==================== motor_cmd_sequencer
### Wiring by layer, motor_cmd_sequencer

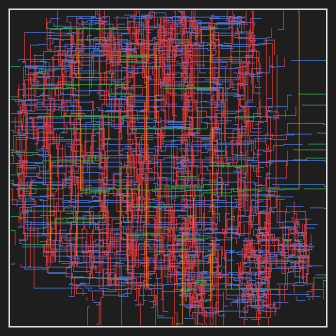
### Routing congestion, motor_cmd_sequencer

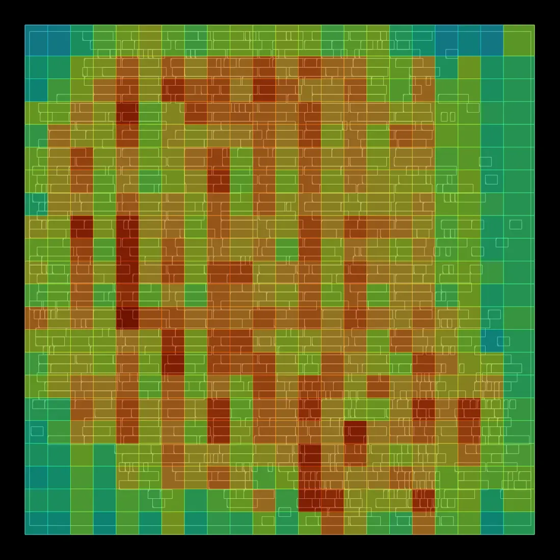
### src/rtl/motor_cmd_sequencer.sv
// Queues host motor commands and replays each one as data-setup, latch pulse and recovery gap.
// A batch ends with a trigger pulse, then waits for the core's completion edge or a timeout.
module motor_cmd_sequencer #(
    parameter int          FIFO_DEPTH      = 8,
    parameter int          FIFO_ADDR_WIDTH = 3,
    parameter int          SETUP_CYCLES    = 2,
    parameter int          PULSE_CYCLES    = 4,
    parameter logic [15:0] TIMEOUT_CYCLES  = 16'd50000
) (
    input  logic                       clock,
    input  logic                       reset,
    input  logic                       cmd_valid,
    output logic                       cmd_ready,
    input  logic [31:0]                cmd_word,
    input  logic                       cmd_last,
    output logic [31:0]                cmd_data,
    output logic                       latch_data,
    output logic                       control_trigger,
    input  logic                       update_cycle_complete,
    input  logic                       clear_timeout,
    output logic                       busy,
    output logic [FIFO_ADDR_WIDTH:0]   fifo_count,
    output logic                       timeout
);

    typedef enum logic [2:0] {
        IDLE, SETUP, LATCH, RECOVER, TRIGGER, WAIT_DONE
    } state_t;

    localparam logic [FIFO_ADDR_WIDTH:0] DEPTH_CNT = FIFO_DEPTH[FIFO_ADDR_WIDTH:0];

    state_t                     state, state_nxt;
    logic [32:0]                fifo_mem [FIFO_DEPTH];
    logic [FIFO_ADDR_WIDTH-1:0] wr_ptr, rd_ptr;
    logic [FIFO_ADDR_WIDTH:0]   count;
    logic                       push, pop;
    logic [15:0]                timer, timer_load;
    logic                       last_flag, upd_prev, upd_rise, expire;
    logic                       latch_nxt, trig_nxt;

    assign cmd_ready  = !reset && (count < DEPTH_CNT);
    assign push       = cmd_valid && cmd_ready;
    assign pop        = (state == IDLE) && (count != '0);
    assign fifo_count = count;
    assign upd_rise   = update_cycle_complete && !upd_prev;
    assign expire     = (state == WAIT_DONE) && !upd_rise && (timer == '0);

    always_ff @(posedge clock or posedge reset) begin
        if (reset) begin
            wr_ptr <= '0;
            rd_ptr <= '0;
            count  <= '0;
        end else begin
            if (push) wr_ptr <= wr_ptr + 1'b1;
            if (pop)  rd_ptr <= rd_ptr + 1'b1;
            case ({push, pop})
                2'b10:   count <= count + 1'b1;
                2'b01:   count <= count - 1'b1;
                default: count <= count;
            endcase
        end
    end

    // Storage needs no reset: the pointers and count define what is valid.
    always_ff @(posedge clock) begin
        if (push) fifo_mem[wr_ptr] <= {cmd_last, cmd_word};
    end

    always_ff @(posedge clock or posedge reset) begin
        if (reset) begin
            state           <= IDLE;
            timer           <= '0;
            cmd_data        <= '0;
            last_flag       <= 1'b0;
            latch_data      <= 1'b0;
            control_trigger <= 1'b0;
            upd_prev        <= 1'b0;
            timeout         <= 1'b0;
        end else begin
            state           <= state_nxt;
            latch_data      <= latch_nxt;
            control_trigger <= trig_nxt;
            upd_prev        <= update_cycle_complete;
            if (state_nxt != state)  timer <= timer_load;
            else if (timer != '0)    timer <= timer - 1'b1;
            if (pop) begin
                cmd_data  <= fifo_mem[rd_ptr][31:0];
                last_flag <= fifo_mem[rd_ptr][32];
            end
            // Expiry takes priority over a simultaneous clear.
            if (expire)             timeout <= 1'b1;
            else if (clear_timeout) timeout <= 1'b0;
        end
    end

    always_comb begin
        state_nxt = state;
        case (state)
            IDLE:      if (count != '0)  state_nxt = SETUP;
            SETUP:     if (timer == '0)  state_nxt = LATCH;
            LATCH:     if (timer == '0)  state_nxt = RECOVER;
            RECOVER:   if (timer == '0)  state_nxt = last_flag ? TRIGGER : IDLE;
            TRIGGER:   if (timer == '0)  state_nxt = WAIT_DONE;
            WAIT_DONE: if (upd_rise || timer == '0) state_nxt = IDLE;
            default:   state_nxt = IDLE;
        endcase
    end

    // Timer holds remaining cycles minus one, so a load of N-1 gives an N-cycle state.
    always_comb begin
        timer_load = '0;
        latch_nxt  = (state_nxt == LATCH);
        trig_nxt   = (state_nxt == TRIGGER);
        busy       = (state != IDLE);
        case (state_nxt)
            SETUP:                   timer_load = 16'(SETUP_CYCLES - 1);
            LATCH, RECOVER, TRIGGER: timer_load = 16'(PULSE_CYCLES - 1);
            WAIT_DONE:               timer_load = TIMEOUT_CYCLES - 16'd1;
            default:                 timer_load = '0;
        endcase
    end

endmodule

### config.mk
export PLATFORM = sky130hd
export DESIGN_NAME = motor_cmd_sequencer
export DESIGN_NICKNAME = d
export VERILOG_FILES = /design/src/rtl/motor_cmd_sequencer.sv
export SDC_FILE = /design/constraint.sdc
export NUM_CORES = 1
export LEC_CHECK = 0
export CELL_PAD_IN_SITES_DETAIL_PLACEMENT = 0
export CELL_PAD_IN_SITES_GLOBAL_PLACEMENT = 1
export CORE_MARGIN = 1
export CORE_UTILIZATION = 55
export CTS_CLUSTER_SIZE = 12
export DETAILED_ROUTE_END_ITERATION = 12
export HOLD_SLACK_MARGIN = 0.02
export PLACE_DENSITY = 0.92
export SETUP_SLACK_MARGIN = 0.02
export SLEW_MARGIN = 20
export SYNTH_ARGS = -nofsm -noshare
export SYNTH_HDL_FRONTEND = slang
export SYNTH_SLANG_ARGS = --single-unit
### constraint.sdc
create_clock -name clock -period 6.2 [get_ports clock]
set_clock_uncertainty 0.05 [all_clocks]
set_input_delay 1.24 -clock clock [delete_from_list [all_inputs] [get_ports clock]]
set_output_delay 1.24 -clock clock [all_outputs]
set_load 0.01 [all_outputs]
==> results.json <==
{
  "cts_root_buf": "clkbuf_16",
  "largest_register_ffs": 264,
  "drt_iter0_markers": 556,
  "ys_ff": 330,
  "power_leakage_nw": 5.21,
  "gp_congestion": 0.818,
  "power_density_mw_per_mm2": 439,
  "tritoncts": "built",
  "synthesis.area_mm2": 0.0128,
  "ctsResizeCount": 0,
  "ys_seq_share_pct": 75.1,
  "top_regs": "fifo_mem: 264 flops, cmd_data: 32 flops, timer: 16 flops",
  "final_cell_mix": "edfxtp_1, clkdlybuf4s50_1, mux4_2, dfrtp_1, nand2_1",
  "met1_length_um": 10200,
  "nWellTaps": 285,
  "dr.pass1.iters": 5,
  "reg2regPathDepth": 11,
  "status": "completed",
  "grt_max_degree": 74,
  "max_slew_margin_pct": 34.6,
  "nonClockInverterCount": 14,
  "drc_errors": 0,
  "p_seq_mw": 2.97,
  "cts_setup_buffers": 0,
  "cp-end-kind": "output port",
  "cp.depth": 3,
  "warnings": 26,
  "drv_slew": 0,
  "dp_cells": 1015,
  "switchingPower_mw": 1.91,
  "fp.dieW_um": 154,
  "clock_power_share_pct": 28.8,
  "reg2reg_from": "fifo_count[0]",
  "first_global_vias": 6880,
  "logic_gates": 300,
  "initCoreUtil_pct": 56.2,
  "ant_nets": 0,
  "clkSlewWorstSetupHoldPaths_ns": 0.06
}
## Picture notes: 'Wiring by layer' of motor_cmd_sequencer
[green] met3 | wire length: 1340 um
[red] met2 | wire length: 13500 um
[blue] met1 | wire length: 10200 um
[orange] met4 | wire length: 736 um
via count: 6501
routed wire length: 25800 um
Total Routing Usage GR: 22.5%
DR WL/cell: 23.8 um

## Picture notes: 'Routing congestion' of motor_cmd_sequencer
met3 Track Usage GR: 3.64%
final core occ: 66.4%
layer with the highest usage: met2
GR Util met2: 38.9%
GR Util met1: 28.8%


==================== composite_sync_generator_flat
[src/rtl/composite_sync_generator_if.sv]
// composite_sync_generator_if: sample strobe, pixel pull handshake and video/timing outputs
interface composite_sync_generator_if;
  logic        sample_valid;
  logic        en;
  logic [11:0] pixel_data;
  logic        pixel_req;
  logic [11:0] video_out;
  logic        line_start;
  logic        frame_start;
  logic [11:0] h_cnt;
  logic [8:0]  line_cnt;
  modport master (
    output sample_valid, en, pixel_data,
    input  pixel_req, video_out, line_start, frame_start, h_cnt, line_cnt
  );
  modport slave (
    input  sample_valid, en, pixel_data,
    output pixel_req, video_out, line_start, frame_start, h_cnt, line_cnt
  );
endinterface

[src/rtl/composite_sync_generator.sv]
// composite_sync_generator: 12-bit composite video stream with hsync, porches, active video
// and broad vsync lines, advancing one sample per sample_valid strobe.
module composite_sync_generator #(
  parameter logic [11:0] SYNC_LEVEL      = 12'd2000,
  parameter logic [11:0] BLANK_LEVEL     = 12'd3000,
  parameter logic [11:0] LINE_LEN        = 12'd2360,
  parameter logic [11:0] HSYNC_WIDTH     = 12'd173,
  parameter logic [11:0] BACK_PORCH      = 12'd175,
  parameter logic [11:0] ACTIVE_WIDTH    = 12'd1920,
  parameter logic [11:0] VSYNC_LOW_WIDTH = 12'd2187,
  parameter logic [8:0]  VSYNC_LINES     = 9'd3,
  parameter logic [8:0]  VBLANK_LINES    = 9'd20,
  parameter logic [8:0]  LINES_PER_FIELD = 9'd262
) (
  input logic clk,
  input logic rst_n,
  composite_sync_generator_if.slave bus
);
  localparam logic [11:0] ACT_START = HSYNC_WIDTH + BACK_PORCH;
  localparam logic [11:0] ACT_END   = ACT_START + ACTIVE_WIDTH;
  typedef enum logic {IDLE, RUN} state_t;
  state_t      state, state_nxt;
  logic        go, broad, active, h_wrap;
  logic        line_start_nxt, frame_start_nxt;
  logic [11:0] h_nxt, video_nxt;
  logic [8:0]  line_nxt;
  logic [12:0] luma_sum;
  assign go       = state == RUN && bus.en;
  assign broad    = bus.line_cnt < VSYNC_LINES;
  assign active   = bus.line_cnt >= VBLANK_LINES && bus.h_cnt >= ACT_START && bus.h_cnt < ACT_END;
  assign h_wrap   = bus.h_cnt == LINE_LEN - 12'd1;
  assign luma_sum = {1'b0, BLANK_LEVEL} + {3'b000, bus.pixel_data[11:2]};
  assign bus.pixel_req = go && active;
  always_comb begin
    state_nxt       = bus.en ? RUN : IDLE;
    h_nxt           = '0;
    line_nxt        = '0;
    video_nxt       = BLANK_LEVEL;
    line_start_nxt  = 1'b0;
    frame_start_nxt = 1'b0;
    if (go) begin
      h_nxt           = h_wrap ? '0 : bus.h_cnt + 12'd1;
      line_nxt        = !h_wrap ? bus.line_cnt :
                        bus.line_cnt == LINES_PER_FIELD - 9'd1 ? '0 : bus.line_cnt + 9'd1;
      line_start_nxt  = bus.h_cnt == '0;
      frame_start_nxt = bus.h_cnt == '0 && bus.line_cnt == '0;
      // luma is added on top of blank and clipped to the DAC full scale
      video_nxt       = broad ? (bus.h_cnt < VSYNC_LOW_WIDTH ? SYNC_LEVEL : BLANK_LEVEL) :
                        bus.h_cnt < HSYNC_WIDTH ? SYNC_LEVEL :
                        active ? (luma_sum[12] ? 12'hFFF : luma_sum[11:0]) : BLANK_LEVEL;
    end
  end
  always_ff @(posedge clk or negedge rst_n) begin
    if (!rst_n) begin
      state           <= IDLE;
      bus.h_cnt       <= '0;
      bus.line_cnt    <= '0;
      bus.video_out   <= BLANK_LEVEL;
      bus.line_start  <= 1'b0;
      bus.frame_start <= 1'b0;
    end else if (bus.sample_valid) begin
      state           <= state_nxt;
      bus.h_cnt       <= h_nxt;
      bus.line_cnt    <= line_nxt;
      bus.video_out   <= video_nxt;
      bus.line_start  <= line_start_nxt;
      bus.frame_start <= frame_start_nxt;
    end
  end
endmodule

[src/flat_wrapper.sv]
// flat-port wrapper written by rule: the top's interface ports become plain ports
module composite_sync_generator_flat 
#(
  parameter logic [11:0] SYNC_LEVEL      = 12'd2000,
  parameter logic [11:0] BLANK_LEVEL     = 12'd3000,
  parameter logic [11:0] LINE_LEN        = 12'd2360,
  parameter logic [11:0] HSYNC_WIDTH     = 12'd173,
  parameter logic [11:0] BACK_PORCH      = 12'd175,
  parameter logic [11:0] ACTIVE_WIDTH    = 12'd1920,
  parameter logic [11:0] VSYNC_LOW_WIDTH = 12'd2187,
  parameter logic [8:0]  VSYNC_LINES     = 9'd3,
  parameter logic [8:0]  VBLANK_LINES    = 9'd20,
  parameter logic [8:0]  LINES_PER_FIELD = 9'd262
)
  (clk, rst_n, bus_sample_valid, bus_en, bus_pixel_data, bus_pixel_req, bus_video_out, bus_line_start, bus_frame_start, bus_h_cnt, bus_line_cnt);
  composite_sync_generator_if bus_i ();
  input logic clk;
  input logic rst_n;
  input wire logic [$bits(bus_i.sample_valid)-1:0] bus_sample_valid;
  input wire logic [$bits(bus_i.en)-1:0] bus_en;
  input wire logic [$bits(bus_i.pixel_data)-1:0] bus_pixel_data;
  output wire logic [$bits(bus_i.pixel_req)-1:0] bus_pixel_req;
  output wire logic [$bits(bus_i.video_out)-1:0] bus_video_out;
  output wire logic [$bits(bus_i.line_start)-1:0] bus_line_start;
  output wire logic [$bits(bus_i.frame_start)-1:0] bus_frame_start;
  output wire logic [$bits(bus_i.h_cnt)-1:0] bus_h_cnt;
  output wire logic [$bits(bus_i.line_cnt)-1:0] bus_line_cnt;
  assign bus_i.sample_valid = bus_sample_valid;
  assign bus_i.en = bus_en;
  assign bus_i.pixel_data = bus_pixel_data;
  assign bus_pixel_req = bus_i.pixel_req;
  assign bus_video_out = bus_i.video_out;
  assign bus_line_start = bus_i.line_start;
  assign bus_frame_start = bus_i.frame_start;
  assign bus_h_cnt = bus_i.h_cnt;
  assign bus_line_cnt = bus_i.line_cnt;
  composite_sync_generator #(.SYNC_LEVEL(SYNC_LEVEL), .BLANK_LEVEL(BLANK_LEVEL), .LINE_LEN(LINE_LEN), .HSYNC_WIDTH(HSYNC_WIDTH), .BACK_PORCH(BACK_PORCH), .ACTIVE_WIDTH(ACTIVE_WIDTH), .VSYNC_LOW_WIDTH(VSYNC_LOW_WIDTH), .VSYNC_LINES(VSYNC_LINES), .VBLANK_LINES(VBLANK_LINES), .LINES_PER_FIELD(LINES_PER_FIELD)) u_core (.clk(clk), .rst_n(rst_n), .bus(bus_i));
endmodule
[config.mk]
export PLATFORM = sky130hd
export DESIGN_NAME = composite_sync_generator_flat
export DESIGN_NICKNAME = d
export VERILOG_FILES = /design/src/rtl/composite_sync_generator_if.sv /design/src/rtl/composite_sync_generator.sv /design/src/flat_wrapper.sv
export SDC_FILE = /design/constraint.sdc
export NUM_CORES = 1
export LEC_CHECK = 0
export ABC_AREA = 0
export CORE_MARGIN = 2
export CORE_UTILIZATION = 44
export CTS_CLUSTER_DIAMETER = 100
export CTS_CLUSTER_SIZE = 8
export DETAILED_ROUTE_END_ITERATION = 7
export PLACE_DENSITY = 0.73
export SLEW_MARGIN = 10
export SYNTH_ARGS = -nofsm -noshare
export SYNTH_HDL_FRONTEND = slang
export SYNTH_SLANG_ARGS = --single-unit
export TNS_END_PERCENT = 20
[constraint.sdc]
create_clock -name clk -period 1.88 [get_ports clk]
set_input_delay 0.282 -clock clk [delete_from_list [all_inputs] [get_ports clk]]
set_output_delay 0.282 -clock clk [all_outputs]
set_load 0.02 [all_outputs]
### Wiring by layer, composite_sync_generator_flat

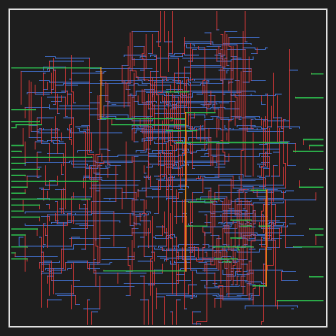
[orange] met4 | wire length: 69.4 um
[green] met3 | wire length: 354 um
[red] met2 | wire length: 2480 um
[blue] met1 | wire length: 2260 um
Total Routing Usage GR: 21.7%
routed wire length: 5160 um
via count: 1977

==> results.json <==
{
  "fin_ws_ns": -0.0991,
  "power_density_mw_per_mm2": 598,
  "cp-end-kind": "output port",
  "fin_util_pct": 69.1,
  "ctsHoldBuffers": 0,
  "drc_errors": 0,
  "top_regs": "u_core.bus.h_cnt: 12 flops, u_core.bus.video_out: 12 flops, u_core.bus.line_cnt: 9 flops",
  "ys_types": 49,
  "logic_family": "simple AND/OR/NAND/NOR gates",
  "violations": "negative setup slack",
  "final-nonclk-buf-share_pct": 27.3,
  "initCoreUtil_pct": 46.1,
  "ir_drop_uv": 420,
  "met1_length_um": 2260,
  "internal_power_mw": 1.35,
  "final-clk-cell-share_pct": 3.65,
  "ant_nets": 0,
  "status": "complete, but fails checks",
  "ys_sh_simple_pct": 21.9,
  "powerComb_mw": 0.306,
  "grt_overflow_total": 0,
  "wl_per_cell_um": 14.5,
  "cts_max_path_buffers": 2,
  "clock_skew_ns": 0.00591,
  "startpoint": "u_core.bus.h_cnt[10]",
  "worst_path_max_delay_cell": "or3_4",
  "wl_met2_um": 2480,
  "rows": 24,
  "grt_first_pass_wirelength_um": 8800,
  "combGateArea_mm2": 0.00109,
  "finalSetupViolations": 6,
  "ys_seq_share_pct": 44.7,
  "core_mm2": 0.00441,
  "clock_sinks": 36
}
### Signal wires on met3, composite_sync_generator_flat

Scale bar: 20 um. Cells faint in the background.
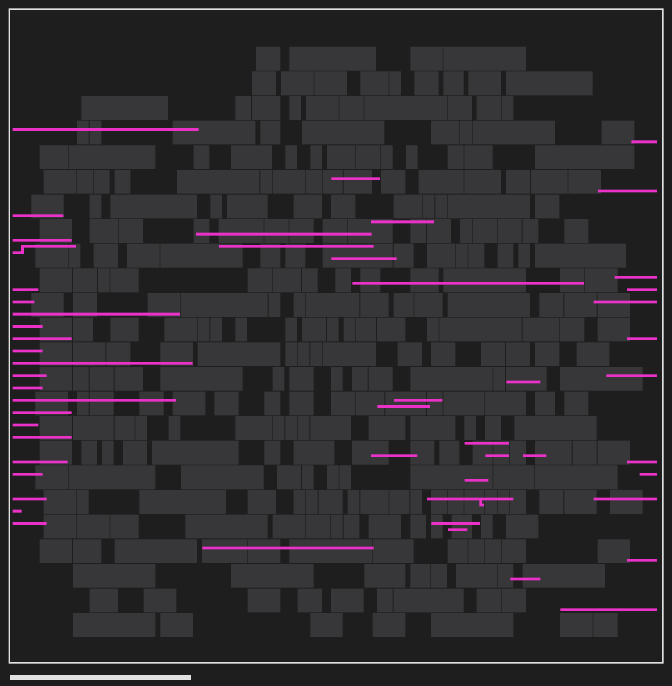
wire length on this layer: 354 um
main direction: horizontal
nets with wire on the layer: 46
longest straight run: 25.3 um
met3 Track Usage GR: 6.11%


==================== dh_modexp
### Signal wires on met2, dh_modexp

Cells faint in the background.
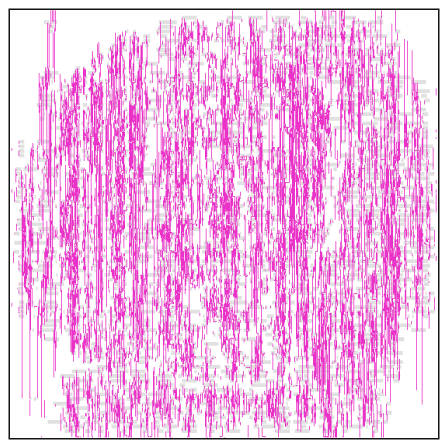
### Clock wires, drivers and flops, dh_modexp

Scale bar: 100 um.
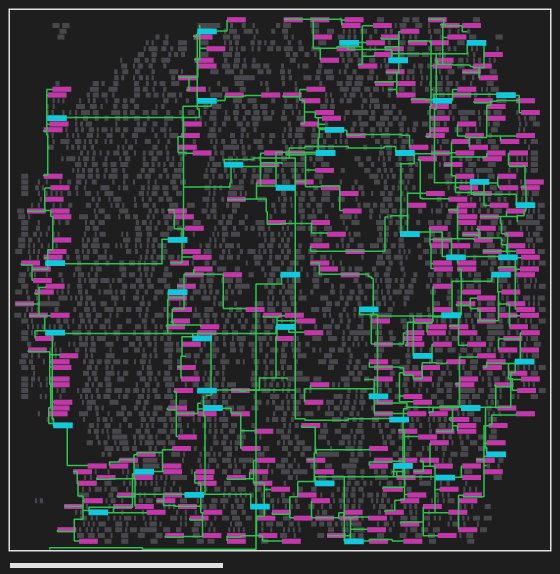
### Routing congestion, dh_modexp

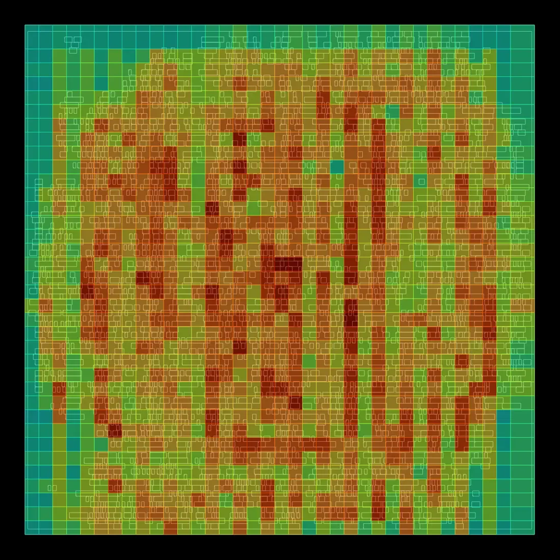
===== src/rtl/dh_pkg.sv =====
// dh_pkg: shared definitions for the Diffie-Hellman modular exponentiation slice.
//   DH_WIDTH      : default operand / modulus width in bits
//   dh_state_e    : exponentiation FSM state encoding
//   DH_MODMUL_LAT : cycles one modular multiply occupies an FSM state
//                   (one issue cycle plus one cycle per multiplier bit)
package dh_pkg;

    localparam int DH_WIDTH      = 32;
    localparam int DH_MODMUL_LAT = DH_WIDTH + 1;

    typedef enum logic [2:0] {
        ST_IDLE   = 3'd0,
        ST_REDUCE = 3'd1,
        ST_SQR    = 3'd2,
        ST_MUL    = 3'd3,
        ST_FIN    = 3'd4
    } dh_state_e;

endpackage


===== src/rtl/dh_modmul.sv =====
// dh_modmul: bit-serial modular multiplier, r = (a * b) mod p.
// Scans b MSB first, one bit per cycle, doubling and conditionally adding a,
// reducing after each step so the running value never leaves [0, p).
// Precondition: a < p.
// Ports:
//   clk, rst : clock, asynchronous active-high reset
//   go       : one-cycle request; a, b, p are sampled in that cycle
//   a, b, p  : multiplicand, multiplier, modulus
//   rdy      : one-cycle pulse exactly WIDTH cycles after go; r valid then
//   r        : product mod p (held until the next go)
module dh_modmul
    import dh_pkg::*;
#(
    parameter int WIDTH = DH_WIDTH
) (
    input  logic             clk,
    input  logic             rst,
    input  logic             go,
    input  logic [WIDTH-1:0] a,
    input  logic [WIDTH-1:0] b,
    input  logic [WIDTH-1:0] p,
    output logic             rdy,
    output logic [WIDTH-1:0] r
);

    localparam int JW = $clog2(WIDTH);

    // One double-and-add step. Inputs r_in, a_in < p_in keep every
    // intermediate below 2p, so WIDTH+1 bits never overflow.
    function automatic logic [WIDTH-1:0] mod_step(
        input logic [WIDTH-1:0] r_in,
        input logic [WIDTH-1:0] a_in,
        input logic [WIDTH-1:0] p_in,
        input logic             bit_in
    );
        logic [WIDTH:0] t;
        t = {r_in, 1'b0};
        if (t >= {1'b0, p_in}) t = t - {1'b0, p_in};
        else                   t = t;
        if (bit_in) t = t + {1'b0, a_in};
        else        t = t;
        if (t >= {1'b0, p_in}) t = t - {1'b0, p_in};
        else                   t = t;
        return t[WIDTH-1:0];
    endfunction

    logic [WIDTH-1:0] a_q, a_d, b_q, b_d, p_q, p_d, r_q, r_d;
    logic [JW-1:0]    j_q, j_d;
    logic             run_q, run_d, rdy_q, rdy_d;

    // Next-state: the MSB step runs in the go cycle directly on the ports,
    // the remaining WIDTH-1 steps run from the captured operands.
    always_comb begin
        a_d   = a_q;
        b_d   = b_q;
        p_d   = p_q;
        r_d   = r_q;
        j_d   = j_q;
        run_d = run_q;
        rdy_d = 1'b0;
        if (go) begin
            a_d   = a;
            b_d   = b;
            p_d   = p;
            r_d   = mod_step({WIDTH{1'b0}}, a, p, b[WIDTH-1]);
            j_d   = JW'(WIDTH - 2);
            run_d = 1'b1;
        end else if (run_q) begin
            r_d = mod_step(r_q, a_q, p_q, b_q[j_q]);
            if (j_q == {JW{1'b0}}) begin
                run_d = 1'b0;
                rdy_d = 1'b1;
            end else begin
                j_d = j_q - {{(JW-1){1'b0}}, 1'b1};
            end
        end else begin
            run_d = 1'b0;
        end
    end

    // Multiplier state registers.
    always_ff @(posedge clk or posedge rst) begin
        if (rst) begin
            a_q   <= {WIDTH{1'b0}};
            b_q   <= {WIDTH{1'b0}};
            p_q   <= {WIDTH{1'b0}};
            r_q   <= {WIDTH{1'b0}};
            j_q   <= {JW{1'b0}};
            run_q <= 1'b0;
            rdy_q <= 1'b0;
        end else begin
            a_q   <= a_d;
            b_q   <= b_d;
            p_q   <= p_d;
            r_q   <= r_d;
            j_q   <= j_d;
            run_q <= run_d;
            rdy_q <= rdy_d;
        end
    end

    assign rdy = rdy_q;
    assign r   = r_q;

endmodule


===== src/rtl/dh_modexp.sv =====
// dh_modexp: iterative modular exponentiation, result = base^exponent mod p,
// left-to-right square-and-multiply over the dh_modmul bit-serial multiplier.
// Build option: DH_MODEXP_CONST_TIME_EN -- when defined, a multiply is issued
// for every exponent bit (discarded for zero bits) so latency does not depend
// on the exponent.
// Ports:
//   clk, rst  : clock, asynchronous active-high reset
//   start     : request pulse, only honoured in IDLE
//   base      : base value (any value, reduced internally)
//   exponent  : exponent
//   p         : modulus, p >= 2 (smaller values raise err)
//   busy      : high in every state except IDLE
//   done      : one-cycle completion pulse
//   result    : base^exponent mod p, held until the next accepted start
//   err       : set with done when p < 2, held until the next accepted start
module dh_modexp
    import dh_pkg::*;
#(
    parameter int WIDTH = DH_WIDTH
) (
    input  logic             clk,
    input  logic             rst,
    input  logic             start,
    input  logic [WIDTH-1:0] base,
    input  logic [WIDTH-1:0] exponent,
    input  logic [WIDTH-1:0] p,
    output logic             busy,
    output logic             done,
    output logic [WIDTH-1:0] result,
    output logic             err
);

    localparam int IW = $clog2(WIDTH);
    localparam logic [WIDTH-1:0] ONE = {{(WIDTH-1){1'b0}}, 1'b1};
    localparam logic [WIDTH-1:0] TWO = {{(WIDTH-2){1'b0}}, 2'b10};

`ifdef DH_MODEXP_CONST_TIME_EN
    localparam logic CONST_TIME = 1'b1;
`else
    localparam logic CONST_TIME = 1'b0;
`endif

    dh_state_e        state_q, state_d;
    logic [WIDTH-1:0] base_q, base_d, exp_q, exp_d, p_q, p_d;
    logic [WIDTH-1:0] b_q, b_d, acc_q, acc_d, result_q, result_d;
    logic [IW-1:0]    idx_q, idx_d;
    logic             issued_q, issued_d;
    logic             busy_q, busy_d, done_q, done_d, err_q, err_d;

    logic             go_s, mm_rdy_s, exp_bit_s;
    logic [WIDTH-1:0] mm_a_s, mm_b_s, mm_r_s, mul_val_s;

    dh_modmul #(.WIDTH(WIDTH)) u_modmul (
        .clk (clk),
        .rst (rst),
        .go  (go_s),
        .a   (mm_a_s),
        .b   (mm_b_s),
        .p   (p_q),
        .rdy (mm_rdy_s),
        .r   (mm_r_s)
    );

    assign exp_bit_s = exp_q[idx_q];
    // In constant-time mode a MUL on a zero bit computes but keeps acc.
    assign mul_val_s = exp_bit_s ? mm_r_s : acc_q;

    // FSM next-state and datapath. Each multiply state issues go in its
    // first cycle (issued_q low) and leaves on the multiplier's rdy pulse.
    always_comb begin
        state_d  = state_q;
        base_d   = base_q;
        exp_d    = exp_q;
        p_d      = p_q;
        b_d      = b_q;
        acc_d    = acc_q;
        idx_d    = idx_q;
        issued_d = issued_q;
        result_d = result_q;
        err_d    = err_q;
        go_s     = 1'b0;
        mm_a_s   = acc_q;
        mm_b_s   = acc_q;
        case (state_q)
            ST_IDLE: begin
                if (start) begin
                    base_d   = base;
                    exp_d    = exponent;
                    p_d      = p;
                    idx_d    = IW'(WIDTH - 1);
                    issued_d = 1'b0;
                    acc_d    = {WIDTH{1'b0}};
                    b_d      = {WIDTH{1'b0}};
                    result_d = {WIDTH{1'b0}};
                    if (p < TWO) begin
                        err_d   = 1'b1;
                        state_d = ST_FIN;
                    end else begin
                        err_d   = 1'b0;
                        state_d = ST_REDUCE;
                    end
                end else begin
                    state_d = ST_IDLE;
                end
            end
            ST_REDUCE: begin
                // 1 * base through the multiplier yields base mod p.
                mm_a_s   = ONE;
                mm_b_s   = base_q;
                go_s     = ~issued_q;
                issued_d = 1'b1;
                if (mm_rdy_s) begin
                    b_d      = mm_r_s;
                    acc_d    = ONE;
                    issued_d = 1'b0;
                    state_d  = ST_SQR;
                end else begin
                    state_d = ST_REDUCE;
                end
            end
            ST_SQR: begin
                mm_a_s   = acc_q;
                mm_b_s   = acc_q;
                go_s     = ~issued_q;
                issued_d = 1'b1;
                if (mm_rdy_s) begin
                    acc_d    = mm_r_s;
                    issued_d = 1'b0;
                    if (CONST_TIME || exp_bit_s) begin
                        state_d = ST_MUL;
                    end else if (idx_q == {IW{1'b0}}) begin
                        result_d = mm_r_s;
                        state_d  = ST_FIN;
                    end else begin
                        idx_d   = idx_q - {{(IW-1){1'b0}}, 1'b1};
                        state_d = ST_SQR;
                    end
                end else begin
                    state_d = ST_SQR;
                end
            end
            ST_MUL: begin
                mm_a_s   = acc_q;
                mm_b_s   = b_q;
                go_s     = ~issued_q;
                issued_d = 1'b1;
                if (mm_rdy_s) begin
                    acc_d    = mul_val_s;
                    issued_d = 1'b0;
                    if (idx_q == {IW{1'b0}}) begin
                        result_d = mul_val_s;
                        state_d  = ST_FIN;
                    end else begin
                        idx_d   = idx_q - {{(IW-1){1'b0}}, 1'b1};
                        state_d = ST_SQR;
                    end
                end else begin
                    state_d = ST_MUL;
                end
            end
            ST_FIN: begin
                state_d = ST_IDLE;
            end
            default: begin
                state_d = ST_IDLE;
            end
        endcase
        // Registered strobes follow the state being entered.
        busy_d = (state_d != ST_IDLE);
        done_d = (state_d == ST_FIN);
    end

    // State, datapath and output registers.
    always_ff @(posedge clk or posedge rst) begin
        if (rst) begin
            state_q  <= ST_IDLE;
            base_q   <= {WIDTH{1'b0}};
            exp_q    <= {WIDTH{1'b0}};
            p_q      <= {WIDTH{1'b0}};
            b_q      <= {WIDTH{1'b0}};
            acc_q    <= {WIDTH{1'b0}};
            idx_q    <= {IW{1'b0}};
            issued_q <= 1'b0;
            result_q <= {WIDTH{1'b0}};
            err_q    <= 1'b0;
            busy_q   <= 1'b0;
            done_q   <= 1'b0;
        end else begin
            state_q  <= state_d;
            base_q   <= base_d;
            exp_q    <= exp_d;
            p_q      <= p_d;
            b_q      <= b_d;
            acc_q    <= acc_d;
            idx_q    <= idx_d;
            issued_q <= issued_d;
            result_q <= result_d;
            err_q    <= err_d;
            busy_q   <= busy_d;
            done_q   <= done_d;
        end
    end

    assign busy   = busy_q;
    assign done   = done_q;
    assign result = result_q;
    assign err    = err_q;

endmodule


===== config.mk =====
export PLATFORM = sky130hd
export DESIGN_NAME = dh_modexp
export DESIGN_NICKNAME = d
export VERILOG_FILES = /design/src/rtl/dh_pkg.sv /design/src/rtl/dh_modmul.sv /design/src/rtl/dh_modexp.sv
export SDC_FILE = /design/constraint.sdc
export NUM_CORES = 1
export LEC_CHECK = 0
export ABC_CLOCK_PERIOD_IN_PS = 9750
export CELL_PAD_IN_SITES_DETAIL_PLACEMENT = 1
export CELL_PAD_IN_SITES_GLOBAL_PLACEMENT = 1
export CORE_UTILIZATION = 40
export DETAILED_ROUTE_END_ITERATION = 7
export PLACE_DENSITY = 0.78
export REMOVE_ABC_BUFFERS = 1
export SLEW_MARGIN = 5
export SYNTH_ARGS = -nofsm -noshare
export SYNTH_HDL_FRONTEND = slang
export SYNTH_HIERARCHICAL = 1
export SYNTH_SLANG_ARGS = --single-unit

===== constraint.sdc =====
create_clock -name clk -period 9.75 [get_ports clk]
set_input_delay 1.95 -clock clk [delete_from_list [all_inputs] [get_ports clk]]
set_output_delay 1.95 -clock clk [all_outputs]
set_load 0.03 [all_outputs]

==> results.json <==
{
  "status": "completed",
  "rsz0062_at_grt": "false",
  "synthesis.area_mm2": 0.0253,
  "final-nonclk-buf-share_pct": 5.76,
  "logic_family": "AND-OR/OR-AND gates",
  "fillers": 7223,
  "logic_gates": 2358,
  "fa_ha_area_share_pct": 8.51,
  "min_to": "exp_q[30]",
  "largestClassByArea": "combinational gates",
  "clock_sinks": 339,
  "ys_types": 90,
  "dp_hpwl_um": 71200,
  "combGateArea_mm2": 0.0157,
  "synthMuxAreaShare_pct": 8.24,
  "ys.flop_type": "dfrtp_1",
  "fin_setup_tns_ns": 0,
  "min_path_cells": 2,
  "cp_max_fo": 15,
  "ys_sh_aoi_pct": 21.1
}
Notes on 'Signal wires on met2' of dh_modexp above:
nets with wire on the layer: 2938
share of all routed wire: 44%
wire length on this layer: 41.3 mm
longest straight run: 128 um
routed wire length: 93000 um
via count: 23200
GR Util met2: 45.4%

Notes on 'Clock wires, drivers and flops' of dh_modexp above:
[green] clock wires | length: 5530 um
[magenta] flip-flops | count: 339
[cyan] cells driving clock nets | count: 45
routed clock nets: 46
clk latency of the worst-skew pair: 0.60 ns
Setup Skew: 0.0186 ns

Notes on 'Routing congestion' of dh_modexp above:
final core occ: 46.6%
met3 Track Usage GR: 4.33%


==================== or16
### Routing congestion, or16

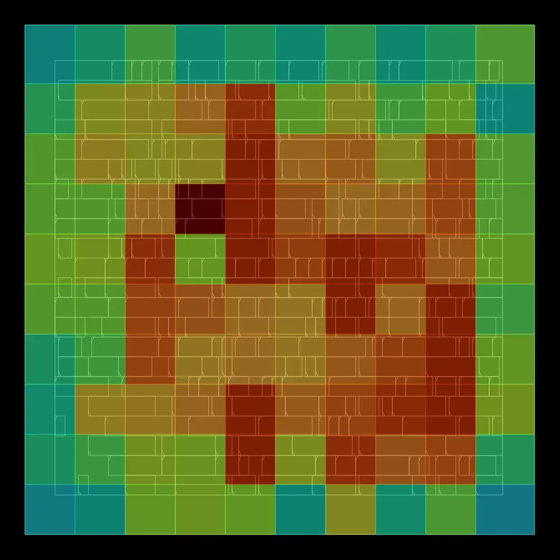
### Wiring by layer, or16

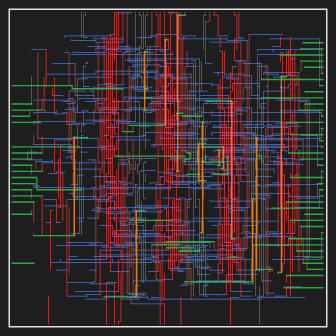
### Signal wires on met2, or16

Cells faint in the background.
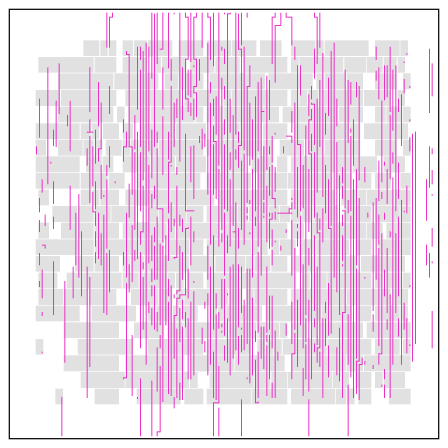
## src/rtl/or16.sv

```systemverilog
// 16-bit bitwise OR with a combinational result, a registered copy with popcount/flags,
// and an optional sticky OR accumulator enabled by defining OR16_ACC_EN.
module or16 (
   input  logic        clk,
   input  logic        rst_n,
   input  logic [15:0] a,
   input  logic [15:0] b,
   input  logic        in_valid,
   input  logic        acc_clr,
   output logic [15:0] out,
   output logic [15:0] out_q,
   output logic        out_valid,
   output logic [4:0]  ones_q,
   output logic        all_ones_q,
   output logic        zero_q,
   output logic [15:0] acc_q
);

   localparam int unsigned W      = 16;
   localparam int unsigned CNT_W  = 5;

   logic [W-1:0]     or_c;
   logic [CNT_W-1:0] ones_c;
   logic             all_ones_c;
   logic             zero_c;

   // Zero-latency primary result; also tracks inputs while in reset.
   assign out = or_c;

   // OR value plus its exact population count and extreme-value flags.
   always_comb begin
      or_c   = a | b;
      ones_c = '0;
      for (int unsigned i = 0; i < W; i++) begin
         ones_c = ones_c + CNT_W'(or_c[i]);
      end
      all_ones_c = (or_c == {W{1'b1}});
      zero_c     = (or_c == '0);
   end

   always_ff @(posedge clk or negedge rst_n) begin
      if (!rst_n) begin
         out_valid <= 1'b0;
      end else begin
         out_valid <= in_valid;
      end
   end

   // Result and flags load only on a qualified edge and otherwise hold.
   always_ff @(posedge clk or negedge rst_n) begin
      if (!rst_n) begin
         out_q      <= '0;
         ones_q     <= '0;
         all_ones_q <= 1'b0;
         zero_q     <= 1'b0;
      end else if (in_valid) begin
         out_q      <= or_c;
         ones_q     <= ones_c;
         all_ones_q <= all_ones_c;
         zero_q     <= zero_c;
      end
   end

`ifdef OR16_ACC_EN
   logic [W-1:0] acc_d;

   // Clear has priority; clear with a capture restarts the accumulation from this value.
   always_comb begin
      acc_d = acc_q;
      if (acc_clr) begin
         acc_d = in_valid ? or_c : '0;
      end else if (in_valid) begin
         acc_d = acc_q | or_c;
      end
   end

   always_ff @(posedge clk or negedge rst_n) begin
      if (!rst_n) begin
         acc_q <= '0;
      end else begin
         acc_q <= acc_d;
      end
   end
`else
   logic unused_acc_clr;

   assign unused_acc_clr = acc_clr;
   assign acc_q          = '0;
`endif

endmodule

```

## config.mk

```make
export PLATFORM = sky130hd
export DESIGN_NAME = or16
export DESIGN_NICKNAME = d
export VERILOG_FILES = /design/src/rtl/or16.sv
export SDC_FILE = /design/constraint.sdc
export NUM_CORES = 1
export LEC_CHECK = 0
export CORE_MARGIN = 4
export CORE_UTILIZATION = 41
export DETAILED_ROUTE_END_ITERATION = 8
export PLACE_DENSITY = 0.85
export SYNTH_ARGS = -nofsm -noshare
export SYNTH_HDL_FRONTEND = slang
export SYNTH_SLANG_ARGS = --single-unit
export TNS_END_PERCENT = 10
```

## constraint.sdc

```tcl
create_clock -name clk -period 1.5 [get_ports clk]
set_input_delay 0.45 -clock clk [delete_from_list [all_inputs] [get_ports clk]]
set_output_delay 0.45 -clock clk [all_outputs]
set_load 0.05 [all_outputs]
```

==> results.json <==
{
  "hold_viol": 0,
  "fin_ws_ns": -2.27,
  "synth.area.top_cells": "dfrtp_1, fa_1, buf_4, inv_1, nor2_1",
  "pwr-share-seq_pct": 23.7,
  "timing.rr.end": "ones_q[3]",
  "startpoint": "b[7]",
  "synth-xor-area-share_pct": 0.552,
  "gp_congestion": 0.841,
  "top_area_share_pct": 37.9,
  "buffers_excl_clock": 129,
  "finalClockPeriodUsage_pct": 251,
  "cts_max_path_buffers": 2,
  "p_comb_share_pct": 66.4,
  "rsz0062_at_grt": "true",
  "reg2regPathDepth": 3,
  "dp_cells": 335,
  "fa_ha_area_share_pct": 18.2,
  "cts_setup_buffers": 6,
  "final_cell_mix": "buf_4, buf_12, dfrtp_1, buf_6",
  "combGateArea_um2": 952,
  "largest_register_ffs": 16,
  "r2r_setup_slack_ns": 0.49,
  "core_mm2": 0.00369,
  "final_common_cell": "buf_4",
  "finalSetupViolations": 20,
  "power_density_mw_per_mm2": 1130,
  "violations": "negative setup slack",
  "powerComb_mw": 2.47,
  "cp-endpoint": "ones_q[2]",
  "nWellTaps": 48,
  "grtUsageMet1_pct": 27.9,
  "dp_hpwl_um": 4410,
  "grt_overflow_total": 0,
  "logic_gates": 110,
  "worstSetupPathType": "in -> reg",
  "cap_violations": 0,
  "common_cells": "inv_1, nor2_1, dfrtp_1",
  "status": "complete, but fails checks"
}
Notes on 'Routing congestion' of or16 above:
layer with the highest usage: met2
met3 Track Usage GR: 6.33%
DR WL/cell: 19.4 um

Notes on 'Wiring by layer' of or16 above:
[green] met3 | wire length: 492 um
[orange] met4 | wire length: 270 um
[blue] met1 | wire length: 2350 um
[red] met2 | wire length: 3590 um
via count: 1742
routed wire length: 6690 um
Total Routing Usage GR: 25.9%

Notes on 'Signal wires on met2' of or16 above:
main direction: vertical
nets with wire on the layer: 329
share of all routed wire: 54%
wire length on this layer: 3590 um
longest straight run: 52.7 um
GR Util met2: 47.1%


==================== sum_accumulator_flat
### Clock wires, drivers and flops, sum_accumulator_flat

Scale bar: 20 um.
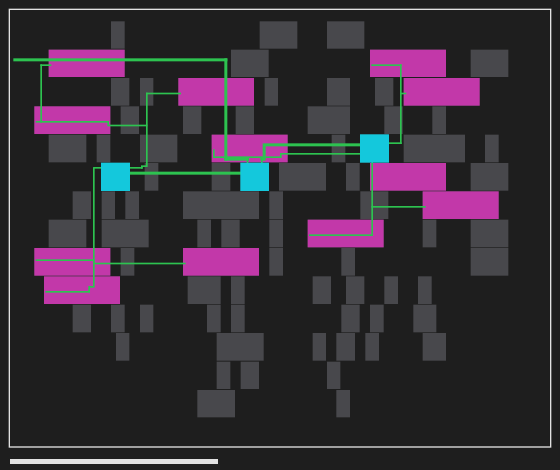
### Signal wires on met2, sum_accumulator_flat

Cells faint in the background.
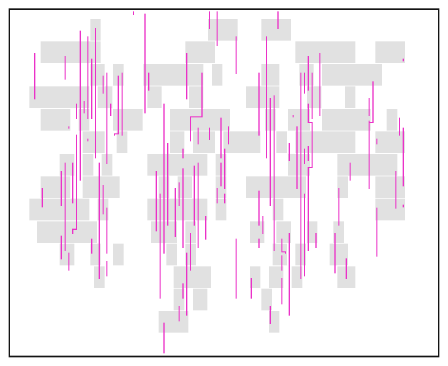
### Signal wires on met3, sum_accumulator_flat

Scale bar: 20 um. Cells faint in the background.
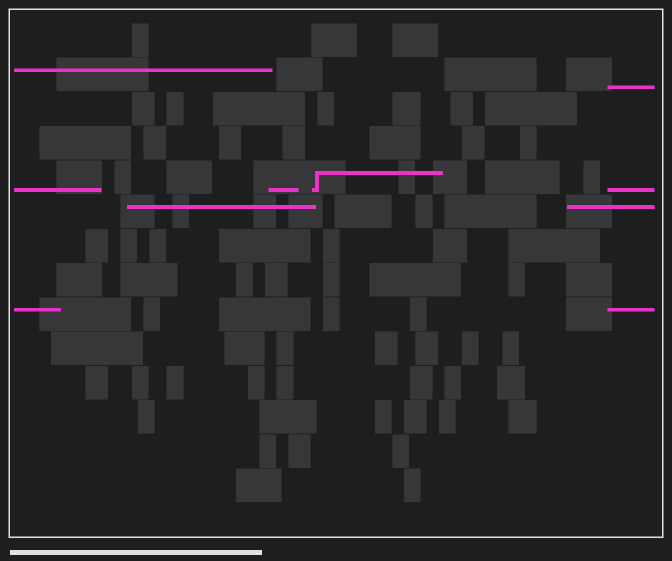
## src/rtl/sum_accumulator_if.sv

```systemverilog
// rtl/sum_accumulator_if.sv - sample input and result output handshake bundle for sum_accumulator
interface sum_accumulator_if #(
    parameter int WIDTH     = 2,
    parameter int OUT_WIDTH = 4
);
    logic                 i_valid;
    logic [WIDTH-1:0]     i_data;
    logic                 o_valid;
    logic                 o_ready;
    logic [OUT_WIDTH-1:0] o_data;
    logic                 o_drop;

    // Sample producer / result consumer side
    modport master (
        output i_valid,
        output i_data,
        output o_ready,
        input  o_valid,
        input  o_data,
        input  o_drop
    );

    // Accumulator side
    modport slave (
        input  i_valid,
        input  i_data,
        input  o_ready,
        output o_valid,
        output o_data,
        output o_drop
    );
endinterface

```

## src/rtl/sum_accumulator.sv

```systemverilog
// rtl/sum_accumulator.sv - groups COUNT samples into one sum, one-deep output register; SUM_ACCUMULATOR_SATURATE_EN selects clamping
module sum_accumulator #(
    parameter int WIDTH     = 2,
    parameter int COUNT     = 4,
    parameter int OUT_WIDTH = 4
) (
    input  logic              clk,
    input  logic              rst,
    sum_accumulator_if.slave  bus
);
    localparam int CW = (COUNT > 2) ? $clog2(COUNT) : 1;
    localparam logic [CW-1:0] LAST = CW'(COUNT - 1);

    logic [OUT_WIDTH-1:0] acc;
    logic [CW-1:0]        cnt;
    logic                 o_valid_q;
    logic [OUT_WIDTH-1:0] o_data_q;
    logic                 o_drop_q;

    logic [OUT_WIDTH:0]   sum_ext;
    logic [OUT_WIDTH-1:0] sum_next;
    logic                 final_sample;
    logic                 reg_free;

    // One extra bit catches the carry out of the OUT_WIDTH addition
    always_comb begin
        sum_ext = {1'b0, acc} + (OUT_WIDTH + 1)'(bus.i_data);
`ifdef SUM_ACCUMULATOR_SATURATE_EN
        // Once clamped, acc sits at all-ones so later additions stay clamped
        sum_next = sum_ext[OUT_WIDTH] ? {OUT_WIDTH{1'b1}} : sum_ext[OUT_WIDTH-1:0];
`else
        sum_next = sum_ext[OUT_WIDTH-1:0];
`endif
        final_sample = bus.i_valid && (cnt == LAST);
        // The output register can take a result if empty or being drained this cycle
        reg_free     = !o_valid_q || bus.o_ready;
    end

    // Accumulator, sample counter and output register update
    always_ff @(posedge clk) begin
        if (!rst) begin
            acc       <= '0;
            cnt       <= '0;
            o_valid_q <= 1'b0;
            o_data_q  <= '0;
            o_drop_q  <= 1'b0;
        end else begin
            o_drop_q <= 1'b0;
            if (o_valid_q && bus.o_ready) begin
                o_valid_q <= 1'b0;
            end
            if (bus.i_valid) begin
                if (final_sample) begin
                    acc <= '0;
                    cnt <= '0;
                    if (reg_free) begin
                        o_valid_q <= 1'b1;
                        o_data_q  <= sum_next;
                    end else begin
                        o_drop_q <= 1'b1;
                    end
                end else begin
                    acc <= sum_next;
                    cnt <= cnt + CW'(1);
                end
            end
        end
    end

    assign bus.o_valid = o_valid_q;
    assign bus.o_data  = o_data_q;
    assign bus.o_drop  = o_drop_q;
endmodule

```

## src/flat_wrapper.sv

```systemverilog
// flat-port wrapper written by rule: the top's interface ports become plain ports
module sum_accumulator_flat 
#(
    parameter int WIDTH     = 2,
    parameter int COUNT     = 4,
    parameter int OUT_WIDTH = 4
)
  (clk, rst, bus_i_valid, bus_i_data, bus_o_ready, bus_o_valid, bus_o_data, bus_o_drop);
  sum_accumulator_if #(.WIDTH(WIDTH), .OUT_WIDTH(OUT_WIDTH)) bus_i ();
  input  logic clk;
  input  logic rst;
  input wire logic [$bits(bus_i.i_valid)-1:0] bus_i_valid;
  input wire logic [$bits(bus_i.i_data)-1:0] bus_i_data;
  input wire logic [$bits(bus_i.o_ready)-1:0] bus_o_ready;
  output wire logic [$bits(bus_i.o_valid)-1:0] bus_o_valid;
  output wire logic [$bits(bus_i.o_data)-1:0] bus_o_data;
  output wire logic [$bits(bus_i.o_drop)-1:0] bus_o_drop;
  assign bus_i.i_valid = bus_i_valid;
  assign bus_i.i_data = bus_i_data;
  assign bus_i.o_ready = bus_o_ready;
  assign bus_o_valid = bus_i.o_valid;
  assign bus_o_data = bus_i.o_data;
  assign bus_o_drop = bus_i.o_drop;
  sum_accumulator #(.WIDTH(WIDTH), .COUNT(COUNT), .OUT_WIDTH(OUT_WIDTH)) u_core (.clk(clk), .rst(rst), .bus(bus_i));
endmodule
```

## config.mk

```make
export PLATFORM = sky130hd
export DESIGN_NAME = sum_accumulator_flat
export DESIGN_NICKNAME = d
export VERILOG_FILES = /design/src/rtl/sum_accumulator_if.sv /design/src/rtl/sum_accumulator.sv /design/src/flat_wrapper.sv
export SDC_FILE = /design/constraint.sdc
export NUM_CORES = 1
export LEC_CHECK = 0
export ABC_AREA = 1
export ABC_CLOCK_PERIOD_IN_PS = 2670
export CAP_MARGIN = 10
export CELL_PAD_IN_SITES_DETAIL_PLACEMENT = 1
export CELL_PAD_IN_SITES_GLOBAL_PLACEMENT = 2
export CORE_ASPECT_RATIO = 0.8
export CORE_UTILIZATION = 28
export CTS_CLUSTER_DIAMETER = 60
export DETAILED_ROUTE_END_ITERATION = 7
export GPL_TIMING_DRIVEN = 0
export PLACE_DENSITY_LB_ADDON = 0.25
export SLEW_MARGIN = 20
export SYNTH_ARGS = -nofsm -noshare
export SYNTH_HDL_FRONTEND = slang
export SYNTH_SLANG_ARGS = --single-unit
```

## constraint.sdc

```tcl
create_clock -name clk -period 2.67 [get_ports clk]
set_clock_uncertainty 0.15 [all_clocks]
set_input_delay 0.534 -clock clk [delete_from_list [all_inputs] [get_ports clk]]
set_output_delay 0.534 -clock clk [all_outputs]
set_load 0.1 [all_outputs]
```

==> results.json <==
{
  "min_path_cells": 1,
  "wl_met2_um": 549,
  "pwr-share-seq_pct": 52.2,
  "sh_seq_area_pct": 33.4,
  "ys.flop_type": "dfxtp_1",
  "ys_async_sr_fraction_pct": 0,
  "fp.dieW_um": 51.8,
  "cts_setup_buffers": 0,
  "grt.busiest_layer": "met2",
  "ys_types": 18,
  "vias_per_cell": 4.51,
  "switching_share_pct": 28.4,
  "cp_top_family": "buffers and inverters",
  "hold_viol": 0,
  "chipArea_mm2": 0.00217,
  "hp-class": "reg -> reg",
  "synthesis.area_um2": 556,
  "status": "completed",
  "logic_family": "simple AND/OR/NAND/NOR gates",
  "r2r_setup_slack_ns": 1.07,
  "warnings": 26,
  "holdWs_ns": 0.325,
  "grt_first_pass_wirelength_um": 1950,
  "ys_ff": 12,
  "cts_root_buf": "clkbuf_4",
  "pre_cts_ws_ns": 0.386,
  "ys_sh_simple_pct": 24.1,
  "grt_max_degree": 9
}
About 'Clock wires, drivers and flops' of sum_accumulator_flat:
[magenta] flip-flops | count: 12
[green] clock wires | length: 174 um
[cyan] cells driving clock nets | count: 3
routed clock nets: 4
clock distribution power: 0.110 mW
clk latency of the worst-skew pair: 0.27 ns
Clk pwr share: 29.7%

About 'Signal wires on met2' of sum_accumulator_flat:
nets with wire on the layer: 83
longest straight run: 24.8 um
main direction: vertical
share of all routed wire: 47%
wire length on this layer: 550 um
routed wire length: 1180 um
via count: 487

About 'Signal wires on met3' of sum_accumulator_flat:
nets with wire on the layer: 8
main direction: horizontal
longest straight run: 20.2 um
share of all routed wire: 6.4%
wire length on this layer: 75.7 um
met3 Track Usage GR: 6.96%


==================== ssd_frame_ctrl
### Clock wires, drivers and flops, ssd_frame_ctrl

Scale bar: 20 um.
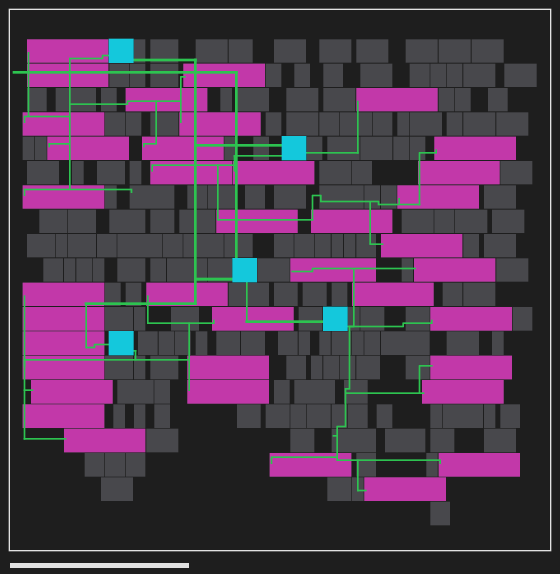
[config.mk]
export PLATFORM = sky130hd
export DESIGN_NAME = ssd_frame_ctrl
export DESIGN_NICKNAME = d
export VERILOG_FILES = /design/src/rtl/ssd_pkg.sv /design/src/rtl/ssd_tick_gen.sv /design/src/rtl/ssd_frame_ctrl.sv
export SDC_FILE = /design/constraint.sdc
export NUM_CORES = 1
export LEC_CHECK = 0
export CORE_UTILIZATION = 56
export DETAILED_ROUTE_END_ITERATION = 16
export GPL_TIMING_DRIVEN = 1
export PLACE_DENSITY = 0.92
export SYNTH_ARGS = -nofsm -noshare
export SYNTH_HDL_FRONTEND = slang
export SYNTH_SLANG_ARGS = --single-unit
export TNS_END_PERCENT = 5
[constraint.sdc]
create_clock -name clk -period 3.2 [get_ports clk]
set_input_delay 0.64 -clock clk [delete_from_list [all_inputs] [get_ports clk]]
set_output_delay 0.64 -clock clk [all_outputs]
set_load 0.02 [all_outputs]
[src/rtl/ssd_pkg.sv]
// rtl/ssd_pkg.sv - shared constants and types for the seven-segment frame controller
package ssd_pkg;

   localparam int DATA_W               = 8;
   localparam int SEG_W                = 7;
   localparam int DIV_DEFAULT          = 50000;
   localparam int BLINK_FRAMES_DEFAULT = 250;

   typedef enum logic {
      REQ_A = 1'b0,
      REQ_B = 1'b1
   } req_idx_t;

endpackage

[src/rtl/ssd_tick_gen.sv]
// rtl/ssd_tick_gen.sv - free-running prescaler producing a one-cycle strobe every DIV clocks
module ssd_tick_gen #(
   parameter int DIV = 50000
) (
   input  logic clk,
   input  logic rst,
   output logic tick
);

   localparam int               CNT_W    = $clog2(DIV);
   localparam logic [CNT_W-1:0] CNT_LAST = CNT_W'(DIV - 1);

   logic [CNT_W-1:0] count;

   always_ff @(posedge clk or posedge rst) begin
      if (rst)
         count <= '0;
      else if (count == CNT_LAST)
         count <= '0;
      else
         count <= count + 1'b1;
   end

   // Decoded from the counter alone, so it reads 0 as soon as reset clears the count.
   assign tick = (count == CNT_LAST);

endmodule

[src/rtl/ssd_frame_ctrl.sv]
// rtl/ssd_frame_ctrl.sv - frame-synchronous two-requester display byte loader with blink/blank control
module ssd_frame_ctrl #(
   parameter int DIV          = ssd_pkg::DIV_DEFAULT,
   parameter int BLINK_FRAMES = ssd_pkg::BLINK_FRAMES_DEFAULT
) (
   input  logic                       clk,
   input  logic                       rst,
   input  logic                       req_a,
   input  logic [ssd_pkg::DATA_W-1:0] data_a,
   output logic                       gnt_a,
   input  logic                       req_b,
   input  logic [ssd_pkg::DATA_W-1:0] data_b,
   output logic                       gnt_b,
   input  logic                       blank,
   input  logic                       blink_en,
   output logic                       mux_tick,
   output logic [ssd_pkg::DATA_W-1:0] shown,
   output logic                       blank_o
);

   import ssd_pkg::*;

   localparam int              FC_W    = (BLINK_FRAMES > 1) ? $clog2(BLINK_FRAMES) : 1;
   localparam logic [FC_W-1:0] FC_LAST = FC_W'(BLINK_FRAMES - 1);

   logic            phase;
   logic            frame_end;
   logic            win_a;
   logic            win_b;
   req_idx_t        last_grant;
   logic [FC_W-1:0] frame_cnt;
   logic            blink_phase;

   ssd_tick_gen #(.DIV(DIV)) u_tick (
      .clk  (clk),
      .rst  (rst),
      .tick (mux_tick)
   );

   always_ff @(posedge clk or posedge rst) begin
      if (rst)
         phase <= 1'b0;
      else if (mux_tick)
         phase <= ~phase;
   end

   // A frame is two mux ticks; only its closing tick opens the request window.
   assign frame_end = mux_tick & phase;

   always_comb begin
      win_a = 1'b0;
      win_b = 1'b0;
      if (frame_end) begin
         if (req_a && (!req_b || last_grant == REQ_B))
            win_a = 1'b1;
         else if (req_b)
            win_b = 1'b1;
      end
   end

   always_ff @(posedge clk or posedge rst) begin
      if (rst) begin
         gnt_a      <= 1'b0;
         gnt_b      <= 1'b0;
         shown      <= '0;
         last_grant <= REQ_B;
      end else begin
         gnt_a <= win_a;
         gnt_b <= win_b;
         if (win_a) begin
            shown      <= data_a;
            last_grant <= REQ_A;
         end else if (win_b) begin
            shown      <= data_b;
            last_grant <= REQ_B;
         end
      end
   end

   always_ff @(posedge clk or posedge rst) begin
      if (rst) begin
         frame_cnt   <= '0;
         blink_phase <= 1'b0;
      end else if (!blink_en) begin
         frame_cnt   <= '0;
         blink_phase <= 1'b0;
      end else if (frame_end) begin
         if (frame_cnt == FC_LAST) begin
            frame_cnt   <= '0;
            blink_phase <= ~blink_phase;
         end else begin
            frame_cnt <= frame_cnt + 1'b1;
         end
      end
   end

   always_ff @(posedge clk or posedge rst) begin
      if (rst)
         blank_o <= 1'b0;
      else
         blank_o <= blank | (blink_en & blink_phase);
   end

endmodule

==> results.json <==
{
  "fin_crit_ns": 3.06,
  "cts_max_path_buffers": 2,
  "ys_seq_share_pct": 50.0,
  "ctsResizeCount": 0,
  "met3_usage_pct": 7.04,
  "ys_async_sr_fraction_pct": 100,
  "dp_cells": 260,
  "power_density_mw_per_mm2": 359,
  "min_to": "u_tick.count[15]",
  "common_cells": "dfrtp_1, a21oi_1, nand2_1",
  "crit_chain": "or4bb_1 > nor4_2 > clkdlybuf4s50_1",
  "synth.area.top_cells": "dfrtp_1, a21oi_1, xor2_1, o22ai_1, nand2_1",
  "synth-xor-area-share_pct": 5.06,
  "worst_slew_pin_slew_ns": 0.673,
  "rsz0062_at_grt": "false",
  "first_global_vias": 1521,
  "met1_length_um": 1820,
  "status": "completed",
  "logic_family": "simple AND/OR/NAND/NOR gates",
  "warnings": 27,
  "grt.busiest_layer": "met2",
  "clock_buffers": 8,
  "fin_util_pct": 75.2,
  "cp.depth": 3
}
About 'Clock wires, drivers and flops' of ssd_frame_ctrl:
[green] clock wires | length: 436 um
[magenta] flip-flops | count: 38
[cyan] cells driving clock nets | count: 5
routed clock nets: 6
clock distribution power: 0.308 mW
Setup Skew: 0.0104 ns
Clk pwr share: 36.5%
clk latency of the worst-skew pair: 0.35 ns


==================== bcd_time_counter
### Signal wires on met2, bcd_time_counter

Cells faint in the background.
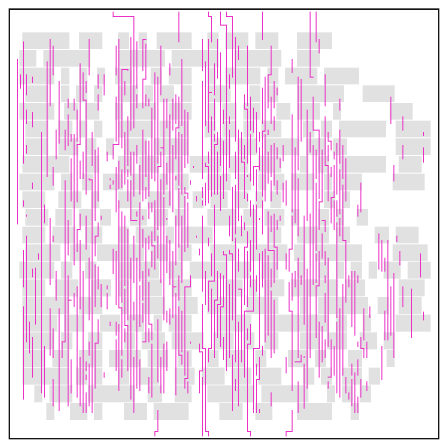
### Wiring by layer, bcd_time_counter

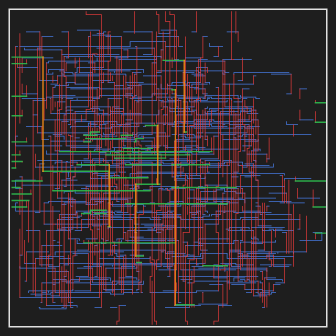
==> src/rtl/bcd_time_pkg.sv <==
// Shared constants and helpers for the BCD mm..m:ss time counter.
package bcd_time_pkg;

    localparam int DIGIT_W = 4;

    localparam logic [DIGIT_W-1:0] SEC_ONES_MAX = 4'd9;
    localparam logic [DIGIT_W-1:0] SEC_TENS_MAX = 4'd5;
    localparam logic [DIGIT_W-1:0] MIN_MAX      = 4'd9;

    function automatic logic [DIGIT_W-1:0] bcd_clamp(
        input logic [DIGIT_W-1:0] val,
        input logic [DIGIT_W-1:0] max
    );
        return (val > max) ? max : val;
    endfunction

    // Digit 0 is seconds ones, digit 1 seconds tens, everything above is minutes.
    function automatic logic [DIGIT_W-1:0] digit_max(input int idx);
        if (idx == 0)      return SEC_ONES_MAX;
        else if (idx == 1) return SEC_TENS_MAX;
        else               return MIN_MAX;
    endfunction

endpackage

==> src/rtl/bcd_digit.sv <==
// One BCD digit with load, increment and decrement; exposes wrap strobes for the ripple chain.
module bcd_digit
    import bcd_time_pkg::*;
#(
    parameter logic [DIGIT_W-1:0] MAX = 4'd9
) (
    input  logic               clk,
    input  logic               rst,
    input  logic               i_inc,
    input  logic               i_dec,
    input  logic               i_ld,
    input  logic [DIGIT_W-1:0] i_ld_val,
    output logic [DIGIT_W-1:0] o_q,
    output logic               o_cout,
    output logic               o_bout
);

    logic [DIGIT_W-1:0] r_q;

    always_ff @(posedge clk) begin
        if (rst) begin
            r_q <= '0;
        end else if (i_ld) begin
            r_q <= i_ld_val;
        end else if (i_inc) begin
            r_q <= (r_q == MAX) ? '0 : r_q + 4'd1;
        end else if (i_dec) begin
            r_q <= (r_q == '0) ? MAX : r_q - 4'd1;
        end
    end

    assign o_q    = r_q;
    assign o_cout = i_inc && (r_q == MAX);
    assign o_bout = i_dec && (r_q == '0);

endmodule

==> src/rtl/bcd_time_counter.sv <==
// BCD mm..m:ss up/down time counter: load decode, terminal detect and term pulse around a digit chain.
module bcd_time_counter
    import bcd_time_pkg::*;
#(
    parameter int MIN_DIGITS = 2,
    parameter bit WRAP       = 1'b1
) (
    input  logic                                clk,
    input  logic                                rst,
    input  logic                                i_tick,
    input  logic                                i_run,
    input  logic                                i_down,
    input  logic                                i_ld_en,
    input  logic [2:0]                          i_ld_sel,
    input  logic [DIGIT_W-1:0]                  i_ld_val,
    output logic [DIGIT_W*(MIN_DIGITS+2)-1:0]   o_digits,
    output logic                                o_at_zero,
    output logic                                o_term
);

    localparam int D = MIN_DIGITS + 2;

    logic [D:0]   w_inc_chain;
    logic [D:0]   w_dec_chain;
    logic [D-1:0] w_at_max;
    logic [D-1:0] w_at_min;
    logic         w_count;
    logic         w_term_now;
    logic         w_step;
    logic         w_term_next;
    logic         r_term;

    assign w_count    = i_tick && i_run && !i_ld_en;
    assign w_term_now = i_down ? (&w_at_min) : (&w_at_max);
    // Without wrap the chain is simply not stepped at terminal, so digits hold.
    assign w_step     = w_count && (WRAP || !w_term_now);

    assign w_inc_chain[0] = w_step && !i_down;
    assign w_dec_chain[0] = w_step && i_down;

    for (genvar g = 0; g < D; g++) begin : g_digit
        localparam logic [DIGIT_W-1:0] DMAX = digit_max(g);

        logic               w_ld;
        logic [DIGIT_W-1:0] w_ld_val;

        assign w_ld     = i_ld_en && (i_ld_sel == 3'(g));
        assign w_ld_val = bcd_clamp(i_ld_val, DMAX);

        bcd_digit #(.MAX(DMAX)) u_digit (
            .clk      (clk),
            .rst      (rst),
            .i_inc    (w_inc_chain[g]),
            .i_dec    (w_dec_chain[g]),
            .i_ld     (w_ld),
            .i_ld_val (w_ld_val),
            .o_q      (o_digits[DIGIT_W*g +: DIGIT_W]),
            .o_cout   (w_inc_chain[g+1]),
            .o_bout   (w_dec_chain[g+1])
        );

        assign w_at_max[g] = (o_digits[DIGIT_W*g +: DIGIT_W] == DMAX);
        assign w_at_min[g] = (o_digits[DIGIT_W*g +: DIGIT_W] == '0);
    end

    // With wrap, a carry/borrow leaving the top digit is exactly the terminal event.
    assign w_term_next = WRAP ? (w_inc_chain[D] || w_dec_chain[D])
                              : (w_count && w_term_now);

    always_ff @(posedge clk) begin
        if (rst) begin
            r_term <= 1'b0;
        end else begin
            r_term <= w_term_next;
        end
    end

    assign o_term    = r_term;
    assign o_at_zero = &w_at_min;

endmodule

==> config.mk <==
export PLATFORM = sky130hd
export DESIGN_NAME = bcd_time_counter
export DESIGN_NICKNAME = d
export VERILOG_FILES = /design/src/rtl/bcd_time_pkg.sv /design/src/rtl/bcd_digit.sv /design/src/rtl/bcd_time_counter.sv
export SDC_FILE = /design/constraint.sdc
export NUM_CORES = 1
export LEC_CHECK = 0
export ABC_CLOCK_PERIOD_IN_PS = 5000
export CAP_MARGIN = 40
export CELL_PAD_IN_SITES_DETAIL_PLACEMENT = 1
export CELL_PAD_IN_SITES_GLOBAL_PLACEMENT = 1
export CORE_UTILIZATION = 42
export DETAILED_ROUTE_END_ITERATION = 6
export GPL_TIMING_DRIVEN = 0
export PLACE_DENSITY = 0.95
export SLEW_MARGIN = 20
export SYNTH_ARGS = -nofsm -noshare
export SYNTH_HDL_FRONTEND = slang
export SYNTH_SLANG_ARGS = --single-unit
==> constraint.sdc <==
create_clock -name clk -period 5 [get_ports clk]
set_clock_uncertainty 0.1 [all_clocks]
set_input_delay 0.5 -clock clk [delete_from_list [all_inputs] [get_ports clk]]
set_output_delay 0.5 -clock clk [all_outputs]
set_load 0.1 [all_outputs]
==> results.json <==
{
  "drc_errors": 0,
  "combGateArea_mm2": 0.00120,
  "fa_ha_area_share_pct": 0,
  "tritoncts": "built",
  "pin_count": 31,
  "clock_sinks": 17,
  "comb-cell-share_pct": 50.1,
  "cts_max_path_buffers": 2,
  "synth-edff-count": 0,
  "syn_avg_cell_area_um2": 8.02,
  "worst_slew_pin_slew_ns": 0.653,
  "post_dp_cell_area_mm2": 0.00234,
  "wl_met2_um": 2970,
  "p_clk_mw": 0.112,
  "warnings": 26,
  "cts_buffers": 3,
  "largestClassByArea": "combinational gates",
  "cp-endpoint": "o_at_zero",
  "reg2regPathDepth": 5,
  "yosys_warnings": 0,
  "fp.dieW_um": 65.9,
  "final-nonclk-buf-share_pct": 30.3,
  "initCoreUtil_pct": 45.2,
  "status": "completed",
  "drive_above_1_share_pct": 19.2,
  "fin_ws_ns": 1.73,
  "drv_slew": 0,
  "clock.fmax_ghz": 0.306,
  "buffers_excl_clock": 67,
  "postLayoutCellArea_mm2": 0.00239,
  "grt_max_degree": 11,
  "ys_sh_simple_pct": 34.7,
  "r2r_setup_slack_ns": 2.72,
  "rows": 22,
  "grt_overflow_total": 0,
  "total_power_mw": 0.466,
  "io_buffers": 29,
  "nonClockInverterCount": 6,
  "clock_power_share_pct": 24.0,
  "startpoint": "g_digit[1].u_digit.o_q[3]"
}
About 'Signal wires on met2' of bcd_time_counter:
main direction: vertical
longest straight run: 40.1 um
wire length on this layer: 2970 um
share of all routed wire: 50%
via count: 1970
routed wire length: 5880 um

About 'Wiring by layer' of bcd_time_counter:
[orange] met4 | wire length: 124 um
[blue] met1 | wire length: 2500 um
[red] met2 | wire length: 2970 um
[green] met3 | wire length: 292 um
Total Routing Usage GR: 28.9%
DR WL/cell: 18.7 um


==================== cpu_trace_monitor
$ cat config.mk
export PLATFORM = sky130hd
export DESIGN_NAME = cpu_trace_monitor
export DESIGN_NICKNAME = d
export VERILOG_FILES = /design/src/rtl/cpu_trace_monitor_pkg.sv /design/src/rtl/cpu_trace_monitor_fifo.sv /design/src/rtl/cpu_trace_monitor.sv
export SDC_FILE = /design/constraint.sdc
export NUM_CORES = 1
export LEC_CHECK = 0
export ABC_CLOCK_PERIOD_IN_PS = 7850
export CAP_MARGIN = 20
export CORE_ASPECT_RATIO = 1.4
export CORE_MARGIN = 8
export CORE_UTILIZATION = 55
export DETAILED_ROUTE_END_ITERATION = 10
export GPL_ROUTABILITY_DRIVEN = 0
export PLACE_DENSITY = 0.77
export SLEW_MARGIN = 20
export SYNTH_ARGS = -nofsm -noshare
export SYNTH_HDL_FRONTEND = slang
export SYNTH_SLANG_ARGS = --single-unit
$ cat constraint.sdc
create_clock -name clk -period 7.85 [get_ports clk]
set_input_delay 1.57 -clock clk [delete_from_list [all_inputs] [get_ports clk]]
set_output_delay 1.57 -clock clk [all_outputs]
set_load 0.01 [all_outputs]
$ cat src/rtl/cpu_trace_monitor_pkg.sv
// Shared constants for the tinycpu trace monitor: controller state codes and opcodes.
package cpu_trace_monitor_pkg;

    // Controller one-hot state codes used by the monitor
    localparam logic [5:0] ST_IDLE = 6'b100000;
    localparam logic [5:0] ST_EXEC = 6'b001000;

    // Opcode field (instruction bits [7:6]) for an unconditional jump
    localparam logic [1:0] OP_JMP = 2'b11;

endpackage

$ cat src/rtl/cpu_trace_monitor_fifo.sv
// Trace FIFO: register array with wrapping pointers and an explicit level counter.
// The caller gates push/pop; the head is presented straight from the storage array.
module cpu_trace_monitor_fifo #(
    parameter int unsigned WIDTH = 32,
    parameter int unsigned DEPTH = 8
) (
    input  logic                   clk,
    input  logic                   reset,
    input  logic                   push,
    input  logic [WIDTH-1:0]       push_data,
    input  logic                   pop,
    output logic [WIDTH-1:0]       head_data,
    output logic [$clog2(DEPTH):0] level,
    output logic                   full,
    output logic                   empty
);

    localparam int unsigned PTR_W = $clog2(DEPTH);
    localparam int unsigned LVL_W = PTR_W + 1;

    logic [WIDTH-1:0] mem [DEPTH];
    logic [PTR_W-1:0] wr_ptr;
    logic [PTR_W-1:0] rd_ptr;

    assign full      = (level == LVL_W'(DEPTH));
    assign empty     = (level == '0);
    // Head reads zero when empty so outputs are clean straight out of reset
    assign head_data = empty ? '0 : mem[rd_ptr];

    // Storage array; contents need no reset since level gates visibility
    always_ff @(posedge clk) begin
        if (push) begin
            mem[wr_ptr] <= push_data;
        end
    end

    // Pointers and level; pointers wrap naturally because DEPTH is a power of 2
    always_ff @(posedge clk) begin
        if (reset) begin
            wr_ptr <= '0;
            rd_ptr <= '0;
            level  <= '0;
        end else begin
            if (push) wr_ptr <= wr_ptr + PTR_W'(1);
            if (pop)  rd_ptr <= rd_ptr + PTR_W'(1);
            case ({push, pop})
                2'b10:   level <= level + LVL_W'(1);
                2'b01:   level <= level - LVL_W'(1);
                default: level <= level;
            endcase
        end
    end

endmodule

$ cat src/rtl/cpu_trace_monitor.sv
// Trace monitor beside the tinycpu core: snapshots registers on every IDLE cycle into a
// FIFO and latches a sticky halt flag when the core executes a jump to itself.
module cpu_trace_monitor
    import cpu_trace_monitor_pkg::*;
#(
    parameter int unsigned DATA_W = 8,
    parameter int unsigned DEPTH  = 8,
    parameter int unsigned CNT_W  = 16
) (
    input  logic                    clk,
    input  logic                    reset,
    input  logic [5:0]              state_i,
    input  logic [1:0]              instr_op_i,
    input  logic [DATA_W-1:0]       ra_i,
    input  logic [DATA_W-1:0]       rb_i,
    input  logic [DATA_W-1:0]       rm_i,
    input  logic [DATA_W-1:0]       rp_i,
    output logic                    trace_valid_o,
    input  logic                    trace_ready_i,
    output logic [4*DATA_W-1:0]     trace_data_o,
    output logic                    halt_o,
    output logic [CNT_W-1:0]        instr_count_o,
    output logic [CNT_W-1:0]        drop_count_o,
    output logic [$clog2(DEPTH):0]  fifo_level_o
);

    logic capture;
    logic pop;
    logic push;
    logic full;
    logic empty;
    logic halt_hit;

    assign capture       = (state_i == ST_IDLE) && !halt_o;
    assign trace_valid_o = !empty;
    assign pop           = trace_valid_o && trace_ready_i;
    // A pop frees the slot this cycle, so a full FIFO still accepts a simultaneous capture
    assign push          = capture && (!full || pop);
    // P has already advanced past the jump, so P-1 == M means the jump targets itself
    assign halt_hit      = (state_i == ST_EXEC) && (instr_op_i == OP_JMP)
                           && ((rp_i - DATA_W'(1)) == rm_i);

    cpu_trace_monitor_fifo #(
        .WIDTH (4 * DATA_W),
        .DEPTH (DEPTH)
    ) u_fifo (
        .clk       (clk),
        .reset     (reset),
        .push      (push),
        .push_data ({ra_i, rb_i, rm_i, rp_i}),
        .pop       (pop),
        .head_data (trace_data_o),
        .level     (fifo_level_o),
        .full      (full),
        .empty     (empty)
    );

    // Sticky halt flag, cleared only by reset
    always_ff @(posedge clk) begin
        if (reset) begin
            halt_o <= 1'b0;
        end else if (halt_hit) begin
            halt_o <= 1'b1;
        end
    end

    // Saturating snapshot and drop counters
    always_ff @(posedge clk) begin
        if (reset) begin
            instr_count_o <= '0;
            drop_count_o  <= '0;
        end else if (capture) begin
            if (instr_count_o != '1) instr_count_o <= instr_count_o + CNT_W'(1);
            if (!push && drop_count_o != '1) drop_count_o <= drop_count_o + CNT_W'(1);
        end
    end

endmodule
### Signal wires on met3, cpu_trace_monitor

Scale bar: 50 um. Cells faint in the background.
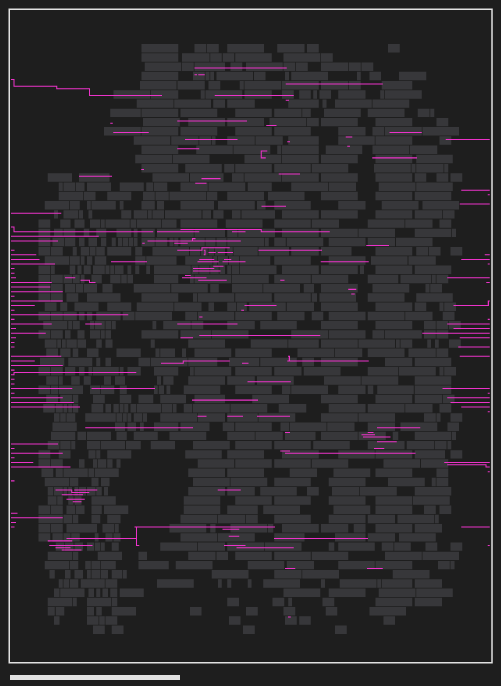
wire length on this layer: 1640 um
main direction: horizontal
nets with wire on the layer: 138
share of all routed wire: 6.3%
via count: 6908
met3 Track Usage GR: 3.91%

### Routing congestion, cpu_trace_monitor

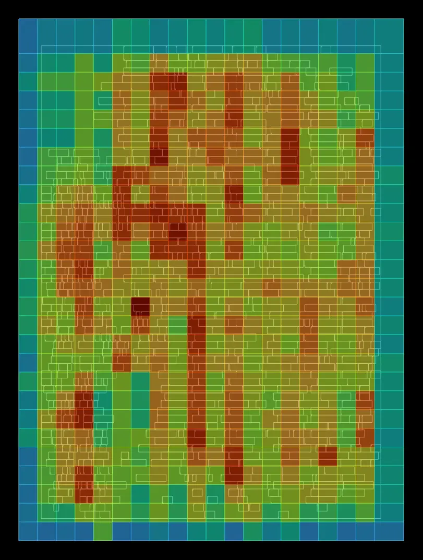
Total Routing Usage GR: 19.3%
GR Util met1: 22.0%

==> results.json <==
{
  "status": "completed",
  "ys_seq_share_pct": 70.6,
  "reg2reg_from": "halt_o",
  "fin_ws_ns": 2.87,
  "hp-class": "reg -> reg",
  "fp.dieW_um": 142,
  "largestClassByArea": "sequential cells",
  "largest_register_ffs": 256,
  "yosys_warnings": 0,
  "holdWs_ns": 0.489,
  "ys_cells": 711,
  "cp.depth": 5,
  "wl_met2_um": 14100,
  "drv_slew": 0,
  "fin_util_pct": 67.8,
  "dp_cells": 1104,
  "met1_length_um": 9720,
  "p_clk_mw": 1.31,
  "ys_sh_simple_pct": 7.07,
  "ys_types": 52,
  "ctsHoldBuffers": 0,
  "vias_per_cell": 5.97,
  "top_regs": "u_fifo.mem: 256 flops, drop_count_o: 16 flops, instr_count_o: 16 flops",
  "cap_violations": 0,
  "min_path_cells": 2,
  "core_mm2": 0.0218,
  "ir_drop_uv": 177,
  "dr_wl_met3_um": 1640,
  "grt_first_pass_wirelength_um": 40600,
  "maxPowerGroup": "sequential cells",
  "pwr-share-seq_pct": 43.6,
  "top_register": "u_fifo.mem",
  "final-clk-cell-share_pct": 6.14,
  "ys_sh_aoi_pct": 3.41,
  "ys_area_mm2": 0.0122,
  "fin_setup_tns_ns": 0,
  "drive_above_1_share_pct": 16.7,
  "cp_slowest_stage_delay_ns": 0.74,
  "postLayoutCellArea_mm2": 0.0148,
  "fillers": 1425
}

==================== serial_pattern_tx
### Wiring by layer, serial_pattern_tx

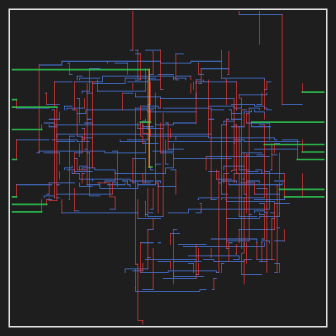
### Signal wires on met2, serial_pattern_tx

Cells faint in the background.
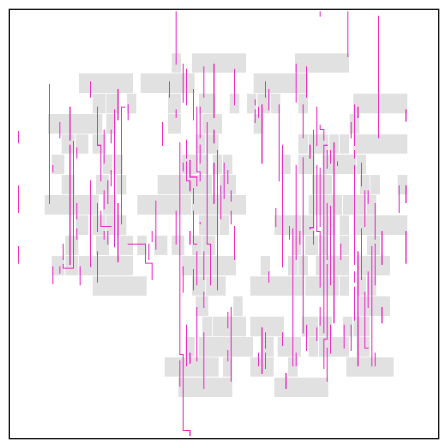
## src/rtl/seq_det_pkg.sv

```systemverilog
// seq_det_pkg: state encoding and sync-pattern defaults shared by the serial transmitter and detectors
package seq_det_pkg;
  localparam logic [1:0] ST_IDLE = 2'b00;
  localparam logic [1:0] ST_SYNC = 2'b01;
  localparam logic [1:0] ST_DATA = 2'b10;
  localparam logic [1:0] ST_GAP  = 2'b11;
  localparam int DEF_SYNC_W = 4;
  localparam logic [3:0] DEF_SYNC_PAT = 4'b1011;
  typedef enum logic [1:0] {
    S_IDLE = ST_IDLE,
    S_SYNC = ST_SYNC,
    S_DATA = ST_DATA,
    S_GAP  = ST_GAP
  } state_e;
  function automatic int max3(int a, int b, int c);
    return a > b ? (a > c ? a : c) : (b > c ? b : c);
  endfunction
endpackage

```

## src/rtl/piso_shreg.sv

```systemverilog
// piso_shreg: parallel-in/serial-out shift register, MSB first
module piso_shreg #(
  parameter int W = 12
) (
  input  logic         clk,
  input  logic         rst,
  input  logic         load,
  input  logic         shift,
  input  logic [W-1:0] din,
  output logic         msb,
  output logic         msb_nxt
);
  logic [W-1:0] sr_q, sr_d;
  // load wins over shift; otherwise hold
  always_comb sr_d = load ? din : shift ? sr_q << 1 : sr_q;
  // active-low synchronous clear
  always_ff @(posedge clk) sr_q <= !rst ? '0 : sr_d;
  assign msb = sr_q[W-1];
  assign msb_nxt = sr_q[W-2];
endmodule

```

## src/rtl/serial_pattern_tx.sv

```systemverilog
// serial_pattern_tx: sends sync pattern then payload MSB first, followed by a zero gap
import seq_det_pkg::*;
module serial_pattern_tx #(
  parameter int DATA_W = 8,
  parameter int SYNC_W = DEF_SYNC_W,
  parameter logic [SYNC_W-1:0] SYNC_PAT = SYNC_W'(DEF_SYNC_PAT),
  parameter int GAP_CYC = 2
) (
  input  logic              clk,
  input  logic              rst,
  input  logic              in_valid,
  output logic              in_ready,
  input  logic [DATA_W-1:0] in_data,
  output logic              serout,
  output logic              frame,
  output logic              done,
  output logic [1:0]        ps,
  output logic [1:0]        ns
);
  localparam int W = SYNC_W + DATA_W;
  localparam int CNT_W = $clog2(max3(SYNC_W, DATA_W, GAP_CYC)) + 1;
  state_e ps_q, ns_d;
  logic [CNT_W-1:0] cnt_q, cnt_d;
  logic serout_q, serout_d, frame_q, frame_d, done_q, done_d;
  logic load, shift, sr_msb, sr_nxt;
  assign in_ready = ps_q == S_IDLE;
  assign load = in_valid && in_ready;
  assign shift = ps_q == S_SYNC || ps_q == S_DATA;
  piso_shreg #(.W(W)) u_shreg (
    .clk(clk), .rst(rst), .load(load), .shift(shift),
    .din({SYNC_PAT, in_data}), .msb(sr_msb), .msb_nxt(sr_nxt)
  );
  // next state, per-state bit counter and the registered-output next values
  always_comb begin
    unique case (ps_q)
      S_IDLE:  ns_d = load ? S_SYNC : S_IDLE;
      S_SYNC:  ns_d = cnt_q == CNT_W'(SYNC_W - 1) ? S_DATA : S_SYNC;
      S_DATA:  ns_d = cnt_q == CNT_W'(DATA_W - 1) ? S_GAP : S_DATA;
      default: ns_d = cnt_q == CNT_W'(GAP_CYC - 1) ? S_IDLE : S_GAP;
    endcase
    cnt_d = (ns_d != ps_q || ps_q == S_IDLE) ? '0 : cnt_q + 1'b1;
    frame_d = ns_d == S_SYNC || ns_d == S_DATA;
    done_d = ps_q == S_DATA && ns_d == S_GAP;
    serout_d = frame_d & (load ? SYNC_PAT[SYNC_W-1] : shift ? sr_nxt : sr_msb);
  end
  // FSM and registered outputs; reset abandons any frame in flight
  always_ff @(posedge clk) begin
    if (!rst) begin
      ps_q <= S_IDLE;
      cnt_q <= '0;
      serout_q <= 1'b0;
      frame_q <= 1'b0;
      done_q <= 1'b0;
    end else begin
      ps_q <= ns_d;
      cnt_q <= cnt_d;
      serout_q <= serout_d;
      frame_q <= frame_d;
      done_q <= done_d;
    end
  end
  assign ps = ps_q;
  assign ns = ns_d;
  assign serout = serout_q;
  assign frame = frame_q;
  assign done = done_q;
endmodule

```

## config.mk

```make
export PLATFORM = sky130hd
export DESIGN_NAME = serial_pattern_tx
export DESIGN_NICKNAME = d
export VERILOG_FILES = /design/src/rtl/seq_det_pkg.sv /design/src/rtl/piso_shreg.sv /design/src/rtl/serial_pattern_tx.sv
export SDC_FILE = /design/constraint.sdc
export NUM_CORES = 1
export LEC_CHECK = 0
export ABC_AREA = 1
export CAP_MARGIN = 20
export CORE_MARGIN = 4
export CORE_UTILIZATION = 40
export DETAILED_ROUTE_END_ITERATION = 12
export DONT_BUFFER_PORTS = 1
export GPL_ROUTABILITY_DRIVEN = 0
export MAX_ROUTING_LAYER = met4
export REMOVE_ABC_BUFFERS = 1
export SLEW_MARGIN = 0
export SYNTH_ARGS = -nofsm -noshare
export SYNTH_HDL_FRONTEND = slang
export SYNTH_SLANG_ARGS = --single-unit
```

## constraint.sdc

```tcl
create_clock -name clk -period 2.9 [get_ports clk]
set_input_delay 0.58 -clock clk [delete_from_list [all_inputs] [get_ports clk]]
set_output_delay 0.58 -clock clk [all_outputs]
set_load 0.02 [all_outputs]
```

==> results.json <==
{
  "status": "completed",
  "worstHoldStart": "rst",
  "drv_slew": 0,
  "antenna_cells": 0,
  "sh_seq_area_pct": 40.8,
  "clock_buffers": 3,
  "top_area_share_pct": 43.0,
  "startpoint": "ps[0]",
  "clock_sinks": 21,
  "worstSetupPathType": "reg -> out",
  "finalSetupViolations": 0,
  "ys_ff": 21,
  "vias_per_cell": 5.12,
  "warnings": 29,
  "arrival_ns": 2.03,
  "htree_num_levels": 1,
  "clkSlewWorstSetupHoldPaths_ns": 0.12,
  "powerComb_mw": 0.0678,
  "ys_sh_simple_pct": 26.0,
  "hold_viol": 0,
  "ys_async_sr_fraction_pct": 0,
  "tritoncts": "built",
  "fa_ha_area_share_pct": 8.96,
  "ir_drop_uv": 230
}
## Picture notes: 'Wiring by layer' of serial_pattern_tx
[blue] met1 | wire length: 928 um
[green] met3 | wire length: 106 um
[orange] met4 | wire length: 17.7 um
[red] met2 | wire length: 880 um
DR WL/cell: 12.6 um
Total Routing Usage GR: 13.4%

## Picture notes: 'Signal wires on met2' of serial_pattern_tx
wire length on this layer: 880 um
share of all routed wire: 46%
main direction: vertical
via count: 783
GR Util met2: 19.5%
routed wire length: 1930 um


==================== pipe_stall_ctrl
### Routing congestion, pipe_stall_ctrl

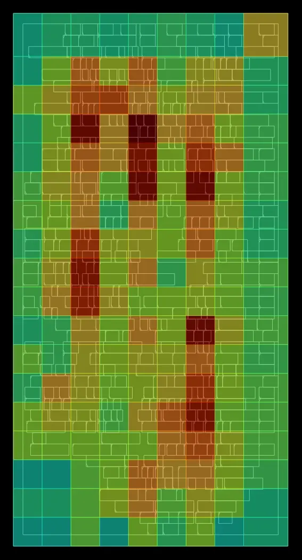
### Clock wires, drivers and flops, pipe_stall_ctrl

Scale bar: 20 um.
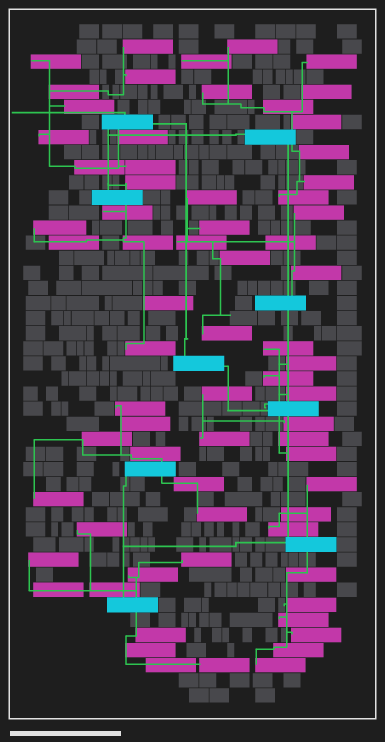
--- src/rtl/pipe_stall_ctrl_pkg.sv ---
// Shared pipeline definitions: controller state encoding, the NOP loaded by flushes,
// and the bubble-length normalisation used by the stall controller.
package pipe_stall_ctrl_pkg;

    typedef enum logic [1:0] {
        ST_RUN    = 2'd0,
        ST_BUBBLE = 2'd1,
        ST_HOLD   = 2'd2
    } stall_state_e;

    // sll $0,$0,0 -- the canonical MIPS NOP written into flushed pipeline registers
    localparam logic [31:0] NOP_INSTR = 32'h0000_0000;

    function automatic logic [1:0] eff_len_m1(input logic [1:0] len);
        return (len == 2'd0) ? 2'd0 : 2'(len - 2'd1);
    endfunction

endpackage

--- src/rtl/pipe_stall_ctrl_sat_counter.sv ---
// Saturating up-counter with asynchronous active-high clear.
module sat_counter #(
    parameter int W = 32
) (
    input  logic         clk,
    input  logic         rst,
    input  logic         inc,
    output logic [W-1:0] q
);

    logic [W-1:0] cnt_q;

    always_ff @(posedge clk or posedge rst) begin
        if (rst) begin
            cnt_q <= '0;
        end else if (inc && (cnt_q != '1)) begin
            cnt_q <= cnt_q + 1'b1;
        end
    end

    assign q = cnt_q;

endmodule

--- src/rtl/pipe_stall_ctrl.sv ---
// Stall/flush controller for the five-stage core: turns load-use bubbles, mul/div busy
// and MEM-stage redirects into same-cycle write enables and flushes, with perf counters.
module pipe_stall_ctrl
    import pipe_stall_ctrl_pkg::*;
#(
    parameter int CNT_W = 32
) (
    input  logic             clk,
    input  logic             rst,
    input  logic             bubble_req,
    input  logic [1:0]       bubble_len,
    input  logic             md_busy,
    input  logic             redirect,
    output logic             pc_we,
    output logic             ifid_we,
    output logic             idex_we,
    output logic             ifid_flush,
    output logic             idex_flush,
    output logic             exmem_flush,
    output logic             busy,
    output logic [CNT_W-1:0] stall_cnt,
    output logic [CNT_W-1:0] flush_cnt
);

    stall_state_e state_q, state_d;
    logic [1:0]   rem_q, rem_d;
    logic         pend_q, pend_d;

    logic pc_we_c, ifid_we_c, idex_we_c;
    logic ifid_flush_c, idex_flush_c, exmem_flush_c;

    always_ff @(posedge clk or posedge rst) begin
        if (rst) begin
            state_q <= ST_RUN;
            rem_q   <= 2'd0;
            pend_q  <= 1'b0;
        end else begin
            state_q <= state_d;
            rem_q   <= rem_d;
            pend_q  <= pend_d;
        end
    end

    always_comb begin
        pc_we_c       = 1'b1;
        ifid_we_c     = 1'b1;
        idex_we_c     = 1'b1;
        ifid_flush_c  = 1'b0;
        idex_flush_c  = 1'b0;
        exmem_flush_c = 1'b0;
        state_d       = state_q;
        rem_d         = rem_q;
        pend_d        = pend_q;

        if (redirect) begin
            ifid_flush_c  = 1'b1;
            idex_flush_c  = 1'b1;
            exmem_flush_c = 1'b1;
            state_d       = ST_RUN;
            rem_d         = 2'd0;
            pend_d        = 1'b0;
        end else if (md_busy) begin
            pc_we_c   = 1'b0;
            ifid_we_c = 1'b0;
            idex_we_c = 1'b0;
            state_d   = ST_HOLD;
            // A fresh hazard seen while the front end freezes is remembered, not lost
            if (state_q == ST_RUN && bubble_req) begin
                rem_d  = eff_len_m1(bubble_len);
                pend_d = 1'b1;
            end
        end else begin
            unique case (state_q)
                ST_RUN: begin
                    if (bubble_req) begin
                        pc_we_c      = 1'b0;
                        ifid_we_c    = 1'b0;
                        idex_flush_c = 1'b1;
                        rem_d        = eff_len_m1(bubble_len);
                        state_d      = (eff_len_m1(bubble_len) != 2'd0) ? ST_BUBBLE : ST_RUN;
                    end
                end
                ST_BUBBLE: begin
                    pc_we_c      = 1'b0;
                    ifid_we_c    = 1'b0;
                    idex_flush_c = 1'b1;
                    rem_d        = 2'(rem_q - 2'd1);
                    state_d      = (rem_q > 2'd1) ? ST_BUBBLE : ST_RUN;
                end
                ST_HOLD: begin
                    // Leaving HOLD: a pending request owes 1+rem bubbles, otherwise rem are owed
                    if (pend_q) begin
                        pc_we_c      = 1'b0;
                        ifid_we_c    = 1'b0;
                        idex_flush_c = 1'b1;
                        pend_d       = 1'b0;
                        state_d      = (rem_q != 2'd0) ? ST_BUBBLE : ST_RUN;
                    end else if (rem_q != 2'd0) begin
                        pc_we_c      = 1'b0;
                        ifid_we_c    = 1'b0;
                        idex_flush_c = 1'b1;
                        rem_d        = 2'(rem_q - 2'd1);
                        state_d      = (rem_q > 2'd1) ? ST_BUBBLE : ST_RUN;
                    end else begin
                        state_d = ST_RUN;
                    end
                end
                default: begin
                    state_d = ST_RUN;
                    rem_d   = 2'd0;
                    pend_d  = 1'b0;
                end
            endcase
        end
    end

    // Reset freezes the whole pipeline combinationally, independent of the clock
    assign pc_we       = pc_we_c & ~rst;
    assign ifid_we     = ifid_we_c & ~rst;
    assign idex_we     = idex_we_c & ~rst;
    assign ifid_flush  = ifid_flush_c & ~rst;
    assign idex_flush  = idex_flush_c & ~rst;
    assign exmem_flush = exmem_flush_c & ~rst;
    assign busy        = (state_q != ST_RUN);

    sat_counter #(.W(CNT_W)) u_stall_cnt (
        .clk (clk),
        .rst (rst),
        .inc (~pc_we),
        .q   (stall_cnt)
    );

    sat_counter #(.W(CNT_W)) u_flush_cnt (
        .clk (clk),
        .rst (rst),
        .inc (redirect),
        .q   (flush_cnt)
    );

endmodule

--- config.mk ---
export PLATFORM = sky130hd
export DESIGN_NAME = pipe_stall_ctrl
export DESIGN_NICKNAME = d
export VERILOG_FILES = /design/src/rtl/pipe_stall_ctrl_pkg.sv /design/src/rtl/pipe_stall_ctrl_sat_counter.sv /design/src/rtl/pipe_stall_ctrl.sv
export SDC_FILE = /design/constraint.sdc
export NUM_CORES = 1
export LEC_CHECK = 0
export ABC_CLOCK_PERIOD_IN_PS = 2570
export CAP_MARGIN = 15
export CORE_ASPECT_RATIO = 2
export CORE_MARGIN = 2
export CORE_UTILIZATION = 49
export CTS_CLUSTER_SIZE = 12
export DETAILED_ROUTE_END_ITERATION = 7
export GPL_ROUTABILITY_DRIVEN = 0
export GPL_TIMING_DRIVEN = 0
export PLACE_DENSITY = 0.85
export SETUP_SLACK_MARGIN = 0.1
export SYNTH_ARGS = -nofsm -noshare
export SYNTH_HDL_FRONTEND = slang
export SYNTH_HIERARCHICAL = 1
export SYNTH_SLANG_ARGS = --single-unit
--- constraint.sdc ---
create_clock -name clk -period 2.57 [get_ports clk]
set_input_delay 0.514 -clock clk [delete_from_list [all_inputs] [get_ports clk]]
set_output_delay 0.514 -clock clk [all_outputs]
set_load 0.005 [all_outputs]
==> results.json <==
{
  "status": "completed",
  "power_leakage_nw": 2.19,
  "htree_num_levels": 3,
  "ys_cells": 370,
  "crit_required_ns": 2.82,
  "dr_wl_met3_um": 445,
  "cp_slowest_stage_delay_ns": 0.44,
  "yosysMostFrequentCell": "dfrtp_1",
  "path_common_cell": "o21ai_4",
  "min_to": "u_stall_cnt/q[15]",
  "ys_area_mm2": 0.00374,
  "powerComb_mw": 0.722,
  "yosysTopAreaCell": "dfrtp_1",
  "crit_chain": "ha_2 > nor2_4 > o21ai_4 > o21ai_4 > buf_4 > nand3_1 > nor3_4 > and3b_1 > clkbuf_2 > and3_1 > xor2_1",
  "ys_types": 60,
  "final-clk-cell-share_pct": 5.10,
  "drc_errors": 0,
  "drive_above_1_share_pct": 15.7,
  "fin_util_pct": 68.1,
  "grt_first_pass_wirelength_um": 14200,
  "initCoreUtil_pct": 50.0,
  "internal_power_mw": 2.31,
  "clock_sinks": 69,
  "die_h_um": 128,
  "ctsResizeCount": 24,
  "antenna_found_initial": 0,
  "worstSetupPathType": "reg -> reg",
  "ys.flop_type": "dfrtp_1",
  "drv_slew": 0,
  "worstHoldStart": "u_stall_cnt/q[15]",
  "switching_share_pct": 27.4,
  "r2r_setup_slack_ns": 0.19,
  "sh_seq_area_pct": 33.9,
  "max_slew_margin_pct": 50.6
}
Notes on 'Routing congestion' of pipe_stall_ctrl above:
met3 Track Usage GR: 5.28%
layer with the highest usage: met2
Total Routing Usage GR: 21.5%

Notes on 'Clock wires, drivers and flops' of pipe_stall_ctrl above:
[green] clock wires | length: 836 um
[cyan] cells driving clock nets | count: 9
[magenta] flip-flops | count: 69
routed clock nets: 10
flops lie: widely spread
Clk pwr share: 33.8%
clock distribution power: 1.07 mW
Setup Skew: 0.00364 ns
clk latency of the worst-skew pair: 0.33 ns


==================== multi_gear_controller
### Wiring by layer, multi_gear_controller

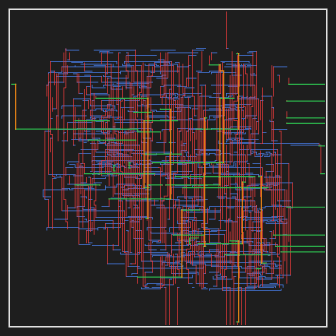
### Signal wires on met3, multi_gear_controller

Scale bar: 20 um. Cells faint in the background.
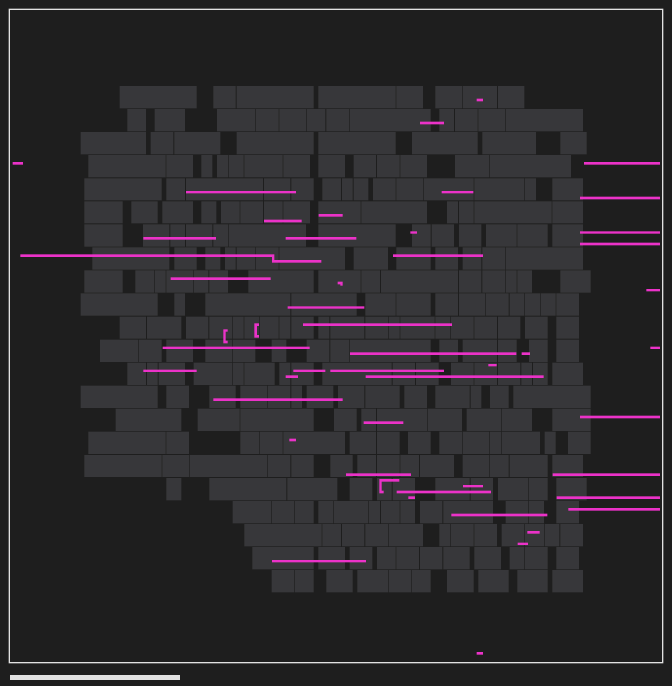
## src/rtl/gear_pkg.sv

```systemverilog
// Shared types and constants for the multi-leg landing gear controller.
package gear_pkg;

  typedef enum logic [2:0] {
    TAXI    = 3'd0,
    TAKEOFF = 3'd1,
    GOUP    = 3'd2,
    GODN    = 3'd3,
    FLYUP   = 3'd4,
    FLYDN   = 3'd5,
    FAULT   = 3'd6
  } state_t;

  typedef enum logic [1:0] {
    F_NONE   = 2'd0,
    F_SENSOR = 2'd1,
    F_UP_TMO = 2'd2,
    F_DN_TMO = 2'd3
  } fault_t;

  localparam logic ON   = 1'b1;
  localparam logic OFF  = 1'b0;
  localparam logic UP   = 1'b0;
  localparam logic DOWN = 1'b1;

  typedef struct packed {
    logic red;
    logic grn;
    logic valve;
    logic pump;
    logic fault;
  } lamp_t;

  // Moore output decode; unknown encodings look like FAULT so the gear is driven down.
  function automatic lamp_t decode_lamps(state_t s);
    lamp_t l;
    case (s)
      TAXI:    l = '{red: OFF, grn: ON,  valve: DOWN, pump: OFF, fault: OFF};
      TAKEOFF: l = '{red: OFF, grn: ON,  valve: DOWN, pump: OFF, fault: OFF};
      GOUP:    l = '{red: ON,  grn: OFF, valve: UP,   pump: ON,  fault: OFF};
      GODN:    l = '{red: ON,  grn: OFF, valve: DOWN, pump: ON,  fault: OFF};
      FLYUP:   l = '{red: OFF, grn: OFF, valve: UP,   pump: OFF, fault: OFF};
      FLYDN:   l = '{red: OFF, grn: ON,  valve: DOWN, pump: OFF, fault: OFF};
      FAULT:   l = '{red: ON,  grn: OFF, valve: DOWN, pump: ON,  fault: ON};
      default: l = '{red: ON,  grn: OFF, valve: DOWN, pump: ON,  fault: ON};
    endcase
    return l;
  endfunction

endpackage

```

## src/rtl/gear_fsm_assertions.sv

```systemverilog
// Legal-predecessor checks for every controller state.
module gear_fsm_assertions
  import gear_pkg::*;
(
  input logic   clk_i,
  input logic   rst_ni,
  input state_t state_i
);

  a_legal: assert property (@(posedge clk_i) disable iff (!rst_ni)
    state_i inside {TAXI, TAKEOFF, GOUP, GODN, FLYUP, FLYDN, FAULT});

  a_taxi: assert property (@(posedge clk_i) disable iff (!rst_ni)
    (state_i == TAXI) |-> ($past(state_i) inside {TAXI, TAKEOFF, GODN, FLYDN, FAULT}));

  a_takeoff: assert property (@(posedge clk_i) disable iff (!rst_ni)
    (state_i == TAKEOFF) |-> ($past(state_i) inside {TAXI, TAKEOFF}));

  a_goup: assert property (@(posedge clk_i) disable iff (!rst_ni)
    (state_i == GOUP) |-> ($past(state_i) inside {TAKEOFF, GOUP, FLYDN}));

  a_godn: assert property (@(posedge clk_i) disable iff (!rst_ni)
    (state_i == GODN) |-> ($past(state_i) inside {GOUP, GODN, FLYUP, FAULT}));

  a_flyup: assert property (@(posedge clk_i) disable iff (!rst_ni)
    (state_i == FLYUP) |-> ($past(state_i) inside {GOUP, FLYUP}));

  a_flydn: assert property (@(posedge clk_i) disable iff (!rst_ni)
    (state_i == FLYDN) |-> ($past(state_i) inside {TAKEOFF, GODN, FLYDN, FAULT}));

  // Sensor conflicts can push any state into FAULT.
  a_fault: assert property (@(posedge clk_i) disable iff (!rst_ni)
    (state_i == FAULT) |->
      ($past(state_i) inside {TAXI, TAKEOFF, GOUP, GODN, FLYUP, FLYDN, FAULT}));

endmodule

```

## src/rtl/gear_timer.sv

```systemverilog
// Saturating cycle counter; the owning FSM performs the terminal compares.
module gear_timer #(
  parameter int unsigned TIMER_W = 16
) (
  input  logic               clk_i,
  input  logic               rst_ni,
  input  logic               clr_i,
  input  logic               en_i,
  output logic [TIMER_W-1:0] count_o
);

  logic [TIMER_W-1:0] count_q, count_d;

  // Clear has priority; counting stops at all-ones instead of wrapping.
  always_comb begin
    count_d = count_q;
    if (clr_i) begin
      count_d = '0;
    end else if (en_i && (count_q != '1)) begin
      count_d = count_q + TIMER_W'(1);
    end
  end

  always_ff @(posedge clk_i or negedge rst_ni) begin
    if (!rst_ni) begin
      count_q <= '0;
    end else begin
      count_q <= count_d;
    end
  end

  assign count_o = count_q;

endmodule

```

## src/rtl/multi_gear_controller.sv

```systemverilog
// Supervises NUM_GEAR gear legs with one shared valve/pump, takeoff delay,
// transit watchdog, in-transit reversal and a latched fault state.
module multi_gear_controller
  import gear_pkg::*;
#(
  parameter int unsigned NUM_GEAR       = 3,
  parameter int unsigned TAKEOFF_CYCLES = 2000,
  parameter int unsigned TRANSIT_CYCLES = 8000,
  parameter int unsigned TIMER_W        = 16
) (
  input  logic                Clock,
  input  logic                Clear,
  input  logic                PlaneOnGround,
  input  logic                PilotLever,
  input  logic [NUM_GEAR-1:0] GearIsDown,
  input  logic [NUM_GEAR-1:0] GearIsUp,
  input  logic                FaultAck,
  output logic                RedLED,
  output logic                GrnLED,
  output logic                Valve,
  output logic                Pump,
  output logic                FaultLED,
  output logic [1:0]          FaultCode,
  output state_t              State
);

  localparam int unsigned     LongestWait = (TAKEOFF_CYCLES > TRANSIT_CYCLES) ?
                                            TAKEOFF_CYCLES : TRANSIT_CYCLES;
  localparam longint unsigned TimerSpan   = 64'(1) << TIMER_W;
  localparam logic [TIMER_W-1:0] TakeoffLast = TIMER_W'(TAKEOFF_CYCLES - 1);
  localparam logic [TIMER_W-1:0] TransitLast = TIMER_W'(TRANSIT_CYCLES - 1);

  if ((NUM_GEAR < 1) || (NUM_GEAR > 8)) begin : g_bad_num_gear
    $error("NUM_GEAR must lie in 1..8");
  end
  if (TimerSpan <= 64'(LongestWait)) begin : g_bad_timer_w
    $error("TIMER_W too narrow for the takeoff/transit cycle counts");
  end

  state_t             state_q, state_d;
  fault_t             fault_q, fault_d;
  lamp_t              lamps_q;
  logic [TIMER_W-1:0] count;
  logic               all_down, all_up, conflict;
  logic               timer_clr, timer_en;

  assign all_down = &GearIsDown;
  assign all_up   = &GearIsUp;
  assign conflict = |(GearIsDown & GearIsUp);

  // Next-state logic: a sensor conflict outranks every state-specific rule.
  always_comb begin
    state_d = state_q;
    fault_d = fault_q;
    if ((state_q != FAULT) && conflict) begin
      state_d = FAULT;
      fault_d = F_SENSOR;
    end else begin
      case (state_q)
        TAXI: begin
          if (!PlaneOnGround) state_d = TAKEOFF;
        end
        TAKEOFF: begin
          if (PlaneOnGround) begin
            state_d = TAXI;
          end else if (count == TakeoffLast) begin
            state_d = (PilotLever == UP) ? GOUP : FLYDN;
          end
        end
        GOUP: begin
          if (all_up) begin
            state_d = FLYUP;
          end else if (PilotLever == DOWN) begin
            state_d = GODN;
          end else if (count == TransitLast) begin
            state_d = FAULT;
            fault_d = F_UP_TMO;
          end
        end
        GODN: begin
          if (all_down && PlaneOnGround) begin
            state_d = TAXI;
          end else if (all_down) begin
            state_d = FLYDN;
          end else if (count == TransitLast) begin
            state_d = FAULT;
            fault_d = F_DN_TMO;
          end
        end
        FLYUP: begin
          if (PilotLever == DOWN) state_d = GODN;
        end
        FLYDN: begin
          if (PlaneOnGround) begin
            state_d = TAXI;
          end else if (PilotLever == UP) begin
            state_d = GOUP;
          end
        end
        FAULT: begin
          if (FaultAck && !conflict) begin
            fault_d = F_NONE;
            if (all_down && PlaneOnGround) begin
              state_d = TAXI;
            end else if (all_down) begin
              state_d = FLYDN;
            end else begin
              state_d = GODN;
            end
          end
        end
        default: begin
          state_d = FAULT;
          fault_d = F_SENSOR;
        end
      endcase
    end
  end

  // Timer restarts on any state change and idles at zero outside the timed states.
  assign timer_en  = state_q inside {TAKEOFF, GOUP, GODN};
  assign timer_clr = (state_d != state_q) || !timer_en;

  gear_timer #(
    .TIMER_W (TIMER_W)
  ) u_timer (
    .clk_i   (Clock),
    .rst_ni  (Clear),
    .clr_i   (timer_clr),
    .en_i    (timer_en),
    .count_o (count)
  );

  // Lamps are registered from the next state so they track State exactly.
  always_ff @(posedge Clock or negedge Clear) begin
    if (!Clear) begin
      state_q <= TAXI;
      fault_q <= F_NONE;
      lamps_q <= decode_lamps(TAXI);
    end else begin
      state_q <= state_d;
      fault_q <= fault_d;
      lamps_q <= decode_lamps(state_d);
    end
  end

  assign State     = state_q;
  assign FaultCode = 2'(fault_q);
  assign RedLED    = lamps_q.red;
  assign GrnLED    = lamps_q.grn;
  assign Valve     = lamps_q.valve;
  assign Pump      = lamps_q.pump;
  assign FaultLED  = lamps_q.fault;

  gear_fsm_assertions u_assertions (
    .clk_i   (Clock),
    .rst_ni  (Clear),
    .state_i (state_q)
  );

endmodule

```

## config.mk

```make
export PLATFORM = sky130hd
export DESIGN_NAME = multi_gear_controller
export DESIGN_NICKNAME = d
export VERILOG_FILES = /design/src/rtl/gear_pkg.sv /design/src/rtl/gear_fsm_assertions.sv /design/src/rtl/gear_timer.sv /design/src/rtl/multi_gear_controller.sv
export SDC_FILE = /design/constraint.sdc
export NUM_CORES = 1
export LEC_CHECK = 0
export CORE_MARGIN = 8
export CORE_UTILIZATION = 49
export DETAILED_ROUTE_END_ITERATION = 6
export HOLD_SLACK_MARGIN = 0.02
export PLACE_DENSITY = 0.76
export SETUP_SLACK_MARGIN = 0.3
export SYNTH_ARGS = -nofsm -noshare
export SYNTH_HDL_FRONTEND = slang
export SYNTH_SLANG_ARGS = --single-unit
```

## constraint.sdc

```tcl
create_clock -name Clock -period 2.1 [get_ports Clock]
set_input_delay 0.42 -clock Clock [delete_from_list [all_inputs] [get_ports Clock]]
set_output_delay 0.42 -clock Clock [all_outputs]
set_load 0.03 [all_outputs]
```

==> results.json <==
{
  "combGateArea_mm2": 0.00130,
  "ys_seq_share_pct": 34.5,
  "buffers_excl_clock": 97,
  "pwr-share-seq_pct": 20.0,
  "fp.dieW_um": 76.9,
  "die_h_um": 76.9,
  "hold_viol": 0,
  "synthesis.area_mm2": 0.00182,
  "cp-endpoint": "u_timer.count_o[10]",
  "largestClassByArea": "combinational gates",
  "ys_cells": 193,
  "grt.met2_usage_pct": 34.1,
  "p_clk_mw": 0.304,
  "status": "complete, but fails checks",
  "finalSetupViolations": 18,
  "violations": "negative setup slack",
  "drive_above_1_share_pct": 47.0,
  "yosys_warnings": 0,
  "seq_area_um2": 629,
  "maxPowerGroup": "combinational logic",
  "dp_hpwl_um": 3710,
  "cts_buffers": 3,
  "synth-edff-count": 0,
  "common_cells": "dfrtp_1, nand2_1, nand3_1",
  "fin_ws_ns": -0.241
}
About 'Wiring by layer' of multi_gear_controller:
[orange] met4 | wire length: 246 um
[red] met2 | wire length: 3310 um
[blue] met1 | wire length: 2190 um
[green] met3 | wire length: 363 um
via count: 1986
routed wire length: 6100 um
Total Routing Usage GR: 18.8%
DR WL/cell: 18.4 um

About 'Signal wires on met3' of multi_gear_controller:
wire length on this layer: 363 um
nets with wire on the layer: 36
met3 Track Usage GR: 4.90%


==================== uart_tx_arbiter_flat
### Clock wires, drivers and flops, uart_tx_arbiter_flat

Scale bar: 20 um.
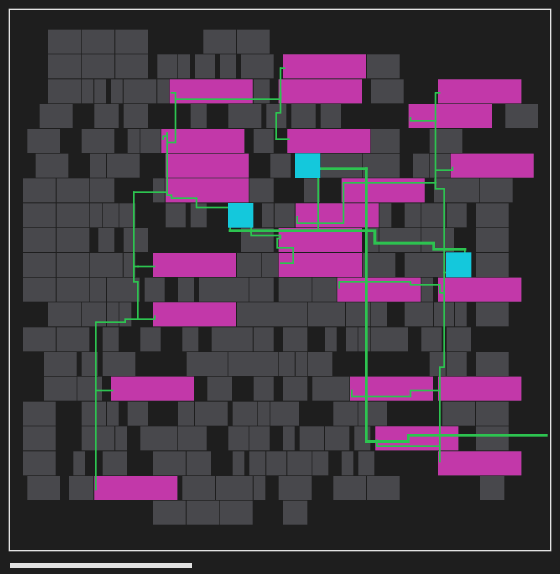
### Signal wires on met3, uart_tx_arbiter_flat

Scale bar: 20 um. Cells faint in the background.
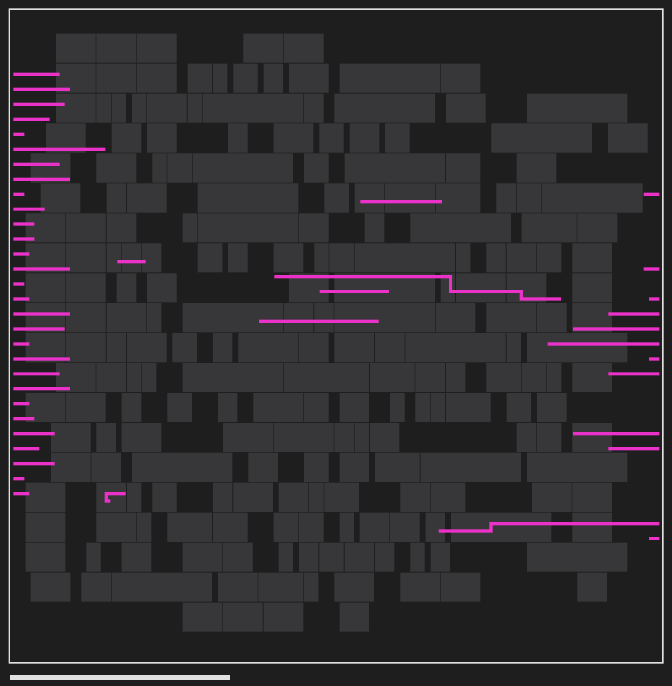
### Wiring by layer, uart_tx_arbiter_flat

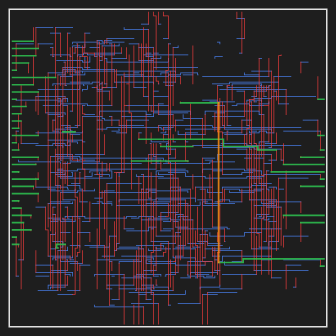
==> src/rtl/uart_tx_arbiter_if.sv <==
// uart_tx_arbiter_if
//   Bundles the requester-side handshake and the UART TX-side signals of the
//   round-robin UART TX arbiter.
//   Modports:
//     master : the arbiter (drives req_ready, tx_p_data, tx_data_valid,
//              grant_id, timeout_err; samples req_valid, req_data, tx_busy)
//     slave  : the surrounding requesters and UART TX controller
//   Signals:
//     req_valid     [NREQ]            per-requester byte pending
//     req_data      [NREQ*DATA_WIDTH] requester i byte at [i*DATA_WIDTH +: DATA_WIDTH]
//     req_ready     [NREQ]            one-hot accept pulse
//     tx_busy                         busy flag from the UART TX controller
//     tx_p_data     [DATA_WIDTH]      byte handed to the UART TX
//     tx_data_valid                   one-cycle start pulse to the UART TX
//     grant_id      [clog2(NREQ)]     last/current granted requester
//     timeout_err                     sticky busy-never-rose flag
interface uart_tx_arbiter_if #(
  parameter int NREQ       = 4,
  parameter int DATA_WIDTH = 8
);
  localparam int ID_W = $clog2(NREQ);

  logic [NREQ-1:0]            req_valid;
  logic [NREQ*DATA_WIDTH-1:0] req_data;
  logic [NREQ-1:0]            req_ready;
  logic                       tx_busy;
  logic [DATA_WIDTH-1:0]      tx_p_data;
  logic                       tx_data_valid;
  logic [ID_W-1:0]            grant_id;
  logic                       timeout_err;

  modport master (
    input  req_valid, req_data, tx_busy,
    output req_ready, tx_p_data, tx_data_valid, grant_id, timeout_err
  );

  modport slave (
    output req_valid, req_data, tx_busy,
    input  req_ready, tx_p_data, tx_data_valid, grant_id, timeout_err
  );
endinterface

==> src/rtl/uart_tx_arbiter.sv <==
// uart_tx_arbiter
//   Round-robin scheduler sharing one UART TX datapath between NREQ byte
//   producers. A pending requester is picked (scan from rr_ptr with
//   wrap-around), its byte is captured, a one-cycle tx_data_valid is issued,
//   and the arbiter then follows tx_busy through the whole frame before it
//   grants again. If tx_busy never rises within TIMEOUT cycles the byte is
//   dropped and the sticky timeout_err is set.
//   Ports:
//     clk    UART TX clock
//     rst_n  asynchronous active-low reset
//     bus    uart_tx_arbiter_if.master (requester handshake + UART TX side)
//   Parameters: NREQ (2..8), DATA_WIDTH, TIMEOUT (>= 2)
//   Optional feature: define UART_TX_ARB_PRIO0_EN to give requester 0
//   absolute priority; requesters 1..NREQ-1 stay round-robin among themselves.
module uart_tx_arbiter #(
  parameter int NREQ       = 4,
  parameter int DATA_WIDTH = 8,
  parameter int TIMEOUT    = 15
) (
  input logic              clk,
  input logic              rst_n,
  uart_tx_arbiter_if.master bus
);
  localparam int ID_W  = $clog2(NREQ);
  localparam int CNT_W = $clog2(TIMEOUT);

  typedef enum logic [1:0] {IDLE, LOAD, WAIT_START, WAIT_DONE} state_t;

  state_t                state;
  logic [ID_W-1:0]       rr_ptr;
  logic [CNT_W-1:0]      cnt;

  logic [NREQ-1:0]       rr_cand;
  logic                  prio0_hit;
  logic                  rr_found;
  logic [ID_W-1:0]       rr_winner;
  logic [ID_W-1:0]       winner;
  logic                  any_req;
  logic [DATA_WIDTH-1:0] win_data;
  logic [ID_W:0]         scan_sum;
  logic [ID_W-1:0]       scan_idx;

  function automatic logic [ID_W-1:0] next_ptr(input logic [ID_W-1:0] w);
    if (w == ID_W'(NREQ - 1)) return '0;
    else                      return w + 1'b1;
  endfunction

  function automatic logic [NREQ-1:0] onehot(input logic [ID_W-1:0] w);
    return {{(NREQ-1){1'b0}}, 1'b1} << w;
  endfunction

`ifdef UART_TX_ARB_PRIO0_EN
  // Requester 0 bypasses the rotation, so it is removed from the scan.
  assign prio0_hit = bus.req_valid[0];
  assign rr_cand   = {bus.req_valid[NREQ-1:1], 1'b0};
`else
  assign prio0_hit = 1'b0;
  assign rr_cand   = bus.req_valid;
`endif

  // Scan from rr_ptr upward with wrap-around; first pending candidate wins.
  always_comb begin
    rr_found  = 1'b0;
    rr_winner = '0;
    scan_sum  = '0;
    scan_idx  = '0;
    for (int i = 0; i < NREQ; i++) begin
      scan_sum = {1'b0, rr_ptr} + (ID_W+1)'(i);
      if (scan_sum >= (ID_W+1)'(NREQ)) scan_sum = scan_sum - (ID_W+1)'(NREQ);
      scan_idx = scan_sum[ID_W-1:0];
      if (!rr_found && rr_cand[scan_idx]) begin
        rr_found  = 1'b1;
        rr_winner = scan_idx;
      end
    end
  end

  assign winner  = prio0_hit ? '0 : rr_winner;
  assign any_req = prio0_hit | rr_found;

  always_comb begin
    win_data = '0;
    for (int i = 0; i < NREQ; i++) begin
      if (winner == ID_W'(i)) win_data = bus.req_data[i*DATA_WIDTH +: DATA_WIDTH];
    end
  end

  always_ff @(posedge clk or negedge rst_n) begin
    if (!rst_n) begin
      state             <= IDLE;
      rr_ptr            <= '0;
      cnt               <= '0;
      bus.req_ready     <= '0;
      bus.tx_p_data     <= '0;
      bus.tx_data_valid <= 1'b0;
      bus.grant_id      <= '0;
      bus.timeout_err   <= 1'b0;
    end else begin
      // Both strobes are single-cycle pulses unless re-asserted below.
      bus.req_ready     <= '0;
      bus.tx_data_valid <= 1'b0;
      case (state)
        IDLE: begin
          // A busy UART (even a spurious one) simply holds off arbitration.
          if (any_req && !bus.tx_busy) begin
            bus.tx_p_data <= win_data;
            bus.grant_id  <= winner;
            bus.req_ready <= onehot(winner);
            // A priority grant to requester 0 leaves the rotation untouched.
            if (!prio0_hit) rr_ptr <= next_ptr(winner);
            state <= LOAD;
          end
        end
        LOAD: begin
          bus.tx_data_valid <= 1'b1;
          cnt               <= '0;
          state             <= WAIT_START;
        end
        WAIT_START: begin
          if (bus.tx_busy) begin
            state <= WAIT_DONE;
          end else if (cnt == CNT_W'(TIMEOUT - 2)) begin
            // Counter would reach TIMEOUT-1 on this edge: give up on the byte.
            bus.timeout_err <= 1'b1;
            cnt             <= '0;
            state           <= IDLE;
          end else begin
            cnt <= cnt + 1'b1;
          end
        end
        WAIT_DONE: begin
          if (!bus.tx_busy) state <= IDLE;
        end
        default: state <= IDLE;
      endcase
    end
  end
endmodule

==> src/flat_wrapper.sv <==
// flat-port wrapper written by rule: the top's interface ports become plain ports
module uart_tx_arbiter_flat 
#(
  parameter int NREQ       = 4,
  parameter int DATA_WIDTH = 8,
  parameter int TIMEOUT    = 15
)
  (clk, rst_n, bus_req_valid, bus_req_data, bus_tx_busy, bus_req_ready, bus_tx_p_data, bus_tx_data_valid, bus_grant_id, bus_timeout_err);
  uart_tx_arbiter_if #(.NREQ(NREQ), .DATA_WIDTH(DATA_WIDTH)) bus_i ();
  input logic clk;
  input logic rst_n;
  input wire logic [$bits(bus_i.req_valid)-1:0] bus_req_valid;
  input wire logic [$bits(bus_i.req_data)-1:0] bus_req_data;
  input wire logic [$bits(bus_i.tx_busy)-1:0] bus_tx_busy;
  output wire logic [$bits(bus_i.req_ready)-1:0] bus_req_ready;
  output wire logic [$bits(bus_i.tx_p_data)-1:0] bus_tx_p_data;
  output wire logic [$bits(bus_i.tx_data_valid)-1:0] bus_tx_data_valid;
  output wire logic [$bits(bus_i.grant_id)-1:0] bus_grant_id;
  output wire logic [$bits(bus_i.timeout_err)-1:0] bus_timeout_err;
  assign bus_i.req_valid = bus_req_valid;
  assign bus_i.req_data = bus_req_data;
  assign bus_i.tx_busy = bus_tx_busy;
  assign bus_req_ready = bus_i.req_ready;
  assign bus_tx_p_data = bus_i.tx_p_data;
  assign bus_tx_data_valid = bus_i.tx_data_valid;
  assign bus_grant_id = bus_i.grant_id;
  assign bus_timeout_err = bus_i.timeout_err;
  uart_tx_arbiter #(.NREQ(NREQ), .DATA_WIDTH(DATA_WIDTH), .TIMEOUT(TIMEOUT)) u_core (.clk(clk), .rst_n(rst_n), .bus(bus_i));
endmodule
==> config.mk <==
export PLATFORM = sky130hd
export DESIGN_NAME = uart_tx_arbiter_flat
export DESIGN_NICKNAME = d
export VERILOG_FILES = /design/src/rtl/uart_tx_arbiter_if.sv /design/src/rtl/uart_tx_arbiter.sv /design/src/flat_wrapper.sv
export SDC_FILE = /design/constraint.sdc
export NUM_CORES = 1
export LEC_CHECK = 0
export CORE_UTILIZATION = 44
export CTS_CLUSTER_DIAMETER = 80
export DETAILED_ROUTE_END_ITERATION = 7
export GPL_ROUTABILITY_DRIVEN = 0
export PLACE_DENSITY = 0.8
export SYNTH_ARGS = -nofsm -noshare
export SYNTH_HDL_FRONTEND = slang
export SYNTH_SLANG_ARGS = --single-unit
==> constraint.sdc <==
create_clock -name clk -period 3.1 [get_ports clk]
set_input_delay 0.93 -clock clk [delete_from_list [all_inputs] [get_ports clk]]
set_output_delay 0.93 -clock clk [all_outputs]
set_load 0.005 [all_outputs]
==> results.json <==
{
  "status": "completed",
  "post_dp_cell_area_mm2": 0.00212,
  "reg2reg_from": "u_core.rr_ptr[1]",
  "ys_cells": 150,
  "timing.rr.end": "u_core.bus.tx_p_data[7]",
  "clock_buffers": 4,
  "final-nonclk-buf-share_pct": 30.9,
  "largestClassByArea": "combinational gates",
  "cp_slowest_stage_delay_ns": 0.60,
  "total_power_mw": 1.58,
  "ys_async_sr_fraction_pct": 100,
  "fin_crit_ns": 2.92,
  "cp-endpoint": "u_core.bus.tx_p_data[6]",
  "synthMuxAreaShare_pct": 2.26,
  "fin_util_pct": 70.3,
  "arrival_ns": 3.18,
  "cts_max_path_buffers": 2,
  "cap_violations": 0,
  "dr.pass1.iters": 4,
  "fp_nets": 195,
  "ant_nets": 0,
  "top_register": "u_core.bus.tx_p_data",
  "yosysMostFrequentCell": "dfrtp_1",
  "crit_chain": "clkdlybuf4s50_1 > nand2_1 > a221oi_1 > or2_2 > ha_1 > nand3b_1 > a221o_1 > a31oi_1",
  "cp-end-kind": "register",
  "nWellTaps": 44
}
About 'Clock wires, drivers and flops' of uart_tx_arbiter_flat:
[cyan] cells driving clock nets | count: 3
[green] clock wires | length: 304 um
[magenta] flip-flops | count: 24
routed clock nets: 4
Clk pwr share: 10.7%
clock distribution power: 0.170 mW
clk latency of the worst-skew pair: 0.32 ns
Setup Skew: 0.00161 ns

About 'Signal wires on met3' of uart_tx_arbiter_flat:
longest straight run: 15.9 um
wire length on this layer: 204 um
main direction: horizontal
nets with wire on the layer: 46
share of all routed wire: 5.4%
via count: 1418
routed wire length: 3790 um

About 'Wiring by layer' of uart_tx_arbiter_flat:
[green] met3 | wire length: 204 um
[red] met2 | wire length: 1920 um
[blue] met1 | wire length: 1640 um
[orange] met4 | wire length: 29.9 um
DR WL/cell: 14.5 um
Total Routing Usage GR: 23.6%


==================== mem_arbiter
### Wiring by layer, mem_arbiter

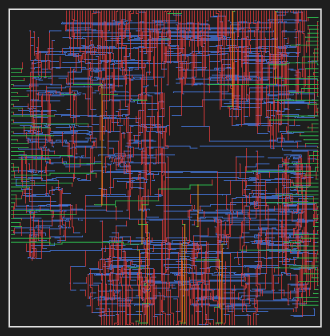
**src/rtl/mem_arbiter.sv**
```systemverilog
// rtl/mem_arbiter.sv - single-port RAM arbiter between instruction fetch and data access
// Build option: MEM_ARB_FAIR_EN bounds how long data traffic can starve a pending fetch.
module mem_arbiter #(
  parameter int ADDR_W      = 32,
  parameter int DATA_W      = 32,
  parameter int MAX_DSTREAK = 4
) (
  input  logic              CLK,
  input  logic              RST,
  input  logic              halt,
  input  logic              iREN,
  input  logic [ADDR_W-1:0] iaddr,
  output logic              iwait,
  output logic [DATA_W-1:0] iload,
  input  logic              dREN,
  input  logic              dWEN,
  input  logic [ADDR_W-1:0] daddr,
  input  logic [DATA_W-1:0] dstore,
  output logic              dwait,
  output logic [DATA_W-1:0] dload,
  output logic              ramREN,
  output logic              ramWEN,
  output logic [ADDR_W-1:0] ramaddr,
  output logic [DATA_W-1:0] ramstore,
  input  logic [DATA_W-1:0] ramload,
  input  logic              ram_ready
);

  localparam logic [1:0] IDLE = 2'd0;
  localparam logic [1:0] IACC = 2'd1;
  localparam logic [1:0] DACC = 2'd2;

  logic [1:0]        state_q, state_d;
  logic [ADDR_W-1:0] addr_q, addr_d;
  logic [DATA_W-1:0] store_q, store_d;
  logic              wr_q, wr_d;

  logic fetch_pend;
  logic data_req;
  logic fair_force;
  logic gnt_data;
  logic gnt_inst;
  logic i_done;
  logic d_done;
  logic addr_lo_unused;

  assign fetch_pend = iREN && !halt;
  assign data_req   = dREN || dWEN;

  assign gnt_data = (state_q == IDLE) && data_req && !fair_force;
  assign gnt_inst = (state_q == IDLE) && !gnt_data && fetch_pend;

`ifdef MEM_ARB_FAIR_EN
  localparam int SW = (MAX_DSTREAK > 1) ? $clog2(MAX_DSTREAK + 1) : 1;

  logic [SW-1:0] streak_q, streak_d;

  // Once the streak limit is reached a waiting fetch wins over data.
  assign fair_force = fetch_pend && (streak_q == SW'(MAX_DSTREAK));

  always_comb begin
    streak_d = streak_q;
    if (!fetch_pend || gnt_inst) begin
      streak_d = '0;
    end else if (gnt_data && (streak_q != SW'(MAX_DSTREAK))) begin
      streak_d = streak_q + 1'b1;
    end
  end

  always_ff @(posedge CLK) begin
    if (RST) begin
      streak_q <= '0;
    end else begin
      streak_q <= streak_d;
    end
  end
`else
  localparam int dstreak_unused = MAX_DSTREAK;

  assign fair_force = 1'b0;
`endif

  always_comb begin
    state_d = state_q;
    addr_d  = addr_q;
    store_d = store_q;
    wr_d    = wr_q;
    case (state_q)
      IDLE: begin
        if (gnt_data) begin
          state_d = DACC;
          addr_d  = daddr;
          store_d = dstore;
          wr_d    = dWEN;
        end else if (gnt_inst) begin
          state_d = IACC;
          addr_d  = iaddr;
          wr_d    = 1'b0;
        end
      end
      IACC, DACC: begin
        if (ram_ready) begin
          state_d = IDLE;
        end
      end
      default: state_d = IDLE;
    endcase
  end

  always_ff @(posedge CLK) begin
    if (RST) begin
      state_q <= IDLE;
      addr_q  <= '0;
      store_q <= '0;
      wr_q    <= 1'b0;
    end else begin
      state_q <= state_d;
      addr_q  <= addr_d;
      store_q <= store_d;
      wr_q    <= wr_d;
    end
  end

  // A requester that withdrew, or an access cut short by reset, gets no completion pulse.
  assign i_done = (state_q == IACC) && ram_ready && iREN && !RST;
  assign d_done = (state_q == DACC) && ram_ready && data_req && !RST;

  assign iwait = !i_done;
  assign dwait = !d_done;
  assign iload = i_done ? ramload : '0;
  assign dload = (d_done && !wr_q) ? ramload : '0;

  assign ramREN   = (state_q == IACC) || ((state_q == DACC) && !wr_q);
  assign ramWEN   = (state_q == DACC) && wr_q;
  assign ramaddr  = {addr_q[ADDR_W-1:2], 2'b00};
  assign ramstore = store_q;

  assign addr_lo_unused = ^addr_q[1:0];

endmodule

```
**config.mk**
```make
export PLATFORM = sky130hd
export DESIGN_NAME = mem_arbiter
export DESIGN_NICKNAME = d
export VERILOG_FILES = /design/src/rtl/mem_arbiter.sv
export SDC_FILE = /design/constraint.sdc
export NUM_CORES = 1
export LEC_CHECK = 0
export ABC_AREA = 0
export CORE_AREA = 2 2 105 107
export DETAILED_ROUTE_END_ITERATION = 10
export DIE_AREA = 0 0 107 109
export HOLD_SLACK_MARGIN = 0.03
export PLACE_DENSITY = 0.73
export SETUP_SLACK_MARGIN = 0.2
export SYNTH_ARGS = -nofsm -noshare
export SYNTH_HDL_FRONTEND = slang
export SYNTH_SLANG_ARGS = --single-unit
```
**constraint.sdc**
```tcl
create_clock -name CLK -period 2.1 [get_ports CLK]
set_input_delay 0.42 -clock CLK [delete_from_list [all_inputs] [get_ports CLK]]
set_output_delay 0.42 -clock CLK [all_outputs]
set_load 0.02 [all_outputs]
```
==> results.json <==
{
  "cp_slowest_stage_delay_ns": 0.24,
  "worstHoldStart": "ramstore[17]",
  "ctsResizeCount": 414,
  "cp-end-kind": "output port",
  "finalClockPeriodUsage_pct": 100,
  "nWellTaps": 140,
  "largestClassByArea": "buffers",
  "violations": "negative setup slack",
  "ys.flop_type": "dfxtp_1",
  "power_density_mw_per_mm2": 576,
  "worstSetupPathType": "in -> out",
  "final-clk-cell-share_pct": 3.14,
  "io_buffers": 260,
  "synth-xor-area-share_pct": 0,
  "fin_ws_ns": -0.000112,
  "ys_sh_simple_pct": 35.4,
  "finalSetupViolations": 1,
  "final_cell_mix": "clkdlybuf4s50_1, buf_6, nand2_1, dfxtp_1, and3_1",
  "ys_sh_aoi_pct": 16.1,
  "dr.pass1.iters": 4,
  "drt_iter0_markers": 202,
  "drive_above_1_share_pct": 28.1,
  "synth.area.top_cells": "dfxtp_1, and2_1, and3_1, a311o_1, nand2_1",
  "ys_seq_share_pct": 40.7,
  "r2r_setup_slack_ns": 0.23,
  "status": "complete, but fails checks",
  "reg2regPathDepth": 8
}
About 'Wiring by layer' of mem_arbiter:
[green] met3 | wire length: 943 um
[blue] met1 | wire length: 5760 um
[orange] met4 | wire length: 290 um
[red] met2 | wire length: 7050 um
Total Routing Usage GR: 20.8%
DR WL/cell: 17.4 um
via count: 3944
routed wire length: 14000 um


==================== alu_result_sequencer
<file path="config.mk">
export PLATFORM = sky130hd
export DESIGN_NAME = alu_result_sequencer
export DESIGN_NICKNAME = d
export VERILOG_FILES = /design/src/rtl/alu_result_sequencer.sv
export SDC_FILE = /design/constraint.sdc
export NUM_CORES = 1
export LEC_CHECK = 0
export CELL_PAD_IN_SITES_DETAIL_PLACEMENT = 0
export CELL_PAD_IN_SITES_GLOBAL_PLACEMENT = 1
export CORE_MARGIN = 5
export CORE_UTILIZATION = 25
export CTS_BUF_LIST = sky130_fd_sc_hd__clkbuf_8
export CTS_CLUSTER_DIAMETER = 30
export DETAILED_ROUTE_END_ITERATION = 8
export PLACE_DENSITY_LB_ADDON = 0.1
export SYNTH_ARGS = -nofsm -noshare
export SYNTH_HDL_FRONTEND = slang
export SYNTH_SLANG_ARGS = --single-unit
export TNS_END_PERCENT = 100
</file>
<file path="constraint.sdc">
create_clock -name clk -period 1.5 [get_ports clk]
set_input_delay 0.3 -clock clk [delete_from_list [all_inputs] [get_ports clk]]
set_output_delay 0.3 -clock clk [all_outputs]
set_load 0.03 [all_outputs]
</file>
<file path="src/rtl/alu_result_sequencer.sv">
// Holds the ALU's ZHI/ZLO result pair and drains it onto the internal bus one word at a time.
// Two-word results go out low word first, pulsing lo_we/hi_we as each word is accepted.
module alu_result_sequencer #(
  parameter int WIDTH = 32
) (
  input  logic             clk,
  input  logic             clr,
  input  logic [WIDTH-1:0] zhi_in,
  input  logic [WIDTH-1:0] zlo_in,
  input  logic             zin,
  input  logic             wide,
  input  logic             drain,
  input  logic             bus_ready,
  output logic [WIDTH-1:0] bus_out,
  output logic             bus_valid,
  output logic             lo_we,
  output logic             hi_we,
  output logic             busy,
  output logic             done,
  output logic             z_zero,
  output logic             z_neg
);

  typedef enum logic [1:0] {
    IDLE    = 2'd0,
    FULL    = 2'd1,
    SEND_LO = 2'd2,
    SEND_HI = 2'd3
  } state_e;

  state_e           state_q;
  logic [WIDTH-1:0] z_hi_q;
  logic [WIDTH-1:0] z_lo_q;
  logic             wide_q;
  logic             z_zero_q;
  logic             z_neg_q;
  logic             done_q;

  logic             capture;
  logic             sending;
  logic             accept;
  logic             last_accept;
  logic             zero_d;
  logic             neg_d;

  // Captures are only honoured while no transfer is in flight.
  assign capture = zin && ((state_q == IDLE) || (state_q == FULL));

  // Narrow results take their flags from the low word alone.
  assign zero_d = wide ? ({zhi_in, zlo_in} == '0) : (zlo_in == '0);
  assign neg_d  = wide ? zhi_in[WIDTH-1] : zlo_in[WIDTH-1];

  assign sending     = (state_q == SEND_LO) || (state_q == SEND_HI);
  assign accept      = sending && bus_ready;
  assign last_accept = accept && ((state_q == SEND_HI) || !wide_q);

  assign bus_valid = sending;
  assign busy      = sending;
  assign lo_we     = accept && (state_q == SEND_LO) && wide_q;
  assign hi_we     = accept && (state_q == SEND_HI);
  assign done      = done_q;
  assign z_zero    = z_zero_q;
  assign z_neg     = z_neg_q;

  always_comb begin
    bus_out = '0;
    case (state_q)
      SEND_LO: bus_out = z_lo_q;
      SEND_HI: bus_out = z_hi_q;
      default: bus_out = '0;
    endcase
  end

  always_ff @(posedge clk or negedge clr) begin
    if (!clr) begin
      state_q  <= IDLE;
      z_hi_q   <= '0;
      z_lo_q   <= '0;
      wide_q   <= 1'b0;
      z_zero_q <= 1'b0;
      z_neg_q  <= 1'b0;
      done_q   <= 1'b0;
    end else begin
      done_q <= last_accept;

      if (capture) begin
        z_hi_q   <= zhi_in;
        z_lo_q   <= zlo_in;
        wide_q   <= wide;
        z_zero_q <= zero_d;
        z_neg_q  <= neg_d;
      end

      case (state_q)
        IDLE: begin
          // A drain arriving with nothing held is dropped, even alongside a capture.
          if (zin) state_q <= FULL;
        end
        FULL: begin
          if (drain) state_q <= SEND_LO;
        end
        SEND_LO: begin
          if (bus_ready) state_q <= wide_q ? SEND_HI : IDLE;
        end
        SEND_HI: begin
          if (bus_ready) state_q <= IDLE;
        end
        default: state_q <= IDLE;
      endcase
    end
  end

endmodule

</file>
### Signal wires on met2, alu_result_sequencer

Cells faint in the background.
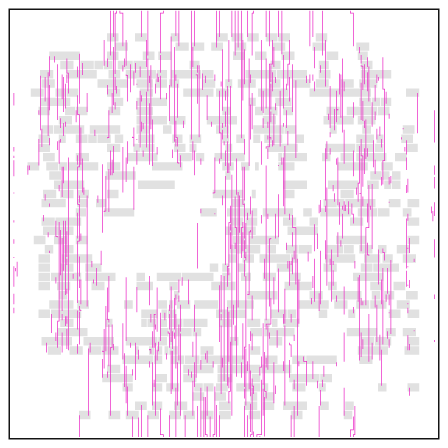
main direction: vertical
longest straight run: 71.1 um
wire length on this layer: 4680 um
share of all routed wire: 47%
nets with wire on the layer: 433
routed wire length: 9910 um
via count: 2546

==> results.json <==
{
  "status": "complete, but fails checks",
  "violations": "negative setup slack",
  "pre_cts_ws_ns": -0.435,
  "cp-endpoint": "bus_out[14]",
  "met3_usage_pct": 2.44,
  "fin_ws_ns": -0.310,
  "cts_root_buf": "clkbuf_8",
  "synthMuxAreaShare_pct": 32.1,
  "common_cells": "dfrtp_1, mux2_2, mux2i_1, nor2b_1, nor4_1",
  "hp-class": "in -> reg",
  "cap_violations": 0,
  "reg2regPathDepth": 3,
  "fp.dieW_um": 126,
  "finalClockPeriodUsage_pct": 121,
  "combGateArea_mm2": 0.00170,
  "tritoncts": "built",
  "finalSetupViolations": 34,
  "dp_hpwl_um": 7310,
  "finalNetCount": 477,
  "wl_met2_um": 4680,
  "fin_setup_tns_ns": -8.74,
  "final_common_cell": "dfrtp_1",
  "ys_ff": 70,
  "ys_sh_simple_pct": 11.4,
  "postLayoutCellArea_mm2": 0.00544,
  "top_area_share_pct": 51.7,
  "vias_per_cell": 4.34,
  "ctsResizeCount": 36,
  "yosysMostFrequentCell": "dfrtp_1",
  "powerComb_mw": 6.60,
  "syn_avg_cell_area_um2": 13.1,
  "grtUsageMet1_pct": 17.1,
  "ff_count": 70,
  "grt_first_pass_wirelength_um": 15800,
  "antenna_cells": 0
}


## Gallery

Clock wires, drivers and flops.
panel A
Scale bar: 20 um.
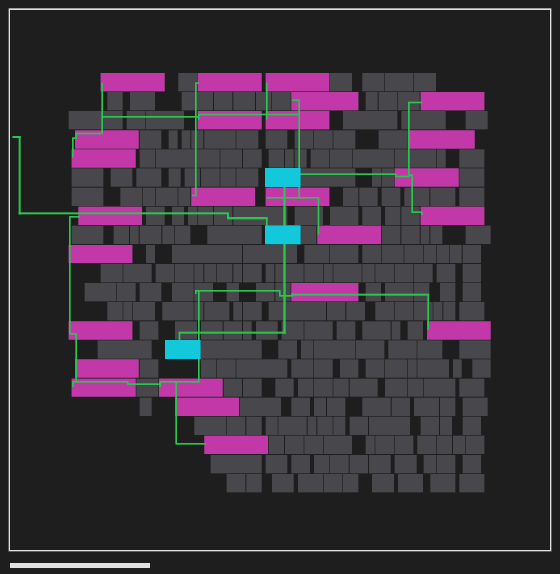
panel B
Scale bar: 20 um.
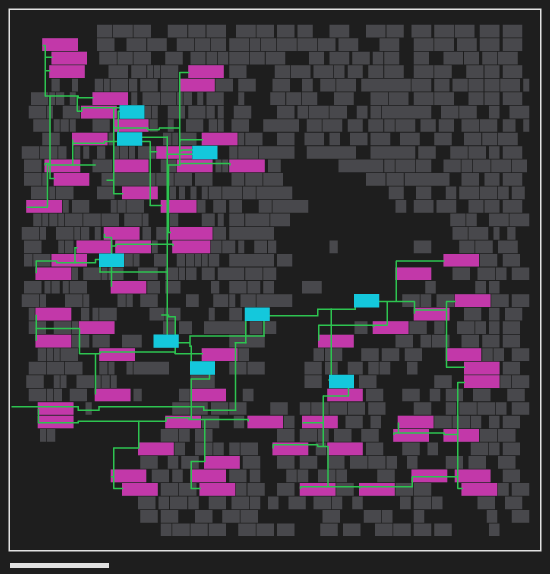
panel C
Scale bar: 50 um.
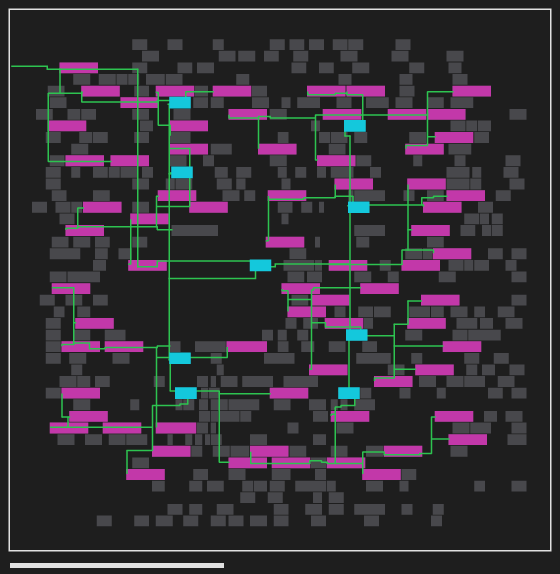
panel D
Scale bar: 20 um.
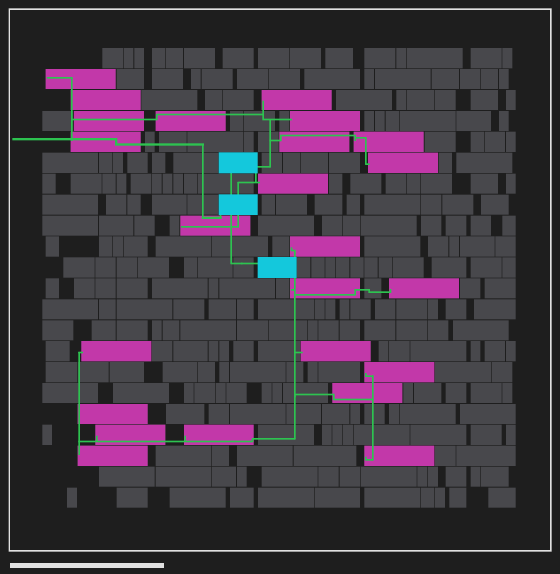
panel E
Scale bar: 50 um.
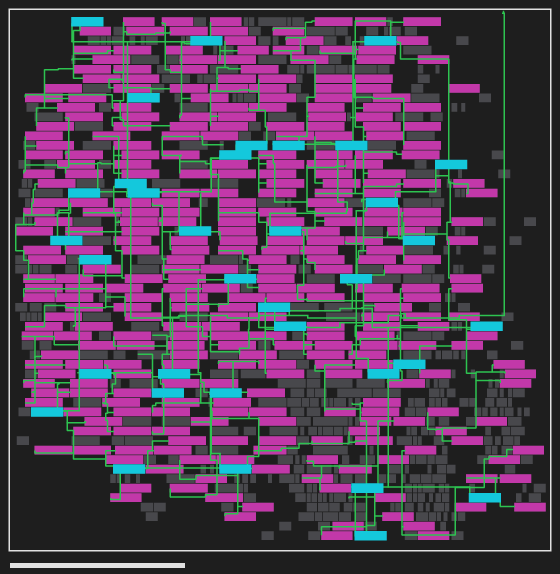
panel F
Scale bar: 20 um.
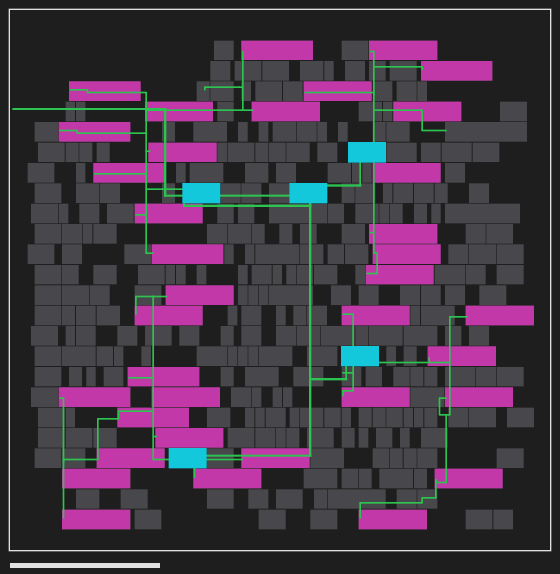
Panel A comes from multi_gear_controller.
Panel B comes from mem_arbiter.
Panel D comes from or16.
Panel E comes from motor_cmd_sequencer.
Panel C comes from alu_result_sequencer.
Panel F comes from composite_sync_generator_flat.
- largest die: panel E
- most sequential cells: panel E

Key to panel E:
[magenta] flip-flops | count: 330
[cyan] cells driving clock nets | count: 35
[green] clock wires | length: 3730 um
flops lie: widely spread


## Gallery

Wiring by layer.
shot_01.png
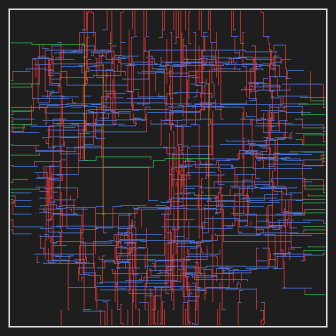
shot_02.png
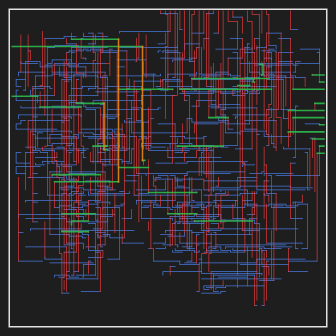
shot_03.png
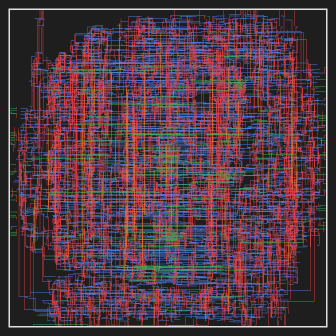
shot_04.png
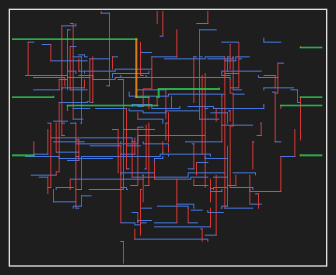
shot_05.png
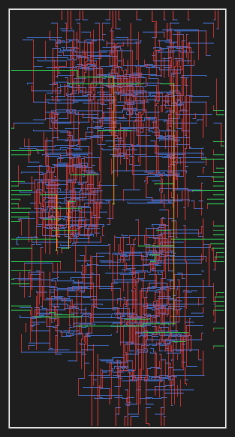
shot_06.png
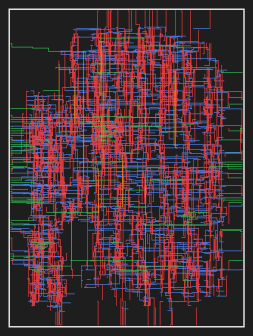
The one with the most wire is shot_03.png.
The one with the least wire is shot_04.png.
- shot_06.png = cpu_trace_monitor
- shot_01.png = alu_result_sequencer
- shot_04.png = sum_accumulator_flat
- shot_02.png = ssd_frame_ctrl
- shot_05.png = pipe_stall_ctrl
- shot_03.png = dh_modexp

Power figures rest on the tool's default switching activity, not on a simulated workload.
